==================== i2c_target_tx
**i2c_target_tx: nets reached from selected ports**

Scale bar: 20 um.
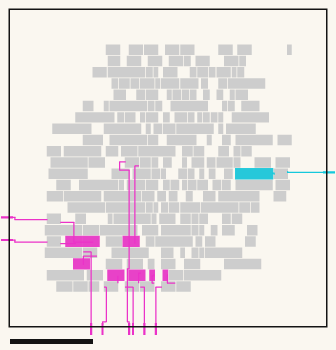

## src/rtl/i2c_target_tx.sv

```systemverilog
// Read-direction data path of the I2C target: serves register bytes MSB first on SDA.
// The optional SCL-low timeout abort is compiled in with `define I2C_TX_TIMEOUT_EN.
module i2c_target_tx #(
  parameter int unsigned SYNC_STAGES    = 2,
  parameter logic [7:0]  REG_LAST       = 8'hFF,
  parameter int unsigned TIMEOUT_CYCLES = 65535
) (
  input  logic       clk_i,
  input  logic       rst_ni,
  input  logic       scl_i,
  input  logic       sda_i,
  output logic       sda_oe_o,
  input  logic       start_i,
  input  logic [7:0] start_addr_i,
  input  logic       stop_i,
  output logic [7:0] reg_addr_o,
  output logic       reg_rd_o,
  input  logic [7:0] reg_data_i,
  output logic       busy_o,
  output logic       byte_done_o,
  output logic       nack_o,
  output logic       timeout_o
);

  typedef enum logic [2:0] {
    IDLE       = 3'd0,
    FETCH      = 3'd1,
    LOAD       = 3'd2,
    SHIFT      = 3'd3,
    ACK_WAIT   = 3'd4,
    ACK_SAMPLE = 3'd5
  } state_t;

  localparam int unsigned SYNC_N = (SYNC_STAGES < 2) ? 2 : SYNC_STAGES;

  state_t            state, state_d;
  logic [SYNC_N-1:0] scl_sync, sda_sync;
  logic              scl_prev, scl_s, sda_s, scl_fall, scl_rise;
  logic [7:0]        shift, shift_d, addr_d;
  logic [3:0]        bit_cnt, cnt_d;
  logic              ack_bit, ack_d;
  logic              oe_d, rd_d, done_d, nack_d, tmo_d, to_hit;

  // Pad synchronisers; reset to the idle-high bus level so no false edge follows reset.
  always_ff @(posedge clk_i or negedge rst_ni) begin
    if (!rst_ni) begin
      scl_sync <= {SYNC_N{1'b1}};
      sda_sync <= {SYNC_N{1'b1}};
      scl_prev <= 1'b1;
    end else begin
      scl_sync <= {scl_sync[SYNC_N-2:0], scl_i};
      sda_sync <= {sda_sync[SYNC_N-2:0], sda_i};
      scl_prev <= scl_sync[SYNC_N-1];
    end
  end

  assign scl_s    = scl_sync[SYNC_N-1];
  assign sda_s    = sda_sync[SYNC_N-1];
  assign scl_fall = scl_prev & ~scl_s;
  assign scl_rise = ~scl_prev & scl_s;
  assign busy_o   = (state != IDLE);

`ifdef I2C_TX_TIMEOUT_EN
  localparam logic [15:0] TO_LIMIT = 16'(TIMEOUT_CYCLES - 32'd1);
  logic [15:0] to_cnt;

  assign to_hit = busy_o & ~scl_s & (to_cnt == TO_LIMIT);

  // SCL-low watchdog: counts only while busy with SCL low.
  always_ff @(posedge clk_i or negedge rst_ni) begin
    if (!rst_ni) begin
      to_cnt <= 16'd0;
    end else if (busy_o && !scl_s && !to_hit) begin
      to_cnt <= to_cnt + 16'd1;
    end else begin
      to_cnt <= 16'd0;
    end
  end
`else
  // No watchdog: the block waits indefinitely for SCL.
  assign to_hit = 1'b0 & (TIMEOUT_CYCLES == 32'd0);
`endif

  // Next-state and next-output logic.
  always_comb begin
    state_d = state;
    addr_d  = reg_addr_o;
    shift_d = shift;
    cnt_d   = bit_cnt;
    ack_d   = ack_bit;
    oe_d    = sda_oe_o;
    rd_d    = 1'b0;
    done_d  = 1'b0;
    nack_d  = 1'b0;
    tmo_d   = 1'b0;
    case (state)
      IDLE: begin
        oe_d = 1'b0;
        if (start_i) begin
          addr_d  = start_addr_i;
          rd_d    = 1'b1;
          state_d = FETCH;
        end else begin
          state_d = IDLE;
        end
      end
      FETCH: begin
        shift_d = reg_data_i;
        state_d = LOAD;
      end
      LOAD: begin
        oe_d    = ~shift[7];
        cnt_d   = 4'd0;
        state_d = SHIFT;
      end
      SHIFT: begin
        if (scl_fall) begin
          if (bit_cnt == 4'd7) begin
            oe_d    = 1'b0;
            cnt_d   = 4'd8;
            state_d = ACK_WAIT;
          end else begin
            cnt_d   = bit_cnt + 4'd1;
            shift_d = {shift[6:0], 1'b0};
            oe_d    = ~shift[6];
          end
        end else begin
          state_d = SHIFT;
        end
      end
      ACK_WAIT: begin
        if (scl_rise) begin
          ack_d   = sda_s;
          done_d  = 1'b1;
          state_d = ACK_SAMPLE;
        end else begin
          state_d = ACK_WAIT;
        end
      end
      ACK_SAMPLE: begin
        // bit_cnt still at 8 marks the address increment as pending.
        if (ack_bit) begin
          nack_d  = 1'b1;
          oe_d    = 1'b0;
          state_d = IDLE;
        end else if (bit_cnt == 4'd8) begin
          addr_d = (reg_addr_o == REG_LAST) ? 8'h00 : reg_addr_o + 8'd1;
          rd_d   = 1'b1;
          cnt_d  = 4'd0;
        end else if (scl_fall) begin
          state_d = FETCH;
        end else begin
          state_d = ACK_SAMPLE;
        end
      end
      default: begin
        oe_d    = 1'b0;
        state_d = IDLE;
      end
    endcase

    if (busy_o && stop_i) begin
      state_d = IDLE;
      oe_d    = 1'b0;
      rd_d    = 1'b0;
      done_d  = 1'b0;
      nack_d  = 1'b0;
    end else if (to_hit) begin
      state_d = IDLE;
      oe_d    = 1'b0;
      rd_d    = 1'b0;
      done_d  = 1'b0;
      nack_d  = 1'b0;
      tmo_d   = 1'b1;
    end else begin
      tmo_d = 1'b0;
    end
  end

  // State, datapath and registered outputs.
  always_ff @(posedge clk_i or negedge rst_ni) begin
    if (!rst_ni) begin
      state       <= IDLE;
      shift       <= 8'h00;
      bit_cnt     <= 4'd0;
      ack_bit     <= 1'b0;
      sda_oe_o    <= 1'b0;
      reg_addr_o  <= 8'h00;
      reg_rd_o    <= 1'b0;
      byte_done_o <= 1'b0;
      nack_o      <= 1'b0;
      timeout_o   <= 1'b0;
    end else begin
      state       <= state_d;
      shift       <= shift_d;
      bit_cnt     <= cnt_d;
      ack_bit     <= ack_d;
      sda_oe_o    <= oe_d;
      reg_addr_o  <= addr_d;
      reg_rd_o    <= rd_d;
      byte_done_o <= done_d;
      nack_o      <= nack_d;
      timeout_o   <= tmo_d;
    end
  end

endmodule

```

## config.mk

```make
export PLATFORM = sky130hd
export DESIGN_NAME = i2c_target_tx
export DESIGN_NICKNAME = d
export VERILOG_FILES = /design/src/rtl/i2c_target_tx.sv
export SDC_FILE = /design/constraint.sdc
export NUM_CORES = 1
export LEC_CHECK = 0
export CAP_MARGIN = 10
export CORE_MARGIN = 8
export CORE_UTILIZATION = 51
export CTS_CLUSTER_SIZE = 8
export DETAILED_ROUTE_END_ITERATION = 12
export GPL_TIMING_DRIVEN = 1
export PLACE_DENSITY = 0.87
export SLEW_MARGIN = 20
export SYNTH_ARGS = -nofsm -noshare
export SYNTH_HDL_FRONTEND = slang
export SYNTH_SLANG_ARGS = --single-unit
export TNS_END_PERCENT = 5
```

## constraint.sdc

```tcl
create_clock -name clk_i -period 2.15 [get_ports clk_i]
set_clock_uncertainty 0.2 [all_clocks]
set_input_delay 0.43 -clock clk_i [delete_from_list [all_inputs] [get_ports clk_i]]
set_output_delay 0.43 -clock clk_i [all_outputs]
set_load 0.01 [all_outputs]
```

==================== sm_accum_flat
**src/rtl/sm_accum_pkg.sv**
```systemverilog
// Shared sign-magnitude helpers for the scaling and accumulation stages.
// Provides default word widths, the accumulator state type and conversion functions.
package sm_pkg;

    localparam int SM_WIDTH = 32;
    localparam int SM_ACC_W = 40;
    localparam logic [SM_WIDTH-2:0] SM_MAG_MAX = '1;

    typedef enum logic {
        ACC  = 1'b0,
        HOLD = 1'b1
    } sm_state_t;

    typedef struct packed {
        logic                sat;
        logic [SM_WIDTH-1:0] data;
    } sm_sat_t;

    function automatic logic [SM_ACC_W-1:0] sm_to_tc(input logic [SM_WIDTH-1:0] sm);
        logic [SM_ACC_W-1:0] mag;
        mag = SM_ACC_W'(sm[SM_WIDTH-2:0]);
        return sm[SM_WIDTH-1] ? -mag : mag;
    endfunction

    // Zero always comes out with a positive sign because a zero sum has bit 39 clear.
    function automatic sm_sat_t tc_to_sm_sat(input logic [SM_ACC_W-1:0] tc);
        logic [SM_ACC_W-1:0] mag;
        sm_sat_t             res;
        mag      = tc[SM_ACC_W-1] ? -tc : tc;
        res.sat  = |mag[SM_ACC_W-1:SM_WIDTH-1];
        res.data = {tc[SM_ACC_W-1], res.sat ? SM_MAG_MAX : mag[SM_WIDTH-2:0]};
        return res;
    endfunction

endpackage

```
**src/rtl/sm_accum_if.sv**
```systemverilog
// Term/result stream bundle between a producer (master) and sm_accum (slave).
interface sm_accum_if
    import sm_pkg::*;
#(
    parameter int WIDTH = SM_WIDTH,
    parameter int CNT_W = 8
) ();

    logic             in_valid;
    logic             in_ready;
    logic [WIDTH-1:0] in_data;
    logic             in_last;
    logic             out_valid;
    logic             out_ready;
    logic [WIDTH-1:0] out_data;
    logic             out_sat;
    logic [CNT_W-1:0] out_terms;

    modport master (
        output in_valid, in_data, in_last, out_ready,
        input  in_ready, out_valid, out_data, out_sat, out_terms
    );

    modport slave (
        input  in_valid, in_data, in_last, out_ready,
        output in_ready, out_valid, out_data, out_sat, out_terms
    );

endinterface

```
**src/rtl/sm_accum_sm_to_tc_conv.sv**
```systemverilog
// Combinational sign-magnitude to two's-complement converter, widened to ACC_W.
module sm_to_tc_conv
    import sm_pkg::*;
#(
    parameter int WIDTH = SM_WIDTH,
    parameter int ACC_W = SM_ACC_W
) (
    input  logic [WIDTH-1:0] sm,
    output logic [ACC_W-1:0] tc
);

    logic [ACC_W-1:0] mag_ext;

    assign mag_ext = ACC_W'(sm[WIDTH-2:0]);
    // Negative zero negates to zero, so it needs no special case.
    assign tc      = sm[WIDTH-1] ? -mag_ext : mag_ext;

endmodule

```
**src/rtl/sm_accum.sv**
```systemverilog
// Packet accumulator: sums sign-magnitude terms, emits one saturated sign-magnitude result per packet.
//   state | meaning
//   ACC   | accepting terms, no result pending
//   HOLD  | result presented on out_*, terms still accepted when out_ready=1
module sm_accum
    import sm_pkg::*;
#(
    parameter int WIDTH = SM_WIDTH,
    parameter int ACC_W = SM_ACC_W,
    parameter int CNT_W = 8
) (
    input  logic     clk,
    input  logic     rst,
    sm_accum_if.slave bus
);

    sm_state_t        state;
    logic [ACC_W-1:0] acc;
    logic [CNT_W-1:0] cnt;
    logic [ACC_W-1:0] term;
    logic [ACC_W-1:0] sum;
    logic [ACC_W-1:0] sum_abs;
    logic             sum_neg;
    logic             sum_sat;
    logic [WIDTH-2:0] sum_mag;
    logic [CNT_W-1:0] cnt_inc;
    logic             accept;

    sm_to_tc_conv #(
        .WIDTH (WIDTH),
        .ACC_W (ACC_W)
    ) u_conv (
        .sm (bus.in_data),
        .tc (term)
    );

    assign bus.in_ready = (state == ACC) || bus.out_ready;
    assign accept       = bus.in_valid && bus.in_ready;

    assign sum     = acc + term;
    assign cnt_inc = (&cnt) ? cnt : cnt + CNT_W'(1);

    assign sum_neg = sum[ACC_W-1];
    assign sum_abs = sum_neg ? -sum : sum;
    assign sum_sat = |sum_abs[ACC_W-1:WIDTH-1];
    assign sum_mag = sum_sat ? '1 : sum_abs[WIDTH-2:0];

    always_ff @(posedge clk) begin
        if (rst) begin
            state         <= ACC;
            acc           <= '0;
            cnt           <= '0;
            bus.out_valid <= 1'b0;
            bus.out_data  <= '0;
            bus.out_sat   <= 1'b0;
            bus.out_terms <= '0;
        end else begin
            if (accept) begin
                if (bus.in_last) begin
                    bus.out_data  <= {sum_neg, sum_mag};
                    bus.out_sat   <= sum_sat;
                    bus.out_terms <= cnt_inc;
                    bus.out_valid <= 1'b1;
                    acc           <= '0;
                    cnt           <= '0;
                    state         <= HOLD;
                end else begin
                    acc <= sum;
                    cnt <= cnt_inc;
                end
            end
            // A consumed result drops out of HOLD unless a new one replaces it this cycle.
            if (state == HOLD && bus.out_ready && !(accept && bus.in_last)) begin
                state         <= ACC;
                bus.out_valid <= 1'b0;
            end
        end
    end

endmodule

```
**src/flat_wrapper.sv**
```systemverilog
// flat-port wrapper written by rule: the top's interface ports become plain ports
module sm_accum_flat import sm_pkg::*;
#(
    parameter int WIDTH = SM_WIDTH,
    parameter int ACC_W = SM_ACC_W,
    parameter int CNT_W = 8
)
  (clk, rst, bus_in_valid, bus_in_data, bus_in_last, bus_out_ready, bus_in_ready, bus_out_valid, bus_out_data, bus_out_sat, bus_out_terms);
  sm_accum_if #(.WIDTH(WIDTH), .CNT_W(CNT_W)) bus_i ();
  input  logic clk;
  input  logic rst;
  input wire logic [$bits(bus_i.in_valid)-1:0] bus_in_valid;
  input wire logic [$bits(bus_i.in_data)-1:0] bus_in_data;
  input wire logic [$bits(bus_i.in_last)-1:0] bus_in_last;
  input wire logic [$bits(bus_i.out_ready)-1:0] bus_out_ready;
  output wire logic [$bits(bus_i.in_ready)-1:0] bus_in_ready;
  output wire logic [$bits(bus_i.out_valid)-1:0] bus_out_valid;
  output wire logic [$bits(bus_i.out_data)-1:0] bus_out_data;
  output wire logic [$bits(bus_i.out_sat)-1:0] bus_out_sat;
  output wire logic [$bits(bus_i.out_terms)-1:0] bus_out_terms;
  assign bus_i.in_valid = bus_in_valid;
  assign bus_i.in_data = bus_in_data;
  assign bus_i.in_last = bus_in_last;
  assign bus_i.out_ready = bus_out_ready;
  assign bus_in_ready = bus_i.in_ready;
  assign bus_out_valid = bus_i.out_valid;
  assign bus_out_data = bus_i.out_data;
  assign bus_out_sat = bus_i.out_sat;
  assign bus_out_terms = bus_i.out_terms;
  sm_accum #(.WIDTH(WIDTH), .ACC_W(ACC_W), .CNT_W(CNT_W)) u_core (.clk(clk), .rst(rst), .bus(bus_i));
endmodule
```
**config.mk**
```make
export PLATFORM = sky130hd
export DESIGN_NAME = sm_accum_flat
export DESIGN_NICKNAME = d
export VERILOG_FILES = /design/src/rtl/sm_accum_pkg.sv /design/src/rtl/sm_accum_if.sv /design/src/rtl/sm_accum_sm_to_tc_conv.sv /design/src/rtl/sm_accum.sv /design/src/flat_wrapper.sv
export SDC_FILE = /design/constraint.sdc
export NUM_CORES = 1
export LEC_CHECK = 0
export ABC_AREA = 1
export CAP_MARGIN = 15
export CELL_PAD_IN_SITES_DETAIL_PLACEMENT = 1
export CELL_PAD_IN_SITES_GLOBAL_PLACEMENT = 2
export CORE_MARGIN = 1
export CORE_UTILIZATION = 31
export CTS_CLUSTER_DIAMETER = 50
export DETAILED_ROUTE_END_ITERATION = 16
export HOLD_SLACK_MARGIN = 0.12
export MAX_ROUTING_LAYER = met4
export PLACE_DENSITY_LB_ADDON = 0.1
export SYNTH_ARGS = -nofsm -noshare
export SYNTH_HDL_FRONTEND = slang
export SYNTH_HIERARCHICAL = 1
export SYNTH_SLANG_ARGS = --single-unit
```
**constraint.sdc**
```tcl
create_clock -name clk -period 5.56 [get_ports clk]
set_input_delay 1.112 -clock clk [delete_from_list [all_inputs] [get_ports clk]]
set_output_delay 1.112 -clock clk [all_outputs]
set_load 0.05 [all_outputs]
```
**i2c_target_tx: where the registers sit**

Scale bar: 20 um. Other sequential cells in the stronger grey, the rest of the logic in the fainter grey.
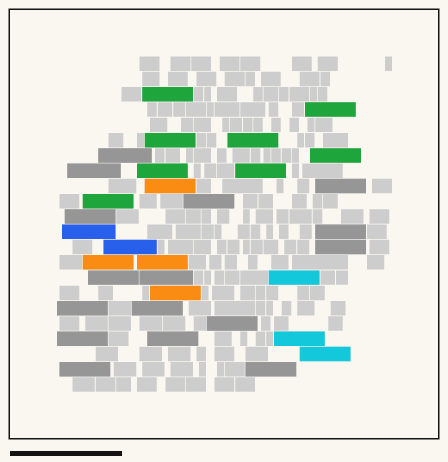
Key: blue = `scl_sync` [placed flops 2]; orange = `bit_cnt` [placed flops 4]; cyan = `state` [placed flops 3]; green = `reg_addr_o` [placed flops 8]
Another 16 sequential cells are not coloured.

Notes on 'nets reached from selected ports' of i2c_target_tx above:
Key: cyan = `byte_done_o` [bits 1, direction output, end cells 1, buffers 1, wire 9.90 um]; magenta = `reg_data_i` [bits 8, direction input, end cells 8, buffers 8, wire 175 um]

==> impl_metrics.toml, i2c_target_tx <==
# generated from flow reports
[status]
outcome = "finished clean"

[synthesis]
syn-instance-count = 174
ys_warn_count = 0
edf_count = 0
ys_sh_xor_pct = 0
yosysTopAreaCellShare_pct = 37.9

[placed_design]
portBuffers = 34
dp_hpwl_um = 3040
dp.cells = 257
place_ws_ps = 17.4

[layout]
mostFrequentLayoutCells = "clkdlybuf4s50_1 (33), dfrtp_1 (28), mux2_2 (14), nand2_1 (11), nand3_1 (10)"
nClkBuffers = 7
fill_cells = 294
signal_buffers = 43

[hold_path]
hp-class = "reg2reg"
min_to = "scl_sync[1]$_DFF_PN1_"

[worst_setup_path]
crit_required_ps = 1520
r2r_cells = 5
startpoint_type = "flip-flop"
critical_path_class = "reg2out"

[detailed_routing]
wl_met2_um = 2030
met3_wirelength_um = 220
top_layer = "met4"

[final_timing]
hold_violations = 0

[grt]
grt_max_degree = 34

[power]
power_mw = 2.54
powerDensity_mw_per_mm2 = 1090
p_comb_mw = 1.13
pwr-share-comb_pct = 44.4
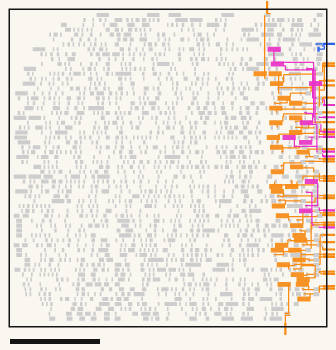
**Above:** sm_accum_flat (nets reached from selected ports).
Scale bar: 50 um.
Key: blue = `bus_out_ready` [bits 1, direction input, end cells 1, buffers 1, wire 12.2 um]; orange = `bus_out_data` [bits 32, direction output, end cells 32, buffers 32, wire 786 um]; magenta = `bus_out_terms` [bits 8, direction output, end cells 8, buffers 8, wire 265 um]

==> impl_metrics.toml, sm_accum_flat <==
# generated from flow reports
[layout]
flop_area_sq_mm = 0.00180
dominant_cells = "multi-input combinational cells"
seq_share_pct = 15.3
logic_gates = 1306

[final_timing]
max_freq_mhz = 192
hold_ws_ps = 476
setup_tns_ps = 0

[flow_run]
warning_count = 26

[synthesis]
ys_types = 48
syn_nets = 1757

[die]
dieArea_sq_mm = 0.0308
die.size.y_um = 176
rows = 63

[detailed_routing]
drtPass1Iterations = 5
wirelength_met1_um = 19400

[placed_design]
place_ws_ps = -278

[status]
outcome = "finished clean"

[grt]
gr-total-overflow = 0

[clock_tree]
cts_inserted_buffers = 9

## Gallery

Cell area per tile.
image #1
Scale bar: 20 um. The die is cut into 8 by 8 equal tiles; white is low, dark blue is high, 0 to 100% covered.
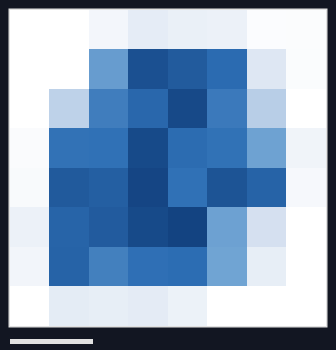
image #2
Scale bar: 50 um. The die is cut into 18 by 18 equal tiles; white is low, dark blue is high, 0 to 100% covered.
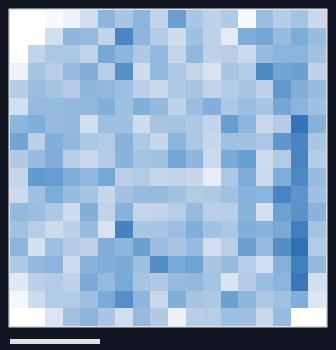
i2c_target_tx is image #1.
sm_accum_flat is image #2.
- highest utilization: image #1
- largest die: image #2


==================== nonrestoring_divider
## src/rtl/nonrestoring_divider.sv

```systemverilog
// Sequential unsigned non-restoring divider: one quotient bit per clock,
// start/done handshake, divide-by-zero short-circuit straight to FIN.
module nonrestoring_divider #(
  parameter int WIDTH = 15
) (
  input  logic             clk,
  input  logic             rst,
  input  logic             start,
  input  logic [WIDTH-1:0] dataQ,
  input  logic [WIDTH-1:0] dataM,
  output logic [WIDTH-1:0] quotient,
  output logic [WIDTH-1:0] remainder,
  output logic             busy,
  output logic             done,
  output logic             dbz
);

  localparam logic [1:0] IDLE = 2'd0;
  localparam logic [1:0] ITER = 2'd1;
  localparam logic [1:0] CORR = 2'd2;
  localparam logic [1:0] FIN  = 2'd3;

  localparam int CW = $clog2(WIDTH + 1);

  logic [1:0]       state;
  logic [CW-1:0]    count;
  logic [WIDTH:0]   a;        // two's-complement partial remainder
  logic [WIDTH:0]   m;        // divisor, zero-extended
  logic [WIDTH-1:0] q;

  logic [WIDTH:0]   a_shift;
  logic [WIDTH:0]   a_step;
  logic [WIDTH:0]   a_fix;

  // NOTE: every always_comb output gets a value on every path, so no latch is inferred.
  always_comb begin
    a_shift = {a[WIDTH-1:0], q[WIDTH-1]};
    a_step  = a[WIDTH] ? (a_shift + m) : (a_shift - m);
    a_fix   = a[WIDTH] ? (a + m) : a;
  end

  // NOTE: sequential state uses non-blocking assignments only, so every register sees pre-edge values.
  always_ff @(posedge clk or negedge rst) begin
    if (!rst) begin
      state     <= IDLE;
      count     <= '0;
      a         <= '0;
      m         <= '0;
      q         <= '0;
      quotient  <= '0;
      remainder <= '0;
      busy      <= 1'b0;
      done      <= 1'b0;
      dbz       <= 1'b0;
    end else begin
      done <= 1'b0;
      case (state)
        IDLE: begin
          if (start) begin
            m     <= {1'b0, dataM};
            q     <= dataQ;
            a     <= '0;
            count <= CW'(WIDTH);
            busy  <= 1'b1;
            dbz   <= 1'b0;
            if (dataM == '0) begin
              quotient  <= '1;
              remainder <= dataQ;
              dbz       <= 1'b1;
              done      <= 1'b1;
              state     <= FIN;
            end else begin
              state <= ITER;
            end
          end
        end
        ITER: begin
          a     <= a_step;
          q     <= {q[WIDTH-2:0], ~a_step[WIDTH]};
          count <= count - CW'(1);
          if (count == CW'(1)) state <= CORR;
        end
        CORR: begin
          // A negative final remainder is restored by one extra add.
          quotient  <= q;
          remainder <= a_fix[WIDTH-1:0];
          done      <= 1'b1;
          state     <= FIN;
        end
        FIN: begin
          busy  <= 1'b0;
          state <= IDLE;
        end
        default: state <= IDLE;
      endcase
    end
  end

endmodule

```

## config.mk

```make
export PLATFORM = sky130hd
export DESIGN_NAME = nonrestoring_divider
export DESIGN_NICKNAME = d
export VERILOG_FILES = /design/src/rtl/nonrestoring_divider.sv
export SDC_FILE = /design/constraint.sdc
export NUM_CORES = 1
export LEC_CHECK = 0
export ABC_AREA = 1
export ABC_CLOCK_PERIOD_IN_PS = 3100
export CORE_MARGIN = 8
export CORE_UTILIZATION = 53
export CTS_BUF_LIST = sky130_fd_sc_hd__clkbuf_4
export DETAILED_ROUTE_END_ITERATION = 16
export PLACE_DENSITY = 0.87
export SLEW_MARGIN = 20
export SYNTH_ARGS = -nofsm -noshare
export SYNTH_HDL_FRONTEND = slang
export SYNTH_SLANG_ARGS = --single-unit
```

## constraint.sdc

```tcl
create_clock -name clk -period 3.1 [get_ports clk]
set_input_delay 0.465 -clock clk [delete_from_list [all_inputs] [get_ports clk]]
set_output_delay 0.465 -clock clk [all_outputs]
set_load 0.05 [all_outputs]
```

==================== ofm_stream_reader
===== config.mk =====
export PLATFORM = sky130hd
export DESIGN_NAME = ofm_stream_reader
export DESIGN_NICKNAME = d
export VERILOG_FILES = /design/src/rtl/ofm_stream_reader.sv
export SDC_FILE = /design/constraint.sdc
export NUM_CORES = 1
export LEC_CHECK = 0
export ABC_AREA = 1
export CAP_MARGIN = 10
export CORE_UTILIZATION = 55
export CTS_CLUSTER_DIAMETER = 150
export DETAILED_ROUTE_END_ITERATION = 8
export GPL_ROUTABILITY_DRIVEN = 0
export PLACE_DENSITY = 0.89
export SLEW_MARGIN = 20
export SYNTH_ARGS = -nofsm -noshare
export SYNTH_HDL_FRONTEND = slang
export SYNTH_SLANG_ARGS = --single-unit

===== constraint.sdc =====
create_clock -name clk -period 5.7 [get_ports clk]
set_clock_uncertainty 0.15 [all_clocks]
set_input_delay 1.14 -clock clk [delete_from_list [all_inputs] [get_ports clk]]
set_output_delay 1.14 -clock clk [all_outputs]
set_load 0.005 [all_outputs]

===== src/rtl/ofm_stream_reader.sv =====
// Drains the OFM DPRAM after a start pulse and emits it as a valid/ready word stream.
// A 2-entry prefetch FIFO with read credits hides the 1-cycle DPRAM latency.
//
// state  | meaning
// IDLE   | waiting for start
// STREAM | issuing DPRAM reads, one per free FIFO credit
// DRAIN  | all reads issued, waiting for the m_last handshake
// FIN    | one-cycle done pulse
module ofm_stream_reader #(
   parameter int DATA_WIDTH  = 8,
   parameter int INOUT_WIDTH = 128,
   parameter int OFM_SIZE    = 208,
   parameter int NO_FILTER   = 16,
   parameter int ADDR_WIDTH  = 17
) (
   input  logic                                        clk,
   input  logic                                        rst_n,
   input  logic                                        start,
   output logic                                        ofm_rd_en,
   output logic [ADDR_WIDTH-1:0]                       ofm_rd_addr,
   input  logic [INOUT_WIDTH-1:0]                      ofm_rd_data,
   output logic                                        m_valid,
   input  logic                                        m_ready,
   output logic [INOUT_WIDTH-1:0]                      m_data,
   output logic [INOUT_WIDTH/(2*DATA_WIDTH)-1:0]       m_keep,
   output logic                                        m_last,
   output logic                                        busy,
   output logic                                        done
);

   localparam int ELEMS       = INOUT_WIDTH / (2 * DATA_WIDTH);
   localparam int EW          = 2 * DATA_WIDTH;
   localparam int TOTAL_ELEMS = OFM_SIZE * OFM_SIZE * NO_FILTER;
   localparam int NO_WORDS    = (TOTAL_ELEMS + ELEMS - 1) / ELEMS;
   localparam int LAST_LANES  = (TOTAL_ELEMS % ELEMS == 0) ? ELEMS : TOTAL_ELEMS % ELEMS;

   localparam logic [ADDR_WIDTH-1:0] LAST_ADDR = ADDR_WIDTH'(NO_WORDS - 1);
   localparam logic [ELEMS-1:0]      KEEP_ALL  = '1;
   localparam logic [ELEMS-1:0]      LAST_KEEP = KEEP_ALL >> (ELEMS - LAST_LANES);

   function automatic logic [INOUT_WIDTH-1:0] keep_to_mask(input logic [ELEMS-1:0] keep);
      logic [INOUT_WIDTH-1:0] m;
      m = '0;
      for (int k = 0; k < ELEMS; k++) m[k*EW +: EW] = {EW{keep[k]}};
      return m;
   endfunction

   localparam logic [INOUT_WIDTH-1:0] LAST_MASK = keep_to_mask(LAST_KEEP);

   typedef enum logic [1:0] {IDLE, STREAM, DRAIN, FIN} state_t;

   state_t                  state_q, state_d;
   logic [ADDR_WIDTH-1:0]   addr_q, addr_d;
   logic                    inflight_q, inflight_d;
   logic                    inflight_last_q, inflight_last_d;
   logic [1:0]              count_q, count_d;
   logic                    rd_ptr_q, wr_ptr_q;
   logic [INOUT_WIDTH-1:0]  mem_q [2];
   logic [1:0]              last_q;

   logic                    valid;
   logic                    pop;
   logic                    push;
   logic                    issue;
   logic [2:0]              occ;

   assign valid = (count_q != 2'd0);
   assign pop   = valid & m_ready;
   assign push  = inflight_q;
   assign occ   = {1'b0, count_q} + {2'b00, inflight_q};

   // A credit freed by this cycle's pop may be reused immediately for full throughput.
   assign issue = (state_q == STREAM) && ((occ - {2'b00, pop}) < 3'd2);

   always_comb begin
      state_d         = state_q;
      addr_d          = addr_q;
      inflight_d      = issue;
      inflight_last_d = issue && (addr_q == LAST_ADDR);
      count_d         = count_q + {1'b0, push} - {1'b0, pop};
      busy            = 1'b0;
      done            = 1'b0;
      case (state_q)
         IDLE: begin
            if (start) begin
               state_d = STREAM;
               addr_d  = '0;
            end
         end
         STREAM: begin
            busy = 1'b1;
            if (issue) begin
               addr_d = addr_q + ADDR_WIDTH'(1);
               if (addr_q == LAST_ADDR) state_d = DRAIN;
            end
         end
         DRAIN: begin
            busy = 1'b1;
            if (pop && last_q[rd_ptr_q]) state_d = FIN;
         end
         FIN: begin
            done    = 1'b1;
            state_d = IDLE;
         end
         default: state_d = IDLE;
      endcase
   end

   always_ff @(posedge clk or negedge rst_n) begin
      if (!rst_n) begin
         state_q         <= IDLE;
         addr_q          <= '0;
         inflight_q      <= 1'b0;
         inflight_last_q <= 1'b0;
         count_q         <= 2'd0;
         rd_ptr_q        <= 1'b0;
         wr_ptr_q        <= 1'b0;
         last_q          <= 2'b00;
         mem_q[0]        <= '0;
         mem_q[1]        <= '0;
      end else begin
         state_q         <= state_d;
         addr_q          <= addr_d;
         inflight_q      <= inflight_d;
         inflight_last_q <= inflight_last_d;
         count_q         <= count_d;
         if (push) begin
            mem_q[wr_ptr_q]  <= ofm_rd_data & (inflight_last_q ? LAST_MASK : '1);
            last_q[wr_ptr_q] <= inflight_last_q;
            wr_ptr_q         <= ~wr_ptr_q;
         end
         if (pop) rd_ptr_q <= ~rd_ptr_q;
      end
   end

   assign ofm_rd_en   = issue;
   assign ofm_rd_addr = issue ? addr_q : '0;
   assign m_valid     = valid;
   assign m_data      = valid ? mem_q[rd_ptr_q] : '0;
   assign m_last      = valid & last_q[rd_ptr_q];
   assign m_keep      = !valid ? '0 : (last_q[rd_ptr_q] ? LAST_KEEP : KEEP_ALL);

endmodule


==================== uart_rx_buffered
File: config.mk
export PLATFORM = sky130hd
export DESIGN_NAME = uart_rx_buffered
export DESIGN_NICKNAME = d
export VERILOG_FILES = /design/src/rtl/uart_rx_buffered.sv
export SDC_FILE = /design/constraint.sdc
export NUM_CORES = 1
export LEC_CHECK = 0
export CAP_MARGIN = 10
export CORE_MARGIN = 2
export CORE_UTILIZATION = 31
export DETAILED_ROUTE_END_ITERATION = 6
export PLACE_DENSITY = 0.42
export SLEW_MARGIN = 20
export SYNTH_ARGS = -nofsm -noshare
export SYNTH_HDL_FRONTEND = slang
export SYNTH_SLANG_ARGS = --single-unit
export TNS_END_PERCENT = 100
File: constraint.sdc
create_clock -name CLK -period 7.7 [get_ports CLK]
set_input_delay 2.31 -clock CLK [delete_from_list [all_inputs] [get_ports CLK]]
set_output_delay 2.31 -clock CLK [all_outputs]
set_load 0.005 [all_outputs]
File: src/rtl/uart_rx_buffered.sv
// UART receiver (8N1) feeding a first-word-fall-through byte FIFO with valid/ready output.
// Define UART_RX_PARITY_EN for 8E1 frames; a parity mismatch is reported through frame_err.
module uart_rx_buffered #(
  parameter int CLK_PER_BIT    = 868,
  parameter int FIFO_DEPTH_LOG = 4
) (
  input  logic       CLK,
  input  logic       RST,
  input  logic       UART_RX,
  output logic [7:0] data,
  output logic       valid,
  input  logic       ready,
  output logic       overrun,
  output logic       frame_err
);
  localparam int DEPTH = 1 << FIFO_DEPTH_LOG;
  localparam int PW    = FIFO_DEPTH_LOG + 1;
  localparam int TW    = (CLK_PER_BIT > 1) ? $clog2(CLK_PER_BIT) : 1;
  localparam logic [TW-1:0] T_HALF = TW'(CLK_PER_BIT / 2 - 1);
  localparam logic [TW-1:0] T_LAST = TW'(CLK_PER_BIT - 1);

`ifdef UART_RX_PARITY_EN
  typedef enum logic [2:0] {
    S_IDLE = 3'd0, S_START = 3'd1, S_DATA = 3'd2, S_PARITY = 3'd3, S_STOP = 3'd4, S_BREAK = 3'd5
  } state_t;
`else
  typedef enum logic [2:0] {
    S_IDLE = 3'd0, S_START = 3'd1, S_DATA = 3'd2, S_STOP = 3'd4, S_BREAK = 3'd5
  } state_t;
`endif

  function automatic logic parity_bad(input logic [7:0] d, input logic p);
    return ^{d, p};
  endfunction

  state_t          state_r;
  logic            rx_meta_r, rx_s_r;
  logic [TW-1:0]   timer_r;
  logic [2:0]      bit_idx_r;
  logic [7:0]      shift_r;
`ifdef UART_RX_PARITY_EN
  logic            par_r;
`endif
  logic [7:0]      mem_r [DEPTH];
  logic [PW-1:0]   wr_ptr_r, rd_ptr_r;
  logic [7:0]      data_r;
  logic            valid_r, overrun_r, frame_err_r;

  logic            stop_sample_s, frame_bad_s, push_s, pop_s, full_s, wr_en_s;
  logic [PW-1:0]   wr_ptr_nx_s, rd_ptr_nx_s;

  assign data      = data_r;
  assign valid     = valid_r;
  assign overrun   = overrun_r;
  assign frame_err = frame_err_r;

  // Two-flop synchroniser for the asynchronous serial line (idles high).
  always_ff @(posedge CLK or posedge RST) begin
    if (RST) begin
      rx_meta_r <= 1'b1;
      rx_s_r    <= 1'b1;
    end else begin
      rx_meta_r <= UART_RX;
      rx_s_r    <= rx_meta_r;
    end
  end

  // Stop-sample decision and FIFO pointer arithmetic.
  always_comb begin
    stop_sample_s = (state_r == S_STOP) && (timer_r == T_LAST);
`ifdef UART_RX_PARITY_EN
    frame_bad_s   = !rx_s_r || parity_bad(shift_r, par_r);
`else
    frame_bad_s   = !rx_s_r;
`endif
    push_s        = stop_sample_s && !frame_bad_s;
    pop_s         = valid_r && ready;
    full_s        = (wr_ptr_r[PW-1] != rd_ptr_r[PW-1]) &&
                    (wr_ptr_r[PW-2:0] == rd_ptr_r[PW-2:0]);
    // A pop in the same cycle frees the slot, so a push into a full FIFO still succeeds.
    wr_en_s       = push_s && (!full_s || pop_s);
    wr_ptr_nx_s   = wr_en_s ? (wr_ptr_r + PW'(1)) : wr_ptr_r;
    rd_ptr_nx_s   = pop_s   ? (rd_ptr_r + PW'(1)) : rd_ptr_r;
  end

  // Receive FSM: bit timer restarts on every state entry; IDLE re-entered at mid stop bit.
  always_ff @(posedge CLK or posedge RST) begin
    if (RST) begin
      state_r   <= S_IDLE;
      timer_r   <= '0;
      bit_idx_r <= 3'd0;
      shift_r   <= 8'h00;
`ifdef UART_RX_PARITY_EN
      par_r     <= 1'b0;
`endif
    end else begin
      case (state_r)
        S_IDLE: begin
          timer_r <= '0;
          if (!rx_s_r) state_r <= S_START;
        end
        S_START: begin
          if (timer_r == T_HALF) begin
            timer_r   <= '0;
            bit_idx_r <= 3'd0;
            state_r   <= rx_s_r ? S_IDLE : S_DATA;
          end else begin
            timer_r <= timer_r + TW'(1);
          end
        end
        S_DATA: begin
          if (timer_r == T_LAST) begin
            timer_r <= '0;
            shift_r <= {rx_s_r, shift_r[7:1]};
            if (bit_idx_r == 3'd7) begin
`ifdef UART_RX_PARITY_EN
              state_r <= S_PARITY;
`else
              state_r <= S_STOP;
`endif
            end else begin
              bit_idx_r <= bit_idx_r + 3'd1;
            end
          end else begin
            timer_r <= timer_r + TW'(1);
          end
        end
`ifdef UART_RX_PARITY_EN
        S_PARITY: begin
          if (timer_r == T_LAST) begin
            timer_r <= '0;
            par_r   <= rx_s_r;
            state_r <= S_STOP;
          end else begin
            timer_r <= timer_r + TW'(1);
          end
        end
`endif
        S_STOP: begin
          if (timer_r == T_LAST) begin
            timer_r <= '0;
            state_r <= rx_s_r ? S_IDLE : S_BREAK;
          end else begin
            timer_r <= timer_r + TW'(1);
          end
        end
        S_BREAK: begin
          timer_r <= '0;
          if (rx_s_r) state_r <= S_IDLE;
        end
        default: begin
          timer_r <= '0;
          state_r <= S_IDLE;
        end
      endcase
    end
  end

  // FIFO storage, pointers and registered head/flag outputs.
  always_ff @(posedge CLK or posedge RST) begin
    if (RST) begin
      for (int i = 0; i < DEPTH; i++) mem_r[i] <= 8'h00;
      wr_ptr_r    <= '0;
      rd_ptr_r    <= '0;
      data_r      <= 8'h00;
      valid_r     <= 1'b0;
      overrun_r   <= 1'b0;
      frame_err_r <= 1'b0;
    end else begin
      if (wr_en_s) mem_r[wr_ptr_r[PW-2:0]] <= shift_r;
      wr_ptr_r    <= wr_ptr_nx_s;
      rd_ptr_r    <= rd_ptr_nx_s;
      valid_r     <= (wr_ptr_nx_s != rd_ptr_nx_s);
      // The new head may be the slot being written this very cycle.
      data_r      <= (wr_en_s && (rd_ptr_nx_s == wr_ptr_r)) ? shift_r : mem_r[rd_ptr_nx_s[PW-2:0]];
      overrun_r   <= push_s && full_s && !pop_s;
      frame_err_r <= stop_sample_s && frame_bad_s;
    end
  end

endmodule

==================== irq_timer_ctrl
==> src/rtl/irq_timer_ctrl.sv <==
// irq_timer_ctrl: machine-level interrupt source feeding the CSR file.
// Holds a memory-mapped 64-bit mtime/mtimecmp timer with prescaler and a
// synchronised, edge-detected external interrupt line. Presents a 4-bit
// interrupt code (0 none, 1 timer, 2 external) held until irq_ack.
//
// Ports:
//   clk        core clock
//   rst        asynchronous active-high reset
//   bus_sel    register access strobe
//   bus_wr     1 = write, 0 = read (qualified by bus_sel)
//   bus_addr   word index: 0 MTIME_LO, 1 MTIME_HI, 2 MTIMECMP_LO,
//              3 MTIMECMP_HI, 4 CTRL, 5 STATUS (W1C), 6/7 reserved
//   bus_wdata  write data
//   bus_rdata  combinational read data, 0 when not reading
//   ext_irq_i  asynchronous external interrupt line
//   irq_ack    one-cycle pulse: core took the presented interrupt
//   interrupt  code to the CSR file
module irq_timer_ctrl #(
  parameter int unsigned SYNC_STAGES = 2,
  parameter int unsigned PRESCALE_W  = 8
) (
  input  logic        clk,
  input  logic        rst,
  input  logic        bus_sel,
  input  logic        bus_wr,
  input  logic [2:0]  bus_addr,
  input  logic [31:0] bus_wdata,
  output logic [31:0] bus_rdata,
  input  logic        ext_irq_i,
  input  logic        irq_ack,
  output logic [3:0]  interrupt
);

  typedef enum logic [1:0] {
    IDLE    = 2'd0,
    REQ_TMR = 2'd1,
    REQ_EXT = 2'd2
  } state_t;

  state_t                  state, state_n;
  logic [63:0]             mtime;
  logic [63:0]             mtimecmp;
  logic                    timer_en;
  logic                    ext_en;
  logic [PRESCALE_W-1:0]   prescale;
  logic [PRESCALE_W-1:0]   ps_cnt;
  logic                    timer_pend, timer_pend_n;
  logic                    ext_pend, ext_pend_n;
  logic                    cmp, cmp_q;
  logic [SYNC_STAGES-1:0]  sync_q;
  logic                    ext_prev;

  logic wr;
  logic wr_mtime_lo, wr_mtime_hi, wr_cmp_lo, wr_cmp_hi, wr_ctrl, wr_status;
  logic ps_hit;
  logic timer_set, ext_set;
  logic timer_clr, ext_clr;

  always_comb begin
    wr          = bus_sel && bus_wr;
    wr_mtime_lo = wr && (bus_addr == 3'd0);
    wr_mtime_hi = wr && (bus_addr == 3'd1);
    wr_cmp_lo   = wr && (bus_addr == 3'd2);
    wr_cmp_hi   = wr && (bus_addr == 3'd3);
    wr_ctrl     = wr && (bus_addr == 3'd4);
    wr_status   = wr && (bus_addr == 3'd5);

    ps_hit    = timer_en && (ps_cnt == prescale);
    cmp       = timer_en && (mtime >= mtimecmp);
    timer_set = cmp && !cmp_q;
    ext_set   = ext_en && sync_q[SYNC_STAGES-1] && !ext_prev;

    timer_clr = (wr_status && bus_wdata[0]) || ((state == REQ_TMR) && irq_ack);
    ext_clr   = (wr_status && bus_wdata[1]) || ((state == REQ_EXT) && irq_ack);

    // Disabling a source kills its pend bit outright; otherwise a new
    // edge beats a same-cycle W1C or ack so it is never lost.
    if (wr_ctrl && !bus_wdata[0])
      timer_pend_n = 1'b0;
    else if (timer_set)
      timer_pend_n = 1'b1;
    else if (timer_clr)
      timer_pend_n = 1'b0;
    else
      timer_pend_n = timer_pend;

    if (wr_ctrl && !bus_wdata[1])
      ext_pend_n = 1'b0;
    else if (ext_set)
      ext_pend_n = 1'b1;
    else if (ext_clr)
      ext_pend_n = 1'b0;
    else
      ext_pend_n = ext_pend;
  end

  // Withdraw decisions look at the next pend value so a software clear
  // drops the code on the same edge that clears the bit.
  always_comb begin
    state_n = state;
    case (state)
      IDLE: begin
        if (ext_pend && ext_pend_n)
          state_n = REQ_EXT;
        else if (timer_pend && timer_pend_n)
          state_n = REQ_TMR;
      end
      REQ_TMR: begin
        if (irq_ack || !timer_pend_n)
          state_n = IDLE;
      end
      REQ_EXT: begin
        if (irq_ack || !ext_pend_n)
          state_n = IDLE;
      end
      default: state_n = IDLE;
    endcase
  end

  always_comb begin
    case (state)
      REQ_TMR: interrupt = 4'd1;
      REQ_EXT: interrupt = 4'd2;
      default: interrupt = 4'd0;
    endcase
  end

  always_ff @(posedge clk or posedge rst) begin
    if (rst) begin
      state      <= IDLE;
      mtime      <= '0;
      mtimecmp   <= '1;
      timer_en   <= 1'b0;
      ext_en     <= 1'b0;
      prescale   <= '0;
      ps_cnt     <= '0;
      timer_pend <= 1'b0;
      ext_pend   <= 1'b0;
      cmp_q      <= 1'b0;
      sync_q     <= '0;
      ext_prev   <= 1'b0;
    end else begin
      state      <= state_n;
      timer_pend <= timer_pend_n;
      ext_pend   <= ext_pend_n;
      cmp_q      <= cmp;
      sync_q     <= {sync_q[SYNC_STAGES-2:0], ext_irq_i};
      ext_prev   <= sync_q[SYNC_STAGES-1];

      if (wr_mtime_lo)
        mtime[31:0] <= bus_wdata;
      else if (wr_mtime_hi)
        mtime[63:32] <= bus_wdata;
      else if (ps_hit)
        mtime <= mtime + 64'd1;

      if (wr_cmp_lo)
        mtimecmp[31:0] <= bus_wdata;
      if (wr_cmp_hi)
        mtimecmp[63:32] <= bus_wdata;

      if (wr_ctrl) begin
        timer_en <= bus_wdata[0];
        ext_en   <= bus_wdata[1];
        prescale <= bus_wdata[8 +: PRESCALE_W];
        ps_cnt   <= '0;
      end else if (timer_en) begin
        ps_cnt <= ps_hit ? '0 : ps_cnt + 1'b1;
      end
    end
  end

  always_comb begin
    bus_rdata = '0;
    if (bus_sel && !bus_wr) begin
      case (bus_addr)
        3'd0: bus_rdata = mtime[31:0];
        3'd1: bus_rdata = mtime[63:32];
        3'd2: bus_rdata = mtimecmp[31:0];
        3'd3: bus_rdata = mtimecmp[63:32];
        3'd4: begin
          bus_rdata[0]              = timer_en;
          bus_rdata[1]              = ext_en;
          bus_rdata[8 +: PRESCALE_W] = prescale;
        end
        3'd5: begin
          bus_rdata[0] = timer_pend;
          bus_rdata[1] = ext_pend;
        end
        default: bus_rdata = '0;
      endcase
    end
  end

endmodule

==> config.mk <==
export PLATFORM = sky130hd
export DESIGN_NAME = irq_timer_ctrl
export DESIGN_NICKNAME = d
export VERILOG_FILES = /design/src/rtl/irq_timer_ctrl.sv
export SDC_FILE = /design/constraint.sdc
export NUM_CORES = 1
export LEC_CHECK = 0
export CAP_MARGIN = 40
export CORE_ASPECT_RATIO = 0.75
export CORE_MARGIN = 3
export CORE_UTILIZATION = 40
export DETAILED_ROUTE_END_ITERATION = 7
export PLACE_DENSITY = 0.68
export SETUP_SLACK_MARGIN = 0.3
export SLEW_MARGIN = 20
export SYNTH_ARGS = -nofsm -noshare
export SYNTH_HDL_FRONTEND = slang
export SYNTH_SLANG_ARGS = --single-unit
==> constraint.sdc <==
create_clock -name clk -period 9.5 [get_ports clk]
set_clock_uncertainty 0.1 [all_clocks]
set_input_delay 1.9 -clock clk [delete_from_list [all_inputs] [get_ports clk]]
set_output_delay 1.9 -clock clk [all_outputs]
set_load 0.05 [all_outputs]
==================== pc_unit
`config.mk`:
```
export PLATFORM = sky130hd
export DESIGN_NAME = pc_unit
export DESIGN_NICKNAME = d
export VERILOG_FILES = /design/src/rtl/pc_unit.sv
export SDC_FILE = /design/constraint.sdc
export NUM_CORES = 1
export LEC_CHECK = 0
export CORE_ASPECT_RATIO = 1.75
export CORE_MARGIN = 2
export CORE_UTILIZATION = 61
export CTS_CLUSTER_DIAMETER = 120
export DETAILED_ROUTE_END_ITERATION = 10
export GPL_ROUTABILITY_DRIVEN = 0
export HOLD_SLACK_MARGIN = 0.05
export PLACE_DENSITY = 0.89
export SLEW_MARGIN = 20
export SYNTH_ARGS = -nofsm -noshare
export SYNTH_HDL_FRONTEND = slang
export SYNTH_SLANG_ARGS = --single-unit
```
`constraint.sdc`:
```
create_clock -name CLK -period 8.5 [get_ports CLK]
set_input_delay 0.85 -clock CLK [delete_from_list [all_inputs] [get_ports CLK]]
set_output_delay 0.85 -clock CLK [all_outputs]
set_load 0.05 [all_outputs]
```
`src/rtl/pc_unit.sv`:
```
// Program-counter unit: PC register, next-address mux and an internal return-address stack.
// Optional macro RAS_ERR_EN: sticky STK_ERR port, and pushes onto a full stack are dropped (not circular).
module pc_unit #(
    parameter int               WIDTH      = 10,
    parameter logic [WIDTH-1:0] ISR_ADDR   = '1,
    parameter logic [WIDTH-1:0] RESET_ADDR = '0,
    parameter int               STK_DEPTH  = 8
) (
    input  logic                             CLK,
    input  logic                             RST,
    input  logic                             PC_LD,
    input  logic                             PC_INC,
    input  logic [1:0]                       PC_MUX_SEL,
    input  logic [WIDTH-1:0]                 FROM_IMMED,
    input  logic                             PUSH,
    input  logic                             POP,
    output logic [WIDTH-1:0]                 PC_COUNT,
    output logic [WIDTH-1:0]                 STK_TOP,
    output logic [$clog2(STK_DEPTH+1)-1:0]   STK_CNT,
    output logic                             STK_EMPTY,
`ifdef RAS_ERR_EN
    output logic                             STK_FULL,
    output logic                             STK_ERR
`else
    output logic                             STK_FULL
`endif
);
    localparam int               CNT_W    = $clog2(STK_DEPTH + 1);
    localparam int               PTR_W    = $clog2(STK_DEPTH);
    localparam logic [CNT_W-1:0] CNT_MAX  = CNT_W'(STK_DEPTH);
    localparam logic [PTR_W-1:0] PTR_LAST = PTR_W'(STK_DEPTH - 1);

    logic [WIDTH-1:0] stk_mem [STK_DEPTH];
    logic [PTR_W-1:0] ptr, ptr_inc, ptr_dec, ptr_nxt, wr_idx;
    logic [CNT_W-1:0] cnt, cnt_nxt;
    logic             stk_wr;
    logic [WIDTH-1:0] ret_addr, next_addr;
`ifdef RAS_ERR_EN
    logic             err, err_set;
`endif

    assign ret_addr  = PC_COUNT + 1'b1;
    assign STK_CNT   = cnt;
    assign STK_EMPTY = (cnt == '0);
    assign STK_FULL  = (cnt == CNT_MAX);
    // Masked while empty so stale or never-written entries never leak out.
    assign STK_TOP   = STK_EMPTY ? RESET_ADDR : stk_mem[ptr];
`ifdef RAS_ERR_EN
    assign STK_ERR   = err;
`endif

    // ptr indexes the current top; wrap explicitly so non-power-of-2 depths work.
    assign ptr_inc = (ptr == PTR_LAST) ? '0 : ptr + 1'b1;
    assign ptr_dec = (ptr == '0) ? PTR_LAST : ptr - 1'b1;

    always_comb begin
        case (PC_MUX_SEL)
            2'b00:   next_addr = FROM_IMMED;
            2'b01:   next_addr = STK_TOP;
            2'b10:   next_addr = ISR_ADDR;
            default: next_addr = RESET_ADDR;
        endcase
    end

    always_comb begin
        stk_wr  = 1'b0;
        wr_idx  = ptr_inc;
        ptr_nxt = ptr;
        cnt_nxt = cnt;
`ifdef RAS_ERR_EN
        err_set = 1'b0;
`endif
        if (PUSH && POP && !STK_EMPTY) begin
            stk_wr = 1'b1;
            wr_idx = ptr;
        end else if (PUSH) begin
            if (!STK_FULL) begin
                stk_wr  = 1'b1;
                ptr_nxt = ptr_inc;
                cnt_nxt = cnt + 1'b1;
            end else begin
`ifdef RAS_ERR_EN
                err_set = 1'b1;
`else
                // When full, the slot after top holds the oldest entry.
                stk_wr  = 1'b1;
                ptr_nxt = ptr_inc;
`endif
            end
        end else if (POP) begin
            if (!STK_EMPTY) begin
                ptr_nxt = ptr_dec;
                cnt_nxt = cnt - 1'b1;
            end
`ifdef RAS_ERR_EN
            else begin
                err_set = 1'b1;
            end
`endif
        end
    end

    always_ff @(posedge CLK) begin
        if (RST) begin
            PC_COUNT <= RESET_ADDR;
            cnt      <= '0;
            ptr      <= PTR_LAST;
`ifdef RAS_ERR_EN
            err      <= 1'b0;
`endif
        end else begin
            if (PC_LD)
                PC_COUNT <= next_addr;
            else if (PC_INC)
                PC_COUNT <= PC_COUNT + 1'b1;
            cnt <= cnt_nxt;
            ptr <= ptr_nxt;
`ifdef RAS_ERR_EN
            if (err_set)
                err <= 1'b1;
`endif
        end
    end

    always_ff @(posedge CLK) begin
        if (stk_wr && !RST)
            stk_mem[wr_idx] <= ret_addr;
    end

endmodule
```

==> layout pictures side by side <==
Cell area per tile.
picture 1
Scale bar: 20 um. The die is cut into 12 by 12 equal tiles; white is low, dark blue is high, 0 to 100% covered.
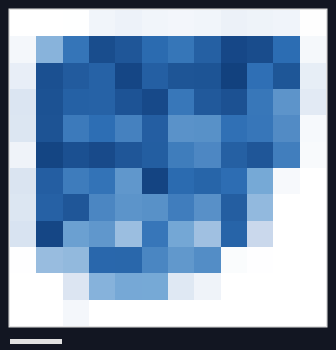
picture 2
Scale bar: 50 um. The die is cut into 19 by 14 equal tiles; white is low, dark blue is high, 0 to 100% covered.
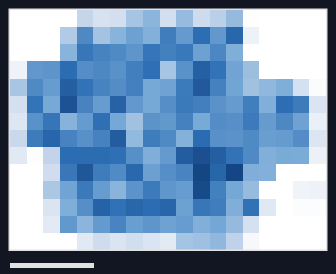
picture 3
Scale bar: 20 um. The die is cut into 7 by 12 equal tiles; white is low, dark blue is high, 0 to 100% covered.
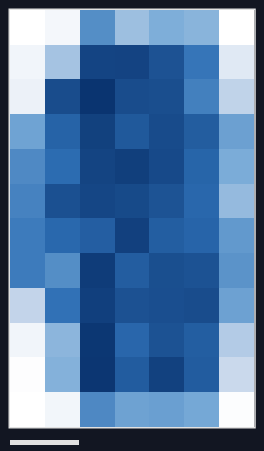
picture 4
Scale bar: 50 um. The die is cut into 16 by 16 equal tiles; white is low, dark blue is high, 0 to 100% covered.
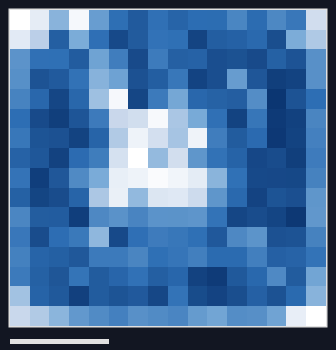
picture 5
Scale bar: 50 um. The die is cut into 17 by 17 equal tiles; white is low, dark blue is high, 0 to 100% covered.
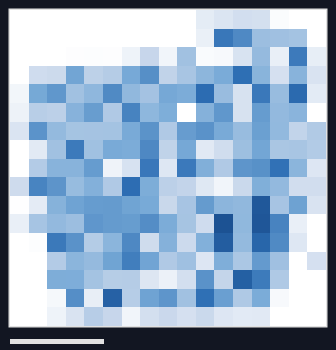
- irq_timer_ctrl = picture 2
- ofm_stream_reader = picture 4
- uart_rx_buffered = picture 5
- nonrestoring_divider = picture 1
- pc_unit = picture 3
The one with the smallest die is picture 3.

**pc_unit: placed standard cells**

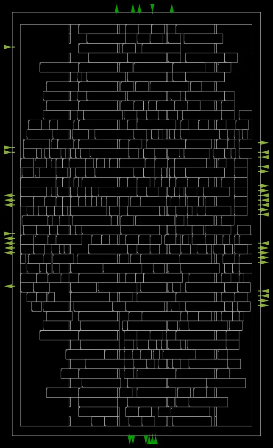
flop share of the area: 50.8%
fillcell total: 481

==> impl_metrics.toml, pc_unit <==
# generated from flow reports
[status]
outcome = "finished clean"

[final_timing]
clock-skew-final_ps = 8.00
period_needed_ps = 3790
hold_violations = 0

[synthesis]
synthMuxAreaShare_pct = 9.11
adder_share_pct = 2.28
ys_cells = 373

[die]
die_x_um = 70.5

[worst_setup_path]
cp_top_family = "flip-flops"

[grt]
grt_max_degree = 33
grt_pass1_vias = 3276

[detailed_routing]
routed_wl_um = 10900

[layout]
logic_gates = 241
n_antenna_cell = 0
signal_buffers = 50

[clock_tree]
cts_tree = "yes"

[placed_design]
place_ws_ps = 4760

[hold_path]
min_from = "PC_COUNT[9]$_SDFFE_PP0P_"
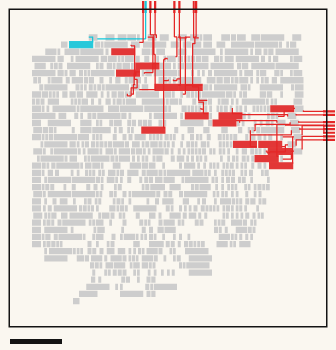
**Above:** nonrestoring_divider (nets reached from selected ports).
Scale bar: 20 um.
Key: cyan = `done` [bits 1, direction output, end cells 1, buffers 1, wire 32.6 um]; red = `remainder` [bits 15, direction output, end cells 15, buffers 15, wire 537 um]
IO Pins: 66
Port Buffer Count: 65

==> impl_metrics.toml, nonrestoring_divider <==
# generated from flow reports
[clock_tree]
clkLatencyLatePin_ps = 470

[worst_setup_path]
path_cells = "inv_1, ha_1, nand3_1, nor2_1, nand3_1, o21ai_2, xor2_1, ha_1, a21oi_1, o21ai_0, nand2_1, nand2_1, a21oi_1, nand2_1, nand3_1, o21ai_0"

[final_timing]
hold_violations = 1
period_needed_ps = 2810
max_slew.worst_pin.slew_ps = 734
hold_ws_ps = -8.58

[synthesis]
synth.top_cells.by_area = "dfrtp_1 (37%), nand2_1 (13%), ha_1 (8.4%)"
synth-seq-cells = 85

[detailed_routing]
drtIter0Drc = 457

[status]
violations = "negative hold slack"
outcome = "finished with violations"

[layout]
ff_count = 85

[flow_run]
warning_count = 33
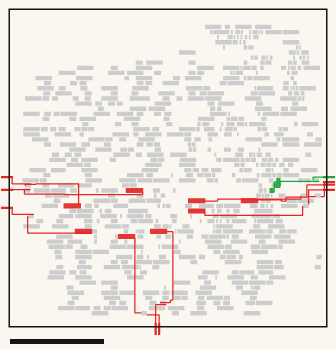
**Above:** uart_rx_buffered (nets reached from selected ports).
Scale bar: 50 um.
Key: red = `data` [bits 8, direction output, end cells 8, buffers 8, wire 500 um]; green = `ready` [bits 1, direction input, end cells 4, buffers 1, wire 41.7 um]
IO Pins: 15
Port Buffer Count: 14

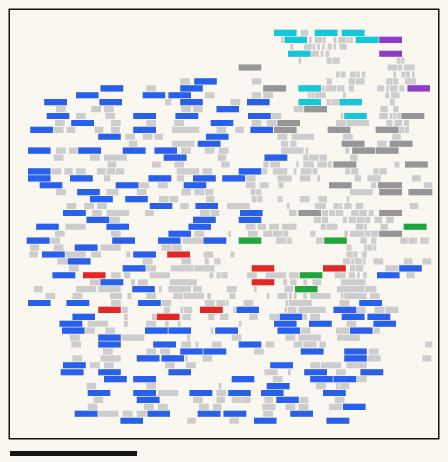
**Above:** uart_rx_buffered (where the registers sit).
Scale bar: 50 um. Other sequential cells in the stronger grey, the rest of the logic in the fainter grey.
Key: red = `data` [placed flops 8]; cyan = `timer_r` [placed flops 10, where north-east]; green = `rd_ptr_r` [placed flops 5]; purple = `bit_idx_r` [placed flops 3]; blue = `mem_r` [placed flops 128, where all over the die]
FF/Latch Area: 0.00438 sq mm
flop share of the area: 46.2%
Layout Utilization: 35.5%

==> impl_metrics.toml, uart_rx_buffered <==
# generated from flow reports
[final_timing]
maxSlewViolCount = 0
hold_ws_ps = 364
finalCritPeriodShare_pct = 67.6

[worst_setup_path]
worstSetupEndpoint = "data[7]$_DFF_PP0_"
path_cells = "clkdlybuf4s50_1, and2_1, nand4_1, xor2_1, inv_1, a221o_1, o211ai_1, mux2_2"
cp_slowest_cell = "xor2_1"
critical_path_class = "in2reg"
reg2reg_setup_slack_ps = 4380

[synthesis]
syn_nets = 635
synth_top_cell_by_count = "dfrtp_1"
yosysTopAreaCellShare_pct = 51.8

[flow_run]
warning_count = 30
maxCapViolCount = 0

[grt]
grt_pass1_vias = 5345
met3_usage_pct = 3.67
grt_pass1_wl_um = 34200

[detailed_routing]
routed_wl_um = 21700
drtPass1Iterations = 4
drc = 0
wirelength_met1_um = 10200

[placed_design]
placed_area_sq_mm = 0.00882
dp_hpwl_um = 14400

[layout]
final_net_count = 636
n_antenna_cell = 1
top_regs = "mem_r: 128 flops, timer_r: 10 flops"
final-nonclk-buf-share_pct = 1.95
ff_count = 175
sh_comb_area_pct = 39.9

[die]
core_area_sq_mm = 0.0267

[status]
outcome = "finished clean"

[hold_path]
min_from = "rx_meta_r$_DFF_PP1_"
holdPathStages = 0
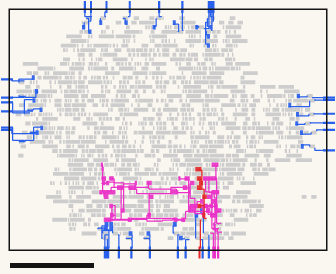
**Above:** irq_timer_ctrl (nets reached from selected ports).
Scale bar: 50 um.
Key: red = `bus_wr` [bits 1, direction input, end cells 7, buffers 1, wire 59.2 um]; blue = `bus_rdata` [bits 32, direction output, end cells 32, buffers 32, wire 552 um]; magenta = `bus_addr` [bits 3, direction input, end cells 56, buffers 6, wire 637 um]
Port Buffer Count: 74
IO Pins: 77

==> impl_metrics.toml, irq_timer_ctrl <==
# generated from flow reports
[layout]
n_antenna_cell = 0
n_all_inverters = 80
logic_gates = 866
signal_buffers = 96
dominant_cells = "multi-input combinational cells"

[synthesis]
ys_area_sq_mm = 0.00989
ys_warn_count = 0
ys_types = 59
aoi_share_pct = 21.9
synthMuxAreaShare_pct = 1.78

[clock_tree]
cts_hold_buf = 0
root_buffer = "clkbuf_16"
cts_tree = "yes"
clockBufferDepth = 2
clkSinkCount = 154

[worst_setup_path]
startpoint_type = "input pin"
r2r_cells = 8
worstSetupEndpoint = "bus_rdata[1]"
cp_top_family = "buffers and inverters"
critPathArrivalTime_ps = 4570
cp_num_cells = 7
critPathMostFrequentCell = "clkdlybuf4s50_1"

[detailed_routing]
routed_wl_um = 29600
vias = 9028
vias_per_cell = 5.79
met3_wirelength_um = 2090
drtIter0Drc = 852

[grt]
gr-usage-met2_pct = 33.7
antenna_found_initial = 1
track_usage_pct = 22.7

[flow_run]
maxCapViolCount = 0

[final_timing]
setup_tns_ps = 0
max_freq_mhz = 152

[die]
die.size.y_um = 142

[placed_design]
place_congestion = 0.931

[status]
outcome = "finished clean"
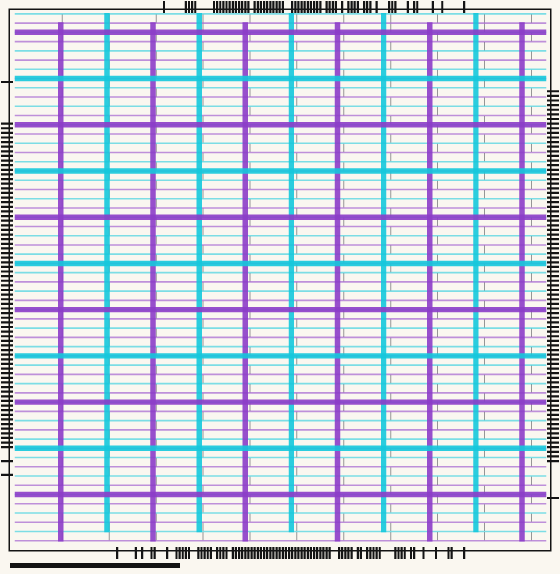
**Above:** ofm_stream_reader (power grid).
Scale bar: 50 um. Pins as bars on the die edge. Tap cells in grey.
Key: cyan = VDD; purple = VSS
324 tap cells. 11 straps on met5. 58 met1 rails follow the rows. 290 signal pins sit on the boundary. The core has 57 rows.

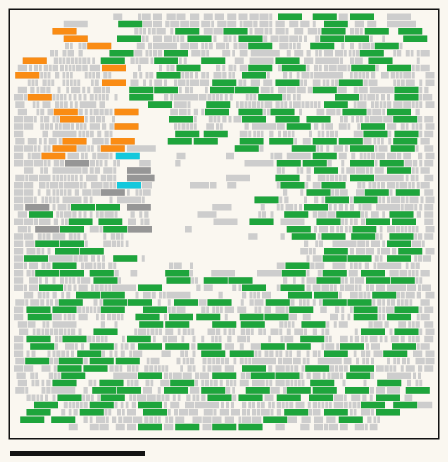
**Above:** ofm_stream_reader (where the registers sit).
Scale bar: 50 um. Other sequential cells in the stronger grey, the rest of the logic in the fainter grey.
Key: green = `mem_q` [placed flops 256, where all over the die]; orange = `addr_q` [placed flops 17, where north-west]; cyan = `state_q` [placed flops 2]

==> impl_metrics.toml, ofm_stream_reader <==
# generated from flow reports
[detailed_routing]
wirelength_met1_um = 14500
met3_wirelength_um = 2440
drc = 0

[grt]
gr-usage-met2_pct = 46.2
grt_pass1_wl_um = 58100

[worst_setup_path]
worst-path-buf-inv = 6
cp_num_cells = 13
startpoint = "m_ready"
reg2reg_setup_slack_ps = 2130
cp_top_family = "buffers and inverters"
startpoint_type = "input pin"
critPathMostFrequentCell = "inv_1"

[placed_design]
place_ws_ps = 392
dp.cells = 2154
placed_area_sq_mm = 0.0163

[clock_tree]
cts_hold_buf = 0
root_buffer = "clkbuf_16"

[layout]
signal_buffers = 298
finish.utilization_pct = 71.7
flop_area_sq_mm = 0.00709
mostFrequentLayoutCells = "nand2_1 (570), clkdlybuf4s50_1 (288), dfrtp_1 (282), inv_1 (161), o21ai_0 (140)"
lay_top_count = "nand2_1"

[hold_path]
min_from = "last_q[0]$_DFFE_PN0P_"

[final_timing]
setup_violations = 0
finalWorstSetupSlack_ps = 367
max_freq_mhz = 187

[status]
outcome = "finished clean"

[synthesis]
aoi_share_pct = 17.7
ys_sh_xor_pct = 0.259

[die]
tapCellCount = 324
core_area_sq_mm = 0.0242

==================== imem_sync
**imem_sync: where the registers sit**

Scale bar: 100 um. Other sequential cells in the stronger grey, the rest of the logic in the fainter grey.
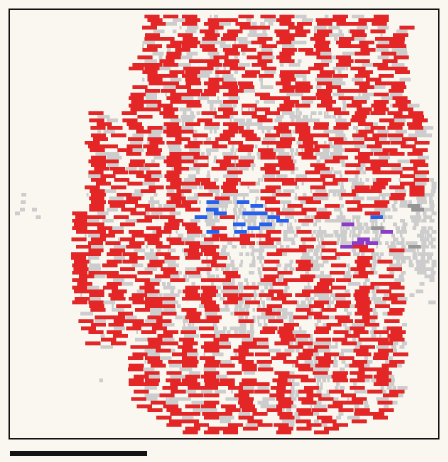

`config.mk`:
```
export PLATFORM = sky130hd
export DESIGN_NAME = imem_sync
export DESIGN_NICKNAME = d
export VERILOG_FILES = /design/src/rtl/imem_sync_pkg.sv /design/src/rtl/imem_ram.sv /design/src/rtl/imem_sync.sv
export SDC_FILE = /design/constraint.sdc
export NUM_CORES = 1
export LEC_CHECK = 0
export CORE_UTILIZATION = 42
export DETAILED_ROUTE_END_ITERATION = 8
export MAX_ROUTING_LAYER = met4
export PLACE_DENSITY = 0.61
export SLEW_MARGIN = 5
export SYNTH_ARGS = -nofsm -noshare
export SYNTH_HDL_FRONTEND = slang
export SYNTH_SLANG_ARGS = --single-unit
```
`constraint.sdc`:
```
create_clock -name clk_i -period 4.8 [get_ports clk_i]
set_input_delay 1.2 -clock clk_i [delete_from_list [all_inputs] [get_ports clk_i]]
set_output_delay 1.2 -clock clk_i [all_outputs]
set_load 0.05 [all_outputs]
```
`src/rtl/imem_sync_pkg.sv`:
```
// Shared constants for the loadable instruction memory.
// Latency: n/a (constants and a width helper only).
// Backpressure: n/a.
package imem_sync_pkg;

    // Default PC / load address width and instruction width.
    localparam int INST_ADDR_LENGTH = 16;
    localparam int INST_BUS_LENGTH  = 16;

    // Encoding of the no-operation instruction used for fill and faults.
    localparam logic [15:0] INST_NOP = 16'h0000;

    // Sequencer states: clearing the array, then serving traffic.
    localparam logic [0:0] IMEM_INIT  = 1'b0;
    localparam logic [0:0] IMEM_READY = 1'b1;

    // Index width for an array of 'depth' words; never narrower than one bit.
    function automatic int idx_width(input int depth);
        return (depth > 1) ? $clog2(depth) : 1;
    endfunction

endpackage

```
`src/rtl/imem_ram.sv`:
```
// Single-clock instruction storage: one write port, one address-indexed read.
// Latency: write lands at the clock edge; read data follows rd_addr combinationally.
// Backpressure: none; the owner decides when to write and when to sample.
module imem_ram #(
    parameter int DEPTH  = 64,
    parameter int INST_W = 16,
    parameter int IDX_W  = 6
) (
    input  logic              clk_i,
    input  logic              wr_en,
    input  logic [IDX_W-1:0]  wr_addr,
    input  logic [INST_W-1:0] wr_data,
    input  logic [IDX_W-1:0]  rd_addr,
    output logic [INST_W-1:0] rd_data
);

    // No reset on the array so it maps onto RAM; the owner clears it after reset.
    logic [INST_W-1:0] mem [DEPTH];

    // Write port.
    always_ff @(posedge clk_i) begin
        if (wr_en) begin
            mem[wr_addr] <= wr_data;
        end
    end

    assign rd_data = mem[rd_addr];

endmodule

```
`src/rtl/imem_sync.sv`:
```
// Loadable instruction memory for the fetch stage, cleared to NOP after reset.
// Latency: fetch at edge N is visible in cycle N+1; back-to-back fetches at full rate.
// Backpressure: stall_i holds the output, flush_i kills it; nothing accepted until ready_o.
module imem_sync
    import imem_sync_pkg::*;
#(
    parameter int                ADDR_W   = INST_ADDR_LENGTH,
    parameter int                INST_W   = INST_BUS_LENGTH,
    parameter int                DEPTH    = 64,
    parameter logic [INST_W-1:0] NOP_INST = INST_W'(INST_NOP)
) (
    input  logic              clk_i,
    input  logic              rst_n_i,
    output logic              ready_o,
    input  logic              fetch_req_i,
    input  logic              stall_i,
    input  logic              flush_i,
    input  logic [ADDR_W-1:0] PC_i,
    output logic [INST_W-1:0] inst_o,
    output logic              inst_valid_o,
    output logic              addr_fault_o,
    input  logic              load_en_i,
    input  logic [ADDR_W-1:0] load_addr_i,
    input  logic [INST_W-1:0] load_data_i,
    output logic              load_err_o
);

    localparam int IDX_W = idx_width(DEPTH);

    // Range checks use the full address width so out-of-range PCs never alias.
    localparam logic [ADDR_W:0]  DEPTH_EXT = (ADDR_W+1)'(DEPTH);
    localparam logic [IDX_W-1:0] LAST_IDX  = IDX_W'(DEPTH - 1);

    logic [0:0]        state;
    logic [IDX_W-1:0]  clr_cnt;
    logic              is_ready;
    logic              load_in_range;
    logic              pc_in_range;
    logic              load_wr;
    logic              bypass_hit;
    logic              ram_we;
    logic [IDX_W-1:0]  ram_waddr;
    logic [INST_W-1:0] ram_wdata;
    logic [INST_W-1:0] ram_rdata;
    logic [INST_W-1:0] fetch_data;

    assign is_ready      = (state == IMEM_READY);
    assign load_in_range = ({1'b0, load_addr_i} < DEPTH_EXT);
    assign pc_in_range   = ({1'b0, PC_i} < DEPTH_EXT);
    assign load_wr       = is_ready && load_en_i && load_in_range;

    // A load to the address being fetched in the same cycle wins (write-first).
    assign bypass_hit = load_wr && (load_addr_i == PC_i);
    assign fetch_data = bypass_hit ? load_data_i : ram_rdata;

    // Write port is owned by the clear sequencer during init, by the load port afterwards.
    always_comb begin
        ram_we    = load_wr;
        ram_waddr = load_addr_i[IDX_W-1:0];
        ram_wdata = load_data_i;
        if (!is_ready) begin
            ram_we    = 1'b1;
            ram_waddr = clr_cnt;
            ram_wdata = NOP_INST;
        end
    end

    imem_ram #(
        .DEPTH  (DEPTH),
        .INST_W (INST_W),
        .IDX_W  (IDX_W)
    ) u_ram (
        .clk_i   (clk_i),
        .wr_en   (ram_we),
        .wr_addr (ram_waddr),
        .wr_data (ram_wdata),
        .rd_addr (PC_i[IDX_W-1:0]),
        .rd_data (ram_rdata)
    );

    // Init sequencer: one word cleared per cycle, READY after the last word is written.
    always_ff @(posedge clk_i or negedge rst_n_i) begin
        if (!rst_n_i) begin
            state   <= IMEM_INIT;
            clr_cnt <= '0;
        end else if (!is_ready) begin
            if (clr_cnt == LAST_IDX) begin
                state <= IMEM_READY;
            end else begin
                clr_cnt <= clr_cnt + 1'b1;
            end
        end
    end

    // Output register: flush over stall over fetch; the data word holds unless a fetch lands.
    always_ff @(posedge clk_i or negedge rst_n_i) begin
        if (!rst_n_i) begin
            inst_o       <= NOP_INST;
            inst_valid_o <= 1'b0;
            addr_fault_o <= 1'b0;
        end else if (is_ready) begin
            if (flush_i) begin
                inst_valid_o <= 1'b0;
                addr_fault_o <= 1'b0;
            end else if (stall_i) begin
                inst_valid_o <= inst_valid_o;
            end else if (fetch_req_i) begin
                inst_o       <= pc_in_range ? fetch_data : NOP_INST;
                inst_valid_o <= 1'b1;
                addr_fault_o <= !pc_in_range;
            end else begin
                inst_valid_o <= 1'b0;
                addr_fault_o <= 1'b0;
            end
        end
    end

    // Dropped-load indication, a single-cycle pulse after the offending strobe.
    always_ff @(posedge clk_i or negedge rst_n_i) begin
        if (!rst_n_i) begin
            load_err_o <= 1'b0;
        end else begin
            load_err_o <= is_ready && load_en_i && !load_in_range;
        end
    end

    assign ready_o = is_ready;

endmodule

```
==================== vedic_dot_acc
<file path="src/rtl/vedic_pkg.sv">
// Shared types and the Vedic partial-product helpers used by vedic_8X8 and vedic_dot_acc.
package vedic_pkg;

    typedef logic [7:0]  vedic_op_t;
    typedef logic [15:0] vedic_prod_t;

    typedef enum logic [1:0] {
        ST_ACC   = 2'd0,
        ST_DRAIN = 2'd1,
        ST_DONE  = 2'd2
    } dot_state_e;

    // Urdhva-tiryagbhyam 2x2 cell: vertical/crosswise bit products with a half-adder carry chain.
    function automatic logic [3:0] vedic_2x2(input logic [1:0] x, input logic [1:0] y);
        logic t_cross;
        logic t_top;
        t_cross = (x[1] & y[0]) & (x[0] & y[1]);
        t_top   = x[1] & y[1];
        return {t_top & t_cross, t_top ^ t_cross, (x[1] & y[0]) ^ (x[0] & y[1]), x[0] & y[0]};
    endfunction

    function automatic logic [7:0] vedic_4x4(input logic [3:0] x, input logic [3:0] y);
        logic [3:0] q0, q1, q2, q3;
        q0 = vedic_2x2(x[1:0], y[1:0]);
        q1 = vedic_2x2(x[3:2], y[1:0]);
        q2 = vedic_2x2(x[1:0], y[3:2]);
        q3 = vedic_2x2(x[3:2], y[3:2]);
        return {4'b0, q0} + {2'b0, q1, 2'b0} + {2'b0, q2, 2'b0} + {q3, 4'b0};
    endfunction

endpackage

</file>
<file path="src/rtl/vedic_8X8.sv">
// Combinational unsigned 8x8 Vedic multiplier built from four 4x4 Vedic blocks.
module vedic_8X8
    import vedic_pkg::*;
(
    input  vedic_op_t   a,
    input  vedic_op_t   b,
    output vedic_prod_t c
);

    logic [7:0] w_q0;
    logic [7:0] w_q1;
    logic [7:0] w_q2;
    logic [7:0] w_q3;

    assign w_q0 = vedic_4x4(a[3:0], b[3:0]);
    assign w_q1 = vedic_4x4(a[7:4], b[3:0]);
    assign w_q2 = vedic_4x4(a[3:0], b[7:4]);
    assign w_q3 = vedic_4x4(a[7:4], b[7:4]);

    assign c = {8'b0, w_q0} + {4'b0, w_q1, 4'b0} + {4'b0, w_q2, 4'b0} + {w_q3, 8'b0};

endmodule

</file>
<file path="src/rtl/vedic_dot_acc.sv">
// Dot-product accumulator: sums N_TERMS registered Vedic products, result on a valid/ready port.
// Optional macro VEDIC_ACC_SAT_EN: saturate on carry-out and flag out_ovf; otherwise wrap.
module vedic_dot_acc
    import vedic_pkg::*;
#(
    parameter int N_TERMS = 4,
    parameter int ACC_W   = 18
) (
    input  logic             clk,
    input  logic             rst,
    input  logic             clr,
    input  logic             in_valid,
    output logic             in_ready,
    input  vedic_op_t        a,
    input  vedic_op_t        b,
    output logic             out_valid,
    input  logic             out_ready,
    output logic [ACC_W-1:0] out_data,
    output logic             out_ovf,
    output dot_state_e       o_dbg_state
);

    // Handshakes: a transfer happens on a rising edge where valid and ready are both high;
    // ready depends only on the FSM state, never on the partner's valid.

    localparam int              CNT_W = $clog2(N_TERMS + 1);
    localparam logic [CNT_W-1:0] LAST  = CNT_W'(N_TERMS - 1);

    dot_state_e       r_state;
    vedic_op_t        r_op_a;
    vedic_op_t        r_op_b;
    logic [CNT_W-1:0] r_term_cnt;
    logic             r_p_vld;
    logic [ACC_W-1:0] r_acc;
    logic             r_ovf;

    vedic_prod_t      w_prod;
    logic             w_accept;
    logic [ACC_W-1:0] w_acc_next;
    logic             w_ovf_next;

    vedic_8X8 u_mul (
        .a(r_op_a),
        .b(r_op_b),
        .c(w_prod)
    );

    assign w_accept = in_valid && (r_state == ST_ACC);

`ifdef VEDIC_ACC_SAT_EN
    logic [ACC_W:0] w_sum;
    always_comb begin
        w_sum      = {1'b0, r_acc} + (ACC_W + 1)'(w_prod);
        w_acc_next = w_sum[ACC_W-1:0];
        w_ovf_next = r_ovf;
        // Once clamped, the sum is pinned at full scale until the result is consumed.
        if (w_sum[ACC_W] || r_ovf) begin
            w_acc_next = '1;
            w_ovf_next = 1'b1;
        end
    end
`else
    always_comb begin
        w_acc_next = r_acc + ACC_W'(w_prod);
        w_ovf_next = 1'b0;
    end
`endif

    always_ff @(posedge clk) begin
        if (rst || clr) begin
            r_state    <= ST_ACC;
            r_op_a     <= '0;
            r_op_b     <= '0;
            r_term_cnt <= '0;
            r_p_vld    <= 1'b0;
            r_acc      <= '0;
            r_ovf      <= 1'b0;
        end else begin
            r_p_vld <= w_accept;
            if (w_accept) begin
                r_op_a     <= a;
                r_op_b     <= b;
                r_term_cnt <= r_term_cnt + CNT_W'(1);
            end
            if (r_p_vld) begin
                r_acc <= w_acc_next;
                r_ovf <= w_ovf_next;
            end
            case (r_state)
                ST_ACC: begin
                    if (w_accept && (r_term_cnt == LAST)) begin
                        r_state <= ST_DRAIN;
                    end
                end
                ST_DRAIN: begin
                    r_state <= ST_DONE;
                end
                ST_DONE: begin
                    if (out_ready) begin
                        r_state    <= ST_ACC;
                        r_acc      <= '0;
                        r_term_cnt <= '0;
                        r_p_vld    <= 1'b0;
                        r_ovf      <= 1'b0;
                    end
                end
                default: begin
                    r_state <= ST_ACC;
                end
            endcase
        end
    end

    assign in_ready    = (r_state == ST_ACC);
    assign out_valid   = (r_state == ST_DONE);
    assign out_data    = r_acc;
    assign out_ovf     = r_ovf;
    assign o_dbg_state = r_state;

endmodule
</file>
<file path="config.mk">
export PLATFORM = sky130hd
export DESIGN_NAME = vedic_dot_acc
export DESIGN_NICKNAME = d
export VERILOG_FILES = /design/src/rtl/vedic_pkg.sv /design/src/rtl/vedic_8X8.sv /design/src/rtl/vedic_dot_acc.sv
export SDC_FILE = /design/constraint.sdc
export NUM_CORES = 1
export LEC_CHECK = 0
export ABC_AREA = 1
export CORE_MARGIN = 10
export CORE_UTILIZATION = 45
export DETAILED_ROUTE_END_ITERATION = 10
export PLACE_DENSITY = 0.66
export SYNTH_ARGS = -nofsm -noshare
export SYNTH_HDL_FRONTEND = slang
export SYNTH_SLANG_ARGS = --single-unit
export TNS_END_PERCENT = 50
</file>
<file path="constraint.sdc">
create_clock -name clk -period 6.6 [get_ports clk]
set_input_delay 1.32 -clock clk [delete_from_list [all_inputs] [get_ports clk]]
set_output_delay 1.32 -clock clk [all_outputs]
set_load 0.005 [all_outputs]
</file>
==================== paralelo_serial_tx_flat
===== config.mk =====
export PLATFORM = sky130hd
export DESIGN_NAME = paralelo_serial_tx_flat
export DESIGN_NICKNAME = d
export VERILOG_FILES = /design/src/rtl/paralelo_serial_tx_if.sv /design/src/rtl/paralelo_serial_tx.sv /design/src/flat_wrapper.sv
export SDC_FILE = /design/constraint.sdc
export NUM_CORES = 1
export LEC_CHECK = 0
export ABC_AREA = 1
export CAP_MARGIN = 20
export CELL_PAD_IN_SITES_DETAIL_PLACEMENT = 0
export CELL_PAD_IN_SITES_GLOBAL_PLACEMENT = 1
export CORE_MARGIN = 2
export CORE_UTILIZATION = 39
export DETAILED_ROUTE_END_ITERATION = 12
export PLACE_DENSITY_LB_ADDON = 0.1
export SYNTH_ARGS = -nofsm -noshare
export SYNTH_HDL_FRONTEND = slang
export SYNTH_SLANG_ARGS = --single-unit

===== constraint.sdc =====
create_clock -name clk_32f -period 1.46 [get_ports clk_32f]
set_clock_uncertainty 0.05 [all_clocks]
set_input_delay 0.365 -clock clk_32f [delete_from_list [all_inputs] [get_ports clk_32f]]
set_output_delay 0.365 -clock clk_32f [all_outputs]
set_load 0.05 [all_outputs]

===== src/rtl/paralelo_serial_tx_if.sv =====
// rtl/paralelo_serial_tx_if.sv - byte handshake and serial-side signals of the parallel-to-serial transmitter
//
// Purpose : groups the upstream valid/ready byte bus and the serial-side
//           outputs of paralelo_serial_tx into one bundle.
// Signals :
//   data_in    [7:0] byte to transmit                  (master -> slave)
//   valid_in         data_in is valid                  (master -> slave)
//   ready_out        holding register can take a byte  (slave  -> master)
//   data_out         serial bit, MSB first             (slave  -> master)
//   byte_start       data_out carries bit 7 of a byte  (slave  -> master)
//   active           link past sync phase              (slave  -> master)
// Modports: master = upstream byte source / observer, slave = the transmitter.

interface paralelo_serial_tx_if;
  logic [7:0] data_in;
  logic       valid_in;
  logic       ready_out;
  logic       data_out;
  logic       byte_start;
  logic       active;

  modport master (
    output data_in,
    output valid_in,
    input  ready_out,
    input  data_out,
    input  byte_start,
    input  active
  );

  modport slave (
    input  data_in,
    input  valid_in,
    output ready_out,
    output data_out,
    output byte_start,
    output active
  );
endinterface


===== src/rtl/paralelo_serial_tx.sv =====
// rtl/paralelo_serial_tx.sv - transmit-side parallel-to-serial stage with COM sync/idle insertion
//
// Purpose : accepts bytes on a valid/ready handshake and shifts them out
//           MSB-first, one bit per clk_32f cycle. COM_SYMBOL is sent whenever
//           no byte is pending. After reset SYNC_COMS COM bytes are sent
//           before the link goes active and data is accepted.
// Ports   :
//   clk_32f  in   bit clock, all registers rising-edge
//   reset_L  in   asynchronous active-low reset
//   bus      slave modport of paralelo_serial_tx_if
//            (data_in, valid_in, ready_out, data_out, byte_start, active)
// Parameters:
//   SYNC_COMS   COM bytes sent after reset before ACTIVE (1..15)
//   COM_SYMBOL  idle / alignment byte
//   SKIP_PERIOD data bytes between forced COMs (only with the macro below)
// Optional feature macro: PS_TX_SKIP_INSERT_EN
//   defined   -> a COM is forced after every SKIP_PERIOD back-to-back data bytes
//   undefined -> back-to-back data bytes are unlimited

module paralelo_serial_tx #(
  parameter int         SYNC_COMS  = 4,
  parameter logic [7:0] COM_SYMBOL = 8'hBC
`ifdef PS_TX_SKIP_INSERT_EN
  ,
  parameter int         SKIP_PERIOD = 16
`endif
) (
  input  logic                  clk_32f,
  input  logic                  reset_L,
  paralelo_serial_tx_if.slave   bus
);

  localparam logic [0:0] ST_SYNC   = 1'b0;
  localparam logic [0:0] ST_ACTIVE = 1'b1;

  localparam logic [3:0] SYNC_LAST = 4'(SYNC_COMS - 1);

  logic [7:0] shift_q, shift_d;
  logic [2:0] bit_cnt_q, bit_cnt_d;
  logic [7:0] hold_q, hold_d;
  logic       hold_full_q, hold_full_d;
  logic [3:0] com_cnt_q, com_cnt_d;
  logic [0:0] state_q, state_d;

`ifdef PS_TX_SKIP_INSERT_EN
  localparam logic [7:0] SKIP_LAST = 8'(SKIP_PERIOD);
  logic [7:0] data_run_q, data_run_d;
`endif

  logic load_edge;
  logic ready;
  logic accept;

  // The edge that ends bit 0 of the current byte loads the next byte.
  assign load_edge = (bit_cnt_q == 3'd7);
  assign ready     = (state_q == ST_ACTIVE) & ~hold_full_q;
  assign accept    = bus.valid_in & ready;

  assign bus.data_out   = shift_q[7];
  assign bus.byte_start = (bit_cnt_q == 3'd0);
  assign bus.active     = (state_q == ST_ACTIVE);
  assign bus.ready_out  = ready;

  always_comb begin
    shift_d     = shift_q;
    bit_cnt_d   = bit_cnt_q + 3'd1;
    hold_d      = hold_q;
    hold_full_d = hold_full_q;
    com_cnt_d   = com_cnt_q;
    state_d     = state_q;
`ifdef PS_TX_SKIP_INSERT_EN
    data_run_d  = data_run_q;
`endif

    if (!load_edge) begin
      shift_d = {shift_q[6:0], 1'b0};
    end else begin
      // Default load is a COM; it is replaced only by pending data while active.
      shift_d = COM_SYMBOL;

      if ((state_q == ST_ACTIVE) && hold_full_q) begin
`ifdef PS_TX_SKIP_INSERT_EN
        if (data_run_q == SKIP_LAST) begin
          // Forced COM: hold_reg stays full and goes out on the next byte slot.
          data_run_d = 8'd0;
        end else begin
          shift_d     = hold_q;
          hold_full_d = 1'b0;
          data_run_d  = data_run_q + 8'd1;
        end
`else
        shift_d     = hold_q;
        hold_full_d = 1'b0;
`endif
      end
`ifdef PS_TX_SKIP_INSERT_EN
      else begin
        data_run_d = 8'd0;
      end
`endif

      // Sync phase: the byte loaded on the transition edge is still a COM,
      // because the selection above looked at the pre-edge state.
      if (state_q == ST_SYNC) begin
        if (com_cnt_q == SYNC_LAST) begin
          state_d   = ST_ACTIVE;
          com_cnt_d = 4'd0;
        end else begin
          com_cnt_d = com_cnt_q + 4'd1;
        end
      end
    end

    // ready_out is low while hold_full is set, so an accept never lands on
    // the same edge as a consume and this override cannot lose a byte.
    if (accept) begin
      hold_d      = bus.data_in;
      hold_full_d = 1'b1;
    end
  end

  always_ff @(posedge clk_32f or negedge reset_L) begin
    if (!reset_L) begin
      shift_q     <= COM_SYMBOL;
      bit_cnt_q   <= 3'd0;
      hold_q      <= 8'd0;
      hold_full_q <= 1'b0;
      com_cnt_q   <= 4'd0;
      state_q     <= ST_SYNC;
    end else begin
      shift_q     <= shift_d;
      bit_cnt_q   <= bit_cnt_d;
      hold_q      <= hold_d;
      hold_full_q <= hold_full_d;
      com_cnt_q   <= com_cnt_d;
      state_q     <= state_d;
    end
  end

`ifdef PS_TX_SKIP_INSERT_EN
  always_ff @(posedge clk_32f or negedge reset_L) begin
    if (!reset_L) begin
      data_run_q <= 8'd0;
    end else begin
      data_run_q <= data_run_d;
    end
  end
`endif

endmodule


===== src/flat_wrapper.sv =====
// flat-port wrapper written by rule: the top's interface ports become plain ports
module paralelo_serial_tx_flat 
#(
  parameter int         SYNC_COMS  = 4,
  parameter logic [7:0] COM_SYMBOL = 8'hBC

)
  (clk_32f, reset_L, bus_data_in, bus_valid_in, bus_ready_out, bus_data_out, bus_byte_start, bus_active);
  paralelo_serial_tx_if bus_i ();
  input  logic clk_32f;
  input  logic reset_L;
  input wire logic [$bits(bus_i.data_in)-1:0] bus_data_in;
  input wire logic [$bits(bus_i.valid_in)-1:0] bus_valid_in;
  output wire logic [$bits(bus_i.ready_out)-1:0] bus_ready_out;
  output wire logic [$bits(bus_i.data_out)-1:0] bus_data_out;
  output wire logic [$bits(bus_i.byte_start)-1:0] bus_byte_start;
  output wire logic [$bits(bus_i.active)-1:0] bus_active;
  assign bus_i.data_in = bus_data_in;
  assign bus_i.valid_in = bus_valid_in;
  assign bus_ready_out = bus_i.ready_out;
  assign bus_data_out = bus_i.data_out;
  assign bus_byte_start = bus_i.byte_start;
  assign bus_active = bus_i.active;
  paralelo_serial_tx #(.SYNC_COMS(SYNC_COMS), .COM_SYMBOL(COM_SYMBOL)) u_core (.clk_32f(clk_32f), .reset_L(reset_L), .bus(bus_i));
endmodule

==================== instruction_fetch
===== src/rtl/instruction_fetch.sv =====
// Instruction fetch stage: owns the PC, reads words from instruction memory
// and hands them to the decoder over a DOR/ack handshake.
module instruction_fetch #(
  parameter logic [15:0] RESET_PC   = 16'h0000,
  parameter int          ADDR_WIDTH = 10
) (
  input  logic                  clk,
  input  logic                  reset,
  input  logic                  run,
  input  logic                  redirect_en,
  input  logic [15:0]           redirect_pc,
  output logic                  mem_en,
  output logic                  mem_we,
  output logic [ADDR_WIDTH-1:0] mem_addr,
  output logic [31:0]           mem_di,
  input  logic [31:0]           mem_do,
  input  logic                  mem_do_ack,
  output logic                  DOR,
  output logic [31:0]           data_out,
  input  logic                  ack_from_next,
  output logic [15:0]           pc_out,
  output logic [15:0]           fetch_count
);

  typedef enum logic [2:0] {
    IDLE,
    FETCH,
    WAIT_MEM,
    PRESENT,
    RELEASE
  } state_t;

  localparam logic [15:0] PC_RST = RESET_PC & 16'hFFFC;

  state_t                state_q;
  logic [15:0]           pc_q;
  logic                  mem_en_q;
  logic [ADDR_WIDTH-1:0] mem_addr_q;
  logic                  dor_q;
  logic [31:0]           data_q;
  logic [15:0]           cnt_q;
  logic                  discard_q;
  logic [15:0]           redir_pc;
  logic                  drop;

  assign redir_pc = redirect_pc & 16'hFFFC;
  // A redirect landing on the ack cycle must also kill the stale word.
  assign drop     = discard_q | redirect_en;

  always_ff @(posedge clk or negedge reset) begin
    if (!reset) begin
      state_q    <= IDLE;
      pc_q       <= PC_RST;
      mem_en_q   <= 1'b0;
      mem_addr_q <= '0;
      dor_q      <= 1'b0;
      data_q     <= '0;
      cnt_q      <= '0;
      discard_q  <= 1'b0;
    end else begin
      unique case (state_q)
        IDLE: begin
          if (run) state_q <= FETCH;
        end
        FETCH: begin
          mem_en_q   <= 1'b1;
          mem_addr_q <= pc_q[ADDR_WIDTH+1:2];
          state_q    <= WAIT_MEM;
          if (redirect_en) discard_q <= 1'b1;
        end
        WAIT_MEM: begin
          if (mem_do_ack) begin
            mem_en_q   <= 1'b0;
            mem_addr_q <= '0;
            if (drop) begin
              discard_q <= 1'b0;
              state_q   <= FETCH;
            end else begin
              data_q  <= mem_do;
              dor_q   <= 1'b1;
              state_q <= PRESENT;
            end
          end else if (redirect_en) begin
            discard_q <= 1'b1;
          end
        end
        PRESENT: begin
          if (ack_from_next) begin
            dor_q   <= 1'b0;
            cnt_q   <= cnt_q + 16'd1;
            pc_q    <= pc_q + 16'd4;
            state_q <= RELEASE;
          end else if (redirect_en) begin
            dor_q   <= 1'b0;
            state_q <= FETCH;
          end
        end
        RELEASE: begin
          if (!ack_from_next) state_q <= run ? FETCH : IDLE;
        end
        default: state_q <= IDLE;
      endcase
      if (redirect_en) pc_q <= redir_pc;
    end
  end

  assign mem_en      = mem_en_q;
  assign mem_we      = 1'b0;
  assign mem_addr    = mem_addr_q;
  assign mem_di      = '0;
  assign DOR         = dor_q;
  assign data_out    = data_q;
  assign pc_out      = pc_q;
  assign fetch_count = cnt_q;

endmodule


===== config.mk =====
export PLATFORM = sky130hd
export DESIGN_NAME = instruction_fetch
export DESIGN_NICKNAME = d
export VERILOG_FILES = /design/src/rtl/instruction_fetch.sv
export SDC_FILE = /design/constraint.sdc
export NUM_CORES = 1
export LEC_CHECK = 0
export ABC_AREA = 1
export CORE_MARGIN = 4
export CORE_UTILIZATION = 30
export CTS_CLUSTER_DIAMETER = 60
export DETAILED_ROUTE_END_ITERATION = 16
export GPL_ROUTABILITY_DRIVEN = 1
export PLACE_DENSITY_LB_ADDON = 0.15
export REMOVE_ABC_BUFFERS = 1
export SLEW_MARGIN = 5
export SYNTH_ARGS = -nofsm -noshare
export SYNTH_HDL_FRONTEND = slang
export SYNTH_SLANG_ARGS = --single-unit

===== constraint.sdc =====
create_clock -name clk -period 1.3 [get_ports clk]
set_input_delay 0.39 -clock clk [delete_from_list [all_inputs] [get_ports clk]]
set_output_delay 0.39 -clock clk [all_outputs]
set_load 0.02 [all_outputs]

**imem_sync: power grid**

Scale bar: 100 um. Pins as bars on the die edge. Tap cells in grey.
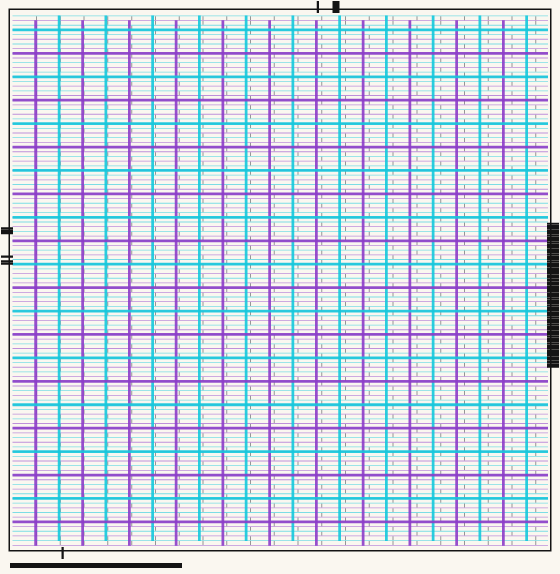
Key: purple = VSS; cyan = VDD
1265 tap cells. 114 met1 rails follow the rows. 74 signal pins sit on the boundary.
Die X: 313 um
die height: 313 um
CORE AREA: 0.0956 sq mm
maximum VDD drop: 0.333 mV

## Picture notes: 'where the registers sit' of imem_sync
Key: red = `u_ram.mem` [placed flops 1024]; purple = `clr_cnt` [placed flops 6, where east]; blue = `inst_o` [placed flops 16, where centre]
Another 4 sequential cells are not coloured.
FF/Latch Area: 0.0314 sq mm
flop share of the area: 66.7%
Layout Utilization: 49.3%
Flop+latch power: 9.90 mW

==> impl_metrics.toml, imem_sync <==
# generated from flow reports
[status]
outcome = "finished clean"

[layout]
ff_count = 1050
nClkBuffers = 135
dominant_cells = "flip-flops and latches"
logic_gates = 831
final_cells = 3570

[hold_path]
min_to = "inst_o[14]$_DFFE_PN0P_"
hp-class = "reg2reg"
min_from = "inst_o[14]$_DFFE_PN0P_"

[grt]
met3_usage_pct = 5.54
gr-total-overflow = 0
grt_pass1_vias = 20800
grt_pass1_wl_um = 150000

[final_timing]
maxSlewViolCount = 0
max_slew.worst_pin.slew_ps = 1310

[synthesis]
syn_area_sq_mm = 0.0407
synth_top_cell_by_count = "edfxtp_1"
syn-instance-count = 2001
seq_area_frac_synth_pct = 77.1
edf_count = 1024
ys_warn_count = 0

[power]
power_frac_seq_pct = 53.6
pwr-share-comb_pct = 2.9

[worst_setup_path]
crit_required_ps = 5150
critPathMostFrequentCell = "buf_4"
critPathArrivalTime_ps = 4180

[die]
rows = 113
fp-utilization_pct = 42.6

[placed_design]
portBuffers = 73

[detailed_routing]
routedWlPerCell_um = 29.7
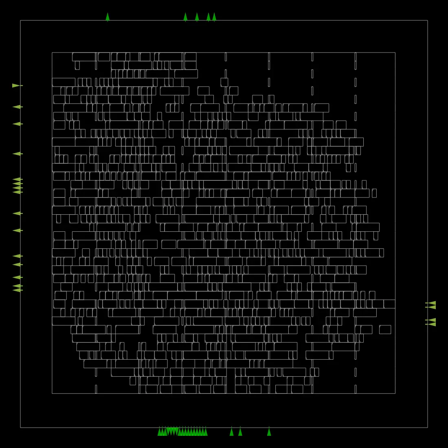
**Above:** vedic_dot_acc (placed standard cells).
fillcell total: 1153
Layout Utilization: 55.2%
# Taps: 147

==> impl_metrics.toml, vedic_dot_acc <==
# generated from flow reports
[grt]
grt_pass1_wl_um = 21500
antenna_found_initial = 0
gr-usage-met2_pct = 26.3

[die]
core_area_sq_mm = 0.0119

[layout]
largest_reg_flops = 18
n_all_inverters = 195
nClkBuffers = 6
final_cells = 1025
n_antenna_cell = 0
mi_logic_area_sq_mm = 0.00403

[status]
outcome = "finished clean"

[worst_setup_path]
crit_required_ps = 6800
startpoint_type = "flip-flop"
cp_num_cells = 34
worstPathMaxFanout = 4

[synthesis]
top_area_cell = "ha_1"
ys_cells = 826
seq_area_frac_synth_pct = 15.1

[final_timing]
finalWorstSetupSlack_ps = 220
clock-skew-final_ps = 3.77
max_freq_mhz = 157
relSlewSlack_pct = 51.2
max_slew.worst_pin.slew_ps = 732

[clock_tree]
clockBufferDepth = 2
clkTransAtPathRegs_ps = 60
cts_hold_buf = 0

[placed_design]
portBuffers = 43

[hold_path]
min_from = "out_ovf$_SDFF_PP0_"
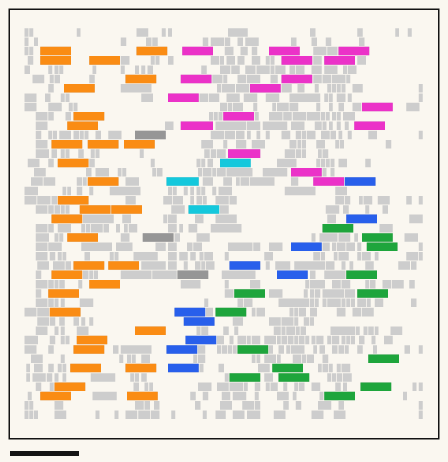
**Above:** instruction_fetch (where the registers sit).
Scale bar: 20 um. Other sequential cells in the stronger grey, the rest of the logic in the fainter grey.
Key: orange = `data_out` [placed flops 32, where a column on the left]; cyan = `state_q` [placed flops 3]; blue = `mem_addr` [placed flops 10]; green = `pc_out` [placed flops 14]; magenta = `fetch_count` [placed flops 16]
Another 3 sequential cells are not coloured.

==> impl_metrics.toml, instruction_fetch <==
# generated from flow reports
[status]
outcome = "finished with violations"
violations = "negative setup slack"

[worst_setup_path]
r2r_cells = 8
critPathArrivalTime_ps = 920
cp_num_cells = 1
reg2reg_setup_slack_ps = 0

[placed_design]
dp_hpwl_um = 8240
dp.cells = 852

[grt]
gr-usage-met2_pct = 23.6
antenna_found_initial = 0
grt_max_degree = 43

[final_timing]
finalWorstSetupSlack_ps = -7.41
maxSlewViolCount = 0
clock-skew-final_ps = 8.52
setup_violations = 4

[layout]
final_area_sq_mm = 0.00650
final_net_count = 768

[die]
die.size.y_um = 125
core_area_sq_mm = 0.0133

[detailed_routing]
drtPass1Iterations = 5
routedWlPerCell_um = 13.4

[power]
maxPowerGroup = "combinational logic"

[clock_tree]
clkSinkCount = 78
clkLatencyLatePin_ps = 330

[synthesis]
edf_count = 0
ys_async_sr_fraction_pct = 100
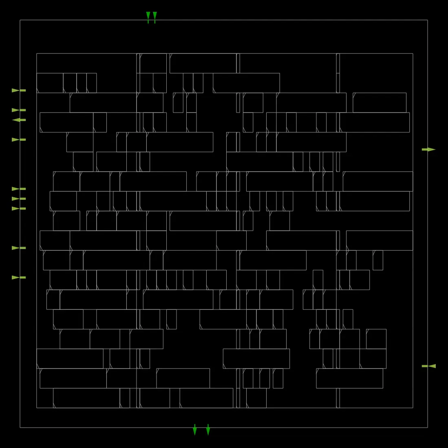
**Above:** paralelo_serial_tx_flat (placed standard cells).
# Taps: 30
fillcell total: 228

==> impl_metrics.toml, paralelo_serial_tx_flat <==
# generated from flow reports
[synthesis]
aoi_share_pct = 1.17
ys.flop_type = "dfrtp_1"
ys_types = 18
ys_async_sr_fraction_pct = 100
simple_gate_area_share_pct = 30.7
syn_area_sq_mm = 0.00107
synth_top_cell_by_count = "nand2_1"
synth.top_cells.by_area = "dfrtp_1 (47%), nand2_1 (14%), dfstp_2 (12%)"
ys_area_sq_mm = 0.00107
synth-seq-cells = 25

[worst_setup_path]
worstPathMaxFanout = 2

[layout]
seq_share_pct = 41.4
top_regs = "u_core.hold_q: 8 flops, u_core.shift_q: 8 flops, u_core.com_cnt_q: 4 flops"
lay_top_count = "nand2_1"
mostFrequentLayoutCells = "nand2_1 (39), nor2_1 (18), dfrtp_1 (18), buf_4 (12)"
signal_buffers = 35

[status]
outcome = "finished with violations"
violations = "negative setup slack"

[clock_tree]
cts_inserted_buffers = 3
clockBufferDepth = 2

[final_timing]
finalWorstSetupSlack_ps = -185
setup_violations = 14

[detailed_routing]
drtAntennaViolNets = 0
routedWlPerCell_um = 11.8
drtPass1Iterations = 4

[power]
internal_power_uw = 983

[grt]
grt_max_degree = 17

==================== inst_encoder_loader
**inst_encoder_loader: placed standard cells**

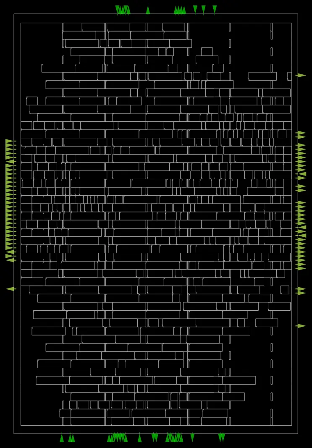

==> config.mk <==
export PLATFORM = sky130hd
export DESIGN_NAME = inst_encoder_loader
export DESIGN_NICKNAME = d
export VERILOG_FILES = /design/src/rtl/inst_encoder_loader.sv
export SDC_FILE = /design/constraint.sdc
export NUM_CORES = 1
export LEC_CHECK = 0
export CAP_MARGIN = 20
export CORE_ASPECT_RATIO = 1.5
export CORE_MARGIN = 2
export CORE_UTILIZATION = 54
export DETAILED_ROUTE_END_ITERATION = 8
export PLACE_DENSITY = 0.91
export SLEW_MARGIN = 15
export SYNTH_ARGS = -nofsm -noshare
export SYNTH_HDL_FRONTEND = slang
export SYNTH_SLANG_ARGS = --single-unit
==> constraint.sdc <==
create_clock -name clk -period 3.08 [get_ports clk]
set_clock_uncertainty 0.15 [all_clocks]
set_input_delay 0.308 -clock clk [delete_from_list [all_inputs] [get_ports clk]]
set_output_delay 0.308 -clock clk [all_outputs]
set_load 0.1 [all_outputs]
==> src/rtl/inst_encoder_loader.sv <==
// Encodes symbolic instruction beats into 32-bit MIPS words and streams them
// through a small FIFO into instruction memory at consecutive word addresses.
module inst_encoder_loader #(
  parameter int ADDR_W    = 8,
  parameter int DEPTH     = 4,
  parameter int BASE_ADDR = 0
) (
  input  logic              clk,
  input  logic              rst_n,
  input  logic              start,
  input  logic              in_valid,
  output logic              in_ready,
  input  logic [3:0]        in_op,
  input  logic [4:0]        in_rs,
  input  logic [4:0]        in_rt,
  input  logic [4:0]        in_rd,
  input  logic [4:0]        in_shamt,
  input  logic [15:0]       in_imm,
  input  logic              in_last,
  output logic              mem_we,
  input  logic              mem_ready,
  output logic [ADDR_W-1:0] mem_addr,
  output logic [31:0]       mem_wdata,
  output logic              done,
  output logic              err_illegal,
  output logic              err_wrap,
  output logic [ADDR_W:0]   words_written
);

  localparam int PTR_W = $clog2(DEPTH);
  localparam logic [PTR_W:0]    FULL_CNT = DEPTH[PTR_W:0];
  localparam logic [ADDR_W-1:0] BASE     = BASE_ADDR[ADDR_W-1:0];

  typedef enum logic [1:0] {S_IDLE, S_RUN, S_DRAIN, S_DONE} state_t;

  state_t            r_state;
  logic [31:0]       r_fifo [DEPTH];
  logic [PTR_W-1:0]  r_wptr;
  logic [PTR_W-1:0]  r_rptr;
  logic [PTR_W:0]    r_count;
  logic [ADDR_W-1:0] r_addr;
  logic [ADDR_W:0]   r_words;
  logic              r_done;
  logic              r_err_ill;
  logic              r_err_wrap;

  logic        w_full;
  logic        w_empty;
  logic        w_active;
  logic        w_accept;
  logic        w_legal;
  logic        w_push;
  logic        w_pop;
  logic [31:0] w_word;

  assign w_full   = (r_count == FULL_CNT);
  assign w_empty  = (r_count == '0);
  assign w_active = (r_state == S_RUN) || (r_state == S_DRAIN);
  assign w_legal  = (in_op <= 4'd10);
  assign w_accept = in_valid && in_ready;
  assign w_push   = w_accept && w_legal;
  assign w_pop    = mem_we && mem_ready;

  assign in_ready      = (r_state == S_RUN) && !w_full;
  assign mem_we        = w_active && !w_empty;
  assign mem_wdata     = mem_we ? r_fifo[r_rptr] : 32'h0;
  assign mem_addr      = r_addr;
  assign done          = r_done;
  assign err_illegal   = r_err_ill;
  assign err_wrap      = r_err_wrap;
  assign words_written = r_words;

  // Shifts take their source from rt, so the rs slot is zeroed for SLL/SRL.
  always_comb begin
    w_word = 32'h0;
    case (in_op)
      4'd0:  w_word = {6'b000000, in_rs, in_rt, in_rd, 5'd0,     6'b100000};
      4'd1:  w_word = {6'b000000, in_rs, in_rt, in_rd, 5'd0,     6'b100100};
      4'd2:  w_word = {6'b000000, in_rs, in_rt, in_rd, 5'd0,     6'b100101};
      4'd3:  w_word = {6'b000000, in_rs, in_rt, in_rd, 5'd0,     6'b100110};
      4'd4:  w_word = {6'b000000, 5'd0,  in_rt, in_rd, in_shamt, 6'b000000};
      4'd5:  w_word = {6'b000000, 5'd0,  in_rt, in_rd, in_shamt, 6'b000010};
      4'd6:  w_word = {6'b000000, in_rs, in_rt, in_rd, 5'd0,     6'b100010};
      4'd7:  w_word = {6'b101011, in_rs, in_rt, in_imm};
      4'd8:  w_word = {6'b100011, in_rs, in_rt, in_imm};
      4'd9:  w_word = {6'b000100, in_rs, in_rt, in_imm};
      4'd10: w_word = {6'b001000, in_rs, in_rt, in_imm};
      default: w_word = 32'h0;
    endcase
  end

  always_ff @(posedge clk) begin
    if (w_push) r_fifo[r_wptr] <= w_word;
  end

  always_ff @(posedge clk or negedge rst_n) begin
    if (!rst_n) begin
      r_state    <= S_IDLE;
      r_wptr     <= '0;
      r_rptr     <= '0;
      r_count    <= '0;
      r_addr     <= BASE;
      r_words    <= '0;
      r_done     <= 1'b0;
      r_err_ill  <= 1'b0;
      r_err_wrap <= 1'b0;
    end else begin
      case (r_state)
        S_IDLE, S_DONE: begin
          if (start) begin
            r_state    <= S_RUN;
            r_wptr     <= '0;
            r_rptr     <= '0;
            r_count    <= '0;
            r_addr     <= BASE;
            r_words    <= '0;
            r_done     <= 1'b0;
            r_err_ill  <= 1'b0;
            r_err_wrap <= 1'b0;
          end
        end
        S_RUN, S_DRAIN: begin
          if (w_push) r_wptr <= r_wptr + 1'b1;
          if (w_pop) begin
            r_rptr  <= r_rptr + 1'b1;
            r_addr  <= r_addr + 1'b1;
            r_words <= r_words + 1'b1;
            if (&r_addr) r_err_wrap <= 1'b1;
          end
          r_count <= r_count + {{PTR_W{1'b0}}, w_push} - {{PTR_W{1'b0}}, w_pop};
          if (w_accept && !w_legal) r_err_ill <= 1'b1;
          // Only RUN accepts beats, so an empty FIFO in DRAIN means every write landed.
          if (r_state == S_RUN) begin
            if (w_accept && in_last) r_state <= S_DRAIN;
          end else if (w_empty) begin
            r_state <= S_DONE;
            r_done  <= 1'b1;
          end
        end
        default: r_state <= S_IDLE;
      endcase
    end
  end

endmodule

==================== fir_3tap_inv
[src/rtl/fir_3tap_pkg.sv]
// Shared types and constants for the 3-tap FIR inverse (deconvolution) block.
package fir_3tap_pkg;

    // Operating mode of the inverter: decoding normally, or halted on a decode error.
    typedef enum logic {
        RUN   = 1'b0,
        FAULT = 1'b1
    } state_t;

    localparam int XW   = 8;     // recovered sample width
    localparam int YW   = 16;    // filtered input sample width
    localparam int AW   = 18;    // internal arithmetic width, wide enough for y - h1 - h2
    localparam int XMIN = -128;  // smallest representable recovered sample
    localparam int XMAX = 127;   // largest representable recovered sample

endpackage

[src/rtl/fir_3tap_inv_chk.sv]
// Combinational decode datapath: undoes the input scaling, subtracts the two
// previous recovered samples and flags results that cannot be a valid x sample.
module fir_3tap_inv_chk
    import fir_3tap_pkg::*;
#(
    parameter int COEF_SHIFT = 0
) (
    input  logic signed [YW-1:0] y_in,
    input  logic signed [XW-1:0] h1,
    input  logic signed [XW-1:0] h2,
    output logic signed [AW-1:0] r,
    output logic                 err
);

    localparam logic signed [AW-1:0] R_MIN = AW'(XMIN);
    localparam logic signed [AW-1:0] R_MAX = AW'(XMAX);

    logic [YW-1:0]        low_mask;
    logic signed [AW-1:0] y_ext;
    logic signed [AW-1:0] s;
    logic signed [AW-1:0] h1_ext;
    logic signed [AW-1:0] h2_ext;
    logic                 misaligned;
    logic                 out_of_range;

    // Bits below the scaling point must be zero for a legitimately scaled sum.
    genvar gi;
    generate
        for (gi = 0; gi < YW; gi++) begin : g_mask
            assign low_mask[gi] = (gi < COEF_SHIFT);
        end
    endgenerate

    assign y_ext  = {{(AW-YW){y_in[YW-1]}}, y_in};
    assign h1_ext = {{(AW-XW){h1[XW-1]}}, h1};
    assign h2_ext = {{(AW-XW){h2[XW-1]}}, h2};

    // Remove the 2^COEF_SHIFT gain, then peel off the two older taps.
    assign s = y_ext >>> COEF_SHIFT;
    assign r = s - h1_ext - h2_ext;

    assign misaligned   = |(y_in & low_mask);
    assign out_of_range = (r < R_MIN) || (r > R_MAX);
    assign err          = misaligned || out_of_range;

endmodule

[src/rtl/fir_3tap_inv.sv]
// Inverse of a 3-tap moving-sum FIR: recovers x[n] from y[n] using the two
// previously recovered samples, with a valid/ready stream on each side and a
// sticky fault state on decode errors.
// Optional feature: define FIR_3TAP_INV_CNT_EN to add the 16-bit sample_cnt
// output counting completed output handshakes.
module fir_3tap_inv
    import fir_3tap_pkg::*;
#(
    parameter int COEF_SHIFT = 0
) (
    input  logic                 clk,
    input  logic                 rst,
    input  logic signed [YW-1:0] y_in,
    input  logic                 in_valid,
    output logic                 in_ready,
    output logic signed [XW-1:0] x_out,
    output logic                 out_valid,
    input  logic                 out_ready,
    output logic                 fault,
    input  logic                 clr_fault
`ifdef FIR_3TAP_INV_CNT_EN
    ,
    output logic [15:0]          sample_cnt
`endif
);

    state_t               state_reg;
    state_t               state_next;
    logic signed [XW-1:0] h1_reg;
    logic signed [XW-1:0] h2_reg;
    logic signed [XW-1:0] x_out_reg;
    logic                 out_valid_reg;
    logic                 fault_reg;

    logic signed [AW-1:0] r;
    logic                 err;
    logic                 accept;
    logic                 load;
    logic                 leave_fault;
    logic                 unused_r_hi;

    fir_3tap_inv_chk #(
        .COEF_SHIFT(COEF_SHIFT)
    ) u_chk (
        .y_in (y_in),
        .h1   (h1_reg),
        .h2   (h2_reg),
        .r    (r),
        .err  (err)
    );

    // Upper bits of r only matter to the range check inside the checker.
    assign unused_r_hi = ^r[AW-1:XW];

    // Accept only while running and the output register is free or draining now.
    assign in_ready    = (state_reg == RUN) && (!out_valid_reg || out_ready);
    assign accept      = in_valid && in_ready;
    assign load        = accept && !err;
    assign leave_fault = (state_reg == FAULT) && clr_fault;

    assign x_out     = x_out_reg;
    assign out_valid = out_valid_reg;
    assign fault     = fault_reg;

    // Next-state logic: a bad accept halts decoding, clr_fault resumes it.
    always_comb begin
        state_next = state_reg;
        case (state_reg)
            RUN:     if (accept && err) state_next = FAULT;
            FAULT:   if (clr_fault)     state_next = RUN;
            default: state_next = RUN;
        endcase
    end

    // State, history, output register and sticky fault flag.
    always_ff @(posedge clk) begin
        if (rst) begin
            state_reg     <= RUN;
            h1_reg        <= '0;
            h2_reg        <= '0;
            x_out_reg     <= '0;
            out_valid_reg <= 1'b0;
            fault_reg     <= 1'b0;
        end else begin
            state_reg <= state_next;

            // A new sample replaces the drained one in the same cycle (no bubble).
            if (load) begin
                x_out_reg     <= r[XW-1:0];
                out_valid_reg <= 1'b1;
            end else if (out_ready) begin
                out_valid_reg <= 1'b0;
            end

            // History only advances on good samples; resync starts from zero.
            if (load) begin
                h1_reg <= r[XW-1:0];
                h2_reg <= h1_reg;
            end else if (leave_fault) begin
                h1_reg <= '0;
                h2_reg <= '0;
            end

            if (accept && err) begin
                fault_reg <= 1'b1;
            end else if (leave_fault) begin
                fault_reg <= 1'b0;
            end
        end
    end

`ifdef FIR_3TAP_INV_CNT_EN
    logic [15:0] sample_cnt_reg;

    // Counts completed output handshakes; survives clr_fault, wraps naturally.
    always_ff @(posedge clk) begin
        if (rst) begin
            sample_cnt_reg <= '0;
        end else if (out_valid_reg && out_ready) begin
            sample_cnt_reg <= sample_cnt_reg + 16'd1;
        end
    end

    assign sample_cnt = sample_cnt_reg;
`endif

endmodule

[config.mk]
export PLATFORM = sky130hd
export DESIGN_NAME = fir_3tap_inv
export DESIGN_NICKNAME = d
export VERILOG_FILES = /design/src/rtl/fir_3tap_pkg.sv /design/src/rtl/fir_3tap_inv_chk.sv /design/src/rtl/fir_3tap_inv.sv
export SDC_FILE = /design/constraint.sdc
export NUM_CORES = 1
export LEC_CHECK = 0
export CAP_MARGIN = 20
export CORE_AREA = 2 2 66 93
export CTS_CLUSTER_DIAMETER = 120
export DETAILED_ROUTE_END_ITERATION = 10
export DIE_AREA = 0 0 68 95
export PLACE_DENSITY = 0.74
export SYNTH_ARGS = -nofsm -noshare
export SYNTH_HDL_FRONTEND = slang
export SYNTH_SLANG_ARGS = --single-unit
[constraint.sdc]
create_clock -name clk -period 5.33 [get_ports clk]
set_input_delay 0.7995 -clock clk [delete_from_list [all_inputs] [get_ports clk]]
set_output_delay 0.7995 -clock clk [all_outputs]
set_load 0.1 [all_outputs]
==================== register_file_param_flat
## src/rtl/register_file_param_if.sv

```systemverilog
// Bundles the register-file read/write ports and the handshaked dump stream.
// The master modport drives addresses, writes and dump control; the slave is the register file.
interface register_file_param_if #(
    parameter int WIDTH = 32,
    parameter int DEPTH = 32
);
    localparam int ADDR_W = $clog2(DEPTH);

    logic [ADDR_W-1:0] rs;
    logic [ADDR_W-1:0] rt;
    logic [ADDR_W-1:0] rd;
    logic              writeSig;
    logic [WIDTH-1:0]  writeData;
    logic [WIDTH-1:0]  sourceReg;
    logic [WIDTH-1:0]  secondaryReg;
    logic              dumpReq;
    logic              dumpReady;
    logic              dumpValid;
    logic [ADDR_W-1:0] dumpIndex;
    logic [WIDTH-1:0]  dumpData;
    logic              dumpBusy;
    logic              dumpDone;

    modport master (
        output rs, rt, rd, writeSig, writeData, dumpReq, dumpReady,
        input  sourceReg, secondaryReg, dumpValid, dumpIndex, dumpData, dumpBusy, dumpDone
    );

    modport slave (
        input  rs, rt, rd, writeSig, writeData, dumpReq, dumpReady,
        output sourceReg, secondaryReg, dumpValid, dumpIndex, dumpData, dumpBusy, dumpDone
    );
endinterface

```

## src/rtl/register_file_param.sv

```systemverilog
// Parametrised MIPS register file (r0 hardwired to zero) with a handshaked dump engine.
// Define REGFILE_BYPASS_EN to forward same-cycle writes onto the read ports.
module register_file_param #(
    parameter int WIDTH = 32,
    parameter int DEPTH = 32
) (
    input  logic                  Clk,
    input  logic                  Rst_n,
    register_file_param_if.slave  bus
);
    localparam int ADDR_W = $clog2(DEPTH);

    typedef enum logic [1:0] {
        IDLE = 2'd0,
        SCAN = 2'd1,
        DONE = 2'd2
    } state_t;

    state_t            state_q, state_d;
    logic [ADDR_W-1:0] idx_q, idx_d;
    logic [WIDTH-1:0]  rf_q [DEPTH];
    logic              beat;

    generate
        for (genvar gi = 0; gi < DEPTH; gi++) begin : g_reg
            if (gi == 0) begin : g_zero
                assign rf_q[gi] = '0;
            end else begin : g_live
                logic [WIDTH-1:0] reg_q;

                always_ff @(posedge Clk or negedge Rst_n) begin
                    if (!Rst_n) begin
                        reg_q <= '0;
                    end else if (bus.writeSig && (bus.rd == ADDR_W'(gi))) begin
                        reg_q <= bus.writeData;
                    end
                end

                assign rf_q[gi] = reg_q;
            end
        end
    endgenerate

    always_comb begin
        bus.sourceReg    = rf_q[bus.rs];
        bus.secondaryReg = rf_q[bus.rt];
`ifdef REGFILE_BYPASS_EN
        // r0 is excluded so a dropped write can never leak onto a read port.
        if (bus.writeSig && (bus.rd != '0) && (bus.rd == bus.rs)) begin
            bus.sourceReg = bus.writeData;
        end
        if (bus.writeSig && (bus.rd != '0) && (bus.rd == bus.rt)) begin
            bus.secondaryReg = bus.writeData;
        end
`endif
    end

    assign beat = (state_q == SCAN) && bus.dumpReady;

    always_ff @(posedge Clk or negedge Rst_n) begin
        if (!Rst_n) begin
            state_q <= IDLE;
            idx_q   <= '0;
        end else begin
            state_q <= state_d;
            idx_q   <= idx_d;
        end
    end

    always_comb begin
        state_d = state_q;
        idx_d   = idx_q;
        case (state_q)
            IDLE: begin
                if (bus.dumpReq) begin
                    state_d = SCAN;
                    idx_d   = '0;
                end
            end
            SCAN: begin
                if (beat) begin
                    if (idx_q == ADDR_W'(DEPTH - 1)) begin
                        state_d = DONE;
                        idx_d   = '0;
                    end else begin
                        idx_d = idx_q + ADDR_W'(1);
                    end
                end
            end
            DONE: begin
                state_d = IDLE;
            end
            default: begin
                state_d = IDLE;
                idx_d   = '0;
            end
        endcase
    end

    // The dump port reads the live array, never the bypass path.
    always_comb begin
        bus.dumpValid = (state_q == SCAN);
        bus.dumpBusy  = (state_q != IDLE);
        bus.dumpDone  = (state_q == DONE);
        bus.dumpIndex = idx_q;
        bus.dumpData  = rf_q[idx_q];
    end
endmodule
```

## src/flat_wrapper.sv

```systemverilog
// flat-port wrapper written by rule: the top's interface ports become plain ports
module register_file_param_flat 
#(
    parameter int WIDTH = 32,
    parameter int DEPTH = 32
)
  (Clk, Rst_n, bus_rs, bus_rt, bus_rd, bus_writeSig, bus_writeData, bus_dumpReq, bus_dumpReady, bus_sourceReg, bus_secondaryReg, bus_dumpValid, bus_dumpIndex, bus_dumpData, bus_dumpBusy, bus_dumpDone);
  register_file_param_if #(.WIDTH(WIDTH), .DEPTH(DEPTH)) bus_i ();
  input  logic Clk;
  input  logic Rst_n;
  input wire logic [$bits(bus_i.rs)-1:0] bus_rs;
  input wire logic [$bits(bus_i.rt)-1:0] bus_rt;
  input wire logic [$bits(bus_i.rd)-1:0] bus_rd;
  input wire logic [$bits(bus_i.writeSig)-1:0] bus_writeSig;
  input wire logic [$bits(bus_i.writeData)-1:0] bus_writeData;
  input wire logic [$bits(bus_i.dumpReq)-1:0] bus_dumpReq;
  input wire logic [$bits(bus_i.dumpReady)-1:0] bus_dumpReady;
  output wire logic [$bits(bus_i.sourceReg)-1:0] bus_sourceReg;
  output wire logic [$bits(bus_i.secondaryReg)-1:0] bus_secondaryReg;
  output wire logic [$bits(bus_i.dumpValid)-1:0] bus_dumpValid;
  output wire logic [$bits(bus_i.dumpIndex)-1:0] bus_dumpIndex;
  output wire logic [$bits(bus_i.dumpData)-1:0] bus_dumpData;
  output wire logic [$bits(bus_i.dumpBusy)-1:0] bus_dumpBusy;
  output wire logic [$bits(bus_i.dumpDone)-1:0] bus_dumpDone;
  assign bus_i.rs = bus_rs;
  assign bus_i.rt = bus_rt;
  assign bus_i.rd = bus_rd;
  assign bus_i.writeSig = bus_writeSig;
  assign bus_i.writeData = bus_writeData;
  assign bus_i.dumpReq = bus_dumpReq;
  assign bus_i.dumpReady = bus_dumpReady;
  assign bus_sourceReg = bus_i.sourceReg;
  assign bus_secondaryReg = bus_i.secondaryReg;
  assign bus_dumpValid = bus_i.dumpValid;
  assign bus_dumpIndex = bus_i.dumpIndex;
  assign bus_dumpData = bus_i.dumpData;
  assign bus_dumpBusy = bus_i.dumpBusy;
  assign bus_dumpDone = bus_i.dumpDone;
  register_file_param #(.WIDTH(WIDTH), .DEPTH(DEPTH)) u_core (.Clk(Clk), .Rst_n(Rst_n), .bus(bus_i));
endmodule
```

## config.mk

```make
export PLATFORM = sky130hd
export DESIGN_NAME = register_file_param_flat
export DESIGN_NICKNAME = d
export VERILOG_FILES = /design/src/rtl/register_file_param_if.sv /design/src/rtl/register_file_param.sv /design/src/flat_wrapper.sv
export SDC_FILE = /design/constraint.sdc
export NUM_CORES = 2
export LEC_CHECK = 0
export CORE_MARGIN = 5
export CORE_UTILIZATION = 63
export CTS_CLUSTER_DIAMETER = 150
export DETAILED_ROUTE_END_ITERATION = 12
export PLACE_DENSITY = 0.81
export SLEW_MARGIN = 10
export SYNTH_ARGS = -nofsm -noshare
export SYNTH_HDL_FRONTEND = slang
export SYNTH_SLANG_ARGS = --single-unit
```

## constraint.sdc

```tcl
create_clock -name Clk -period 2.6 [get_ports Clk]
set_input_delay 0.52 -clock Clk [delete_from_list [all_inputs] [get_ports Clk]]
set_output_delay 0.52 -clock Clk [all_outputs]
set_load 0.05 [all_outputs]
```

==================== countdown_timer
$ cat src/rtl/countdown_pkg.sv
// Shared types and defaults for the countdown timer.
// State encoding and default counter width.
package countdown_pkg;

  localparam int CD_WIDTH = 5;

  typedef enum logic [1:0] {
    ST_IDLE = 2'd0,
    ST_RUN  = 2'd1,
    ST_DONE = 2'd2
  } state_t;

endpackage

$ cat src/rtl/countdown_timer.sv
// Loadable down-counter with one-shot / auto-reload modes.
// Terminal count pulses tc; busy/done decode the state register.
module countdown_timer
  import countdown_pkg::*;
#(
  parameter int WIDTH = CD_WIDTH
) (
  input  logic             clk,
  input  logic             rst_,
  input  logic [WIDTH-1:0] data,
  input  logic             load,
  input  logic             start,
  input  logic             enable,
  input  logic             stop,
  input  logic             auto_reload,
  input  logic             ack,
  output logic [WIDTH-1:0] count,
  output logic             busy,
  output logic             done,
  output logic             tc
);

  state_t           state;
  state_t           state_n;
  logic [WIDTH-1:0] count_n;
  logic [WIDTH-1:0] reload_reg;
  logic [WIDTH-1:0] reload_n;
  logic             tc_n;
  logic             rl_nz;

  assign rl_nz = (reload_reg != '0);

  always_comb begin
    state_n  = state;
    count_n  = count;
    reload_n = reload_reg;
    tc_n     = 1'b0;
    if (load) begin
      count_n  = data;
      reload_n = data;
      state_n  = ST_IDLE;
    end else begin
      unique case (state)
        ST_IDLE: begin
          if (start) begin
            if (count != '0) begin
              state_n = ST_RUN;
            end else begin
              state_n = ST_DONE;
              tc_n    = 1'b1;
            end
          end
        end
        ST_RUN: begin
          if (stop) begin
            state_n = ST_IDLE;
          end else if (enable) begin
            if (count > WIDTH'(1)) begin
              count_n = count - WIDTH'(1);
            end else if (auto_reload && rl_nz) begin
              count_n = reload_reg;
              tc_n    = 1'b1;
            end else begin
              // count==0 cannot reach RUN; treat it as terminal too
              count_n = '0;
              state_n = ST_DONE;
              tc_n    = 1'b1;
            end
          end
        end
        ST_DONE: begin
          if (start) begin
            count_n = reload_reg;
            if (rl_nz) begin
              state_n = ST_RUN;
            end else begin
              tc_n = 1'b1;
            end
          end else if (ack) begin
            state_n = ST_IDLE;
          end
        end
        default: begin
          state_n = ST_IDLE;
        end
      endcase
    end
  end

  always_ff @(posedge clk or negedge rst_) begin
    if (!rst_) begin
      state      <= ST_IDLE;
      count      <= '0;
      reload_reg <= '0;
      tc         <= 1'b0;
    end else begin
      state      <= state_n;
      count      <= count_n;
      reload_reg <= reload_n;
      tc         <= tc_n;
    end
  end

  assign busy = (state == ST_RUN);
  assign done = (state == ST_DONE);

endmodule

$ cat config.mk
export PLATFORM = sky130hd
export DESIGN_NAME = countdown_timer
export DESIGN_NICKNAME = d
export VERILOG_FILES = /design/src/rtl/countdown_pkg.sv /design/src/rtl/countdown_timer.sv
export SDC_FILE = /design/constraint.sdc
export NUM_CORES = 1
export LEC_CHECK = 0
export ABC_AREA = 1
export CAP_MARGIN = 20
export CORE_MARGIN = 10
export CORE_UTILIZATION = 51
export CTS_BUF_LIST = sky130_fd_sc_hd__clkbuf_4 sky130_fd_sc_hd__clkbuf_8
export CTS_CLUSTER_DIAMETER = 120
export CTS_CLUSTER_SIZE = 12
export DETAILED_ROUTE_END_ITERATION = 10
export GPL_TIMING_DRIVEN = 0
export PLACE_DENSITY = 0.81
export SYNTH_ARGS = -nofsm -noshare
export SYNTH_HDL_FRONTEND = slang
export SYNTH_SLANG_ARGS = --single-unit
$ cat constraint.sdc
create_clock -name clk -period 1.65 [get_ports clk]
set_input_delay 0.2475 -clock clk [delete_from_list [all_inputs] [get_ports clk]]
set_output_delay 0.2475 -clock clk [all_outputs]
set_load 0.02 [all_outputs]
==================== if_fetch_queue
==> src/rtl/if_fetch_queue.sv <==
// Instruction fetch unit: PC sequencer over a one-cycle synchronous imem, feeding a prefetch FIFO.
// Optional IF_BYPASS_EN forwards a response straight to the outputs when the queue is empty.
module if_fetch_queue #(
  parameter int                ADDR_W   = 32,
  parameter int                IMEM_AW  = 10,
  parameter int                QDEPTH   = 4,
  parameter logic [ADDR_W-1:0] RESET_PC = '0
) (
  input  logic                      clk,
  input  logic                      RST,
  input  logic                      stall,
  input  logic                      halt,
  input  logic                      interrupt,
  input  logic                      eret,
  input  logic [ADDR_W-1:0]         int_pc,
  input  logic                      redir_valid,
  input  logic [ADDR_W-1:0]         redir_pc,
  output logic                      imem_req,
  output logic [IMEM_AW-1:0]        imem_addr,
  input  logic [ADDR_W-1:0]         imem_rdata,
  output logic                      out_valid,
  output logic [ADDR_W-1:0]         pc_out,
  output logic [ADDR_W-1:0]         instruction,
  output logic                      halted,
  output logic [$clog2(QDEPTH):0]   q_count
);
  localparam int QAW = $clog2(QDEPTH);

  typedef enum logic {RUN, HALTED} state_e;

  state_e              state_q, state_d;
  logic [ADDR_W-1:0]   fetch_pc_q, fetch_pc_d;
  logic                inflight_q;
  logic [ADDR_W-1:0]   infl_pc_q;
  logic [ADDR_W-1:0]   qpc_q  [QDEPTH];
  logic [ADDR_W-1:0]   qins_q [QDEPTH];
  logic [QAW-1:0]      rd_ptr_q, wr_ptr_q;
  logic [QAW:0]        count_q, count_d;

  logic trap, redirect, room, issue, rsp_ok, q_empty, byp, push, pop;

  assign trap     = interrupt | eret;
  assign redirect = trap | (redir_valid & (state_q == RUN));
  assign room     = (32'(count_q) + 32'(inflight_q)) < 32'(QDEPTH);
  // RST gates the strobe so nothing is requested while reset is held
  assign issue    = RST & (state_q == RUN) & ~redirect & room;
  assign rsp_ok   = inflight_q & ~redirect;
  assign q_empty  = (count_q == '0);
`ifdef IF_BYPASS_EN
  assign byp      = q_empty & ~stall & rsp_ok;
`else
  assign byp      = 1'b0;
`endif
  assign push     = rsp_ok & ~byp;
  assign pop      = ~q_empty & ~stall;

  assign imem_req    = issue;
  assign imem_addr   = fetch_pc_q[IMEM_AW+1:2];
  assign out_valid   = ~q_empty | byp;
  assign pc_out      = !q_empty ? qpc_q[rd_ptr_q]  : (byp ? infl_pc_q  : '0);
  assign instruction = !q_empty ? qins_q[rd_ptr_q] : (byp ? imem_rdata : '0);
  assign halted      = (state_q == HALTED);
  assign q_count     = count_q;

  always_comb begin
    state_d    = state_q;
    fetch_pc_d = fetch_pc_q;
    count_d    = count_q + (QAW+1)'(push) - (QAW+1)'(pop);
    if (redirect) begin
      fetch_pc_d = trap ? int_pc : redir_pc;
      count_d    = '0;
    end else if (issue) begin
      fetch_pc_d = fetch_pc_q + ADDR_W'(4);
    end
    case (state_q)
      RUN:     if (halt && !redirect) state_d = HALTED;
      HALTED:  if (trap) state_d = RUN;
      default: state_d = RUN;
    endcase
  end

  always_ff @(posedge clk or negedge RST) begin
    if (!RST) begin
      state_q    <= RUN;
      fetch_pc_q <= RESET_PC;
      inflight_q <= 1'b0;
      infl_pc_q  <= '0;
      rd_ptr_q   <= '0;
      wr_ptr_q   <= '0;
      count_q    <= '0;
    end else begin
      state_q    <= state_d;
      fetch_pc_q <= fetch_pc_d;
      inflight_q <= issue;
      if (issue) infl_pc_q <= fetch_pc_q;
      count_q    <= count_d;
      if (redirect) begin
        rd_ptr_q <= '0;
        wr_ptr_q <= '0;
      end else begin
        if (pop)  rd_ptr_q <= rd_ptr_q + 1'b1;
        if (push) wr_ptr_q <= wr_ptr_q + 1'b1;
      end
    end
  end

  // Storage needs no reset: count_q alone decides which slots are live
  always_ff @(posedge clk) begin
    if (push) begin
      qpc_q[wr_ptr_q]  <= infl_pc_q;
      qins_q[wr_ptr_q] <= imem_rdata;
    end
  end
endmodule

==> config.mk <==
export PLATFORM = sky130hd
export DESIGN_NAME = if_fetch_queue
export DESIGN_NICKNAME = d
export VERILOG_FILES = /design/src/rtl/if_fetch_queue.sv
export SDC_FILE = /design/constraint.sdc
export NUM_CORES = 1
export LEC_CHECK = 0
export CORE_MARGIN = 8
export CORE_UTILIZATION = 35
export DETAILED_ROUTE_END_ITERATION = 10
export PLACE_DENSITY = 0.65
export SYNTH_ARGS = -nofsm -noshare
export SYNTH_HDL_FRONTEND = slang
export SYNTH_SLANG_ARGS = --single-unit
==> constraint.sdc <==
create_clock -name clk -period 4.45 [get_ports clk]
set_input_delay 0.89 -clock clk [delete_from_list [all_inputs] [get_ports clk]]
set_output_delay 0.89 -clock clk [all_outputs]
set_load 0.01 [all_outputs]

==> notes/layouts.md <==
Pictures saved along the way, in no particular order.

Placed standard cells.
shot_01.png
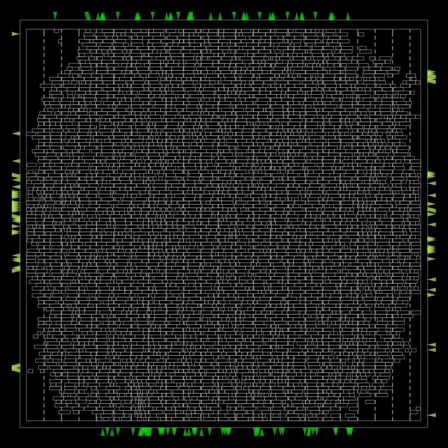
shot_02.png
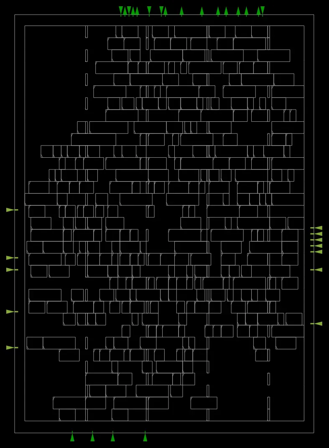
shot_03.png
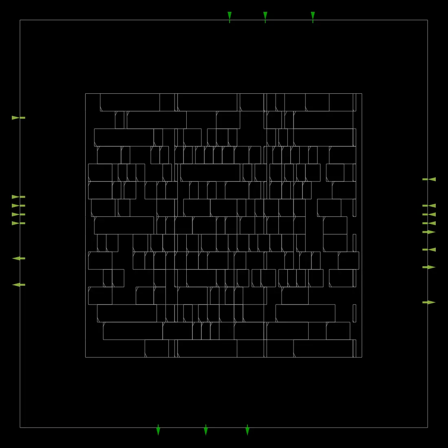
shot_04.png
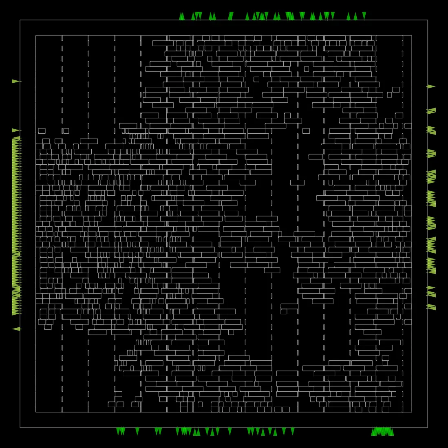
shot_04.png is if_fetch_queue.
shot_01.png is register_file_param_flat.
shot_02.png is fir_3tap_inv.
shot_03.png is countdown_timer.

**register_file_param_flat: power grid**

Scale bar: 100 um. Pins as bars on the die edge. Tap cells in grey.
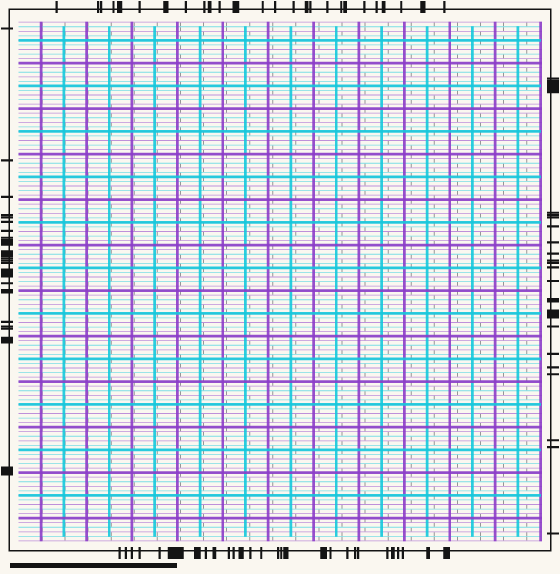
Key: purple = VSS; cyan = VDD
156 signal pins sit on the boundary. 115 met1 rails follow the rows. The core has 114 rows. 22 straps on met5. 1276 tap cells.
Die X: 323 um
maximum VDD drop: 0.698 mV
CORE AREA: 0.0969 sq mm

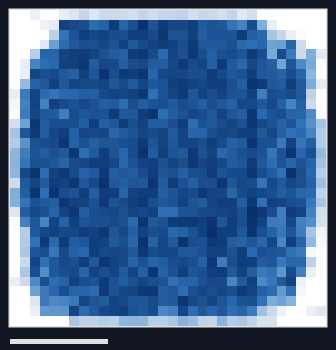
**Above:** register_file_param_flat (cell area per tile).
Scale bar: 100 um. The die is cut into 32 by 32 equal tiles; white is low, dark blue is high, 0 to 100% covered.
7.4% of the tiles are nearly empty. 73% of the tiles are over 75% full. The mean over all tiles is 73%. The fullest tile reaches 100%.

==> impl_metrics.toml, register_file_param_flat <==
# generated from flow reports
[layout]
ff_count = 999
lay_top_count = "mux2_2"
finish.utilization_pct = 79.9
signal_buffers = 811
mostFrequentLayoutCells = "mux2_2 (1010), dfrtp_1 (992), mux4_2 (576), buf_4 (433), mux2i_1 (317)"

[synthesis]
seq_area_frac_synth_pct = 40.5
edf_count = 0
synthMuxAreaShare_pct = 45.5

[die]
rows = 114
tapCellCount = 1276

[worst_setup_path]
crit_path_end_kind = "output port"
critPathArrivalTime_ps = 3040
r2r-start = "u_core.bus.dumpIndex[0]$_DFFE_PN0P_"

[detailed_routing]
top_layer = "met5"
wirelength_met1_um = 74200
routed_wl_um = 227000

[power]
pwr-share-comb_pct = 41.5

[final_timing]
finalWorstSetupSlack_ps = -962
setup_violations = 96
period_needed_ps = 3560

[flow_run]
maxCapViolCount = 0

[status]
outcome = "finished with violations"
violations = "negative setup slack"

[placed_design]
place_ws_ps = -451

[clock_tree]
clkTransAtPathRegs_ps = 60

[grt]
gr-total-overflow = 0
grt_pass1_wl_um = 331000
grt.busiest_layer = "met2"
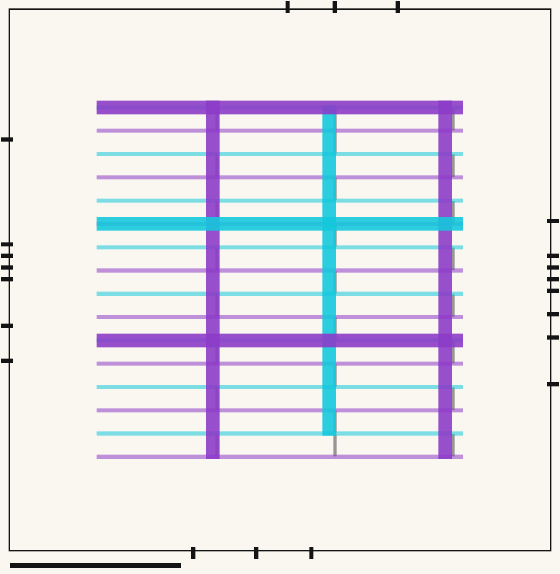
**Above:** countdown_timer (power grid).
Scale bar: 20 um. Pins as bars on the die edge. Tap cells in grey.
Key: cyan = VDD; purple = VSS
21 signal pins sit on the boundary. 16 met1 rails follow the rows. 3 straps on met4.

==> impl_metrics.toml, countdown_timer <==
# generated from flow reports
[status]
outcome = "finished clean"

[final_timing]
max_slew.worst_pin.slew_ps = 652
clock-skew-final_ps = 11.1
hold_ws_ps = 348
hold_violations = 0

[synthesis]
avgSynthCellArea_sq_um = 6.96

[power]
internal_power_uw = 905
maxPowerGroup = "combinational logic"

[die]
die_x_um = 63.1
tapCellCount = 25

[layout]
signal_buffers = 21
drive_above_1_share_pct = 13.2

[worst_setup_path]
reg2reg_to = "state[0]$_DFFE_PN0P_"

[grt]
grt_max_degree = 14

[flow_run]
warning_count = 27
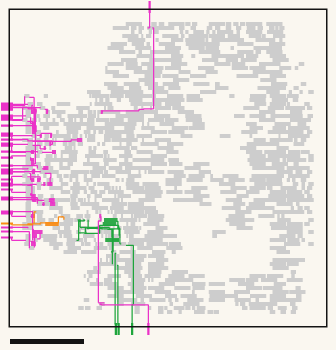
**Above:** if_fetch_queue (nets reached from selected ports).
Scale bar: 50 um.
Key: orange = `halted` [bits 1, direction output, end cells 1, buffers 1, wire 57.5 um]; magenta = `int_pc` [bits 32, direction input, end cells 33, buffers 32, wire 985 um]; green = `q_count` [bits 3, direction output, end cells 3, buffers 3, wire 343 um]

==> impl_metrics.toml, if_fetch_queue <==
# generated from flow reports
[status]
outcome = "finished clean"

[placed_design]
place_ws_ps = 991
dp.cells = 1542
portBuffers = 182

[synthesis]
top_cells_by_count = "edfxtp_1 (256), nand2_1 (126), dfrtp_1 (73), and2_1 (68), mux4_2 (64)"
ys_warn_count = 0
ys_area_sq_mm = 0.0138
yosysTopAreaCellShare_pct = 55.5

[layout]
flop_area_sq_mm = 0.00952
seq_share_pct = 54.5
signal_buffers = 202
ff_count = 329

[worst_setup_path]
startpoint = "q_count[2]$_DFF_PN0_"
crit_path_end_kind = "output port"
path_cells = "or3_2, and2_1, clkdlybuf4s50_1"

[clock_tree]
cts_hold_buf = 0
clkTransAtPathRegs_ps = 60

[final_timing]
max_freq_mhz = 268
finalCritPeriodShare_pct = 83.7
max_slew.worst_pin.slew_ps = 971

[detailed_routing]
drtPass1Iterations = 6
top_layer = "met4"

[flow_run]
warning_count = 29

[grt]
grtUsageMet1_pct = 18.9

[power]
pwr-share-comb_pct = 5.1
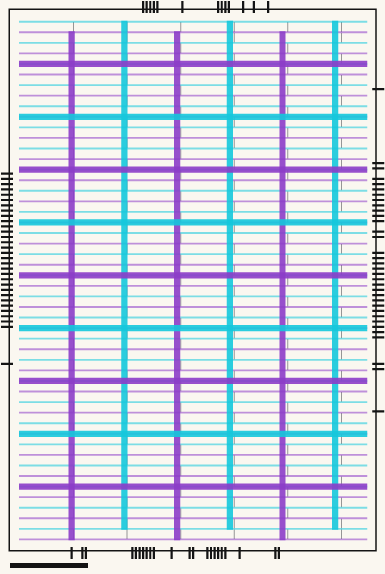
**Above:** inst_encoder_loader (power grid).
Scale bar: 20 um. Pins as bars on the die edge. Tap cells in grey.
Key: purple = VSS; cyan = VDD
153 tap cells. 9 straps on met5.
Die X: 94.0 um
maximum VDD drop: 0.627 mV

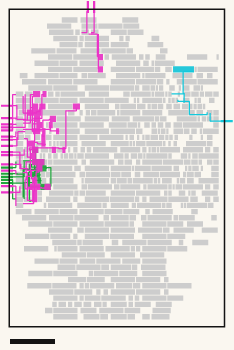
**Above:** inst_encoder_loader (nets reached from selected ports).
Scale bar: 20 um.
Key: cyan = `done` [bits 1, direction output, end cells 1, buffers 1, wire 53.7 um]; magenta = `in_imm` [bits 16, direction input, end cells 32, buffers 16, wire 452 um]; green = `in_rd` [bits 5, direction input, end cells 10, buffers 5, wire 163 um]

## Picture notes: 'placed standard cells' of inst_encoder_loader
flop share of the area: 48.7%
Layout Utilization: 72.3%
fillcell total: 690
# rows: 49
sequential cell count: 145

==> impl_metrics.toml, inst_encoder_loader <==
# generated from flow reports
[grt]
grtUsageMet1_pct = 28.1
grt_max_degree = 36
grt.busiest_layer = "met2"

[synthesis]
adder_share_pct = 2.21
syn_nets = 505
synth.top_cells.by_area = "edfxtp_1 (53%), dfrtp_1 (11%), mux4_2 (10%)"
top_area_cell = "edfxtp_1"
edf_count = 116
ys_cells = 448
ys_sh_xor_pct = 1.73

[final_timing]
relSlewSlack_pct = 53.1

[clock_tree]
clkTransAtPathRegs_ps = 60
cts.repair.resized = 0
htreeDepth = 4

[placed_design]
portBuffers = 98
dp_hpwl_um = 10100
place_ws_ps = 47.9

[worst_setup_path]
cp_top_family = "buffers and inverters"
worstPathMaxFanout = 33
path_cells = "inv_1, ha_1, buf_4, inv_1, buf_4, and3_1, buf_12"

[layout]
n_antenna_cell = 0
regMostFlops = "r_fifo"
nClkBuffers = 19

[detailed_routing]
drc = 0
drtIter0Drc = 333

[status]
outcome = "finished clean"

[power]
internal_power_mw = 5.27
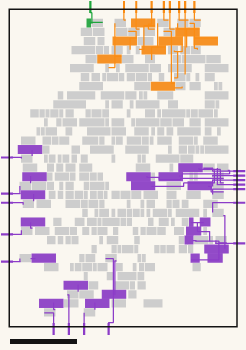
**Above:** fir_3tap_inv (nets reached from selected ports).
Scale bar: 20 um.
Key: orange = `x_out` [bits 8, direction output, end cells 8, buffers 8, wire 177 um]; purple = `y_in` [bits 16, direction input, end cells 21, buffers 16, wire 280 um]; green = `in_valid` [bits 1, direction input, end cells 1, buffers 1, wire 8.30 um]

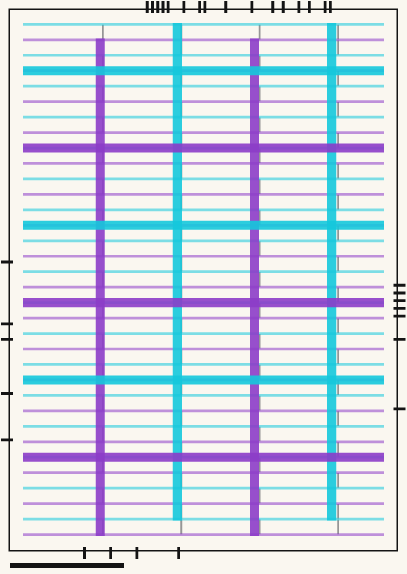
**Above:** fir_3tap_inv (power grid).
Scale bar: 20 um. Pins as bars on the die edge. Tap cells in grey.
Key: cyan = VDD; purple = VSS
4 straps on met4. The core has 33 rows. 70 tap cells. 32 signal pins sit on the boundary. 6 straps on met5.
CORE AREA: 0.00570 sq mm
Die X: 68 um
die height: 95 um
maximum VDD drop: 0.119 mV

==> impl_metrics.toml, fir_3tap_inv <==
# generated from flow reports
[status]
outcome = "finished clean"

[synthesis]
ys_async_sr_fraction_pct = 0
ys_types = 66
synthMuxAreaShare_pct = 3.32
yosysTopAreaCellShare_pct = 19.7
synthTopLogicFamily = "AND-OR/OR-AND gates"
adder_share_pct = 20.3
top_cells_by_count = "dfxtp_1 (27), nand2_1 (27), inv_1 (24), ha_1 (19), nor2_1 (18)"
synth-seq-cells = 27
avgSynthCellArea_sq_um = 8.98
ys_cells = 306
syn_nets = 362

[detailed_routing]
vias = 2307
drtPass1Iterations = 4
wl_met2_um = 3320
routedWlPerCell_um = 15.4
top_layer = "met4"

[placed_design]
dp_hpwl_um = 4930
place_ws_ps = 440

[final_timing]
setup_tns_ps = 0
finalWorstSetupSlack_ps = 678

[worst_setup_path]
cp_top_family = "simple AND/OR/NAND/NOR gates"
crit_path_end_kind = "flip-flop"
critical_path_class = "in2reg"
max_stage_delay_ps = 650

[power]
power_frac_seq_pct = 43.8
p_seq_uw = 204
maxPowerGroup = "sequential cells"
pg_clk_uw = 114

[layout]
final_cells = 400
n_all_inverters = 24
final-nonclk-buf-share_pct = 10.4
fill_cells = 534
sh_comb_area_pct = 65.1

[hold_path]
min_to = "fault$_SDFFE_PP0P_"

[die]
rows = 33
fp-utilization_pct = 48.2

[grt]
grt.busiest_layer = "met2"
grt_pass1_vias = 2214
grtUsageMet1_pct = 24.1

[clock_tree]
root_buffer = "clkbuf_8"
clkTransAtPathRegs_ps = 90
clkSinkCount = 27
clkLatencyLatePin_ps = 270
cts_tree = "yes"

==================== game_round_ctrl
**game_round_ctrl: cell area per tile**

Scale bar: 20 um. The die is cut into 6 by 6 equal tiles; white is low, dark blue is high, 0 to 100% covered.
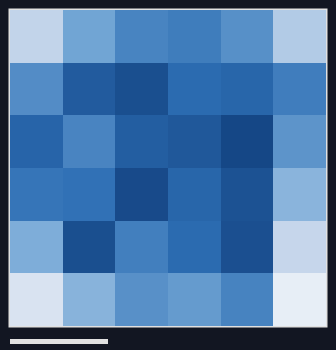

==> config.mk <==
export PLATFORM = sky130hd
export DESIGN_NAME = game_round_ctrl
export DESIGN_NICKNAME = d
export VERILOG_FILES = /design/src/rtl/game_round_ctrl.sv
export SDC_FILE = /design/constraint.sdc
export NUM_CORES = 1
export LEC_CHECK = 0
export CAP_MARGIN = 10
export CORE_UTILIZATION = 55
export DETAILED_ROUTE_END_ITERATION = 10
export GPL_TIMING_DRIVEN = 0
export PLACE_DENSITY = 0.88
export SYNTH_ARGS = -nofsm -noshare
export SYNTH_HDL_FRONTEND = slang
export SYNTH_SLANG_ARGS = --single-unit
==> constraint.sdc <==
create_clock -name clk -period 3.5 [get_ports clk]
set_clock_uncertainty 0.15 [all_clocks]
set_input_delay 0.875 -clock clk [delete_from_list [all_inputs] [get_ports clk]]
set_output_delay 0.875 -clock clk [all_outputs]
set_load 0.01 [all_outputs]
==> src/rtl/game_round_ctrl.sv <==
// Round sequencer for the target game: requests a fresh target each round,
// opens a timed shot window, scores hits and counts rounds until the game ends.
module game_round_ctrl #(
    parameter int ROUNDS  = 8,
    parameter int TIMEOUT = 1023
) (
    input  logic       clk,
    input  logic       reset,
    input  logic       start,
    input  logic       shot_valid,
    input  logic [4:0] shot_x,
    input  logic [4:0] shot_y,
    input  logic [4:0] target_x,
    input  logic [4:0] target_y,
    output logic       next_target,
    output logic       round_active,
    output logic       hit,
    output logic       miss,
    output logic [7:0] score,
    output logic [7:0] round_num,
    output logic       game_over
);

    typedef enum logic [2:0] {
        IDLE, LOAD, ARM, WAIT_SHOT, RESULT, DONE
    } state_t;

    state_t      state, state_nx;
    logic [15:0] timer, timer_nx;
    logic [7:0]  score_nx, round_nx;
    logic        hit_flag, hit_nx;
    logic        miss_flag, miss_nx;
    logic        on_target;

    assign on_target = (shot_x == target_x) && (shot_y == target_y);

    always_ff @(posedge clk) begin
        if (reset) begin
            state     <= IDLE;
            timer     <= '0;
            score     <= '0;
            round_num <= '0;
            hit_flag  <= 1'b0;
            miss_flag <= 1'b0;
        end else begin
            state     <= state_nx;
            timer     <= timer_nx;
            score     <= score_nx;
            round_num <= round_nx;
            hit_flag  <= hit_nx;
            miss_flag <= miss_nx;
        end
    end

    always_comb begin
        state_nx = state;
        timer_nx = timer;
        score_nx = score;
        round_nx = round_num;
        hit_nx   = hit_flag;
        miss_nx  = miss_flag;
        case (state)
            IDLE, DONE: begin
                if (start) begin
                    score_nx = '0;
                    round_nx = '0;
                    state_nx = LOAD;
                end
            end
            LOAD: begin
                hit_nx   = 1'b0;
                miss_nx  = 1'b0;
                state_nx = ARM;
            end
            ARM: begin
                timer_nx = 16'(TIMEOUT);
                state_nx = WAIT_SHOT;
            end
            WAIT_SHOT: begin
                // A shot on the final timer cycle still counts as a shot.
                if (shot_valid && on_target) begin
                    hit_nx   = 1'b1;
                    if (score != 8'hFF)
                        score_nx = score + 8'd1;
                    state_nx = RESULT;
                end else if (shot_valid) begin
                    miss_nx  = 1'b1;
                    state_nx = RESULT;
                end else if (timer == 16'd0) begin
                    miss_nx  = 1'b1;
                    state_nx = RESULT;
                end else begin
                    timer_nx = timer - 16'd1;
                end
            end
            RESULT: begin
                round_nx = round_num + 8'd1;
                hit_nx   = 1'b0;
                miss_nx  = 1'b0;
                state_nx = (round_nx == 8'(ROUNDS)) ? DONE : LOAD;
            end
            default: state_nx = IDLE;
        endcase
    end

    assign next_target  = (state == LOAD);
    assign round_active = (state == WAIT_SHOT);
    assign hit          = (state == RESULT) && hit_flag;
    assign miss         = (state == RESULT) && miss_flag;
    assign game_over    = (state == DONE);

endmodule

==================== nested_badvinstr_stack
File: src/rtl/cp0_pkg.sv
// CP0 shared header: constants common to the CP0 register blocks.
package cp0_pkg;

  localparam int CP0_WIDTH      = 32;
  localparam int CP0_RESET_VAL  = 0;
  localparam int CP0_DEPTH_MAX  = 16;

endpackage

File: src/rtl/nested_badvinstr_stack.sv
// Nested BadVInstr stack: keeps the faulting instruction word of each
// nested exception level. Entry 0 is the top; pushes shift entries toward
// the bottom, erets shift them back up. irq levels carry a zero word.
module nested_badvinstr_stack
  import cp0_pkg::*;
#(
  parameter int WIDTH = CP0_WIDTH,
  parameter int DEPTH = 4
) (
  input  logic                       clk,
  input  logic                       rst,
  input  logic                       exc_take,
  input  logic                       irq,
  input  logic                       exception_abort,
  input  logic                       eret,
  input  logic [WIDTH-1:0]           badvinstr_p,
  input  logic                       mtc0_we,
  input  logic [WIDTH-1:0]           mtc0_data,
  input  logic                       clr_flags,
  output logic [WIDTH-1:0]           read_data,
  output logic [$clog2(DEPTH+1)-1:0] level,
  output logic                       overflow,
  output logic                       underflow
);

  localparam int LW = $clog2(DEPTH+1);
  localparam logic [WIDTH-1:0] RST_WORD = WIDTH'(CP0_RESET_VAL);
  localparam logic [LW-1:0]    LVL_FULL = LW'(DEPTH);

  logic [WIDTH-1:0] entries_q [DEPTH];
  logic [WIDTH-1:0] entries_d [DEPTH];
  logic [LW-1:0]    level_q, level_d;
  logic             overflow_q, overflow_d;
  logic             underflow_q, underflow_d;

  logic             push;
  logic [WIDTH-1:0] push_val;
  logic             empty;
  logic             full;

  assign push     = (exc_take | irq) & ~exception_abort;
  // exc_take takes precedence so a coincident irq still records the fault word
  assign push_val = exc_take ? badvinstr_p : '0;
  assign empty    = (level_q == '0);
  assign full     = (level_q == LVL_FULL);

  // Next-state for entries, level and sticky flags
  always_comb begin
    entries_d   = entries_q;
    level_d     = level_q;
    overflow_d  = clr_flags ? 1'b0 : overflow_q;
    underflow_d = clr_flags ? 1'b0 : underflow_q;

    if (push && eret) begin
      // return and re-entry in the same cycle: the top is simply replaced
      entries_d[0] = push_val;
      if (empty) level_d = LW'(1);
    end else if (push) begin
      for (int i = DEPTH-1; i > 0; i--) entries_d[i] = entries_q[i-1];
      entries_d[0] = push_val;
      if (full) overflow_d = 1'b1;
      else      level_d    = level_q + LW'(1);
    end else if (eret) begin
      if (empty) begin
        underflow_d = 1'b1;
      end else begin
        for (int i = 0; i < DEPTH-1; i++) entries_d[i] = entries_q[i+1];
        entries_d[DEPTH-1] = RST_WORD;
        level_d = level_q - LW'(1);
      end
    end else if (mtc0_we && !empty) begin
      entries_d[0] = mtc0_data;
    end
  end

  // State registers with asynchronous reset
  always_ff @(posedge clk or posedge rst) begin
    if (rst) begin
      for (int i = 0; i < DEPTH; i++) entries_q[i] <= RST_WORD;
      level_q     <= '0;
      overflow_q  <= 1'b0;
      underflow_q <= 1'b0;
    end else begin
      entries_q   <= entries_d;
      level_q     <= level_d;
      overflow_q  <= overflow_d;
      underflow_q <= underflow_d;
    end
  end

  // Top entry is only visible while the stack holds something; the explicit
  // rst term keeps the output at zero for the whole reset pulse
  always_comb begin
    read_data = RST_WORD;
    if (!rst && !empty) read_data = entries_q[0];
  end

  assign level     = level_q;
  assign overflow  = overflow_q;
  assign underflow = underflow_q;

endmodule

File: config.mk
export PLATFORM = sky130hd
export DESIGN_NAME = nested_badvinstr_stack
export DESIGN_NICKNAME = d
export VERILOG_FILES = /design/src/rtl/cp0_pkg.sv /design/src/rtl/nested_badvinstr_stack.sv
export SDC_FILE = /design/constraint.sdc
export NUM_CORES = 1
export LEC_CHECK = 0
export CORE_MARGIN = 3
export CORE_UTILIZATION = 35
export DETAILED_ROUTE_END_ITERATION = 8
export GPL_ROUTABILITY_DRIVEN = 0
export PLACE_DENSITY = 0.58
export RECOVER_POWER = 25
export SYNTH_ARGS = -nofsm -noshare
export SYNTH_HDL_FRONTEND = slang
export SYNTH_SLANG_ARGS = --single-unit
File: constraint.sdc
create_clock -name clk -period 11.35 [get_ports clk]
set_clock_uncertainty 0.05 [all_clocks]
set_input_delay 2.8375 -clock clk [delete_from_list [all_inputs] [get_ports clk]]
set_output_delay 2.8375 -clock clk [all_outputs]
set_load 0.02 [all_outputs]
==================== sound_sequencer
<file path="src/rtl/sound_sequencer.sv">
// Plays fixed square-wave note sequences requested by the game-state FSM.
// Optional SOUND_MUTE_EN adds a mute input that silences the speaker pin only.
module sound_sequencer #(
  parameter int HP_UNIT  = 3000,
  parameter int NOTE_LEN = 1200000,
  parameter int GAP_LEN  = 240000
) (
  input  logic       clk,
  input  logic       reset,
  input  logic [1:0] soundselector,
  input  logic       playsound,
`ifdef SOUND_MUTE_EN
  input  logic       mute,
`endif
  output logic       speaker,
  output logic       busy,
  output logic [1:0] cur_sound,
  output logic       done
);

  localparam int HP_W   = $clog2(HP_UNIT * 16);
  localparam int NOTE_W = (NOTE_LEN > 1) ? $clog2(NOTE_LEN) : 1;
  localparam int GAP_W  = (GAP_LEN > 1) ? $clog2(GAP_LEN) : 1;

  localparam logic [NOTE_W-1:0] NOTE_LAST = NOTE_W'(NOTE_LEN - 1);
  localparam logic [GAP_W-1:0]  GAP_LAST  = GAP_W'(GAP_LEN - 1);

  localparam logic [1:0] ST_IDLE = 2'd0;
  localparam logic [1:0] ST_TONE = 2'd1;
  localparam logic [1:0] ST_GAP  = 2'd2;

  // Half-period multiplier k for a given sound and note index.
  function automatic logic [4:0] note_k(input logic [1:0] snd, input logic [1:0] idx);
    logic [4:0] k;
    case (snd)
      2'd0: k = 5'd4;
      2'd1: begin
        case (idx)
          2'd0:    k = 5'd8;
          2'd1:    k = 5'd6;
          default: k = 5'd4;
        endcase
      end
      2'd2: k = (idx == 2'd0) ? 5'd12 : 5'd16;
      default: begin
        case (idx)
          2'd0:    k = 5'd8;
          2'd1:    k = 5'd6;
          2'd2:    k = 5'd4;
          default: k = 5'd2;
        endcase
      end
    endcase
    return k;
  endfunction

  function automatic logic [1:0] last_idx(input logic [1:0] snd);
    logic [1:0] li;
    case (snd)
      2'd0:    li = 2'd0;
      2'd1:    li = 2'd2;
      2'd2:    li = 2'd1;
      default: li = 2'd3;
    endcase
    return li;
  endfunction

  // CRASH and CELEBRATION share the top priority level.
  function automatic logic [1:0] prio(input logic [1:0] snd);
    logic [1:0] p;
    case (snd)
      2'd0:    p = 2'd0;
      2'd1:    p = 2'd1;
      default: p = 2'd2;
    endcase
    return p;
  endfunction

  function automatic logic [HP_W-1:0] hp_term(input logic [4:0] k);
    return HP_W'(HP_UNIT * int'(k) - 1);
  endfunction

  logic [1:0]        state_r, state_nxt_s;
  logic [1:0]        note_idx_r, note_idx_nxt_s;
  logic [HP_W-1:0]   hp_cnt_r, hp_cnt_nxt_s;
  logic [NOTE_W-1:0] note_cnt_r, note_cnt_nxt_s;
  logic [GAP_W-1:0]  gap_cnt_r, gap_cnt_nxt_s;
  logic              tone_r, tone_nxt_s;
  logic              busy_nxt_s, done_nxt_s;
  logic [1:0]        cur_sound_nxt_s;
  logic              playsound_q_r;
  logic [1:0]        sel_q_r;
  logic              req_s, accept_s;
  logic [HP_W-1:0]   hp_last_s;

  assign req_s     = playsound & (~playsound_q_r | (soundselector != sel_q_r));
  assign accept_s  = req_s & ((state_r == ST_IDLE) | (prio(soundselector) >= prio(cur_sound)));
  assign hp_last_s = hp_term(note_k(cur_sound, note_idx_r));

  // Next-state logic; an accepted request overrides every other transition.
  always_comb begin
    state_nxt_s     = state_r;
    note_idx_nxt_s  = note_idx_r;
    hp_cnt_nxt_s    = hp_cnt_r;
    note_cnt_nxt_s  = note_cnt_r;
    gap_cnt_nxt_s   = gap_cnt_r;
    tone_nxt_s      = tone_r;
    busy_nxt_s      = busy;
    cur_sound_nxt_s = cur_sound;
    done_nxt_s      = 1'b0;
    if (accept_s) begin
      state_nxt_s     = ST_TONE;
      cur_sound_nxt_s = soundselector;
      note_idx_nxt_s  = 2'd0;
      hp_cnt_nxt_s    = {HP_W{1'b0}};
      note_cnt_nxt_s  = {NOTE_W{1'b0}};
      gap_cnt_nxt_s   = {GAP_W{1'b0}};
      tone_nxt_s      = 1'b0;
      busy_nxt_s      = 1'b1;
    end else begin
      case (state_r)
        ST_IDLE: begin
          tone_nxt_s = 1'b0;
        end
        ST_TONE: begin
          if (hp_cnt_r == hp_last_s) begin
            hp_cnt_nxt_s = {HP_W{1'b0}};
            tone_nxt_s   = ~tone_r;
          end else begin
            hp_cnt_nxt_s = hp_cnt_r + HP_W'(1);
          end
          if (note_cnt_r == NOTE_LAST) begin
            note_cnt_nxt_s = {NOTE_W{1'b0}};
            hp_cnt_nxt_s   = {HP_W{1'b0}};
            tone_nxt_s     = 1'b0;
            if (note_idx_r == last_idx(cur_sound)) begin
              state_nxt_s = ST_IDLE;
              busy_nxt_s  = 1'b0;
              done_nxt_s  = 1'b1;
            end else begin
              state_nxt_s   = ST_GAP;
              gap_cnt_nxt_s = {GAP_W{1'b0}};
            end
          end else begin
            note_cnt_nxt_s = note_cnt_r + NOTE_W'(1);
          end
        end
        ST_GAP: begin
          tone_nxt_s = 1'b0;
          if (gap_cnt_r == GAP_LAST) begin
            state_nxt_s    = ST_TONE;
            note_idx_nxt_s = note_idx_r + 2'd1;
            gap_cnt_nxt_s  = {GAP_W{1'b0}};
            hp_cnt_nxt_s   = {HP_W{1'b0}};
            note_cnt_nxt_s = {NOTE_W{1'b0}};
          end else begin
            gap_cnt_nxt_s = gap_cnt_r + GAP_W'(1);
          end
        end
        default: begin
          state_nxt_s = ST_IDLE;
          busy_nxt_s  = 1'b0;
          tone_nxt_s  = 1'b0;
        end
      endcase
    end
  end

  // State, counters, request-edge history and registered status outputs.
  always_ff @(posedge clk or posedge reset) begin
    if (reset) begin
      state_r       <= ST_IDLE;
      note_idx_r    <= 2'd0;
      hp_cnt_r      <= {HP_W{1'b0}};
      note_cnt_r    <= {NOTE_W{1'b0}};
      gap_cnt_r     <= {GAP_W{1'b0}};
      tone_r        <= 1'b0;
      busy          <= 1'b0;
      cur_sound     <= 2'd0;
      done          <= 1'b0;
      playsound_q_r <= 1'b0;
      sel_q_r       <= 2'd0;
    end else begin
      state_r       <= state_nxt_s;
      note_idx_r    <= note_idx_nxt_s;
      hp_cnt_r      <= hp_cnt_nxt_s;
      note_cnt_r    <= note_cnt_nxt_s;
      gap_cnt_r     <= gap_cnt_nxt_s;
      tone_r        <= tone_nxt_s;
      busy          <= busy_nxt_s;
      cur_sound     <= cur_sound_nxt_s;
      done          <= done_nxt_s;
      playsound_q_r <= playsound;
      sel_q_r       <= soundselector;
    end
  end

`ifdef SOUND_MUTE_EN
  // Gated copy of the toggle flop; the toggle itself keeps its phase while muted.
  always_ff @(posedge clk or posedge reset) begin
    if (reset) begin
      speaker <= 1'b0;
    end else begin
      speaker <= tone_nxt_s & ~mute;
    end
  end
`else
  assign speaker = tone_r;
`endif

endmodule
</file>
<file path="config.mk">
export PLATFORM = sky130hd
export DESIGN_NAME = sound_sequencer
export DESIGN_NICKNAME = d
export VERILOG_FILES = /design/src/rtl/sound_sequencer.sv
export SDC_FILE = /design/constraint.sdc
export NUM_CORES = 1
export LEC_CHECK = 0
export CORE_ASPECT_RATIO = 0.7
export CORE_UTILIZATION = 33
export DETAILED_ROUTE_END_ITERATION = 8
export MAX_ROUTING_LAYER = met4
export PLACE_DENSITY_LB_ADDON = 0.3
export SETUP_SLACK_MARGIN = 0.2
export SYNTH_ARGS = -nofsm -noshare
export SYNTH_HDL_FRONTEND = slang
export SYNTH_SLANG_ARGS = --single-unit
</file>
<file path="constraint.sdc">
create_clock -name clk -period 7.4 [get_ports clk]
set_clock_uncertainty 0.2 [all_clocks]
set_input_delay 1.48 -clock clk [delete_from_list [all_inputs] [get_ports clk]]
set_output_delay 1.48 -clock clk [all_outputs]
set_load 0.01 [all_outputs]
</file>
==================== alu_serial_ctrl
[src/rtl/alu_pkg.sv]
// Shared encodings, decode payload and FSM state for the bit-serial ALU sequencer.
package alu_pkg;

   // alu_ctrl request codes
   localparam logic [3:0] CTRL_AND = 4'b0000;
   localparam logic [3:0] CTRL_OR  = 4'b0001;
   localparam logic [3:0] CTRL_ADD = 4'b0010;
   localparam logic [3:0] CTRL_SUB = 4'b0110;
   localparam logic [3:0] CTRL_SLT = 4'b0111;
   localparam logic [3:0] CTRL_NOR = 4'b1100;

   // 1-bit slice operation select
   localparam logic [1:0] SOP_AND  = 2'b00;
   localparam logic [1:0] SOP_OR   = 2'b01;
   localparam logic [1:0] SOP_ADD  = 2'b10;
   localparam logic [1:0] SOP_LESS = 2'b11;

   typedef enum logic {
      ST_IDLE = 1'b0,
      ST_RUN  = 1'b1
   } state_t;

   // Decoded control word, latched at accept
   typedef struct packed {
      logic       a_invert;
      logic       b_invert;
      logic       cin0;
      logic [1:0] operation;
      logic       is_arith;
      logic       is_slt;
      logic       is_valid;
   } dec_t;

endpackage

[src/rtl/alu_ctrl_decode.sv]
// Maps a 4-bit alu_ctrl code to slice controls and operation class.
module alu_ctrl_decode
   import alu_pkg::*;
(
   input  logic [3:0] alu_ctrl_i,
   output dec_t       dec_o
);

   // Unsupported codes fall through with is_valid = 0 and all drives low
   always_comb begin
      dec_o = '0;
      case (alu_ctrl_i)
         CTRL_AND: dec_o = '{a_invert: 1'b0, b_invert: 1'b0, cin0: 1'b0, operation: SOP_AND,
                             is_arith: 1'b0, is_slt: 1'b0, is_valid: 1'b1};
         CTRL_OR:  dec_o = '{a_invert: 1'b0, b_invert: 1'b0, cin0: 1'b0, operation: SOP_OR,
                             is_arith: 1'b0, is_slt: 1'b0, is_valid: 1'b1};
         CTRL_ADD: dec_o = '{a_invert: 1'b0, b_invert: 1'b0, cin0: 1'b0, operation: SOP_ADD,
                             is_arith: 1'b1, is_slt: 1'b0, is_valid: 1'b1};
         CTRL_SUB: dec_o = '{a_invert: 1'b0, b_invert: 1'b1, cin0: 1'b1, operation: SOP_ADD,
                             is_arith: 1'b1, is_slt: 1'b0, is_valid: 1'b1};
         CTRL_SLT: dec_o = '{a_invert: 1'b0, b_invert: 1'b1, cin0: 1'b1, operation: SOP_ADD,
                             is_arith: 1'b1, is_slt: 1'b1, is_valid: 1'b1};
         CTRL_NOR: dec_o = '{a_invert: 1'b1, b_invert: 1'b1, cin0: 1'b0, operation: SOP_AND,
                             is_arith: 1'b0, is_slt: 1'b0, is_valid: 1'b1};
         default:  dec_o = '0;
      endcase
   end

endmodule

[src/rtl/alu_serial_ctrl.sv]
// Bit-serial sequencer: steps an external 1-bit ALU slice LSB first and
// rebuilds the WIDTH-bit result and flags.
module alu_serial_ctrl
   import alu_pkg::*;
#(
   parameter int unsigned WIDTH = 32
) (
   input  logic             clk,
   input  logic             rst,
   input  logic             start,
   input  logic [WIDTH-1:0] src1,
   input  logic [WIDTH-1:0] src2,
   input  logic [3:0]       alu_ctrl,
   output logic             busy,
   output logic             done,
   output logic [WIDTH-1:0] result,
   output logic             zero,
   output logic             cout,
   output logic             overflow,
   output logic             slice_src1,
   output logic             slice_src2,
   output logic             slice_less,
   output logic             slice_a_invert,
   output logic             slice_b_invert,
   output logic             slice_cin,
   output logic [1:0]       slice_operation,
   input  logic             slice_result,
   input  logic             slice_cout
);

   localparam int unsigned IDX_W = (WIDTH > 1) ? $clog2(WIDTH) : 1;

   state_t             state_q, state_d;
   logic [IDX_W-1:0]   idx_q, idx_d;
   logic [WIDTH-1:0]   op1_q, op1_d;
   logic [WIDTH-1:0]   op2_q, op2_d;
   logic [WIDTH-1:0]   res_sh_q, res_sh_d;
   logic               carry_q, carry_d;
   logic               ainv_q, ainv_d;
   logic               binv_q, binv_d;
   logic [1:0]         sop_q, sop_d;
   logic               arith_q, arith_d;
   logic               slt_q, slt_d;
   logic               valid_q, valid_d;
   logic               busy_q, busy_d;
   logic               done_q, done_d;
   logic [WIDTH-1:0]   result_q, result_d;
   logic               zero_q, zero_d;
   logic               cout_q, cout_d;
   logic               ovf_q, ovf_d;

   dec_t               dec_c;
   logic               accept_c;
   logic               last_c;
   logic [WIDTH-1:0]   res_new_c;
   logic [WIDTH-1:0]   final_c;
   logic               ovf_c;

   alu_ctrl_decode u_dec (
      .alu_ctrl_i (alu_ctrl),
      .dec_o      (dec_c)
   );

   assign accept_c = (state_q == ST_IDLE) && start;
   assign last_c   = (idx_q == IDX_W'(WIDTH - 1));

   // State register
   always_ff @(posedge clk) begin
      if (rst) state_q <= ST_IDLE;
      else     state_q <= state_d;
   end

   // Next-state: one RUN cycle per bit, return to IDLE after the MSB
   always_comb begin
      state_d = state_q;
      case (state_q)
         ST_IDLE: if (start)  state_d = ST_RUN;
         ST_RUN:  if (last_c) state_d = ST_IDLE;
         default:             state_d = ST_IDLE;
      endcase
   end

   // Datapath/output next values: latch on accept, shift per bit, resolve flags at the MSB
   always_comb begin
      idx_d     = idx_q;
      op1_d     = op1_q;
      op2_d     = op2_q;
      res_sh_d  = res_sh_q;
      carry_d   = carry_q;
      ainv_d    = ainv_q;
      binv_d    = binv_q;
      sop_d     = sop_q;
      arith_d   = arith_q;
      slt_d     = slt_q;
      valid_d   = valid_q;
      busy_d    = busy_q;
      done_d    = 1'b0;
      result_d  = result_q;
      zero_d    = zero_q;
      cout_d    = cout_q;
      ovf_d     = ovf_q;
      res_new_c = {slice_result, res_sh_q[WIDTH-1:1]};
      ovf_c     = arith_q & (carry_q ^ slice_cout);
      final_c   = '0;

      if (accept_c) begin
         idx_d    = '0;
         op1_d    = src1;
         op2_d    = src2;
         res_sh_d = '0;
         carry_d  = dec_c.cin0;
         ainv_d   = dec_c.a_invert;
         binv_d   = dec_c.b_invert;
         sop_d    = dec_c.operation;
         arith_d  = dec_c.is_arith;
         slt_d    = dec_c.is_slt;
         valid_d  = dec_c.is_valid;
         busy_d   = 1'b1;
      end else if (state_q == ST_RUN) begin
         // Operands shift in zeros so the slice inputs settle to 0 once idle
         res_sh_d = res_new_c;
         op1_d    = {1'b0, op1_q[WIDTH-1:1]};
         op2_d    = {1'b0, op2_q[WIDTH-1:1]};
         carry_d  = slice_cout;
         idx_d    = idx_q + IDX_W'(1);
         if (last_c) begin
            if (!valid_q)   final_c = '0;
            else if (slt_q) final_c = {{(WIDTH-1){1'b0}}, slice_result ^ ovf_c};
            else            final_c = res_new_c;
            idx_d    = '0;
            carry_d  = 1'b0;
            ainv_d   = 1'b0;
            binv_d   = 1'b0;
            sop_d    = SOP_AND;
            busy_d   = 1'b0;
            done_d   = 1'b1;
            result_d = final_c;
            zero_d   = (final_c == '0);
            cout_d   = arith_q & slice_cout;
            ovf_d    = ovf_c;
         end
      end
   end

   // Datapath and output registers
   always_ff @(posedge clk) begin
      if (rst) begin
         idx_q    <= '0;
         op1_q    <= '0;
         op2_q    <= '0;
         res_sh_q <= '0;
         carry_q  <= 1'b0;
         ainv_q   <= 1'b0;
         binv_q   <= 1'b0;
         sop_q    <= SOP_AND;
         arith_q  <= 1'b0;
         slt_q    <= 1'b0;
         valid_q  <= 1'b0;
         busy_q   <= 1'b0;
         done_q   <= 1'b0;
         result_q <= '0;
         zero_q   <= 1'b0;
         cout_q   <= 1'b0;
         ovf_q    <= 1'b0;
      end else begin
         idx_q    <= idx_d;
         op1_q    <= op1_d;
         op2_q    <= op2_d;
         res_sh_q <= res_sh_d;
         carry_q  <= carry_d;
         ainv_q   <= ainv_d;
         binv_q   <= binv_d;
         sop_q    <= sop_d;
         arith_q  <= arith_d;
         slt_q    <= slt_d;
         valid_q  <= valid_d;
         busy_q   <= busy_d;
         done_q   <= done_d;
         result_q <= result_d;
         zero_q   <= zero_d;
         cout_q   <= cout_d;
         ovf_q    <= ovf_d;
      end
   end

   assign busy            = busy_q;
   assign done            = done_q;
   assign result          = result_q;
   assign zero            = zero_q;
   assign cout            = cout_q;
   assign overflow        = ovf_q;
   assign slice_src1      = op1_q[0];
   assign slice_src2      = op2_q[0];
   assign slice_less      = 1'b0;
   assign slice_a_invert  = ainv_q;
   assign slice_b_invert  = binv_q;
   assign slice_cin       = carry_q;
   assign slice_operation = sop_q;

endmodule

[config.mk]
export PLATFORM = sky130hd
export DESIGN_NAME = alu_serial_ctrl
export DESIGN_NICKNAME = d
export VERILOG_FILES = /design/src/rtl/alu_pkg.sv /design/src/rtl/alu_ctrl_decode.sv /design/src/rtl/alu_serial_ctrl.sv
export SDC_FILE = /design/constraint.sdc
export NUM_CORES = 1
export LEC_CHECK = 0
export CAP_MARGIN = 20
export CORE_MARGIN = 3
export CORE_UTILIZATION = 30
export CTS_CLUSTER_SIZE = 20
export DETAILED_ROUTE_END_ITERATION = 12
export PLACE_DENSITY = 0.49
export SYNTH_ARGS = -nofsm -noshare
export SYNTH_HDL_FRONTEND = slang
export SYNTH_HIERARCHICAL = 1
export SYNTH_SLANG_ARGS = --single-unit
[constraint.sdc]
create_clock -name clk -period 4 [get_ports clk]
set_input_delay 0.8 -clock clk [delete_from_list [all_inputs] [get_ports clk]]
set_output_delay 0.8 -clock clk [all_outputs]
set_load 0.01 [all_outputs]
**sound_sequencer: power grid**

Scale bar: 50 um. Pins as bars on the die edge. Tap cells in grey.
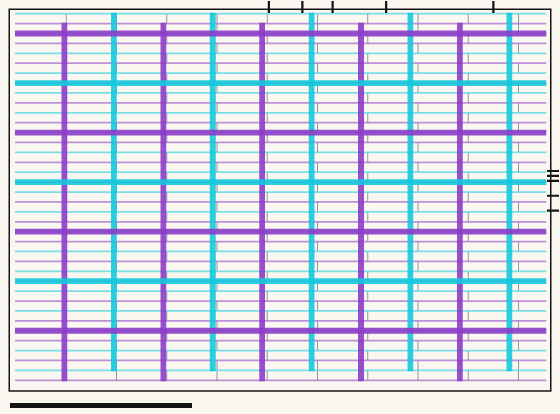
Key: purple = VSS; cyan = VDD
10 straps on met4. 38 met1 rails follow the rows.
maximum VDD drop: 0.126 mV
CORE AREA: 0.0147 sq mm
Die X: 148 um
die height: 104 um

==> impl_metrics.toml, sound_sequencer <==
# generated from flow reports
[worst_setup_path]
r2r-start = "note_idx_r[0]$_DFFE_PP0P_"
worstSetupEndpoint = "speaker$_DFFE_PP0P_"
r2r_cells = 21
worstPathMaxFanout = 12
path_cells = "inv_1, ha_1, nand2_1, o21ai_0, inv_1, fa_1, fa_1, inv_1, ha_1, xor2_1, ha_1, a21o_1, xnor2_2, or3_4, o21bai_4, xnor3_1, o2bb2ai_1, a21oi_1, o22a_2, or4b_1, o21ai_1"
crit_path_end_kind = "flip-flop"

[die]
rows = 37
tapCellCount = 195

[final_timing]
hold_ws_ps = 311
rsz0062_at_grt = "no"

[hold_path]
holdPathStages = 1
min_to = "busy$_DFFE_PP0P_"

[clock_tree]
cts_hold_buf = 0
clkTransAtPathRegs_ps = 60
clockBufferDepth = 2

[power]
maxPowerGroup = "combinational logic"
p_seq_uw = 425

[synthesis]
simple_gate_area_share_pct = 26.9
syn_nets = 615
synth-seq-cells = 67
synthTopLogicFamily = "simple AND/OR/NAND/NOR gates"
ys_warn_count = 0
top_area_cell = "dfrtp_1"
ys_types = 67
top_cells_by_count = "nand2_1 (74), dfrtp_1 (67), nor2_1 (66), xor2_1 (36), ha_1 (34)"

[layout]
signal_buffers = 13
ff_count = 67
final-nonclk-buf-share_pct = 2.17
area_growth_pct = 11.8
nClkBuffers = 9
seq_share_pct = 30.4
n_all_inverters = 27
final_cells = 777

[detailed_routing]
drtIter0Drc = 273
vias_per_cell = 5.15

[grt]
grt.busiest_layer = "met1"
grt_pass1_wl_um = 18600
grt_pass1_vias = 3741

[status]
outcome = "finished clean"

[placed_design]
portBuffers = 9
place_ws_ps = 1470

[flow_run]
maxCapViolCount = 0
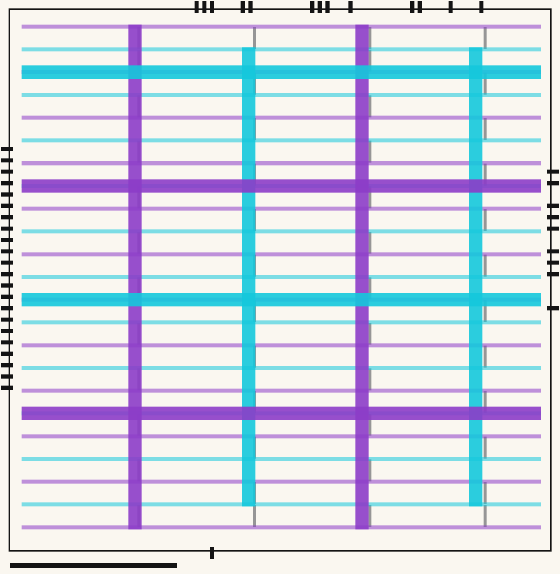
**Above:** game_round_ctrl (power grid).
Scale bar: 20 um. Pins as bars on the die edge. Tap cells in grey.
Key: purple = VSS; cyan = VDD
45 signal pins sit on the boundary. 23 met1 rails follow the rows. 48 tap cells.
Die X: 64.6 um
die height: 64.6 um
CORE AREA: 0.00372 sq mm

About 'cell area per tile' of game_round_ctrl:
39% of the tiles are over 75% full. The fullest tile reaches 91%. The mean over all tiles is 64%. The densest ninth of the die: centre.
Layout Utilization: 73.8%
Starting Density: 57.9%

==> impl_metrics.toml, game_round_ctrl <==
# generated from flow reports
[die]
tapCellCount = 48

[layout]
final_net_count = 352
ff_count = 37
fill_cells = 303
seq_share_pct = 27.0
sh_comb_area_pct = 48.5
nClkBuffers = 7
flop_area_sq_um = 741
final-nonclk-buf-share_pct = 17.9

[detailed_routing]
drtAntennaViolNets = 0
routedWlPerCell_um = 14.4
met3_wirelength_um = 428
vias = 2337
wirelength_met1_um = 2210

[power]
pwr-share-comb_pct = 29.8
p_seq_uw = 484

[worst_setup_path]
worst-path-buf-inv = 2
cp_slowest_cell = "clkdlybuf4s50_1"
crit_path_end_kind = "output port"
reg2reg_setup_slack_ps = 1090

[clock_tree]
cts_hold_buf = 0
clockBufferDepth = 2

[status]
outcome = "finished clean"

[hold_path]
min_to = "timer[13]$_SDFFE_PP0P_"
hp-class = "reg2reg"

[final_timing]
setup_tns_ps = 0
finalCritPeriodShare_pct = 93.3
rsz0062_at_grt = "no"
setup_violations = 0
max_freq_mhz = 306

[flow_run]
warning_count = 27

[grt]
met3_usage_pct = 5.81

[synthesis]
top_cells_by_count = "dfxtp_1 (37), nor2_1 (24), nand2_1 (22), nand3_1 (20), xnor2_1 (18)"
ys_async_sr_fraction_pct = 0
avgSynthCellArea_sq_um = 7.88
edf_count = 0
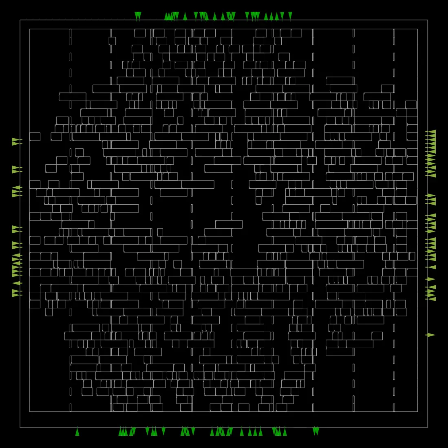
**Above:** nested_badvinstr_stack (placed standard cells).
flop share of the area: 41.6%
# rows: 48
# Taps: 225

==> impl_metrics.toml, nested_badvinstr_stack <==
# generated from flow reports
[worst_setup_path]
max_stage_delay_ps = 600
r2r-start = "level[0]$_DFFE_PP0P_"
crit_required_ps = 8460

[flow_run]
maxCapViolCount = 0

[layout]
fill_cells = 1589
n_antenna_cell = 0
drive_above_1_share_pct = 11.5
mostFrequentLayoutCells = "dfrtp_1 (133), clkdlybuf4s50_1 (106), a21oi_1 (96), inv_1 (66), o22ai_1 (64)"
final-nonclk-buf-share_pct = 14.3
ff_count = 133
finish.utilization_pct = 46.2

[grt]
grtUsageMet1_pct = 22.8

[final_timing]
max_freq_mhz = 122
period_needed_ps = 8200

[die]
fp-utilization_pct = 35.9

[synthesis]
seq_area_frac_synth_pct = 53.7
synthTopLogicFamily = "AND-OR/OR-AND gates"
syn_nets = 684
synth-seq-cells = 133

[detailed_routing]
drtIter0Drc = 411
wl_met2_um = 7640
wirelength_met1_um = 7280

[power]
pwr-share-comb_pct = 28.5
internal_power_mw = 1.33
pwr-share-clk_pct = 29.4
power_mw = 1.97

[hold_path]
holdPathStages = 1

[status]
outcome = "finished clean"
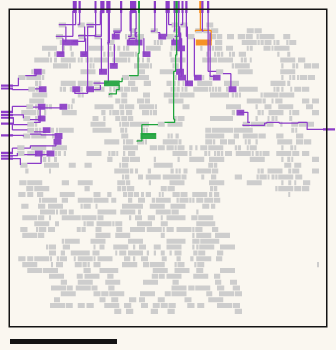
**Above:** alu_serial_ctrl (nets reached from selected ports).
Scale bar: 50 um.
Key: purple = `src1` [bits 32, direction input, end cells 32, buffers 32, wire 808 um]; orange = `slice_src2` [bits 1, direction output, end cells 1, buffers 1, wire 22.3 um]; green = `slice_operation` [bits 2, direction output, end cells 2, buffers 2, wire 130 um]

==> impl_metrics.toml, alu_serial_ctrl <==
# generated from flow reports
[power]
switching_share_pct = 24.4
power_mw = 3.36
p_comb_uw = 321
pwr-share-comb_pct = 9.5

[layout]
seq_share_pct = 37.3
final_cells = 1007
logic_gates = 441
n_antenna_cell = 0
flop_area_sq_mm = 0.00293
finish.utilization_pct = 41.0

[hold_path]
hp-class = "reg2reg"
min_from = "overflow$_SDFFE_PP0P_"

[worst_setup_path]
crit_required_ps = 4360
cp_top_family = "simple AND/OR/NAND/NOR gates"
critPathMostFrequentCell = "ha_1"
reg2reg_to = "result[6]$_SDFFE_PP0P_"

[synthesis]
ys_sh_xor_pct = 0.587
ys_async_sr_fraction_pct = 0
ys_cells = 641
syn_nets = 716

[detailed_routing]
drtPass1Iterations = 4
wl_met2_um = 6600
met3_wirelength_um = 623
vias_per_cell = 4.59

[status]
outcome = "finished clean"

[final_timing]
period_needed_ps = 2250
relSlewSlack_pct = 49.9
max_freq_mhz = 444
maxSlewViolCount = 0

[die]
io_pins = 118
die_x_um = 147

[clock_tree]
clkSinkCount = 146
cts_inserted_buffers = 17
cts_tree = "yes"
root_buffer = "clkbuf_16"

[placed_design]
dp.cells = 973

[grt]
grt_pass1_vias = 4494
antenna_found_initial = 2

==================== if_id_queue_flat
**if_id_queue_flat: cell area per tile**

Scale bar: 50 um. The die is cut into 14 by 17 equal tiles; white is low, dark blue is high, 0 to 100% covered.
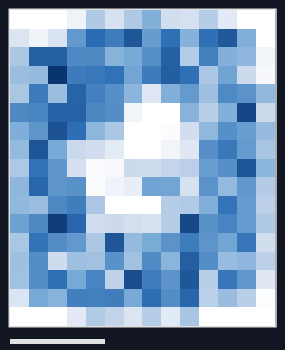

## src/rtl/if_id_queue_if.sv

```systemverilog
// if_id_queue_if: fetch/decode handshake bundle for the IF/ID decoupling queue.
//   flush                        squash all buffered entries (PCSrcE)
//   valid_f/ready_f + InstrF/PCF/PCPlus4F    fetch-side offer
//   valid_d/ready_d + InstrD/PCD/PCPlus4D    decode-side head
//   count                        occupancy, 0..DEPTH
// slave = the queue, master = whoever drives fetch and decode.
interface if_id_queue_if #(
  parameter int WIDTH = 32,
  parameter int DEPTH = 2
);
  localparam int CW = $clog2(DEPTH + 1);

  logic             flush;
  logic             valid_f;
  logic [WIDTH-1:0] InstrF;
  logic [WIDTH-1:0] PCF;
  logic [WIDTH-1:0] PCPlus4F;
  logic             ready_f;
  logic             valid_d;
  logic [WIDTH-1:0] InstrD;
  logic [WIDTH-1:0] PCD;
  logic [WIDTH-1:0] PCPlus4D;
  logic             ready_d;
  logic [CW-1:0]    count;

  modport slave (
    input  flush, valid_f, InstrF, PCF, PCPlus4F, ready_d,
    output ready_f, valid_d, InstrD, PCD, PCPlus4D, count
  );

  modport master (
    output flush, valid_f, InstrF, PCF, PCPlus4F, ready_d,
    input  ready_f, valid_d, InstrD, PCD, PCPlus4D, count
  );
endinterface

```

## src/rtl/if_id_queue.sv

```systemverilog
// if_id_queue: small FIFO between fetch and decode of the RV32I pipeline.
// Holds {instr, pc, pc+4} tuples; head is presented to decode, NOP/0/0 when
// empty. A flush (taken branch/jump in execute) drops everything, including
// a tuple offered on the same edge.
//   clk  rising-edge clock
//   rst  asynchronous active-low reset
//   q    if_id_queue_if.slave (see interface header)
module if_id_queue #(
  parameter int               WIDTH = 32,
  parameter int               DEPTH = 2,
  parameter logic [WIDTH-1:0] NOP   = 32'h00000013
) (
  input logic           clk,
  input logic           rst,
  if_id_queue_if.slave  q
);
  localparam int PW = (DEPTH > 1) ? $clog2(DEPTH) : 1;
  localparam int CW = $clog2(DEPTH + 1);
  localparam logic [CW-1:0] FULL = CW'(DEPTH);

  typedef struct packed {
    logic [WIDTH-1:0] instr;
    logic [WIDTH-1:0] pc;
    logic [WIDTH-1:0] pc4;
  } entry_t;

  entry_t        mem [DEPTH];
  logic [PW-1:0] wr_ptr, rd_ptr;
  logic [CW-1:0] cnt;
  logic          enq, deq;

  // Full/empty come from the occupancy counter only; ready_f deliberately
  // ignores ready_d so there is no fall-through path when full.
  assign q.ready_f = (cnt != FULL);
  assign q.valid_d = (cnt != '0);
  assign q.count   = cnt;

  assign enq = q.valid_f && q.ready_f && !q.flush;
  assign deq = q.valid_d && q.ready_d && !q.flush;

  // Power-of-two DEPTH: pointers wrap by plain overflow.
  always_ff @(posedge clk or negedge rst) begin
    if (!rst) begin
      wr_ptr <= '0;
      rd_ptr <= '0;
      cnt    <= '0;
    end else if (q.flush) begin
      wr_ptr <= '0;
      rd_ptr <= '0;
      cnt    <= '0;
    end else begin
      if (enq) wr_ptr <= wr_ptr + PW'(1);
      if (deq) rd_ptr <= rd_ptr + PW'(1);
      case ({enq, deq})
        2'b10:   cnt <= cnt + CW'(1);
        2'b01:   cnt <= cnt - CW'(1);
        default: cnt <= cnt;
      endcase
    end
  end

  // Storage needs no reset: nothing is read unless count says it is valid.
  always_ff @(posedge clk) begin
    if (enq) mem[wr_ptr] <= '{instr: q.InstrF, pc: q.PCF, pc4: q.PCPlus4F};
  end

  entry_t head;
  assign head = mem[rd_ptr];

  // Gated by valid_d so an async reset forces NOP/0/0 without a clock edge.
  assign q.InstrD   = q.valid_d ? head.instr : NOP;
  assign q.PCD      = q.valid_d ? head.pc    : '0;
  assign q.PCPlus4D = q.valid_d ? head.pc4   : '0;

  a_cnt_range: assert property (@(posedge clk) disable iff (!rst) cnt <= FULL);
  a_no_ovf:    assert property (@(posedge clk) disable iff (!rst) enq |-> cnt != FULL);
  a_no_udf:    assert property (@(posedge clk) disable iff (!rst) deq |-> cnt != '0);
endmodule
```

## src/flat_wrapper.sv

```systemverilog
// flat-port wrapper written by rule: the top's interface ports become plain ports
module if_id_queue_flat 
#(
  parameter int               WIDTH = 32,
  parameter int               DEPTH = 2,
  parameter logic [WIDTH-1:0] NOP   = 32'h00000013
)
  (clk, rst, q_flush, q_valid_f, q_InstrF, q_PCF, q_PCPlus4F, q_ready_d, q_ready_f, q_valid_d, q_InstrD, q_PCD, q_PCPlus4D, q_count);
  if_id_queue_if #(.WIDTH(WIDTH), .DEPTH(DEPTH)) q_i ();
  input logic clk;
  input logic rst;
  input wire logic [$bits(q_i.flush)-1:0] q_flush;
  input wire logic [$bits(q_i.valid_f)-1:0] q_valid_f;
  input wire logic [$bits(q_i.InstrF)-1:0] q_InstrF;
  input wire logic [$bits(q_i.PCF)-1:0] q_PCF;
  input wire logic [$bits(q_i.PCPlus4F)-1:0] q_PCPlus4F;
  input wire logic [$bits(q_i.ready_d)-1:0] q_ready_d;
  output wire logic [$bits(q_i.ready_f)-1:0] q_ready_f;
  output wire logic [$bits(q_i.valid_d)-1:0] q_valid_d;
  output wire logic [$bits(q_i.InstrD)-1:0] q_InstrD;
  output wire logic [$bits(q_i.PCD)-1:0] q_PCD;
  output wire logic [$bits(q_i.PCPlus4D)-1:0] q_PCPlus4D;
  output wire logic [$bits(q_i.count)-1:0] q_count;
  assign q_i.flush = q_flush;
  assign q_i.valid_f = q_valid_f;
  assign q_i.InstrF = q_InstrF;
  assign q_i.PCF = q_PCF;
  assign q_i.PCPlus4F = q_PCPlus4F;
  assign q_i.ready_d = q_ready_d;
  assign q_ready_f = q_i.ready_f;
  assign q_valid_d = q_i.valid_d;
  assign q_InstrD = q_i.InstrD;
  assign q_PCD = q_i.PCD;
  assign q_PCPlus4D = q_i.PCPlus4D;
  assign q_count = q_i.count;
  if_id_queue #(.WIDTH(WIDTH), .DEPTH(DEPTH), .NOP(NOP)) u_core (.clk(clk), .rst(rst), .q(q_i));
endmodule
```

## config.mk

```make
export PLATFORM = sky130hd
export DESIGN_NAME = if_id_queue_flat
export DESIGN_NICKNAME = d
export VERILOG_FILES = /design/src/rtl/if_id_queue_if.sv /design/src/rtl/if_id_queue.sv /design/src/flat_wrapper.sv
export SDC_FILE = /design/constraint.sdc
export NUM_CORES = 1
export LEC_CHECK = 0
export ABC_AREA = 1
export CAP_MARGIN = 40
export CORE_ASPECT_RATIO = 1.2
export CORE_MARGIN = 3
export CORE_UTILIZATION = 35
export CTS_CLUSTER_DIAMETER = 60
export DETAILED_ROUTE_END_ITERATION = 8
export MAX_ROUTING_LAYER = met4
export PLACE_DENSITY = 0.63
export RECOVER_POWER = 25
export SYNTH_ARGS = -nofsm -noshare
export SYNTH_HDL_FRONTEND = slang
export SYNTH_SLANG_ARGS = --single-unit
```

## constraint.sdc

```tcl
create_clock -name clk -period 9.5 [get_ports clk]
set_input_delay 0.95 -clock clk [delete_from_list [all_inputs] [get_ports clk]]
set_output_delay 0.95 -clock clk [all_outputs]
set_load 0.01 [all_outputs]
```

==================== dmem_port_arbiter
$ cat config.mk
export PLATFORM = sky130hd
export DESIGN_NAME = dmem_port_arbiter
export DESIGN_NICKNAME = d
export VERILOG_FILES = /design/src/rtl/dmem_port_arbiter.sv
export SDC_FILE = /design/constraint.sdc
export NUM_CORES = 1
export LEC_CHECK = 0
export CELL_PAD_IN_SITES_DETAIL_PLACEMENT = 1
export CELL_PAD_IN_SITES_GLOBAL_PLACEMENT = 1
export CORE_UTILIZATION = 10
export CTS_CLUSTER_DIAMETER = 100
export DETAILED_ROUTE_END_ITERATION = 10
export HOLD_SLACK_MARGIN = 0.03
export PLACE_DENSITY = 0.92
export SYNTH_ARGS = -nofsm -noshare
export SYNTH_HDL_FRONTEND = slang
export SYNTH_SLANG_ARGS = --single-unit
$ cat constraint.sdc
create_clock -name clk -period 1.45 [get_ports clk]
set_input_delay 0.2175 -clock clk [delete_from_list [all_inputs] [get_ports clk]]
set_output_delay 0.2175 -clock clk [all_outputs]
set_load 0.03 [all_outputs]
$ cat src/rtl/dmem_port_arbiter.sv
// Shares one data-memory port between the pipeline MEM stage and a host port.
// The core has priority and the host is guaranteed a slot by a starvation
// counter. One access is in flight at a time. Every output is forced to 0
// while reset is low.
module dmem_port_arbiter #(
    parameter int ADDR_W       = 32,
    parameter int DATA_W       = 32,
    parameter int STARVE_LIMIT = 4,
    parameter int CNT_W        = 3
) (
    input  logic              clk,
    input  logic              reset,
    input  logic              core_req,
    input  logic              core_we,
    input  logic [ADDR_W-1:0] core_addr,
    input  logic [DATA_W-1:0] core_wdata,
    input  logic [2:0]        core_funct3,
    output logic [DATA_W-1:0] core_rdata,
    output logic              core_rvalid,
    output logic              core_stall,
    input  logic              host_req,
    input  logic              host_we,
    input  logic [ADDR_W-1:0] host_addr,
    input  logic [DATA_W-1:0] host_wdata,
    input  logic [2:0]        host_funct3,
    output logic              host_gnt,
    output logic              host_rvalid,
    output logic [DATA_W-1:0] host_rdata,
    output logic              mem_en,
    output logic              mem_we,
    output logic [ADDR_W-1:0] mem_addr,
    output logic [DATA_W-1:0] mem_wdata,
    output logic [2:0]        mem_funct3,
    input  logic [DATA_W-1:0] mem_rdata
);

    localparam logic [1:0] IDLE    = 2'd0;
    localparam logic [1:0] CORE_RD = 2'd1;
    localparam logic [1:0] HOST_RD = 2'd2;

    localparam logic [CNT_W-1:0] LIMIT = CNT_W'(STARVE_LIMIT);

    logic [1:0]       state, stateNext;
    logic [CNT_W-1:0] starveCnt;
    logic             hostWin;

    // Arbitration, port muxing and response routing for the current cycle
    always_comb begin
        stateNext   = state;
        hostWin     = 1'b0;
        core_rdata  = '0;
        core_rvalid = 1'b0;
        core_stall  = 1'b0;
        host_gnt    = 1'b0;
        host_rvalid = 1'b0;
        host_rdata  = '0;
        mem_en      = 1'b0;
        mem_we      = 1'b0;
        mem_addr    = '0;
        mem_wdata   = '0;
        mem_funct3  = '0;
        if (reset) begin
            case (state)
                IDLE: begin
                    hostWin = host_req & (~core_req | (starveCnt >= LIMIT));
                    if (hostWin) begin
                        mem_en     = 1'b1;
                        mem_we     = host_we;
                        mem_addr   = host_addr;
                        mem_wdata  = host_wdata;
                        mem_funct3 = host_funct3;
                        host_gnt   = 1'b1;
                        core_stall = core_req;
                        stateNext  = host_we ? IDLE : HOST_RD;
                    end else if (core_req) begin
                        mem_en     = 1'b1;
                        mem_we     = core_we;
                        mem_addr   = core_addr;
                        mem_wdata  = core_wdata;
                        mem_funct3 = core_funct3;
                        core_stall = ~core_we;
                        stateNext  = core_we ? IDLE : CORE_RD;
                    end
                end
                CORE_RD: begin
                    // Pipeline advances at this edge, so the load is not re-issued
                    core_rvalid = 1'b1;
                    core_rdata  = mem_rdata;
                    stateNext   = IDLE;
                end
                HOST_RD: begin
                    host_rvalid = 1'b1;
                    host_rdata  = mem_rdata;
                    core_stall  = core_req;
                    stateNext   = IDLE;
                end
                default: stateNext = IDLE;
            endcase
        end
    end

    // State register and saturating count of consecutive denied host cycles
    always_ff @(posedge clk) begin
        if (!reset) begin
            state     <= IDLE;
            starveCnt <= '0;
        end else begin
            state <= stateNext;
            if (!host_req || host_gnt)
                starveCnt <= '0;
            else if (starveCnt < LIMIT)
                starveCnt <= starveCnt + CNT_W'(1);
        end
    end

endmodule

==================== branch_resolve_unit
`config.mk`:
```
export PLATFORM = sky130hd
export DESIGN_NAME = branch_resolve_unit
export DESIGN_NICKNAME = d
export VERILOG_FILES = /design/src/rtl/branch_resolve_unit.sv
export SDC_FILE = /design/constraint.sdc
export NUM_CORES = 1
export LEC_CHECK = 0
export CAP_MARGIN = 20
export CORE_MARGIN = 3
export CORE_UTILIZATION = 35
export DETAILED_ROUTE_END_ITERATION = 8
export PLACE_DENSITY_LB_ADDON = 0.05
export SYNTH_ARGS = -nofsm -noshare
export SYNTH_HDL_FRONTEND = slang
export SYNTH_SLANG_ARGS = --single-unit
```
`constraint.sdc`:
```
create_clock -name clk -period 3.4 [get_ports clk]
set_input_delay 0.51 -clock clk [delete_from_list [all_inputs] [get_ports clk]]
set_output_delay 0.51 -clock clk [all_outputs]
set_load 0.02 [all_outputs]
```
`src/rtl/branch_resolve_unit.sv`:
```
// EX-stage branch/jump resolver: registered fetch redirect, pipeline flushes, link address, redirect counter.
// Optional build macro BRU_DELAY_SLOT_EN selects MIPS delay-slot semantics (Kill_EX tied low, link = PC+8).
module branch_resolve_unit #(
  parameter int CNT_W = 16
) (
  input  logic             clk,
  input  logic             rst,
  input  logic             EX_Valid,
  input  logic             Stall,
  input  logic [29:0]      EX_PC,
  input  logic [3:0]       EX_Br_Type,
  input  logic [15:0]      EX_Imm16,
  input  logic [25:0]      EX_Index,
  input  logic [31:0]      EX_Rs_Data,
  input  logic [31:0]      EX_Rt_Data,
  output logic             PC_Src,
  output logic [29:0]      Target_PC_Addr,
  output logic             Flush_IF_ID,
  output logic             Flush_ID_EX,
  output logic             Kill_EX,
  output logic [31:0]      Link_Addr,
  output logic [CNT_W-1:0] Redirect_Cnt
);

  typedef enum logic {
    IDLE     = 1'b0,
    REDIRECT = 1'b1
  } state_t;

  localparam logic [3:0] BR_BEQ  = 4'd1;
  localparam logic [3:0] BR_BNE  = 4'd2;
  localparam logic [3:0] BR_BLEZ = 4'd3;
  localparam logic [3:0] BR_BGTZ = 4'd4;
  localparam logic [3:0] BR_BLTZ = 4'd5;
  localparam logic [3:0] BR_BGEZ = 4'd6;
  localparam logic [3:0] BR_J    = 4'd7;
  localparam logic [3:0] BR_JAL  = 4'd8;
  localparam logic [3:0] BR_JR   = 4'd9;
  localparam logic [3:0] BR_JALR = 4'd10;

  localparam logic [CNT_W-1:0] CNT_ONE = {{(CNT_W-1){1'b0}}, 1'b1};

  state_t           r_state;
  logic             r_pc_src;
  logic             r_flush;
  logic [29:0]      r_target;
  logic [CNT_W-1:0] r_cnt;

  logic        w_rs_zero;
  logic        w_rs_neg;
  logic        w_taken;
  logic        w_accept;
  logic [29:0] w_pc_plus1;
  logic [29:0] w_br_target;
  logic [29:0] w_j_target;
  logic [29:0] w_jr_target;
  logic [29:0] w_target;
  logic [29:0] w_link_word;

  assign w_rs_zero   = (EX_Rs_Data == 32'd0);
  assign w_rs_neg    = EX_Rs_Data[31];
  assign w_pc_plus1  = EX_PC + 30'd1;
  assign w_br_target = w_pc_plus1 + {{14{EX_Imm16[15]}}, EX_Imm16};
  assign w_j_target  = {w_pc_plus1[29:26], EX_Index};
  assign w_jr_target = EX_Rs_Data[31:2];

  // NOTE: every always_comb output gets a default first so no path leaves it unassigned (no latch).
  always_comb begin
    w_taken  = 1'b0;
    w_target = w_br_target;
    case (EX_Br_Type)
      BR_BEQ:         w_taken = (EX_Rs_Data == EX_Rt_Data);
      BR_BNE:         w_taken = (EX_Rs_Data != EX_Rt_Data);
      BR_BLEZ:        w_taken = w_rs_neg | w_rs_zero;
      BR_BGTZ:        w_taken = ~w_rs_neg & ~w_rs_zero;
      BR_BLTZ:        w_taken = w_rs_neg;
      BR_BGEZ:        w_taken = ~w_rs_neg;
      BR_J, BR_JAL: begin
        w_taken  = 1'b1;
        w_target = w_j_target;
      end
      BR_JR, BR_JALR: begin
        w_taken  = 1'b1;
        w_target = w_jr_target;
      end
      default:        w_taken = 1'b0;
    endcase
  end

  // Delay-slot or wrong-path instructions in EX are ignored while redirecting.
  assign w_accept = EX_Valid & ~Stall & w_taken & (r_state == IDLE);

  // NOTE: sequential state uses non-blocking assignments so all registers update from pre-edge values.
  always_ff @(posedge clk or posedge rst) begin
    if (rst) begin
      r_state  <= IDLE;
      r_pc_src <= 1'b0;
      r_flush  <= 1'b0;
      r_target <= '0;
      r_cnt    <= '0;
    end else begin
      case (r_state)
        IDLE: begin
          if (w_accept) begin
            r_state  <= REDIRECT;
            r_pc_src <= 1'b1;
            r_flush  <= 1'b1;
            r_target <= w_target;
            if (r_cnt != '1) r_cnt <= r_cnt + CNT_ONE;
          end
        end
        REDIRECT: begin
          if (!Stall) begin
            r_state  <= IDLE;
            r_pc_src <= 1'b0;
            r_flush  <= 1'b0;
          end
        end
      endcase
    end
  end

  assign PC_Src         = r_pc_src;
  assign Target_PC_Addr = r_target;
  assign Flush_IF_ID    = r_flush;
  assign Flush_ID_EX    = r_flush;
  assign Redirect_Cnt   = r_cnt;

`ifdef BRU_DELAY_SLOT_EN
  assign Kill_EX     = 1'b0;
  assign w_link_word = EX_PC + 30'd2;
`else
  assign Kill_EX     = r_pc_src;
  assign w_link_word = w_pc_plus1;
`endif

  assign Link_Addr = {w_link_word, 2'b00};

endmodule

```
==================== sdram_arbiter
<file path="config.mk">
export PLATFORM = sky130hd
export DESIGN_NAME = sdram_arbiter
export DESIGN_NICKNAME = d
export VERILOG_FILES = /design/src/rtl/sdram_arbiter.sv
export SDC_FILE = /design/constraint.sdc
export NUM_CORES = 1
export LEC_CHECK = 0
export CORE_MARGIN = 5
export CORE_UTILIZATION = 41
export DETAILED_ROUTE_END_ITERATION = 10
export GPL_TIMING_DRIVEN = 0
export HOLD_SLACK_MARGIN = 0.12
export PLACE_DENSITY = 0.88
export REMOVE_ABC_BUFFERS = 1
export SYNTH_ARGS = -nofsm -noshare
export SYNTH_HDL_FRONTEND = slang
export SYNTH_SLANG_ARGS = --single-unit
export TNS_END_PERCENT = 5
</file>
<file path="constraint.sdc">
create_clock -name clk -period 3.1 [get_ports clk]
set_input_delay 0.62 -clock clk [delete_from_list [all_inputs] [get_ports clk]]
set_output_delay 0.62 -clock clk [all_outputs]
set_load 0.01 [all_outputs]
</file>
<file path="src/rtl/sdram_arbiter.sv">
// sdram_arbiter: round-robin arbiter that shares one toggle-handshake SDRAM
// controller port among NUM_PORTS toggle-handshake requesters. Only one
// transaction is in flight at a time. Read data is held per port until that
// port's next read completes.
module sdram_arbiter #(
    parameter int NUM_PORTS = 3,
    parameter int ADDR_BITS = 22
) (
    input  logic                                 clk,
    input  logic                                 reset,
    input  logic [NUM_PORTS-1:0]                 p_req,
    output logic [NUM_PORTS-1:0]                 p_ack,
    input  logic [NUM_PORTS-1:0]                 p_we,
    input  logic [NUM_PORTS-1:0][ADDR_BITS-1:0]  p_address,
    input  logic [NUM_PORTS-1:0][15:0]           p_data_write,
    input  logic [NUM_PORTS-1:0][1:0]            p_wm,
    output logic [NUM_PORTS-1:0][15:0]           p_data_read,
    output logic                                 m_req,
    input  logic                                 m_ack,
    output logic                                 m_we,
    output logic [ADDR_BITS-1:0]                 m_address,
    output logic [15:0]                          m_data_write,
    output logic [1:0]                           m_wm,
    input  logic [15:0]                          m_data_read,
    output logic                                 busy,
    output logic [2:0]                           grant
);

    localparam int IDX_W = (NUM_PORTS > 1) ? $clog2(NUM_PORTS) : 1;

    typedef enum logic {IDLE, BUSY} state_t;

    state_t               state;
    logic [IDX_W-1:0]     last;
    logic [IDX_W-1:0]     grant_idx;
    logic [IDX_W-1:0]     winner;
    logic [IDX_W-1:0]     cand;
    logic                 found;
    logic [NUM_PORTS-1:0] pending;
    int                   scan_idx;

    // A port has an outstanding request whenever its two toggles disagree.
    assign pending = p_req ^ p_ack;
    assign grant   = 3'(grant_idx);

    // Rotating priority search: start just after the last winner and take the
    // first pending port, so a continuously pending port waits at most one lap.
    always_comb begin
        found    = 1'b0;
        winner   = '0;
        cand     = '0;
        scan_idx = 0;
        for (int k = 1; k <= NUM_PORTS; k++) begin
            scan_idx = (int'(last) + k) % NUM_PORTS;
            cand     = IDX_W'(scan_idx);
            if (!found && pending[cand]) begin
                found  = 1'b1;
                winner = cand;
            end
        end
    end

    // Two-state transaction FSM: IDLE picks a winner and launches it, BUSY
    // holds the controller port stable until the controller toggles back.
    always_ff @(posedge clk) begin
        if (reset) begin
            state        <= IDLE;
            m_req        <= 1'b0;
            m_we         <= 1'b0;
            m_address    <= '0;
            m_data_write <= '0;
            m_wm         <= '0;
            p_ack        <= '0;
            p_data_read  <= '0;
            busy         <= 1'b0;
            grant_idx    <= '0;
            last         <= IDX_W'(NUM_PORTS - 1);
        end else begin
            case (state)
                IDLE: begin
                    if (found) begin
                        m_we         <= p_we[winner];
                        m_address    <= p_address[winner];
                        m_data_write <= p_data_write[winner];
                        m_wm         <= p_wm[winner];
                        m_req        <= ~m_req;
                        grant_idx    <= winner;
                        last         <= winner;
                        busy         <= 1'b1;
                        state        <= BUSY;
                    end
                end
                BUSY: begin
                    if (m_ack == m_req) begin
                        // Writes leave the port's read-data register untouched.
                        if (!m_we) begin
                            p_data_read[grant_idx] <= m_data_read;
                        end
                        p_ack[grant_idx] <= ~p_ack[grant_idx];
                        busy             <= 1'b0;
                        state            <= IDLE;
                    end
                end
                default: state <= IDLE;
            endcase
        end
    end

endmodule

</file>

==> notes/layouts.md <==
Pictures saved along the way, in no particular order.

Cell area per tile.
(a)
Scale bar: 20 um. The die is cut into 12 by 12 equal tiles; white is low, dark blue is high, 0 to 100% covered.
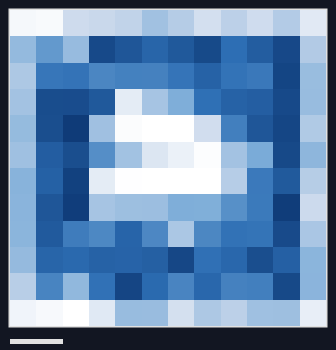
(b)
Scale bar: 50 um. The die is cut into 13 by 13 equal tiles; white is low, dark blue is high, 0 to 100% covered.
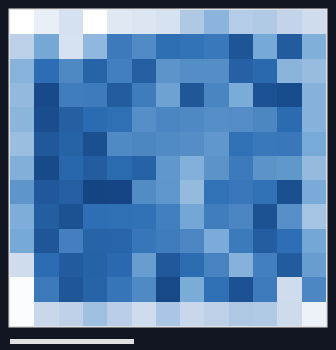
(c)
Scale bar: 20 um. The die is cut into 12 by 12 equal tiles; white is low, dark blue is high, 0 to 100% covered.
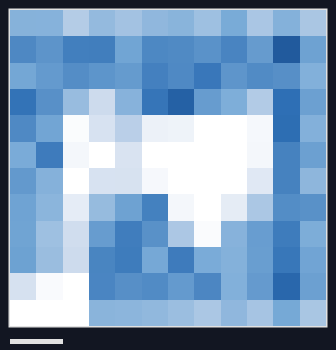
(c) -> dmem_port_arbiter
(b) -> branch_resolve_unit
(a) -> sdram_arbiter

Key to (a):
The mean over all tiles is 53%. The emptiest ninth of the die: centre. 6.2% of the tiles are nearly empty. The fullest tile reaches 96%.

**dmem_port_arbiter: placed standard cells**

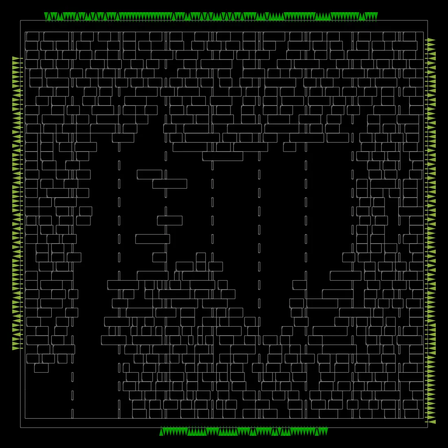
# Taps: 176
sequential cell count: 5
Post-Layout Cell Count: 703
# rows: 42

==> impl_metrics.toml, dmem_port_arbiter <==
# generated from flow reports
[worst_setup_path]
critPathArrivalTime_ps = 1620
worstPathMaxFanout = 13
critical_path_class = "reg2out"
path_cells = "nor2_1, and4_4, buf_6, buf_16, a22o_2, buf_6"

[final_timing]
setup_violations = 137
hold_violations = 0
finalWorstSetupSlack_ps = -389

[power]
internal_power_mw = 1.62
pwr-share-clk_pct = 17.9

[status]
violations = "negative setup slack"
outcome = "finished with violations"

[grt]
grtUsageMet1_pct = 19.4
antenna_found_initial = 0
grt_pass1_wl_um = 20000
met3_usage_pct = 3.87

[die]
die_x_um = 120
io_pins = 309

[detailed_routing]
vias = 3021
drc = 0
drtIter0Drc = 78

[hold_path]
min_to = "state[0]$_SDFFE_PN0P_"
hp-class = "in2reg"

[placed_design]
placed_area_sq_mm = 0.00475

[synthesis]
synth-seq-cells = 5
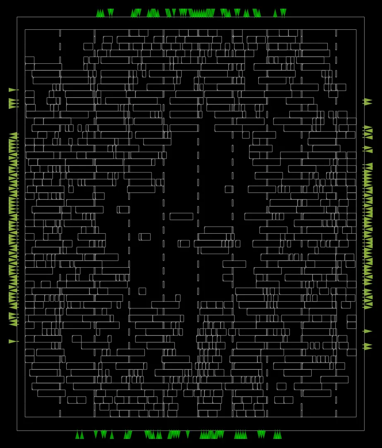
**Above:** if_id_queue_flat (placed standard cells).
# Taps: 265
fillcell total: 1785
CORE AREA: 0.0205 sq mm
flop share of the area: 57.0%
Post-Layout Cell Count: 1031

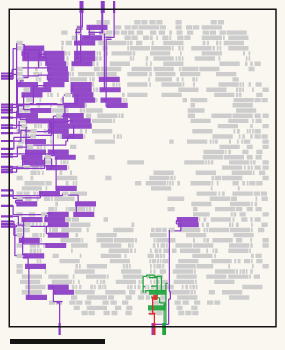
**Above:** if_id_queue_flat (nets reached from selected ports).
Scale bar: 50 um.
Key: green = `q_count` [bits 2, direction output, end cells 2, buffers 2, wire 103 um]; purple = `q_PCPlus4F` [bits 32, direction input, end cells 64, buffers 32, wire 1160 um]; red = `q_valid_f` [bits 1, direction input, end cells 1, buffers 1, wire 19.4 um]
IO Pins: 201
Port Buffer Count: 200

## Picture notes: 'cell area per tile' of if_id_queue_flat
11% of the tiles are over 75% full. The fullest tile reaches 98%. 10% of the tiles are nearly empty. The mean over all tiles is 43%. The emptiest ninth of the die: centre.
Layout Utilization: 50.1%
Starting Density: 36.1%

==> impl_metrics.toml, if_id_queue_flat <==
# generated from flow reports
[worst_setup_path]
critPathArrivalTime_ps = 3260
crit_required_ps = 8550
cp_slowest_cell = "dfrtp_4"
reg2reg_setup_slack_ps = 6990
crit_path_end_kind = "output port"

[layout]
flop_area_sq_mm = 0.00587
final_area_sq_mm = 0.0103
regMostFlops = "u_core.mem"
clock_area_share_pct = 5.88

[clock_tree]
cts.repair.resized = 0
cts_inserted_buffers = 17

[synthesis]
ys_types = 19
ys_sh_xor_pct = 0
aoi_share_pct = 6.59
adder_share_pct = 0
yosysTopAreaCellShare_pct = 77.7

[detailed_routing]
drtIter0Drc = 324
drtAntennaViolNets = 0
wirelength_met1_um = 6940
vias = 4833
drtPass1Iterations = 4
routedWlPerCell_um = 16.4

[power]
switchingPower_uw = 829
leakagePower_nw = 3.59
internal_power_mw = 1.89
power_mw = 2.72

[status]
outcome = "finished clean"

[hold_path]
min_to = "u_core.wr_ptr$_DFFE_PN0P_"

[grt]
gr-total-overflow = 0
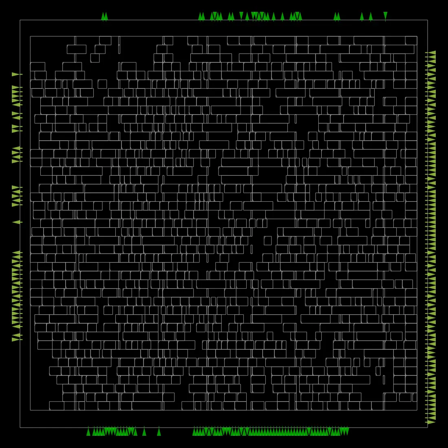
**Above:** branch_resolve_unit (placed standard cells).
sequential cell count: 48
CORE AREA: 0.0141 sq mm

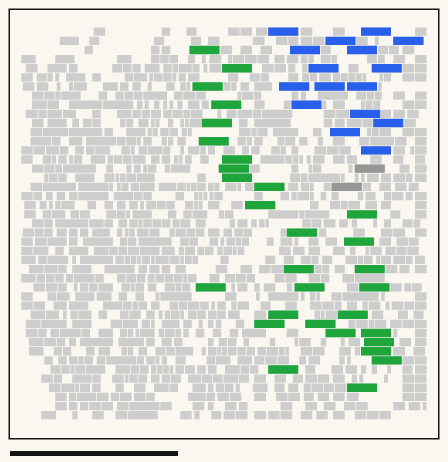
**Above:** branch_resolve_unit (where the registers sit).
Scale bar: 50 um. Other sequential cells in the stronger grey, the rest of the logic in the fainter grey.
Key: green = `Target_PC_Addr` [placed flops 30]; blue = `Redirect_Cnt` [placed flops 16, where north-east]
Another 2 sequential cells are not coloured.
Layout Utilization: 69.9%
Flop+latch power: 824 uW
flop share of the area: 12.1%
FF/Latch Area: 0.00120 sq mm

==> impl_metrics.toml, branch_resolve_unit <==
# generated from flow reports
[worst_setup_path]
reg2reg_to = "Redirect_Cnt[1]$_DFFE_PP0P_"
cp_slowest_cell = "clkdlybuf4s50_1"
crit_path_end_kind = "flip-flop"
path_cells = "clkdlybuf4s50_1, and3_1, nand3_4, or3_4, xnor2_4, ha_4, a211o_1, buf_4, a2111o_1, o221a_4, mux2i_1, a2bb2oi_2"
cp_top_family = "AND-OR/OR-AND gates"
critical_path_class = "in2reg"
startpoint_type = "input pin"
worstPathMaxFanout = 3
r2r-start = "Redirect_Cnt[0]$_DFFE_PP0P_"

[synthesis]
synthMuxAreaShare_pct = 1.79
syn-instance-count = 628
ys_warn_count = 0
top_area_cell = "dfrtp_1"
edf_count = 0
synth.top_cells.by_area = "dfrtp_1 (23%), xnor2_1 (12%), ha_1 (7.7%)"
ys_cells = 628
yosysTopAreaCellShare_pct = 23.2
aoi_share_pct = 24.2
ys_sh_xor_pct = 15.2

[layout]
clock_area_share_pct = 1.96
signal_buffers = 415
final_cells = 1202

[placed_design]
dp_hpwl_um = 17900
portBuffers = 223
place_ws_ps = -666
dp.cells = 1172

[final_timing]
max_freq_mhz = 300
setup_violations = 0
setup_tns_ps = 0

[die]
dieArea_sq_mm = 0.0163
die.size.y_um = 128

[power]
switching_share_pct = 36.9
pg_clk_uw = 655

[clock_tree]
cts_hold_buf = 0
clkLatencyLatePin_ps = 300

[hold_path]
min_to = "Target_PC_Addr[19]$_DFFE_PP0P_"

[detailed_routing]
drc = 0

[status]
outcome = "finished clean"
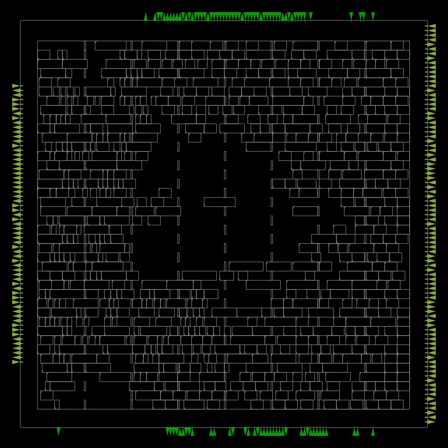
**Above:** sdram_arbiter (placed standard cells).
Layout Utilization: 65.7%
Post-Layout Cell Count: 898
sequential cell count: 98
flop share of the area: 25.0%

==> impl_metrics.toml, sdram_arbiter <==
# generated from flow reports
[detailed_routing]
drtAntennaViolNets = 0
drtPass1Iterations = 4
wl_met2_um = 8320
vias_per_cell = 5.44
top_layer = "met4"

[placed_design]
placed_area_sq_mm = 0.00755
dp.cells = 881
place_congestion = 0.830

[synthesis]
synth.top_cells.by_area = "dfxtp_1 (39%), nand3b_1 (12%), o221ai_2 (12%)"
ys_area_sq_mm = 0.00499
synthMuxAreaShare_pct = 8.63
aoi_share_pct = 19.9
yosysTopAreaCellShare_pct = 39.3
ys.flop_type = "dfxtp_1"
avgSynthCellArea_sq_um = 9.38

[power]
p_seq_mw = 1.71
pg_clk_mw = 1.03
maxPowerGroup = "combinational logic"
switchingPower_mw = 2.67

[final_timing]
period_needed_ps = 2890
rsz0062_at_grt = "no"
setup_violations = 0
relSlewSlack_pct = 37.5
max_freq_mhz = 346

[layout]
flop_area_sq_mm = 0.00196
final_net_count = 897
mi_logic_area_sq_mm = 0.00277
signal_buffers = 254
mostFrequentLayoutCells = "clkdlybuf4s50_1 (239), nand2_1 (104), dfxtp_1 (97), nand3b_1 (80), a21oi_1 (54)"
dominant_cells = "multi-input combinational cells"

[worst_setup_path]
worst-path-buf-inv = 4
crit_path_end_kind = "flip-flop"
startpoint_type = "flip-flop"
crit_required_ps = 3370
max_stage_delay_ps = 450
r2r-start = "last[0]$_SDFFE_PP0P_"

[die]
die_x_um = 120
dieArea_sq_mm = 0.0145

[grt]
grt_max_degree = 90
gr-usage-met2_pct = 39.9

[clock_tree]
cts_hold_buf = 0
clkLatencyLatePin_ps = 350
post-cts-setup-buffer-count = 3

[hold_path]
holdPathStages = 2

[status]
outcome = "finished clean"

==================== fetch_pc_ctrl_flat
**fetch_pc_ctrl_flat: cell area per tile**

Scale bar: 20 um. The die is cut into 11 by 8 equal tiles; white is low, dark blue is high, 0 to 100% covered.
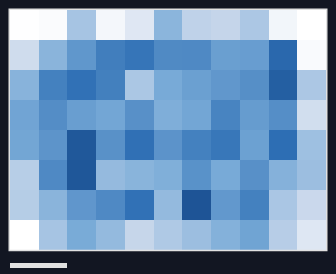

--- src/rtl/fetch_pc_ctrl_pkg.sv ---
`default_nettype none
// ============================================================================
// Module   : fetch_pc_ctrl_pkg
// Brief    : Shared types and constants for the fetch PC controller.
// Revision : 1.0  initial release
// ============================================================================
package fetch_pc_ctrl_pkg;

    localparam int          DEFAULT_PC_W     = 32;
    localparam logic [31:0] DEFAULT_RESET_PC = 32'h0000_0000;
    localparam int          IMEM_LAT_MAX     = 4;
    // Wide enough to hold any legal kill window length.
    localparam int          KILL_CNT_W       = $clog2(IMEM_LAT_MAX + 1);

    typedef enum logic [1:0] {
        ST_RUN  = 2'd0,
        ST_KILL = 2'd1,
        ST_PEND = 2'd2
    } fetch_state_t;

endpackage : fetch_pc_ctrl_pkg
`default_nettype wire

--- src/rtl/fetch_pc_ctrl_if.sv ---
`default_nettype none
// ============================================================================
// Module   : fetch_pc_ctrl_if
// Brief    : Branch-resolution / instruction-fetch bundle around the fetch PC
//            controller. slave = controller side, master = environment side.
// Revision : 1.0  initial release
// ============================================================================
interface fetch_pc_ctrl_if #(
    parameter int PC_W = 32
) ();
    logic            jump_i;
    logic [PC_W-1:0] next_i;
    logic            ex_valid_i;
    logic            imem_ready_i;
    logic [PC_W-1:0] pc_o;
    logic            fetch_req_o;
    logic            fetch_valid_o;
    logic            flush_o;

    modport slave (
        input  jump_i, next_i, ex_valid_i, imem_ready_i,
        output pc_o, fetch_req_o, fetch_valid_o, flush_o
    );

    modport master (
        output jump_i, next_i, ex_valid_i, imem_ready_i,
        input  pc_o, fetch_req_o, fetch_valid_o, flush_o
    );
endinterface : fetch_pc_ctrl_if
`default_nettype wire

--- src/rtl/fetch_pc_ctrl_fetch_valid_pipe.sv ---
`default_nettype none
// ============================================================================
// Module   : fetch_valid_pipe
// Brief    : DEPTH-stage valid shift register tracking in-flight imem reads.
//            kill_i synchronously empties every stage.
// Revision : 1.0  initial release
// ============================================================================
module fetch_valid_pipe #(
    parameter int DEPTH = 1
) (
    input  wire logic clk,
    input  wire logic rst,
    input  wire logic in_valid_i,
    input  wire logic kill_i,
    output logic      out_valid_o
);

    logic [DEPTH-1:0] valid_q;
    logic [DEPTH-1:0] valid_d;

    // Shift one stage per cycle; a kill drops everything in flight.
    always_comb begin
        valid_d = '0;
        if (!kill_i) begin
            valid_d[0] = in_valid_i;
            for (int i = 1; i < DEPTH; i++) begin
                valid_d[i] = valid_q[i-1];
            end
        end
    end

    // Stage registers.
    always_ff @(posedge clk or posedge rst) begin
        if (rst) begin
            valid_q <= '0;
        end else begin
            valid_q <= valid_d;
        end
    end

    assign out_valid_o = valid_q[DEPTH-1];

endmodule : fetch_valid_pipe
`default_nettype wire

--- src/rtl/fetch_pc_ctrl.sv ---
`default_nettype none
// ============================================================================
// Module   : fetch_pc_ctrl
// Brief    : Owns the word-addressed fetch PC, applies EX-stage redirects,
//            holds a redirect while imem is busy, and masks wrong-path fetch
//            data for IMEM_LAT accepted fetches after a redirect lands.
//            Optional macro PC_REDIRECT_COUNT_EN adds redirect_cnt_o, a
//            saturating count of honoured redirects.
// Revision : 1.0  initial release
// ============================================================================
module fetch_pc_ctrl
    import fetch_pc_ctrl_pkg::*;
#(
    parameter int              PC_W     = DEFAULT_PC_W,
    parameter logic [PC_W-1:0] RESET_PC = PC_W'(DEFAULT_RESET_PC),
    parameter int              IMEM_LAT = 1
) (
    input  wire logic      clk,
    input  wire logic      rst,
    fetch_pc_ctrl_if.slave bus
`ifdef PC_REDIRECT_COUNT_EN
    ,
    output logic [31:0]    redirect_cnt_o
`endif
);

    localparam logic [KILL_CNT_W-1:0] KILL_LOAD = KILL_CNT_W'(IMEM_LAT);

    fetch_state_t          state_q, state_d;
    logic [PC_W-1:0]       pc_q, pc_d;
    logic [PC_W-1:0]       pend_target_q, pend_target_d;
    logic                  pend_v_q, pend_v_d;
    logic [KILL_CNT_W-1:0] kill_cnt_q, kill_cnt_d;

    logic redir;
    logic accept;
    logic pipe_valid;

    assign redir  = bus.jump_i & bus.ex_valid_i;
    // Requests are withheld during reset and while a redirect waits for imem.
    assign accept = bus.fetch_req_o & bus.imem_ready_i;

    // Next-state, PC and kill-window computation.
    always_comb begin
        state_d       = state_q;
        pc_d          = pc_q;
        pend_target_d = pend_target_q;
        pend_v_d      = pend_v_q;
        kill_cnt_d    = kill_cnt_q;
        case (state_q)
            ST_PEND: begin
                if (bus.imem_ready_i) begin
                    // A redirect arriving in the same cycle is newer than the stored one.
                    pc_d       = redir ? bus.next_i : pend_target_q;
                    pend_v_d   = 1'b0;
                    kill_cnt_d = KILL_LOAD;
                    state_d    = ST_KILL;
                end else if (redir) begin
                    pend_target_d = bus.next_i;
                end
            end
            default: begin
                if (redir) begin
                    if (bus.imem_ready_i) begin
                        pc_d       = bus.next_i;
                        kill_cnt_d = KILL_LOAD;
                        state_d    = ST_KILL;
                    end else begin
                        pend_target_d = bus.next_i;
                        pend_v_d      = 1'b1;
                        kill_cnt_d    = '0;
                        state_d       = ST_PEND;
                    end
                end else if (accept) begin
                    pc_d = pc_q + PC_W'(1);
                    if (state_q == ST_KILL) begin
                        kill_cnt_d = kill_cnt_q - KILL_CNT_W'(1);
                        if (kill_cnt_q == KILL_CNT_W'(1)) begin
                            state_d = ST_RUN;
                        end
                    end
                end
            end
        endcase
    end

    // Controller state registers.
    always_ff @(posedge clk or posedge rst) begin
        if (rst) begin
            state_q       <= ST_RUN;
            pc_q          <= RESET_PC;
            pend_target_q <= '0;
            pend_v_q      <= 1'b0;
            kill_cnt_q    <= '0;
        end else begin
            state_q       <= state_d;
            pc_q          <= pc_d;
            pend_target_q <= pend_target_d;
            pend_v_q      <= pend_v_d;
            kill_cnt_q    <= kill_cnt_d;
        end
    end

    // A fetch accepted in the redirect cycle itself is wrong-path, so it never enters.
    fetch_valid_pipe #(
        .DEPTH (IMEM_LAT)
    ) u_valid_pipe (
        .clk         (clk),
        .rst         (rst),
        .in_valid_i  (accept & ~redir),
        .kill_i      (redir),
        .out_valid_o (pipe_valid)
    );

    assign bus.pc_o          = pc_q;
    assign bus.fetch_req_o   = ~rst & ~pend_v_q;
    assign bus.flush_o       = redir | (kill_cnt_q != '0);
    assign bus.fetch_valid_o = pipe_valid & (kill_cnt_q == '0);

`ifdef PC_REDIRECT_COUNT_EN
    logic [31:0] redirect_cnt_q, redirect_cnt_d;

    // Saturating count of honoured redirect cycles.
    always_comb begin
        redirect_cnt_d = redirect_cnt_q;
        if (redir && (redirect_cnt_q != 32'hFFFF_FFFF)) begin
            redirect_cnt_d = redirect_cnt_q + 32'd1;
        end
    end

    // Redirect counter register.
    always_ff @(posedge clk or posedge rst) begin
        if (rst) begin
            redirect_cnt_q <= '0;
        end else begin
            redirect_cnt_q <= redirect_cnt_d;
        end
    end

    assign redirect_cnt_o = redirect_cnt_q;
`else
`endif

endmodule : fetch_pc_ctrl
`default_nettype wire
--- src/flat_wrapper.sv ---
// flat-port wrapper written by rule: the top's interface ports become plain ports
module fetch_pc_ctrl_flat import fetch_pc_ctrl_pkg::*;
#(
    parameter int              PC_W     = DEFAULT_PC_W,
    parameter logic [PC_W-1:0] RESET_PC = PC_W'(DEFAULT_RESET_PC),
    parameter int              IMEM_LAT = 1
)
  (clk, rst, bus_jump_i, bus_next_i, bus_ex_valid_i, bus_imem_ready_i, bus_pc_o, bus_fetch_req_o, bus_fetch_valid_o, bus_flush_o);
  fetch_pc_ctrl_if #(.PC_W(PC_W)) bus_i ();
  input  wire logic clk;
  input  wire logic rst;
  input wire logic [$bits(bus_i.jump_i)-1:0] bus_jump_i;
  input wire logic [$bits(bus_i.next_i)-1:0] bus_next_i;
  input wire logic [$bits(bus_i.ex_valid_i)-1:0] bus_ex_valid_i;
  input wire logic [$bits(bus_i.imem_ready_i)-1:0] bus_imem_ready_i;
  output wire logic [$bits(bus_i.pc_o)-1:0] bus_pc_o;
  output wire logic [$bits(bus_i.fetch_req_o)-1:0] bus_fetch_req_o;
  output wire logic [$bits(bus_i.fetch_valid_o)-1:0] bus_fetch_valid_o;
  output wire logic [$bits(bus_i.flush_o)-1:0] bus_flush_o;
  assign bus_i.jump_i = bus_jump_i;
  assign bus_i.next_i = bus_next_i;
  assign bus_i.ex_valid_i = bus_ex_valid_i;
  assign bus_i.imem_ready_i = bus_imem_ready_i;
  assign bus_pc_o = bus_i.pc_o;
  assign bus_fetch_req_o = bus_i.fetch_req_o;
  assign bus_fetch_valid_o = bus_i.fetch_valid_o;
  assign bus_flush_o = bus_i.flush_o;
  fetch_pc_ctrl #(.PC_W(PC_W), .RESET_PC(RESET_PC), .IMEM_LAT(IMEM_LAT)) u_core (.clk(clk), .rst(rst), .bus(bus_i));
endmodule
--- config.mk ---
export PLATFORM = sky130hd
export DESIGN_NAME = fetch_pc_ctrl_flat
export DESIGN_NICKNAME = d
export VERILOG_FILES = /design/src/rtl/fetch_pc_ctrl_pkg.sv /design/src/rtl/fetch_pc_ctrl_if.sv /design/src/rtl/fetch_pc_ctrl_fetch_valid_pipe.sv /design/src/rtl/fetch_pc_ctrl.sv /design/src/flat_wrapper.sv
export SDC_FILE = /design/constraint.sdc
export NUM_CORES = 1
export LEC_CHECK = 0
export CAP_MARGIN = 10
export CORE_ASPECT_RATIO = 0.75
export CORE_MARGIN = 2
export CORE_UTILIZATION = 48
export CTS_CLUSTER_SIZE = 28
export DETAILED_ROUTE_END_ITERATION = 16
export DONT_BUFFER_PORTS = 1
export SKIP_CTS_REPAIR_TIMING = 1
export SLEW_MARGIN = 20
export SYNTH_ARGS = -nofsm -noshare
export SYNTH_HDL_FRONTEND = slang
export SYNTH_SLANG_ARGS = --single-unit
--- constraint.sdc ---
create_clock -name clk -period 3.7 [get_ports clk]
set_input_delay 1.11 -clock clk [delete_from_list [all_inputs] [get_ports clk]]
set_output_delay 1.11 -clock clk [all_outputs]
set_load 0.03 [all_outputs]
==================== mux_rr_arbiter
--- src/rtl/mux_rr_arbiter.sv ---
// Round-robin arbiter that shares one 4:1 data mux between four requesters.
// A grant lasts for one burst. Each beat in the burst is a registered output with a valid flag.
module mux_rr_arbiter #(
  parameter int W        = 3,
  parameter int MAX_HOLD = 4
) (
  input  logic         clk,
  input  logic         rst,
  input  logic [3:0]   req,
  input  logic [W-1:0] i0,
  input  logic [W-1:0] i1,
  input  logic [W-1:0] i2,
  input  logic [W-1:0] i3,
  output logic [3:0]   gnt,
  output logic [1:0]   sel,
  output logic [W-1:0] y,
  output logic         y_valid
);

  localparam int CW = $clog2(MAX_HOLD + 1);

  typedef enum logic [0:0] {
    IDLE  = 1'b0,
    GRANT = 1'b1
  } state_t;

  state_t         state;
  state_t         state_nxt;
  logic [1:0]     ptr;
  logic [1:0]     ptr_nxt;
  logic [CW-1:0]  hold_cnt;
  logic [CW-1:0]  hold_nxt;
  logic [CW-1:0]  hold_inc;
  logic [3:0]     gnt_nxt;
  logic [1:0]     sel_nxt;
  logic [W-1:0]   y_nxt;
  logic           y_valid_nxt;
  logic [W-1:0]   owner_data;
  logic [3:0]     req_rot;
  logic [1:0]     offset;
  logic [1:0]     winner;
  logic           release_now;

  // Shared data mux steered by the registered select
  always_comb begin
    owner_data = i0;
    case (sel)
      2'd0:    owner_data = i0;
      2'd1:    owner_data = i1;
      2'd2:    owner_data = i2;
      2'd3:    owner_data = i3;
      default: owner_data = i0;
    endcase
  end

  // Rotate requests so bit 0 is the pointer position, then take the first set bit
  always_comb begin
    req_rot = 4'({req, req} >> ptr);
    offset  = 2'd0;
    casez (req_rot)
      4'b???1: offset = 2'd0;
      4'b??10: offset = 2'd1;
      4'b?100: offset = 2'd2;
      4'b1000: offset = 2'd3;
      default: offset = 2'd0;
    endcase
    winner = ptr + offset;
  end

  // Next-state and next-output logic
  always_comb begin
    state_nxt   = state;
    gnt_nxt     = gnt;
    sel_nxt     = sel;
    y_nxt       = y;
    y_valid_nxt = 1'b0;
    ptr_nxt     = ptr;
    hold_nxt    = hold_cnt;
    hold_inc    = hold_cnt + CW'(1);
    release_now = 1'b0;
    case (state)
      IDLE: begin
        if (req != 4'b0000) begin
          gnt_nxt   = 4'b0001 << winner;
          sel_nxt   = winner;
          hold_nxt  = {CW{1'b0}};
          state_nxt = GRANT;
        end else begin
          state_nxt = IDLE;
        end
      end
      GRANT: begin
        if (req[sel]) begin
          y_nxt       = owner_data;
          y_valid_nxt = 1'b1;
          // The beat that reaches the limit is still sent on the releasing edge
          if (hold_inc == CW'(MAX_HOLD)) begin
            release_now = 1'b1;
          end else begin
            hold_nxt = hold_inc;
          end
        end else begin
          release_now = 1'b1;
        end
      end
      default: begin
        state_nxt = IDLE;
        gnt_nxt   = 4'b0000;
        hold_nxt  = {CW{1'b0}};
      end
    endcase
    if (release_now) begin
      gnt_nxt   = 4'b0000;
      state_nxt = IDLE;
      ptr_nxt   = sel + 2'd1;
      hold_nxt  = {CW{1'b0}};
    end else begin
      hold_nxt  = hold_nxt;
    end
  end

  // State and output registers with synchronous reset
  always_ff @(posedge clk) begin
    if (rst) begin
      state    <= IDLE;
      gnt      <= 4'b0000;
      sel      <= 2'b00;
      y        <= {W{1'b0}};
      y_valid  <= 1'b0;
      ptr      <= 2'b00;
      hold_cnt <= {CW{1'b0}};
    end else begin
      state    <= state_nxt;
      gnt      <= gnt_nxt;
      sel      <= sel_nxt;
      y        <= y_nxt;
      y_valid  <= y_valid_nxt;
      ptr      <= ptr_nxt;
      hold_cnt <= hold_nxt;
    end
  end

endmodule

--- config.mk ---
export PLATFORM = sky130hd
export DESIGN_NAME = mux_rr_arbiter
export DESIGN_NICKNAME = d
export VERILOG_FILES = /design/src/rtl/mux_rr_arbiter.sv
export SDC_FILE = /design/constraint.sdc
export NUM_CORES = 1
export LEC_CHECK = 0
export CORE_UTILIZATION = 51
export CTS_CLUSTER_SIZE = 10
export DETAILED_ROUTE_END_ITERATION = 8
export HOLD_SLACK_MARGIN = 0.12
export PLACE_DENSITY = 0.93
export SKIP_CTS_REPAIR_TIMING = 1
export SYNTH_ARGS = -nofsm -noshare
export SYNTH_HDL_FRONTEND = slang
export SYNTH_SLANG_ARGS = --single-unit
--- constraint.sdc ---
create_clock -name clk -period 6.4 [get_ports clk]
set_input_delay 1.6 -clock clk [delete_from_list [all_inputs] [get_ports clk]]
set_output_delay 1.6 -clock clk [all_outputs]
set_load 0.1 [all_outputs]
==================== scan_chain_mc_flat
<file path="config.mk">
export PLATFORM = sky130hd
export DESIGN_NAME = scan_chain_mc_flat
export DESIGN_NICKNAME = d
export VERILOG_FILES = /design/src/rtl/scan_chain_mc_if.sv /design/src/rtl/scan_chain_mc.sv /design/src/flat_wrapper.sv
export SDC_FILE = /design/constraint.sdc
export NUM_CORES = 1
export LEC_CHECK = 0
export ABC_AREA = 1
export CAP_MARGIN = 20
export CORE_UTILIZATION = 48
export CTS_BUF_LIST = sky130_fd_sc_hd__clkbuf_4
export DETAILED_ROUTE_END_ITERATION = 16
export PLACE_DENSITY_LB_ADDON = 0.25
export SETUP_SLACK_MARGIN = 0.05
export SYNTH_ARGS = -nofsm -noshare
export SYNTH_HDL_FRONTEND = slang
export SYNTH_SLANG_ARGS = --single-unit
</file>
<file path="constraint.sdc">
create_clock -name clk -period 1.6 [get_ports clk]
set_input_delay 0.32 -clock clk [delete_from_list [all_inputs] [get_ports clk]]
set_output_delay 0.32 -clock clk [all_outputs]
set_load 0.01 [all_outputs]
</file>
<file path="src/rtl/scan_chain_mc_if.sv">
// Signal bundle for scan_chain_mc: functional/capture data, scan controls and status.
interface scan_chain_mc_if #(
   parameter int unsigned WIDTH  = 8,
   parameter int unsigned CHAINS = 4
);
   localparam int unsigned CntW = $clog2(WIDTH);

   logic                      mode;
   logic [CHAINS*WIDTH-1:0]   func_d;
   logic                      scan_en;
   logic [CHAINS-1:0]         scan_in;
   logic                      test_start;
   logic [CHAINS*WIDTH-1:0]   q_out;
   logic [CHAINS-1:0]         scan_out;
   logic                      busy;
   logic                      capture;
   logic                      done;
   logic [CntW-1:0]           shift_cnt;

   modport master (
      output mode, func_d, scan_en, scan_in, test_start,
      input  q_out, scan_out, busy, capture, done, shift_cnt
   );

   modport slave (
      input  mode, func_d, scan_en, scan_in, test_start,
      output q_out, scan_out, busy, capture, done, shift_cnt
   );
endinterface

</file>
<file path="src/rtl/scan_chain_mc.sv">
// Multi-chain scan register with an autonomous shift-in / capture / shift-out sequencer.
module scan_chain_mc #(
   parameter int unsigned WIDTH  = 8,
   parameter int unsigned CHAINS = 4
) (
   input logic             clk,
   input logic             rst_n,
   scan_chain_mc_if.slave  bus
);
   localparam int unsigned CntW = $clog2(WIDTH);
   localparam logic [CntW-1:0] CntMax = CntW'(WIDTH - 1);

   typedef enum logic [2:0] {
      StIdle,
      StShiftIn,
      StCapture,
      StShiftOut,
      StDone
   } state_e;

   state_e                  state_q, state_d;
   logic [CHAINS*WIDTH-1:0] q_q, q_d;
   logic [CHAINS*WIDTH-1:0] shifted;
   logic [CntW-1:0]         cnt_q, cnt_d;

   // All chains advance together; each takes its own serial bit into position 0.
   always_comb begin
      shifted = '0;
      for (int c = 0; c < int'(CHAINS); c++) begin
         shifted[c*WIDTH +: WIDTH] = {q_q[c*WIDTH +: WIDTH-1], bus.scan_in[c]};
      end
   end

   always_ff @(posedge clk or negedge rst_n) begin
      if (!rst_n) begin
         state_q <= StIdle;
         q_q     <= '0;
         cnt_q   <= '0;
      end else begin
         state_q <= state_d;
         q_q     <= q_d;
         cnt_q   <= cnt_d;
      end
   end

   always_comb begin
      state_d = state_q;
      q_d     = q_q;
      cnt_d   = cnt_q;
      unique case (state_q)
         StIdle: begin
            if (!bus.mode) begin
               q_d = bus.func_d;
            end else if (bus.test_start) begin
               state_d = StShiftIn;
               cnt_d   = '0;
            end else if (bus.scan_en) begin
               q_d = shifted;
            end
         end
         StShiftIn: begin
            q_d = shifted;
            if (cnt_q == CntMax) begin
               state_d = StCapture;
               cnt_d   = '0;
            end else begin
               cnt_d = cnt_q + 1'b1;
            end
         end
         StCapture: begin
            q_d     = bus.func_d;
            state_d = StShiftOut;
         end
         StShiftOut: begin
            q_d = shifted;
            if (cnt_q == CntMax) begin
               state_d = StDone;
               cnt_d   = '0;
            end else begin
               cnt_d = cnt_q + 1'b1;
            end
         end
         StDone: begin
            state_d = StIdle;
         end
         default: begin
            state_d = StIdle;
            cnt_d   = '0;
         end
      endcase
   end

   always_comb begin
      bus.scan_out = '0;
      for (int c = 0; c < int'(CHAINS); c++) begin
         bus.scan_out[c] = q_q[c*WIDTH + WIDTH - 1];
      end
   end

   assign bus.q_out     = q_q;
   assign bus.shift_cnt = cnt_q;
   assign bus.busy      = (state_q == StShiftIn) || (state_q == StCapture) ||
                          (state_q == StShiftOut);
   assign bus.capture   = (state_q == StCapture);
   assign bus.done      = (state_q == StDone);
endmodule
</file>
<file path="src/flat_wrapper.sv">
// flat-port wrapper written by rule: the top's interface ports become plain ports
module scan_chain_mc_flat 
#(
   parameter int unsigned WIDTH  = 8,
   parameter int unsigned CHAINS = 4
)
  (clk, rst_n, bus_mode, bus_func_d, bus_scan_en, bus_scan_in, bus_test_start, bus_q_out, bus_scan_out, bus_busy, bus_capture, bus_done, bus_shift_cnt);
  scan_chain_mc_if #(.WIDTH(WIDTH), .CHAINS(CHAINS)) bus_i ();
  input logic clk;
  input logic rst_n;
  input wire logic [$bits(bus_i.mode)-1:0] bus_mode;
  input wire logic [$bits(bus_i.func_d)-1:0] bus_func_d;
  input wire logic [$bits(bus_i.scan_en)-1:0] bus_scan_en;
  input wire logic [$bits(bus_i.scan_in)-1:0] bus_scan_in;
  input wire logic [$bits(bus_i.test_start)-1:0] bus_test_start;
  output wire logic [$bits(bus_i.q_out)-1:0] bus_q_out;
  output wire logic [$bits(bus_i.scan_out)-1:0] bus_scan_out;
  output wire logic [$bits(bus_i.busy)-1:0] bus_busy;
  output wire logic [$bits(bus_i.capture)-1:0] bus_capture;
  output wire logic [$bits(bus_i.done)-1:0] bus_done;
  output wire logic [$bits(bus_i.shift_cnt)-1:0] bus_shift_cnt;
  assign bus_i.mode = bus_mode;
  assign bus_i.func_d = bus_func_d;
  assign bus_i.scan_en = bus_scan_en;
  assign bus_i.scan_in = bus_scan_in;
  assign bus_i.test_start = bus_test_start;
  assign bus_q_out = bus_i.q_out;
  assign bus_scan_out = bus_i.scan_out;
  assign bus_busy = bus_i.busy;
  assign bus_capture = bus_i.capture;
  assign bus_done = bus_i.done;
  assign bus_shift_cnt = bus_i.shift_cnt;
  scan_chain_mc #(.WIDTH(WIDTH), .CHAINS(CHAINS)) u_core (.clk(clk), .rst_n(rst_n), .bus(bus_i));
endmodule
</file>
==================== pm_sorter_pipe
--- src/rtl/pm_sorter_pkg.sv ---
// Shared types and bitonic-network geometry helpers for the path-metric sorter.
package pm_sorter_pkg;

  localparam int PM_WIDTH_DEF = 8;
  localparam int LOG_N_DEF    = 3;

  typedef struct packed {
    logic [PM_WIDTH_DEF-1:0] pm;
    logic [LOG_N_DEF-1:0]    idx;
  } elem_t;

  function automatic int stages(input int log_n);
    return log_n * (log_n + 1) / 2;
  endfunction

  // Layer number -> merge phase p (block size 2^p); phases 1..LOG_N own p layers each.
  function automatic int phase(input int stage);
    int s, p;
    s = stage;
    p = 1;
    for (int k = 0; k < 8; k++)
      if (s >= p) begin
        s -= p;
        p++;
      end
    return p;
  endfunction

  // Layer number -> compare distance exponent within its phase (p-1 down to 0).
  function automatic int span(input int stage);
    int s, p;
    s = stage;
    p = 1;
    for (int k = 0; k < 8; k++)
      if (s >= p) begin
        s -= p;
        p++;
      end
    return p - 1 - s;
  endfunction

  function automatic int partner(input int stage, input int i);
    return i ^ (1 << span(stage));
  endfunction

  // 1 = descending comparator; the final phase is always ascending.
  function automatic logic dir(input int stage, input int i);
    return 1'((i >> phase(stage)) & 1);
  endfunction

endpackage

--- src/rtl/pm_sorter_pipe_cas_tag.sv ---
// Combinational compare-exchange on tagged path metrics.
// PM_SORTER_TIEBREAK_EN: compare on {pm, idx} for a stable ordering of equal metrics.
module cas_tag #(
  parameter int PM_WIDTH  = 8,
  parameter int IDX_WIDTH = 3
) (
  input  logic [PM_WIDTH-1:0]  a_pm,
  input  logic [IDX_WIDTH-1:0] a_idx,
  input  logic [PM_WIDTH-1:0]  b_pm,
  input  logic [IDX_WIDTH-1:0] b_idx,
  input  logic                 desc,
  output logic [PM_WIDTH-1:0]  lo_pm,
  output logic [IDX_WIDTH-1:0] lo_idx,
  output logic [PM_WIDTH-1:0]  hi_pm,
  output logic [IDX_WIDTH-1:0] hi_idx
);

`ifdef PM_SORTER_TIEBREAK_EN
  localparam int KW = PM_WIDTH + IDX_WIDTH;
  logic [KW-1:0] ka, kb;
  assign ka = {a_pm, a_idx};
  assign kb = {b_pm, b_idx};
`else
  localparam int KW = PM_WIDTH;
  logic [KW-1:0] ka, kb;
  assign ka = a_pm;
  assign kb = b_pm;
`endif

  logic swap;
  assign swap = desc ? (ka < kb) : (kb < ka);

  assign lo_pm  = swap ? b_pm  : a_pm;
  assign lo_idx = swap ? b_idx : a_idx;
  assign hi_pm  = swap ? a_pm  : b_pm;
  assign hi_idx = swap ? a_idx : b_idx;

endmodule

--- src/rtl/pm_sorter_pipe.sv ---
// Registered bitonic sorter for SCL path metrics; one network layer per pipeline stage.
// Optional PM_SORTER_TIEBREAK_EN (in cas_tag) makes equal-metric ordering stable.
module pm_sorter_pipe
  import pm_sorter_pkg::*;
#(
  parameter  int PM_WIDTH  = PM_WIDTH_DEF,
  parameter  int LOG_N     = LOG_N_DEF,
  localparam int N         = 1 << LOG_N,
  localparam int IDX_WIDTH = LOG_N,
  localparam int STAGES    = stages(LOG_N)
) (
  input  logic                      clk,
  input  logic                      rst_n,
  input  logic                      Flush,
  input  logic                      In_valid,
  output logic                      In_ready,
  input  logic [N*PM_WIDTH-1:0]     In_pm,
  output logic                      Out_valid,
  input  logic                      Out_ready,
  output logic [N*PM_WIDTH-1:0]     Out_pm,
  output logic [N*IDX_WIDTH-1:0]    Out_idx
);

  logic [N-1:0][PM_WIDTH-1:0]  pm_q  [STAGES];
  logic [N-1:0][IDX_WIDTH-1:0] idx_q [STAGES];
  logic [N-1:0][PM_WIDTH-1:0]  pm_cx [STAGES];
  logic [N-1:0][IDX_WIDTH-1:0] idx_cx[STAGES];
  logic [STAGES-1:0]           vld_pipe;
  logic                        adv;

  assign adv       = ~Out_valid | Out_ready;
  assign In_ready  = adv;
  assign Out_valid = vld_pipe[STAGES-1];
  assign Out_pm    = pm_q[STAGES-1];
  assign Out_idx   = idx_q[STAGES-1];

  for (genvar s = 0; s < STAGES; s++) begin : g_stg
    logic [N-1:0][PM_WIDTH-1:0]  pm_in;
    logic [N-1:0][IDX_WIDTH-1:0] idx_in;

    if (s == 0) begin : g_src
      for (genvar i = 0; i < N; i++) begin : g_tag
        assign pm_in[i]  = In_pm[i*PM_WIDTH +: PM_WIDTH];
        assign idx_in[i] = IDX_WIDTH'(i);
      end
    end else begin : g_src
      assign pm_in  = pm_q[s-1];
      assign idx_in = idx_q[s-1];
    end

    // Each lane pairs with exactly one partner; the lower position owns the comparator.
    for (genvar i = 0; i < N; i++) begin : g_lane
      if (partner(s, i) > i) begin : g_cas
        cas_tag #(.PM_WIDTH(PM_WIDTH), .IDX_WIDTH(IDX_WIDTH)) u_cas (
          .a_pm  (pm_in[i]),
          .a_idx (idx_in[i]),
          .b_pm  (pm_in[partner(s, i)]),
          .b_idx (idx_in[partner(s, i)]),
          .desc  (dir(s, i)),
          .lo_pm (pm_cx[s][i]),
          .lo_idx(idx_cx[s][i]),
          .hi_pm (pm_cx[s][partner(s, i)]),
          .hi_idx(idx_cx[s][partner(s, i)])
        );
      end
    end
  end

  always_ff @(posedge clk or negedge rst_n) begin
    if (!rst_n) begin
      vld_pipe <= '0;
      for (int s = 0; s < STAGES; s++) begin
        pm_q[s]  <= '0;
        idx_q[s] <= '0;
      end
    end else begin
      if (Flush)
        vld_pipe <= '0;
      else if (adv)
        vld_pipe <= (vld_pipe << 1) | STAGES'(In_valid);
      // Data of flushed/bubble slots is don't-care; only the valid chain gates output.
      if (adv)
        for (int s = 0; s < STAGES; s++) begin
          pm_q[s]  <= pm_cx[s];
          idx_q[s] <= idx_cx[s];
        end
    end
  end

endmodule

--- config.mk ---
export PLATFORM = sky130hd
export DESIGN_NAME = pm_sorter_pipe
export DESIGN_NICKNAME = d
export VERILOG_FILES = /design/src/rtl/pm_sorter_pkg.sv /design/src/rtl/pm_sorter_pipe_cas_tag.sv /design/src/rtl/pm_sorter_pipe.sv
export SDC_FILE = /design/constraint.sdc
export NUM_CORES = 1
export LEC_CHECK = 0
export ABC_CLOCK_PERIOD_IN_PS = 4200
export CORE_MARGIN = 8
export CORE_UTILIZATION = 40
export CTS_BUF_LIST = sky130_fd_sc_hd__clkbuf_16
export CTS_CLUSTER_SIZE = 30
export DETAILED_ROUTE_END_ITERATION = 6
export MAX_ROUTING_LAYER = met4
export SYNTH_ARGS = -nofsm -noshare
export SYNTH_HDL_FRONTEND = slang
export SYNTH_HIERARCHICAL = 1
export SYNTH_SLANG_ARGS = --single-unit
--- constraint.sdc ---
create_clock -name clk -period 4.2 [get_ports clk]
set_clock_uncertainty 0.15 [all_clocks]
set_input_delay 0.42 -clock clk [delete_from_list [all_inputs] [get_ports clk]]
set_output_delay 0.42 -clock clk [all_outputs]
set_load 0.05 [all_outputs]
**pm_sorter_pipe: where the registers sit**

Scale bar: 100 um. Other cells in grey.
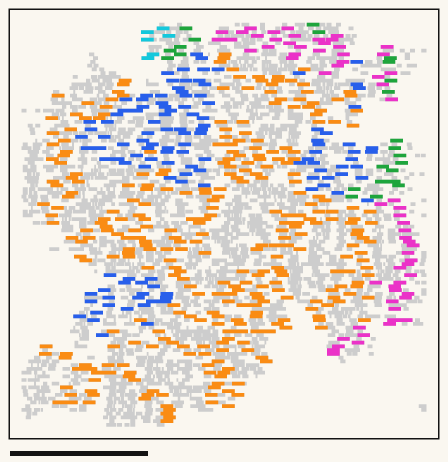
Key: green = `Out_idx` [placed flops 24]; orange = `g_stg.pm_in` [placed flops 320]; magenta = `Out_pm` [placed flops 64]; cyan = `vld_pipe` [placed flops 6]; blue = `g_stg.idx_in` [placed flops 120]

==> impl_metrics.toml, pm_sorter_pipe <==
# generated from flow reports
[status]
outcome = "finished clean"

[synthesis]
ys.flop_type = "dfrtp_1"
edf_count = 0
seq_area_frac_synth_pct = 38.4
top_area_cell = "dfrtp_1"
ys_sh_xor_pct = 0
synth_top_cell_by_count = "mux2_4"
aoi_share_pct = 5.19
avgSynthCellArea_sq_um = 14.2
ys_area_sq_mm = 0.0348

[layout]
largest_reg_flops = 320
fill_cells = 7686
sh_comb_area_pct = 50.4
lay_top_count = "mux2_4"
n_antenna_cell = 0
drive_above_1_share_pct = 45.9
ff_count = 534

[detailed_routing]
drtAntennaViolNets = 0
drc = 0
wirelength_met1_um = 36000
met3_wirelength_um = 1940
top_layer = "met4"

[worst_setup_path]
crit_path_end_kind = "output port"
reg2reg_setup_slack_ps = 1470
startpoint_type = "flip-flop"
r2r_cells = 8
reg2reg_to = "g_stg[2].idx_in[8]$_DFFE_PN0P_"

[clock_tree]
root_buffer = "clkbuf_16"
clkTransAtPathRegs_ps = 60
cts_hold_buf = 1
cts_tree = "yes"

[placed_design]
place_ws_ps = 1040
place_congestion = 0.840

[hold_path]
hp-class = "in2reg"
min_to = "vld_pipe[0]$_DFFE_PN0P_"

[final_timing]
period_needed_ps = 2920
rsz0062_at_grt = "no"

[die]
die_x_um = 311
die.size.y_um = 311

[grt]
grt_pass1_wl_um = 124000

[power]
power_frac_seq_pct = 28.9
leakagePower_nw = 19.0
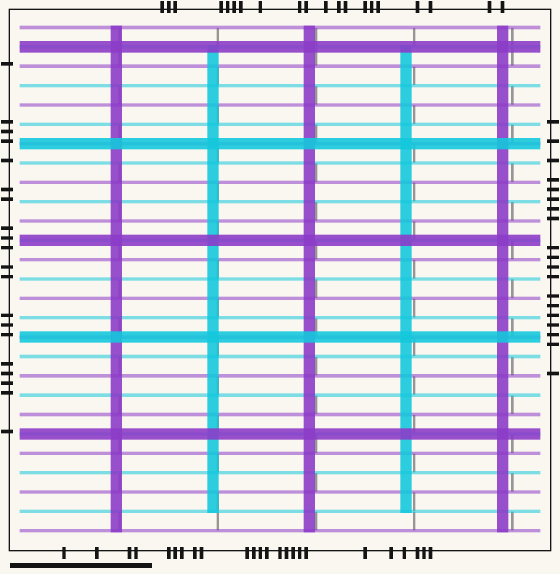
**Above:** scan_chain_mc_flat (power grid).
Scale bar: 20 um. Pins as bars on the die edge. Tap cells in grey.
Key: cyan = VDD; purple = VSS
5 straps on met5. 70 tap cells. 83 signal pins sit on the boundary. The core has 26 rows.

==> impl_metrics.toml, scan_chain_mc_flat <==
# generated from flow reports
[clock_tree]
root_buffer = "clkbuf_4"
clkLatencyLatePin_ps = 350
clkSinkCount = 38
cts_hold_buf = 1

[grt]
gr-total-overflow = 0
antenna_found_initial = 0

[status]
outcome = "finished with violations"
violations = "negative setup slack"

[synthesis]
yosysTopAreaCellShare_pct = 39.1
top_area_cell = "nand2_1"

[power]
pwr-share-clk_pct = 7.3
switching_share_pct = 46.2
pwr-share-comb_pct = 67.5

[layout]
ff_count = 38

[placed_design]
place_congestion = 0.816
place_ws_ps = -36.3
portBuffers = 82

[worst_setup_path]
crit_path_end_kind = "flip-flop"
r2r-start = "u_core.state_q[0]$_DFFE_PN0P_"

[final_timing]
setup_tns_ps = -1120
finalWorstSetupSlack_ps = -91.9
relSlewSlack_pct = 74.3
setup_violations = 32

[die]
rows = 26
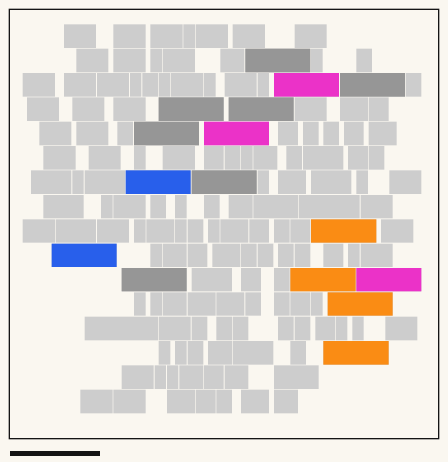
**Above:** mux_rr_arbiter (where the registers sit).
Scale bar: 10 um. Other sequential cells in the stronger grey, the rest of the logic in the fainter grey.
Key: blue = `ptr` [placed flops 2]; orange = `gnt` [placed flops 4]; magenta = `hold_cnt` [placed flops 3]
Another 7 sequential cells are not coloured.

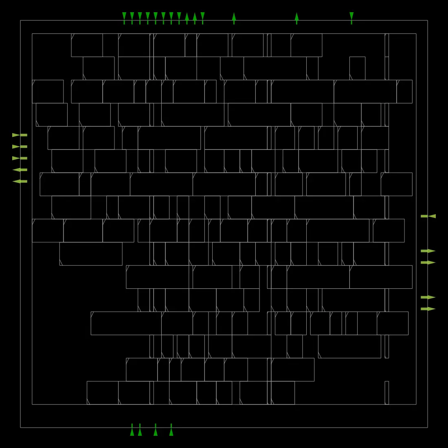
**Above:** mux_rr_arbiter (placed standard cells).
flop share of the area: 23.5%
fillcell total: 168

==> impl_metrics.toml, mux_rr_arbiter <==
# generated from flow reports
[layout]
final_cells = 179
flop_area_sq_um = 320
top_regs = "gnt: 4 flops, hold_cnt: 3 flops, y: 3 flops"
lay_top_count = "clkdlybuf4s50_1"

[synthesis]
synthMuxAreaShare_pct = 6.78
top_cells_by_count = "dfxtp_1 (16), nor2_1 (14), nand2_1 (10), nand3_1 (10), o21ai_0 (10)"
top_area_cell = "dfxtp_1"
ys_area_sq_mm = 0.00107
synth-seq-cells = 16
ys.flop_type = "dfxtp_1"
ys_types = 36
yosysTopAreaCellShare_pct = 29.9

[placed_design]
place_congestion = 0.892

[status]
outcome = "finished clean"

[clock_tree]
clkLatencyLatePin_ps = 300

[worst_setup_path]
worstPathMaxFanout = 9
critical_path_class = "in2reg"
r2r_cells = 8
path_cells = "clkdlybuf4s50_1, nor2_1, a221oi_1, a31oi_1, a211o_1, ha_1, nor3_1, o21ai_0, a31oi_1"
worstSetupEndpoint = "gnt[2]$_SDFFE_PP0P_"

[power]
p_seq_uw = 122
maxPowerGroup = "combinational logic"

[final_timing]
max_slew.worst_pin.slew_ps = 967
hold_ws_ps = 489
max_freq_mhz = 278
clock-skew-final_ps = 5.03

[detailed_routing]
vias = 1060
drtIter0Drc = 34
routedWlPerCell_um = 14.5
wl_met2_um = 1300

[grt]
gr-usage-met2_pct = 39.7
grt.busiest_layer = "met2"

[die]
io_pins = 28
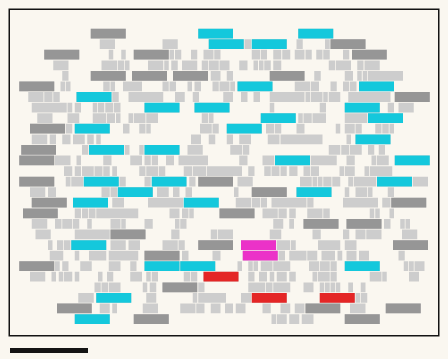
**Above:** fetch_pc_ctrl_flat (where the registers sit).
Scale bar: 20 um. Other sequential cells in the stronger grey, the rest of the logic in the fainter grey.
Key: magenta = `u_core.state_q` [placed flops 2]; red = `u_core.kill_cnt_q` [placed flops 3]; cyan = `u_core.bus.pc_o` [placed flops 32, where all over the die]

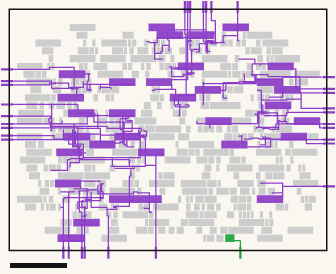
**Above:** fetch_pc_ctrl_flat (nets reached from selected ports).
Scale bar: 20 um.
Key: green = `bus_fetch_valid_o` [bits 1, direction output, end cells 1, buffers 0, wire 5.20 um]; purple = `bus_pc_o` [bits 32, direction output, end cells 32, buffers 0, wire 1690 um]

## Picture notes: 'cell area per tile' of fetch_pc_ctrl_flat
3.4% of the tiles are nearly empty. The fullest tile reaches 85%. The mean over all tiles is 48%.
Layout Utilization: 56.1%
CORE AREA: 0.00806 sq mm
Starting Density: 50.3%

==> impl_metrics.toml, fetch_pc_ctrl_flat <==
# generated from flow reports
[synthesis]
ys_types = 57
ys_cells = 433
simple_gate_area_share_pct = 21.7
yosysTopAreaCellShare_pct = 43.8
ys_sh_xor_pct = 0.864
avgSynthCellArea_sq_um = 9.36

[placed_design]
portBuffers = 0
placed_area_sq_mm = 0.00418

[clock_tree]
clkSinkCount = 71
clkTransAtPathRegs_ps = 50

[grt]
grt_max_degree = 72

[status]
outcome = "finished clean"

[worst_setup_path]
r2r-start = "u_core.bus.pc_o[0]$_DFFE_PP0P_"
worstSetupEndpoint = "bus_fetch_req_o"

[layout]
final_cells = 538
logic_gates = 326

[die]
die.size.y_um = 83.6

[detailed_routing]
drc = 0

[final_timing]
rsz0062_at_grt = "no"
clock-skew-final_ps = 6.91
maxSlewViolCount = 0

==================== alu_rr_arbiter
**alu_rr_arbiter: placed standard cells**

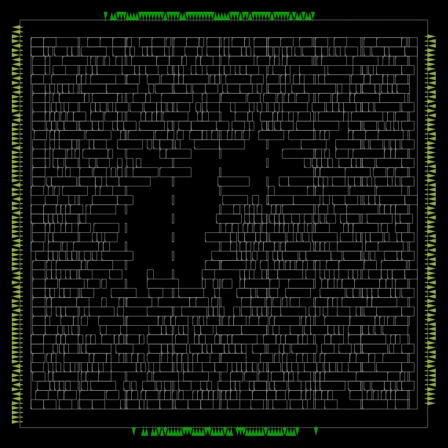
**alu_rr_arbiter: where the registers sit**

Scale bar: 20 um. Other sequential cells in the stronger grey, the rest of the logic in the fainter grey.
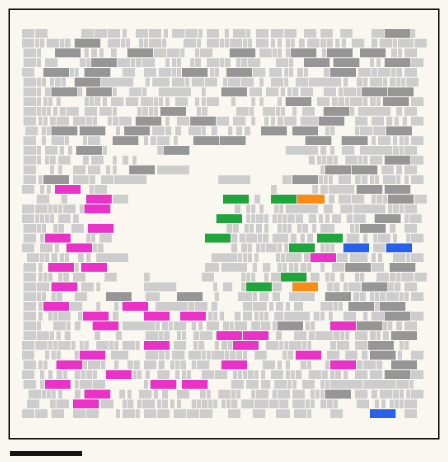
==> src/rtl/alu_rr_arbiter.sv <==
// Two-requester round-robin front end for one shared 32-bit ALU.
// Operands are held steady for SETTLE_CYCLES before the result is captured.
module alu_rr_arbiter #(
  parameter int unsigned SETTLE_CYCLES = 8
) (
  input  logic        clk,
  input  logic        reset,
  input  logic        req0_valid,
  output logic        req0_ready,
  input  logic [31:0] req0_a,
  input  logic [31:0] req0_b,
  input  logic [2:0]  req0_cmd,
  input  logic        req1_valid,
  output logic        req1_ready,
  input  logic [31:0] req1_a,
  input  logic [31:0] req1_b,
  input  logic [2:0]  req1_cmd,
  output logic        resp0_valid,
  input  logic        resp0_ready,
  output logic        resp1_valid,
  input  logic        resp1_ready,
  output logic [31:0] resp_result,
  output logic [2:0]  resp_flags,
  output logic        busy,
  output logic [31:0] alu_operandA,
  output logic [31:0] alu_operandB,
  output logic [2:0]  alu_command,
  input  logic [31:0] alu_result,
  input  logic        alu_carryout,
  input  logic        alu_zero,
  input  logic        alu_overflow
);

  typedef enum logic [1:0] {
    IDLE   = 2'd0,
    SETTLE = 2'd1,
    RESP   = 2'd2
  } state_t;

  localparam logic [7:0] CNT_INIT = 8'(SETTLE_CYCLES - 1);

  state_t      r_state;
  state_t      w_next;
  logic [7:0]  r_cnt;
  logic        r_rr;
  logic        r_owner;
  logic [31:0] r_a;
  logic [31:0] r_b;
  logic [2:0]  r_cmd;
  logic [31:0] r_res;
  logic [2:0]  r_flags;
  logic        r_v0;
  logic        r_v1;

  logic w_idle;
  logic w_rdy0;
  logic w_rdy1;
  logic w_acc;
  logic w_grant;
  logic w_rsp_rdy;

  assign w_idle    = (r_state == IDLE) & ~reset;
  assign w_rdy0    = w_idle & req0_valid & (~r_rr | ~req1_valid);
  assign w_rdy1    = w_idle & req1_valid & (r_rr | ~req0_valid);
  assign w_acc     = w_rdy0 | w_rdy1;
  assign w_grant   = w_rdy1;
  assign w_rsp_rdy = r_owner ? resp1_ready : resp0_ready;

  assign req0_ready   = w_rdy0;
  assign req1_ready   = w_rdy1;
  assign resp0_valid  = r_v0;
  assign resp1_valid  = r_v1;
  assign resp_result  = r_res;
  assign resp_flags   = r_flags;
  assign busy         = (r_state != IDLE);
  assign alu_operandA = r_a;
  assign alu_operandB = r_b;
  assign alu_command  = r_cmd;

  // Next-state: accept, wait out the settle count, hold until taken.
  always_comb begin
    w_next = r_state;
    unique case (r_state)
      IDLE:    if (w_acc) w_next = SETTLE;
      SETTLE:  if (r_cnt == 8'd0) w_next = RESP;
      RESP:    if (w_rsp_rdy) w_next = IDLE;
      default: w_next = IDLE;
    endcase
  end

  // State register.
  always_ff @(posedge clk) begin
    if (reset) r_state <= IDLE;
    else       r_state <= w_next;
  end

  // Operand latch on accept, settle countdown, result capture/handoff.
  always_ff @(posedge clk) begin
    if (reset) begin
      r_cnt   <= '0;
      r_rr    <= 1'b0;
      r_owner <= 1'b0;
      r_a     <= '0;
      r_b     <= '0;
      r_cmd   <= '0;
      r_res   <= '0;
      r_flags <= '0;
      r_v0    <= 1'b0;
      r_v1    <= 1'b0;
    end else begin
      if (w_acc) begin
        r_a     <= w_grant ? req1_a : req0_a;
        r_b     <= w_grant ? req1_b : req0_b;
        r_cmd   <= w_grant ? req1_cmd : req0_cmd;
        r_owner <= w_grant;
        r_rr    <= ~w_grant;
        r_cnt   <= CNT_INIT;
      end
      if (r_state == SETTLE) begin
        if (r_cnt == 8'd0) begin
          r_res   <= alu_result;
          r_flags <= {alu_overflow, alu_zero, alu_carryout};
          r_v0    <= ~r_owner;
          r_v1    <= r_owner;
        end else begin
          r_cnt <= r_cnt - 8'd1;
        end
      end
      if ((r_state == RESP) && w_rsp_rdy) begin
        r_v0 <= 1'b0;
        r_v1 <= 1'b0;
      end
    end
  end

endmodule

==> config.mk <==
export PLATFORM = sky130hd
export DESIGN_NAME = alu_rr_arbiter
export DESIGN_NICKNAME = d
export VERILOG_FILES = /design/src/rtl/alu_rr_arbiter.sv
export SDC_FILE = /design/constraint.sdc
export NUM_CORES = 1
export LEC_CHECK = 0
export ABC_AREA = 1
export CAP_MARGIN = 25
export CORE_MARGIN = 3
export CORE_UTILIZATION = 39
export DETAILED_ROUTE_END_ITERATION = 8
export GPL_ROUTABILITY_DRIVEN = 0
export PLACE_DENSITY = 0.81
export SLEW_MARGIN = 25
export SYNTH_ARGS = -nofsm -noshare
export SYNTH_HDL_FRONTEND = slang
export SYNTH_SLANG_ARGS = --single-unit
==> constraint.sdc <==
create_clock -name clk -period 1.8 [get_ports clk]
set_input_delay 0.36 -clock clk [delete_from_list [all_inputs] [get_ports clk]]
set_output_delay 0.36 -clock clk [all_outputs]
set_load 0.02 [all_outputs]
==> impl_metrics.toml <==
# generated from flow reports
[final_timing]
clock-skew-final_ps = 9.13
hold_ws_ps = 459
finalWorstSetupSlack_ps = 66.9

[synthesis]
syn_nets = 919
seq_area_frac_synth_pct = 46.3
avgSynthCellArea_sq_um = 6.76
ys.flop_type = "dfxtp_1"
ys_area_sq_mm = 0.00501
edf_count = 0
top_area_cell = "dfxtp_1"

[power]
internal_power_mw = 6.06
p_comb_mw = 2.61
vdd_ir_drop_max_mv = 0.638
maxPowerGroup = "sequential cells"

[layout]
final-nonclk-buf-share_pct = 35.5
drive_above_1_share_pct = 6.02
logic_gates = 530
n_antenna_cell = 1
final_area_sq_mm = 0.00855
sh_comb_area_pct = 26.3
dominant_cells = "non-clock buffers"
nClkBuffers = 25
n_all_inverters = 53

[placed_design]
dp_hpwl_um = 11600
placed_area_sq_mm = 0.00799
portBuffers = 281

[grt]
track_usage_pct = 22.4
antenna_found_initial = 1

[status]
outcome = "finished clean"

[clock_tree]
post-cts-setup-buffer-count = 1

[hold_path]
hp-class = "reg2reg"
min_from = "resp1_valid$_SDFFE_PP0P_"

[detailed_routing]
drc = 0
drtAntennaViolNets = 0

[worst_setup_path]
reg2reg_to = "r_cnt[0]$_SDFF_PP0_"
worstPathMaxFanout = 2
About 'placed standard cells' of alu_rr_arbiter:
CORE AREA: 0.0123 sq mm
# rows: 40
fillcell total: 1066
Post-Layout Cell Count: 1199

About 'where the registers sit' of alu_rr_arbiter:
Key: green = `r_cnt` [placed flops 8, where centre]; blue = `resp_flags` [placed flops 3]; magenta = `alu_operandA` [placed flops 32]; orange = `r_state` [placed flops 2]
Another 71 sequential cells are not coloured.



==> screenshots <==
Cell area per tile.
panel A
Scale bar: 50 um. The die is cut into 15 by 10 equal tiles; white is low, dark blue is high, 0 to 100% covered.
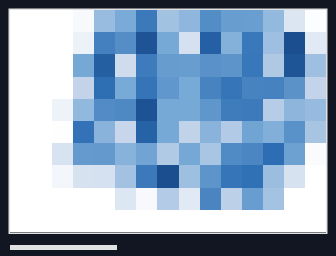
panel B
Scale bar: 10 um. The die is cut into 10 by 10 equal tiles; white is low, dark blue is high, 0 to 100% covered.
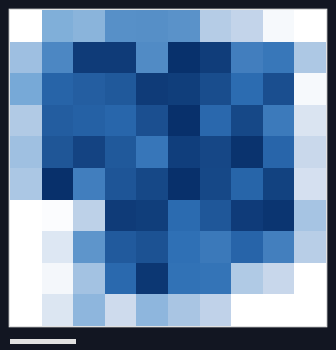
panel C
Scale bar: 20 um. The die is cut into 7 by 10 equal tiles; white is low, dark blue is high, 0 to 100% covered.
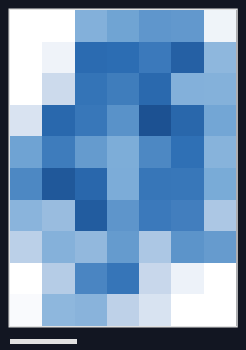
panel D
Scale bar: 20 um. The die is cut into 9 by 14 equal tiles; white is low, dark blue is high, 0 to 100% covered.
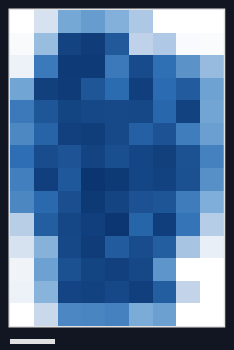
panel E
Scale bar: 20 um. The die is cut into 12 by 12 equal tiles; white is low, dark blue is high, 0 to 100% covered.
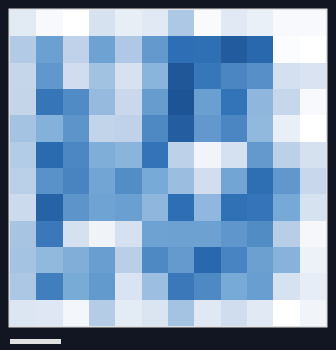
panel F
Scale bar: 50 um. The die is cut into 14 by 14 equal tiles; white is low, dark blue is high, 0 to 100% covered.
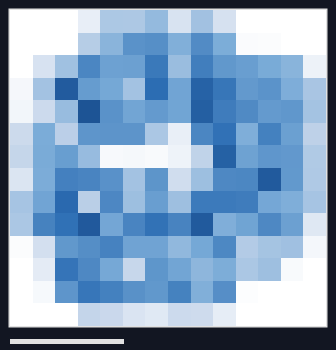
Panel B comes from mux_rr_arbiter.
Panel E comes from instruction_fetch.
Panel C comes from fir_3tap_inv.
Panel A comes from sound_sequencer.
Panel F comes from nested_badvinstr_stack.
Panel D comes from inst_encoder_loader.

Key to panel D:
52% of the tiles are over 75% full. 7.9% of the tiles are nearly empty. The emptiest ninth of the die: south-east. The fullest tile reaches 98%. The mean over all tiles is 65%.


==> notes/layouts.md <==
Pictures saved along the way, in no particular order.

Nets reached from selected ports.
Plate I
Scale bar: 50 um.
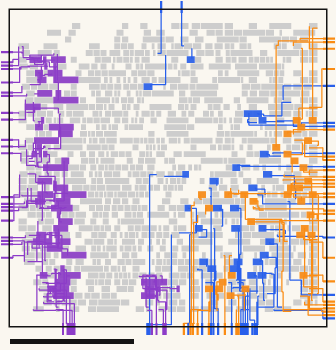
Plate II
Scale bar: 50 um.
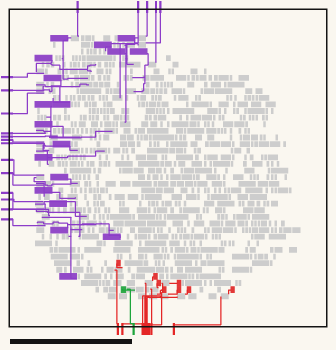
Plate III
Scale bar: 50 um.
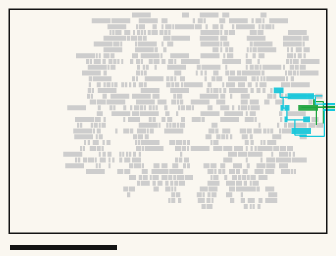
Plate IV
Scale bar: 20 um.
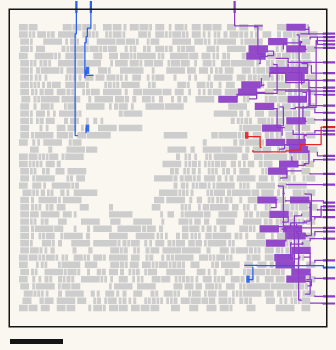
Plate V
Scale bar: 20 um.
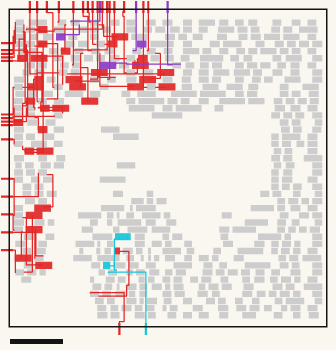
Plate VI
Scale bar: 100 um.
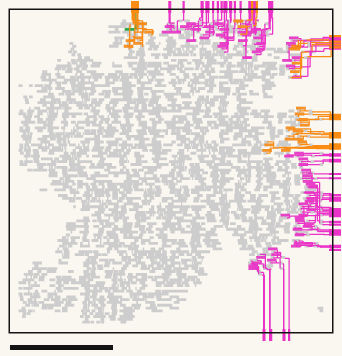
Of these, largest die: Plate VI
Of these, most cells: Plate VI
| picture | from |
|---|---|
| Plate IV | alu_rr_arbiter |
| Plate III | sound_sequencer |
| Plate VI | pm_sorter_pipe |
| Plate V | dmem_port_arbiter |
| Plate II | vedic_dot_acc |
| Plate I | branch_resolve_unit |

Key to Plate II:
Key: red = `b` [bits 8, direction input, end cells 8, buffers 8, wire 204 um]; purple = `out_data` [bits 18, direction output, end cells 18, buffers 18, wire 884 um]; green = `in_valid` [bits 1, direction input, end cells 1, buffers 1, wire 23.0 um]

No activity file was given, so power comes from the tool's default toggle rates.
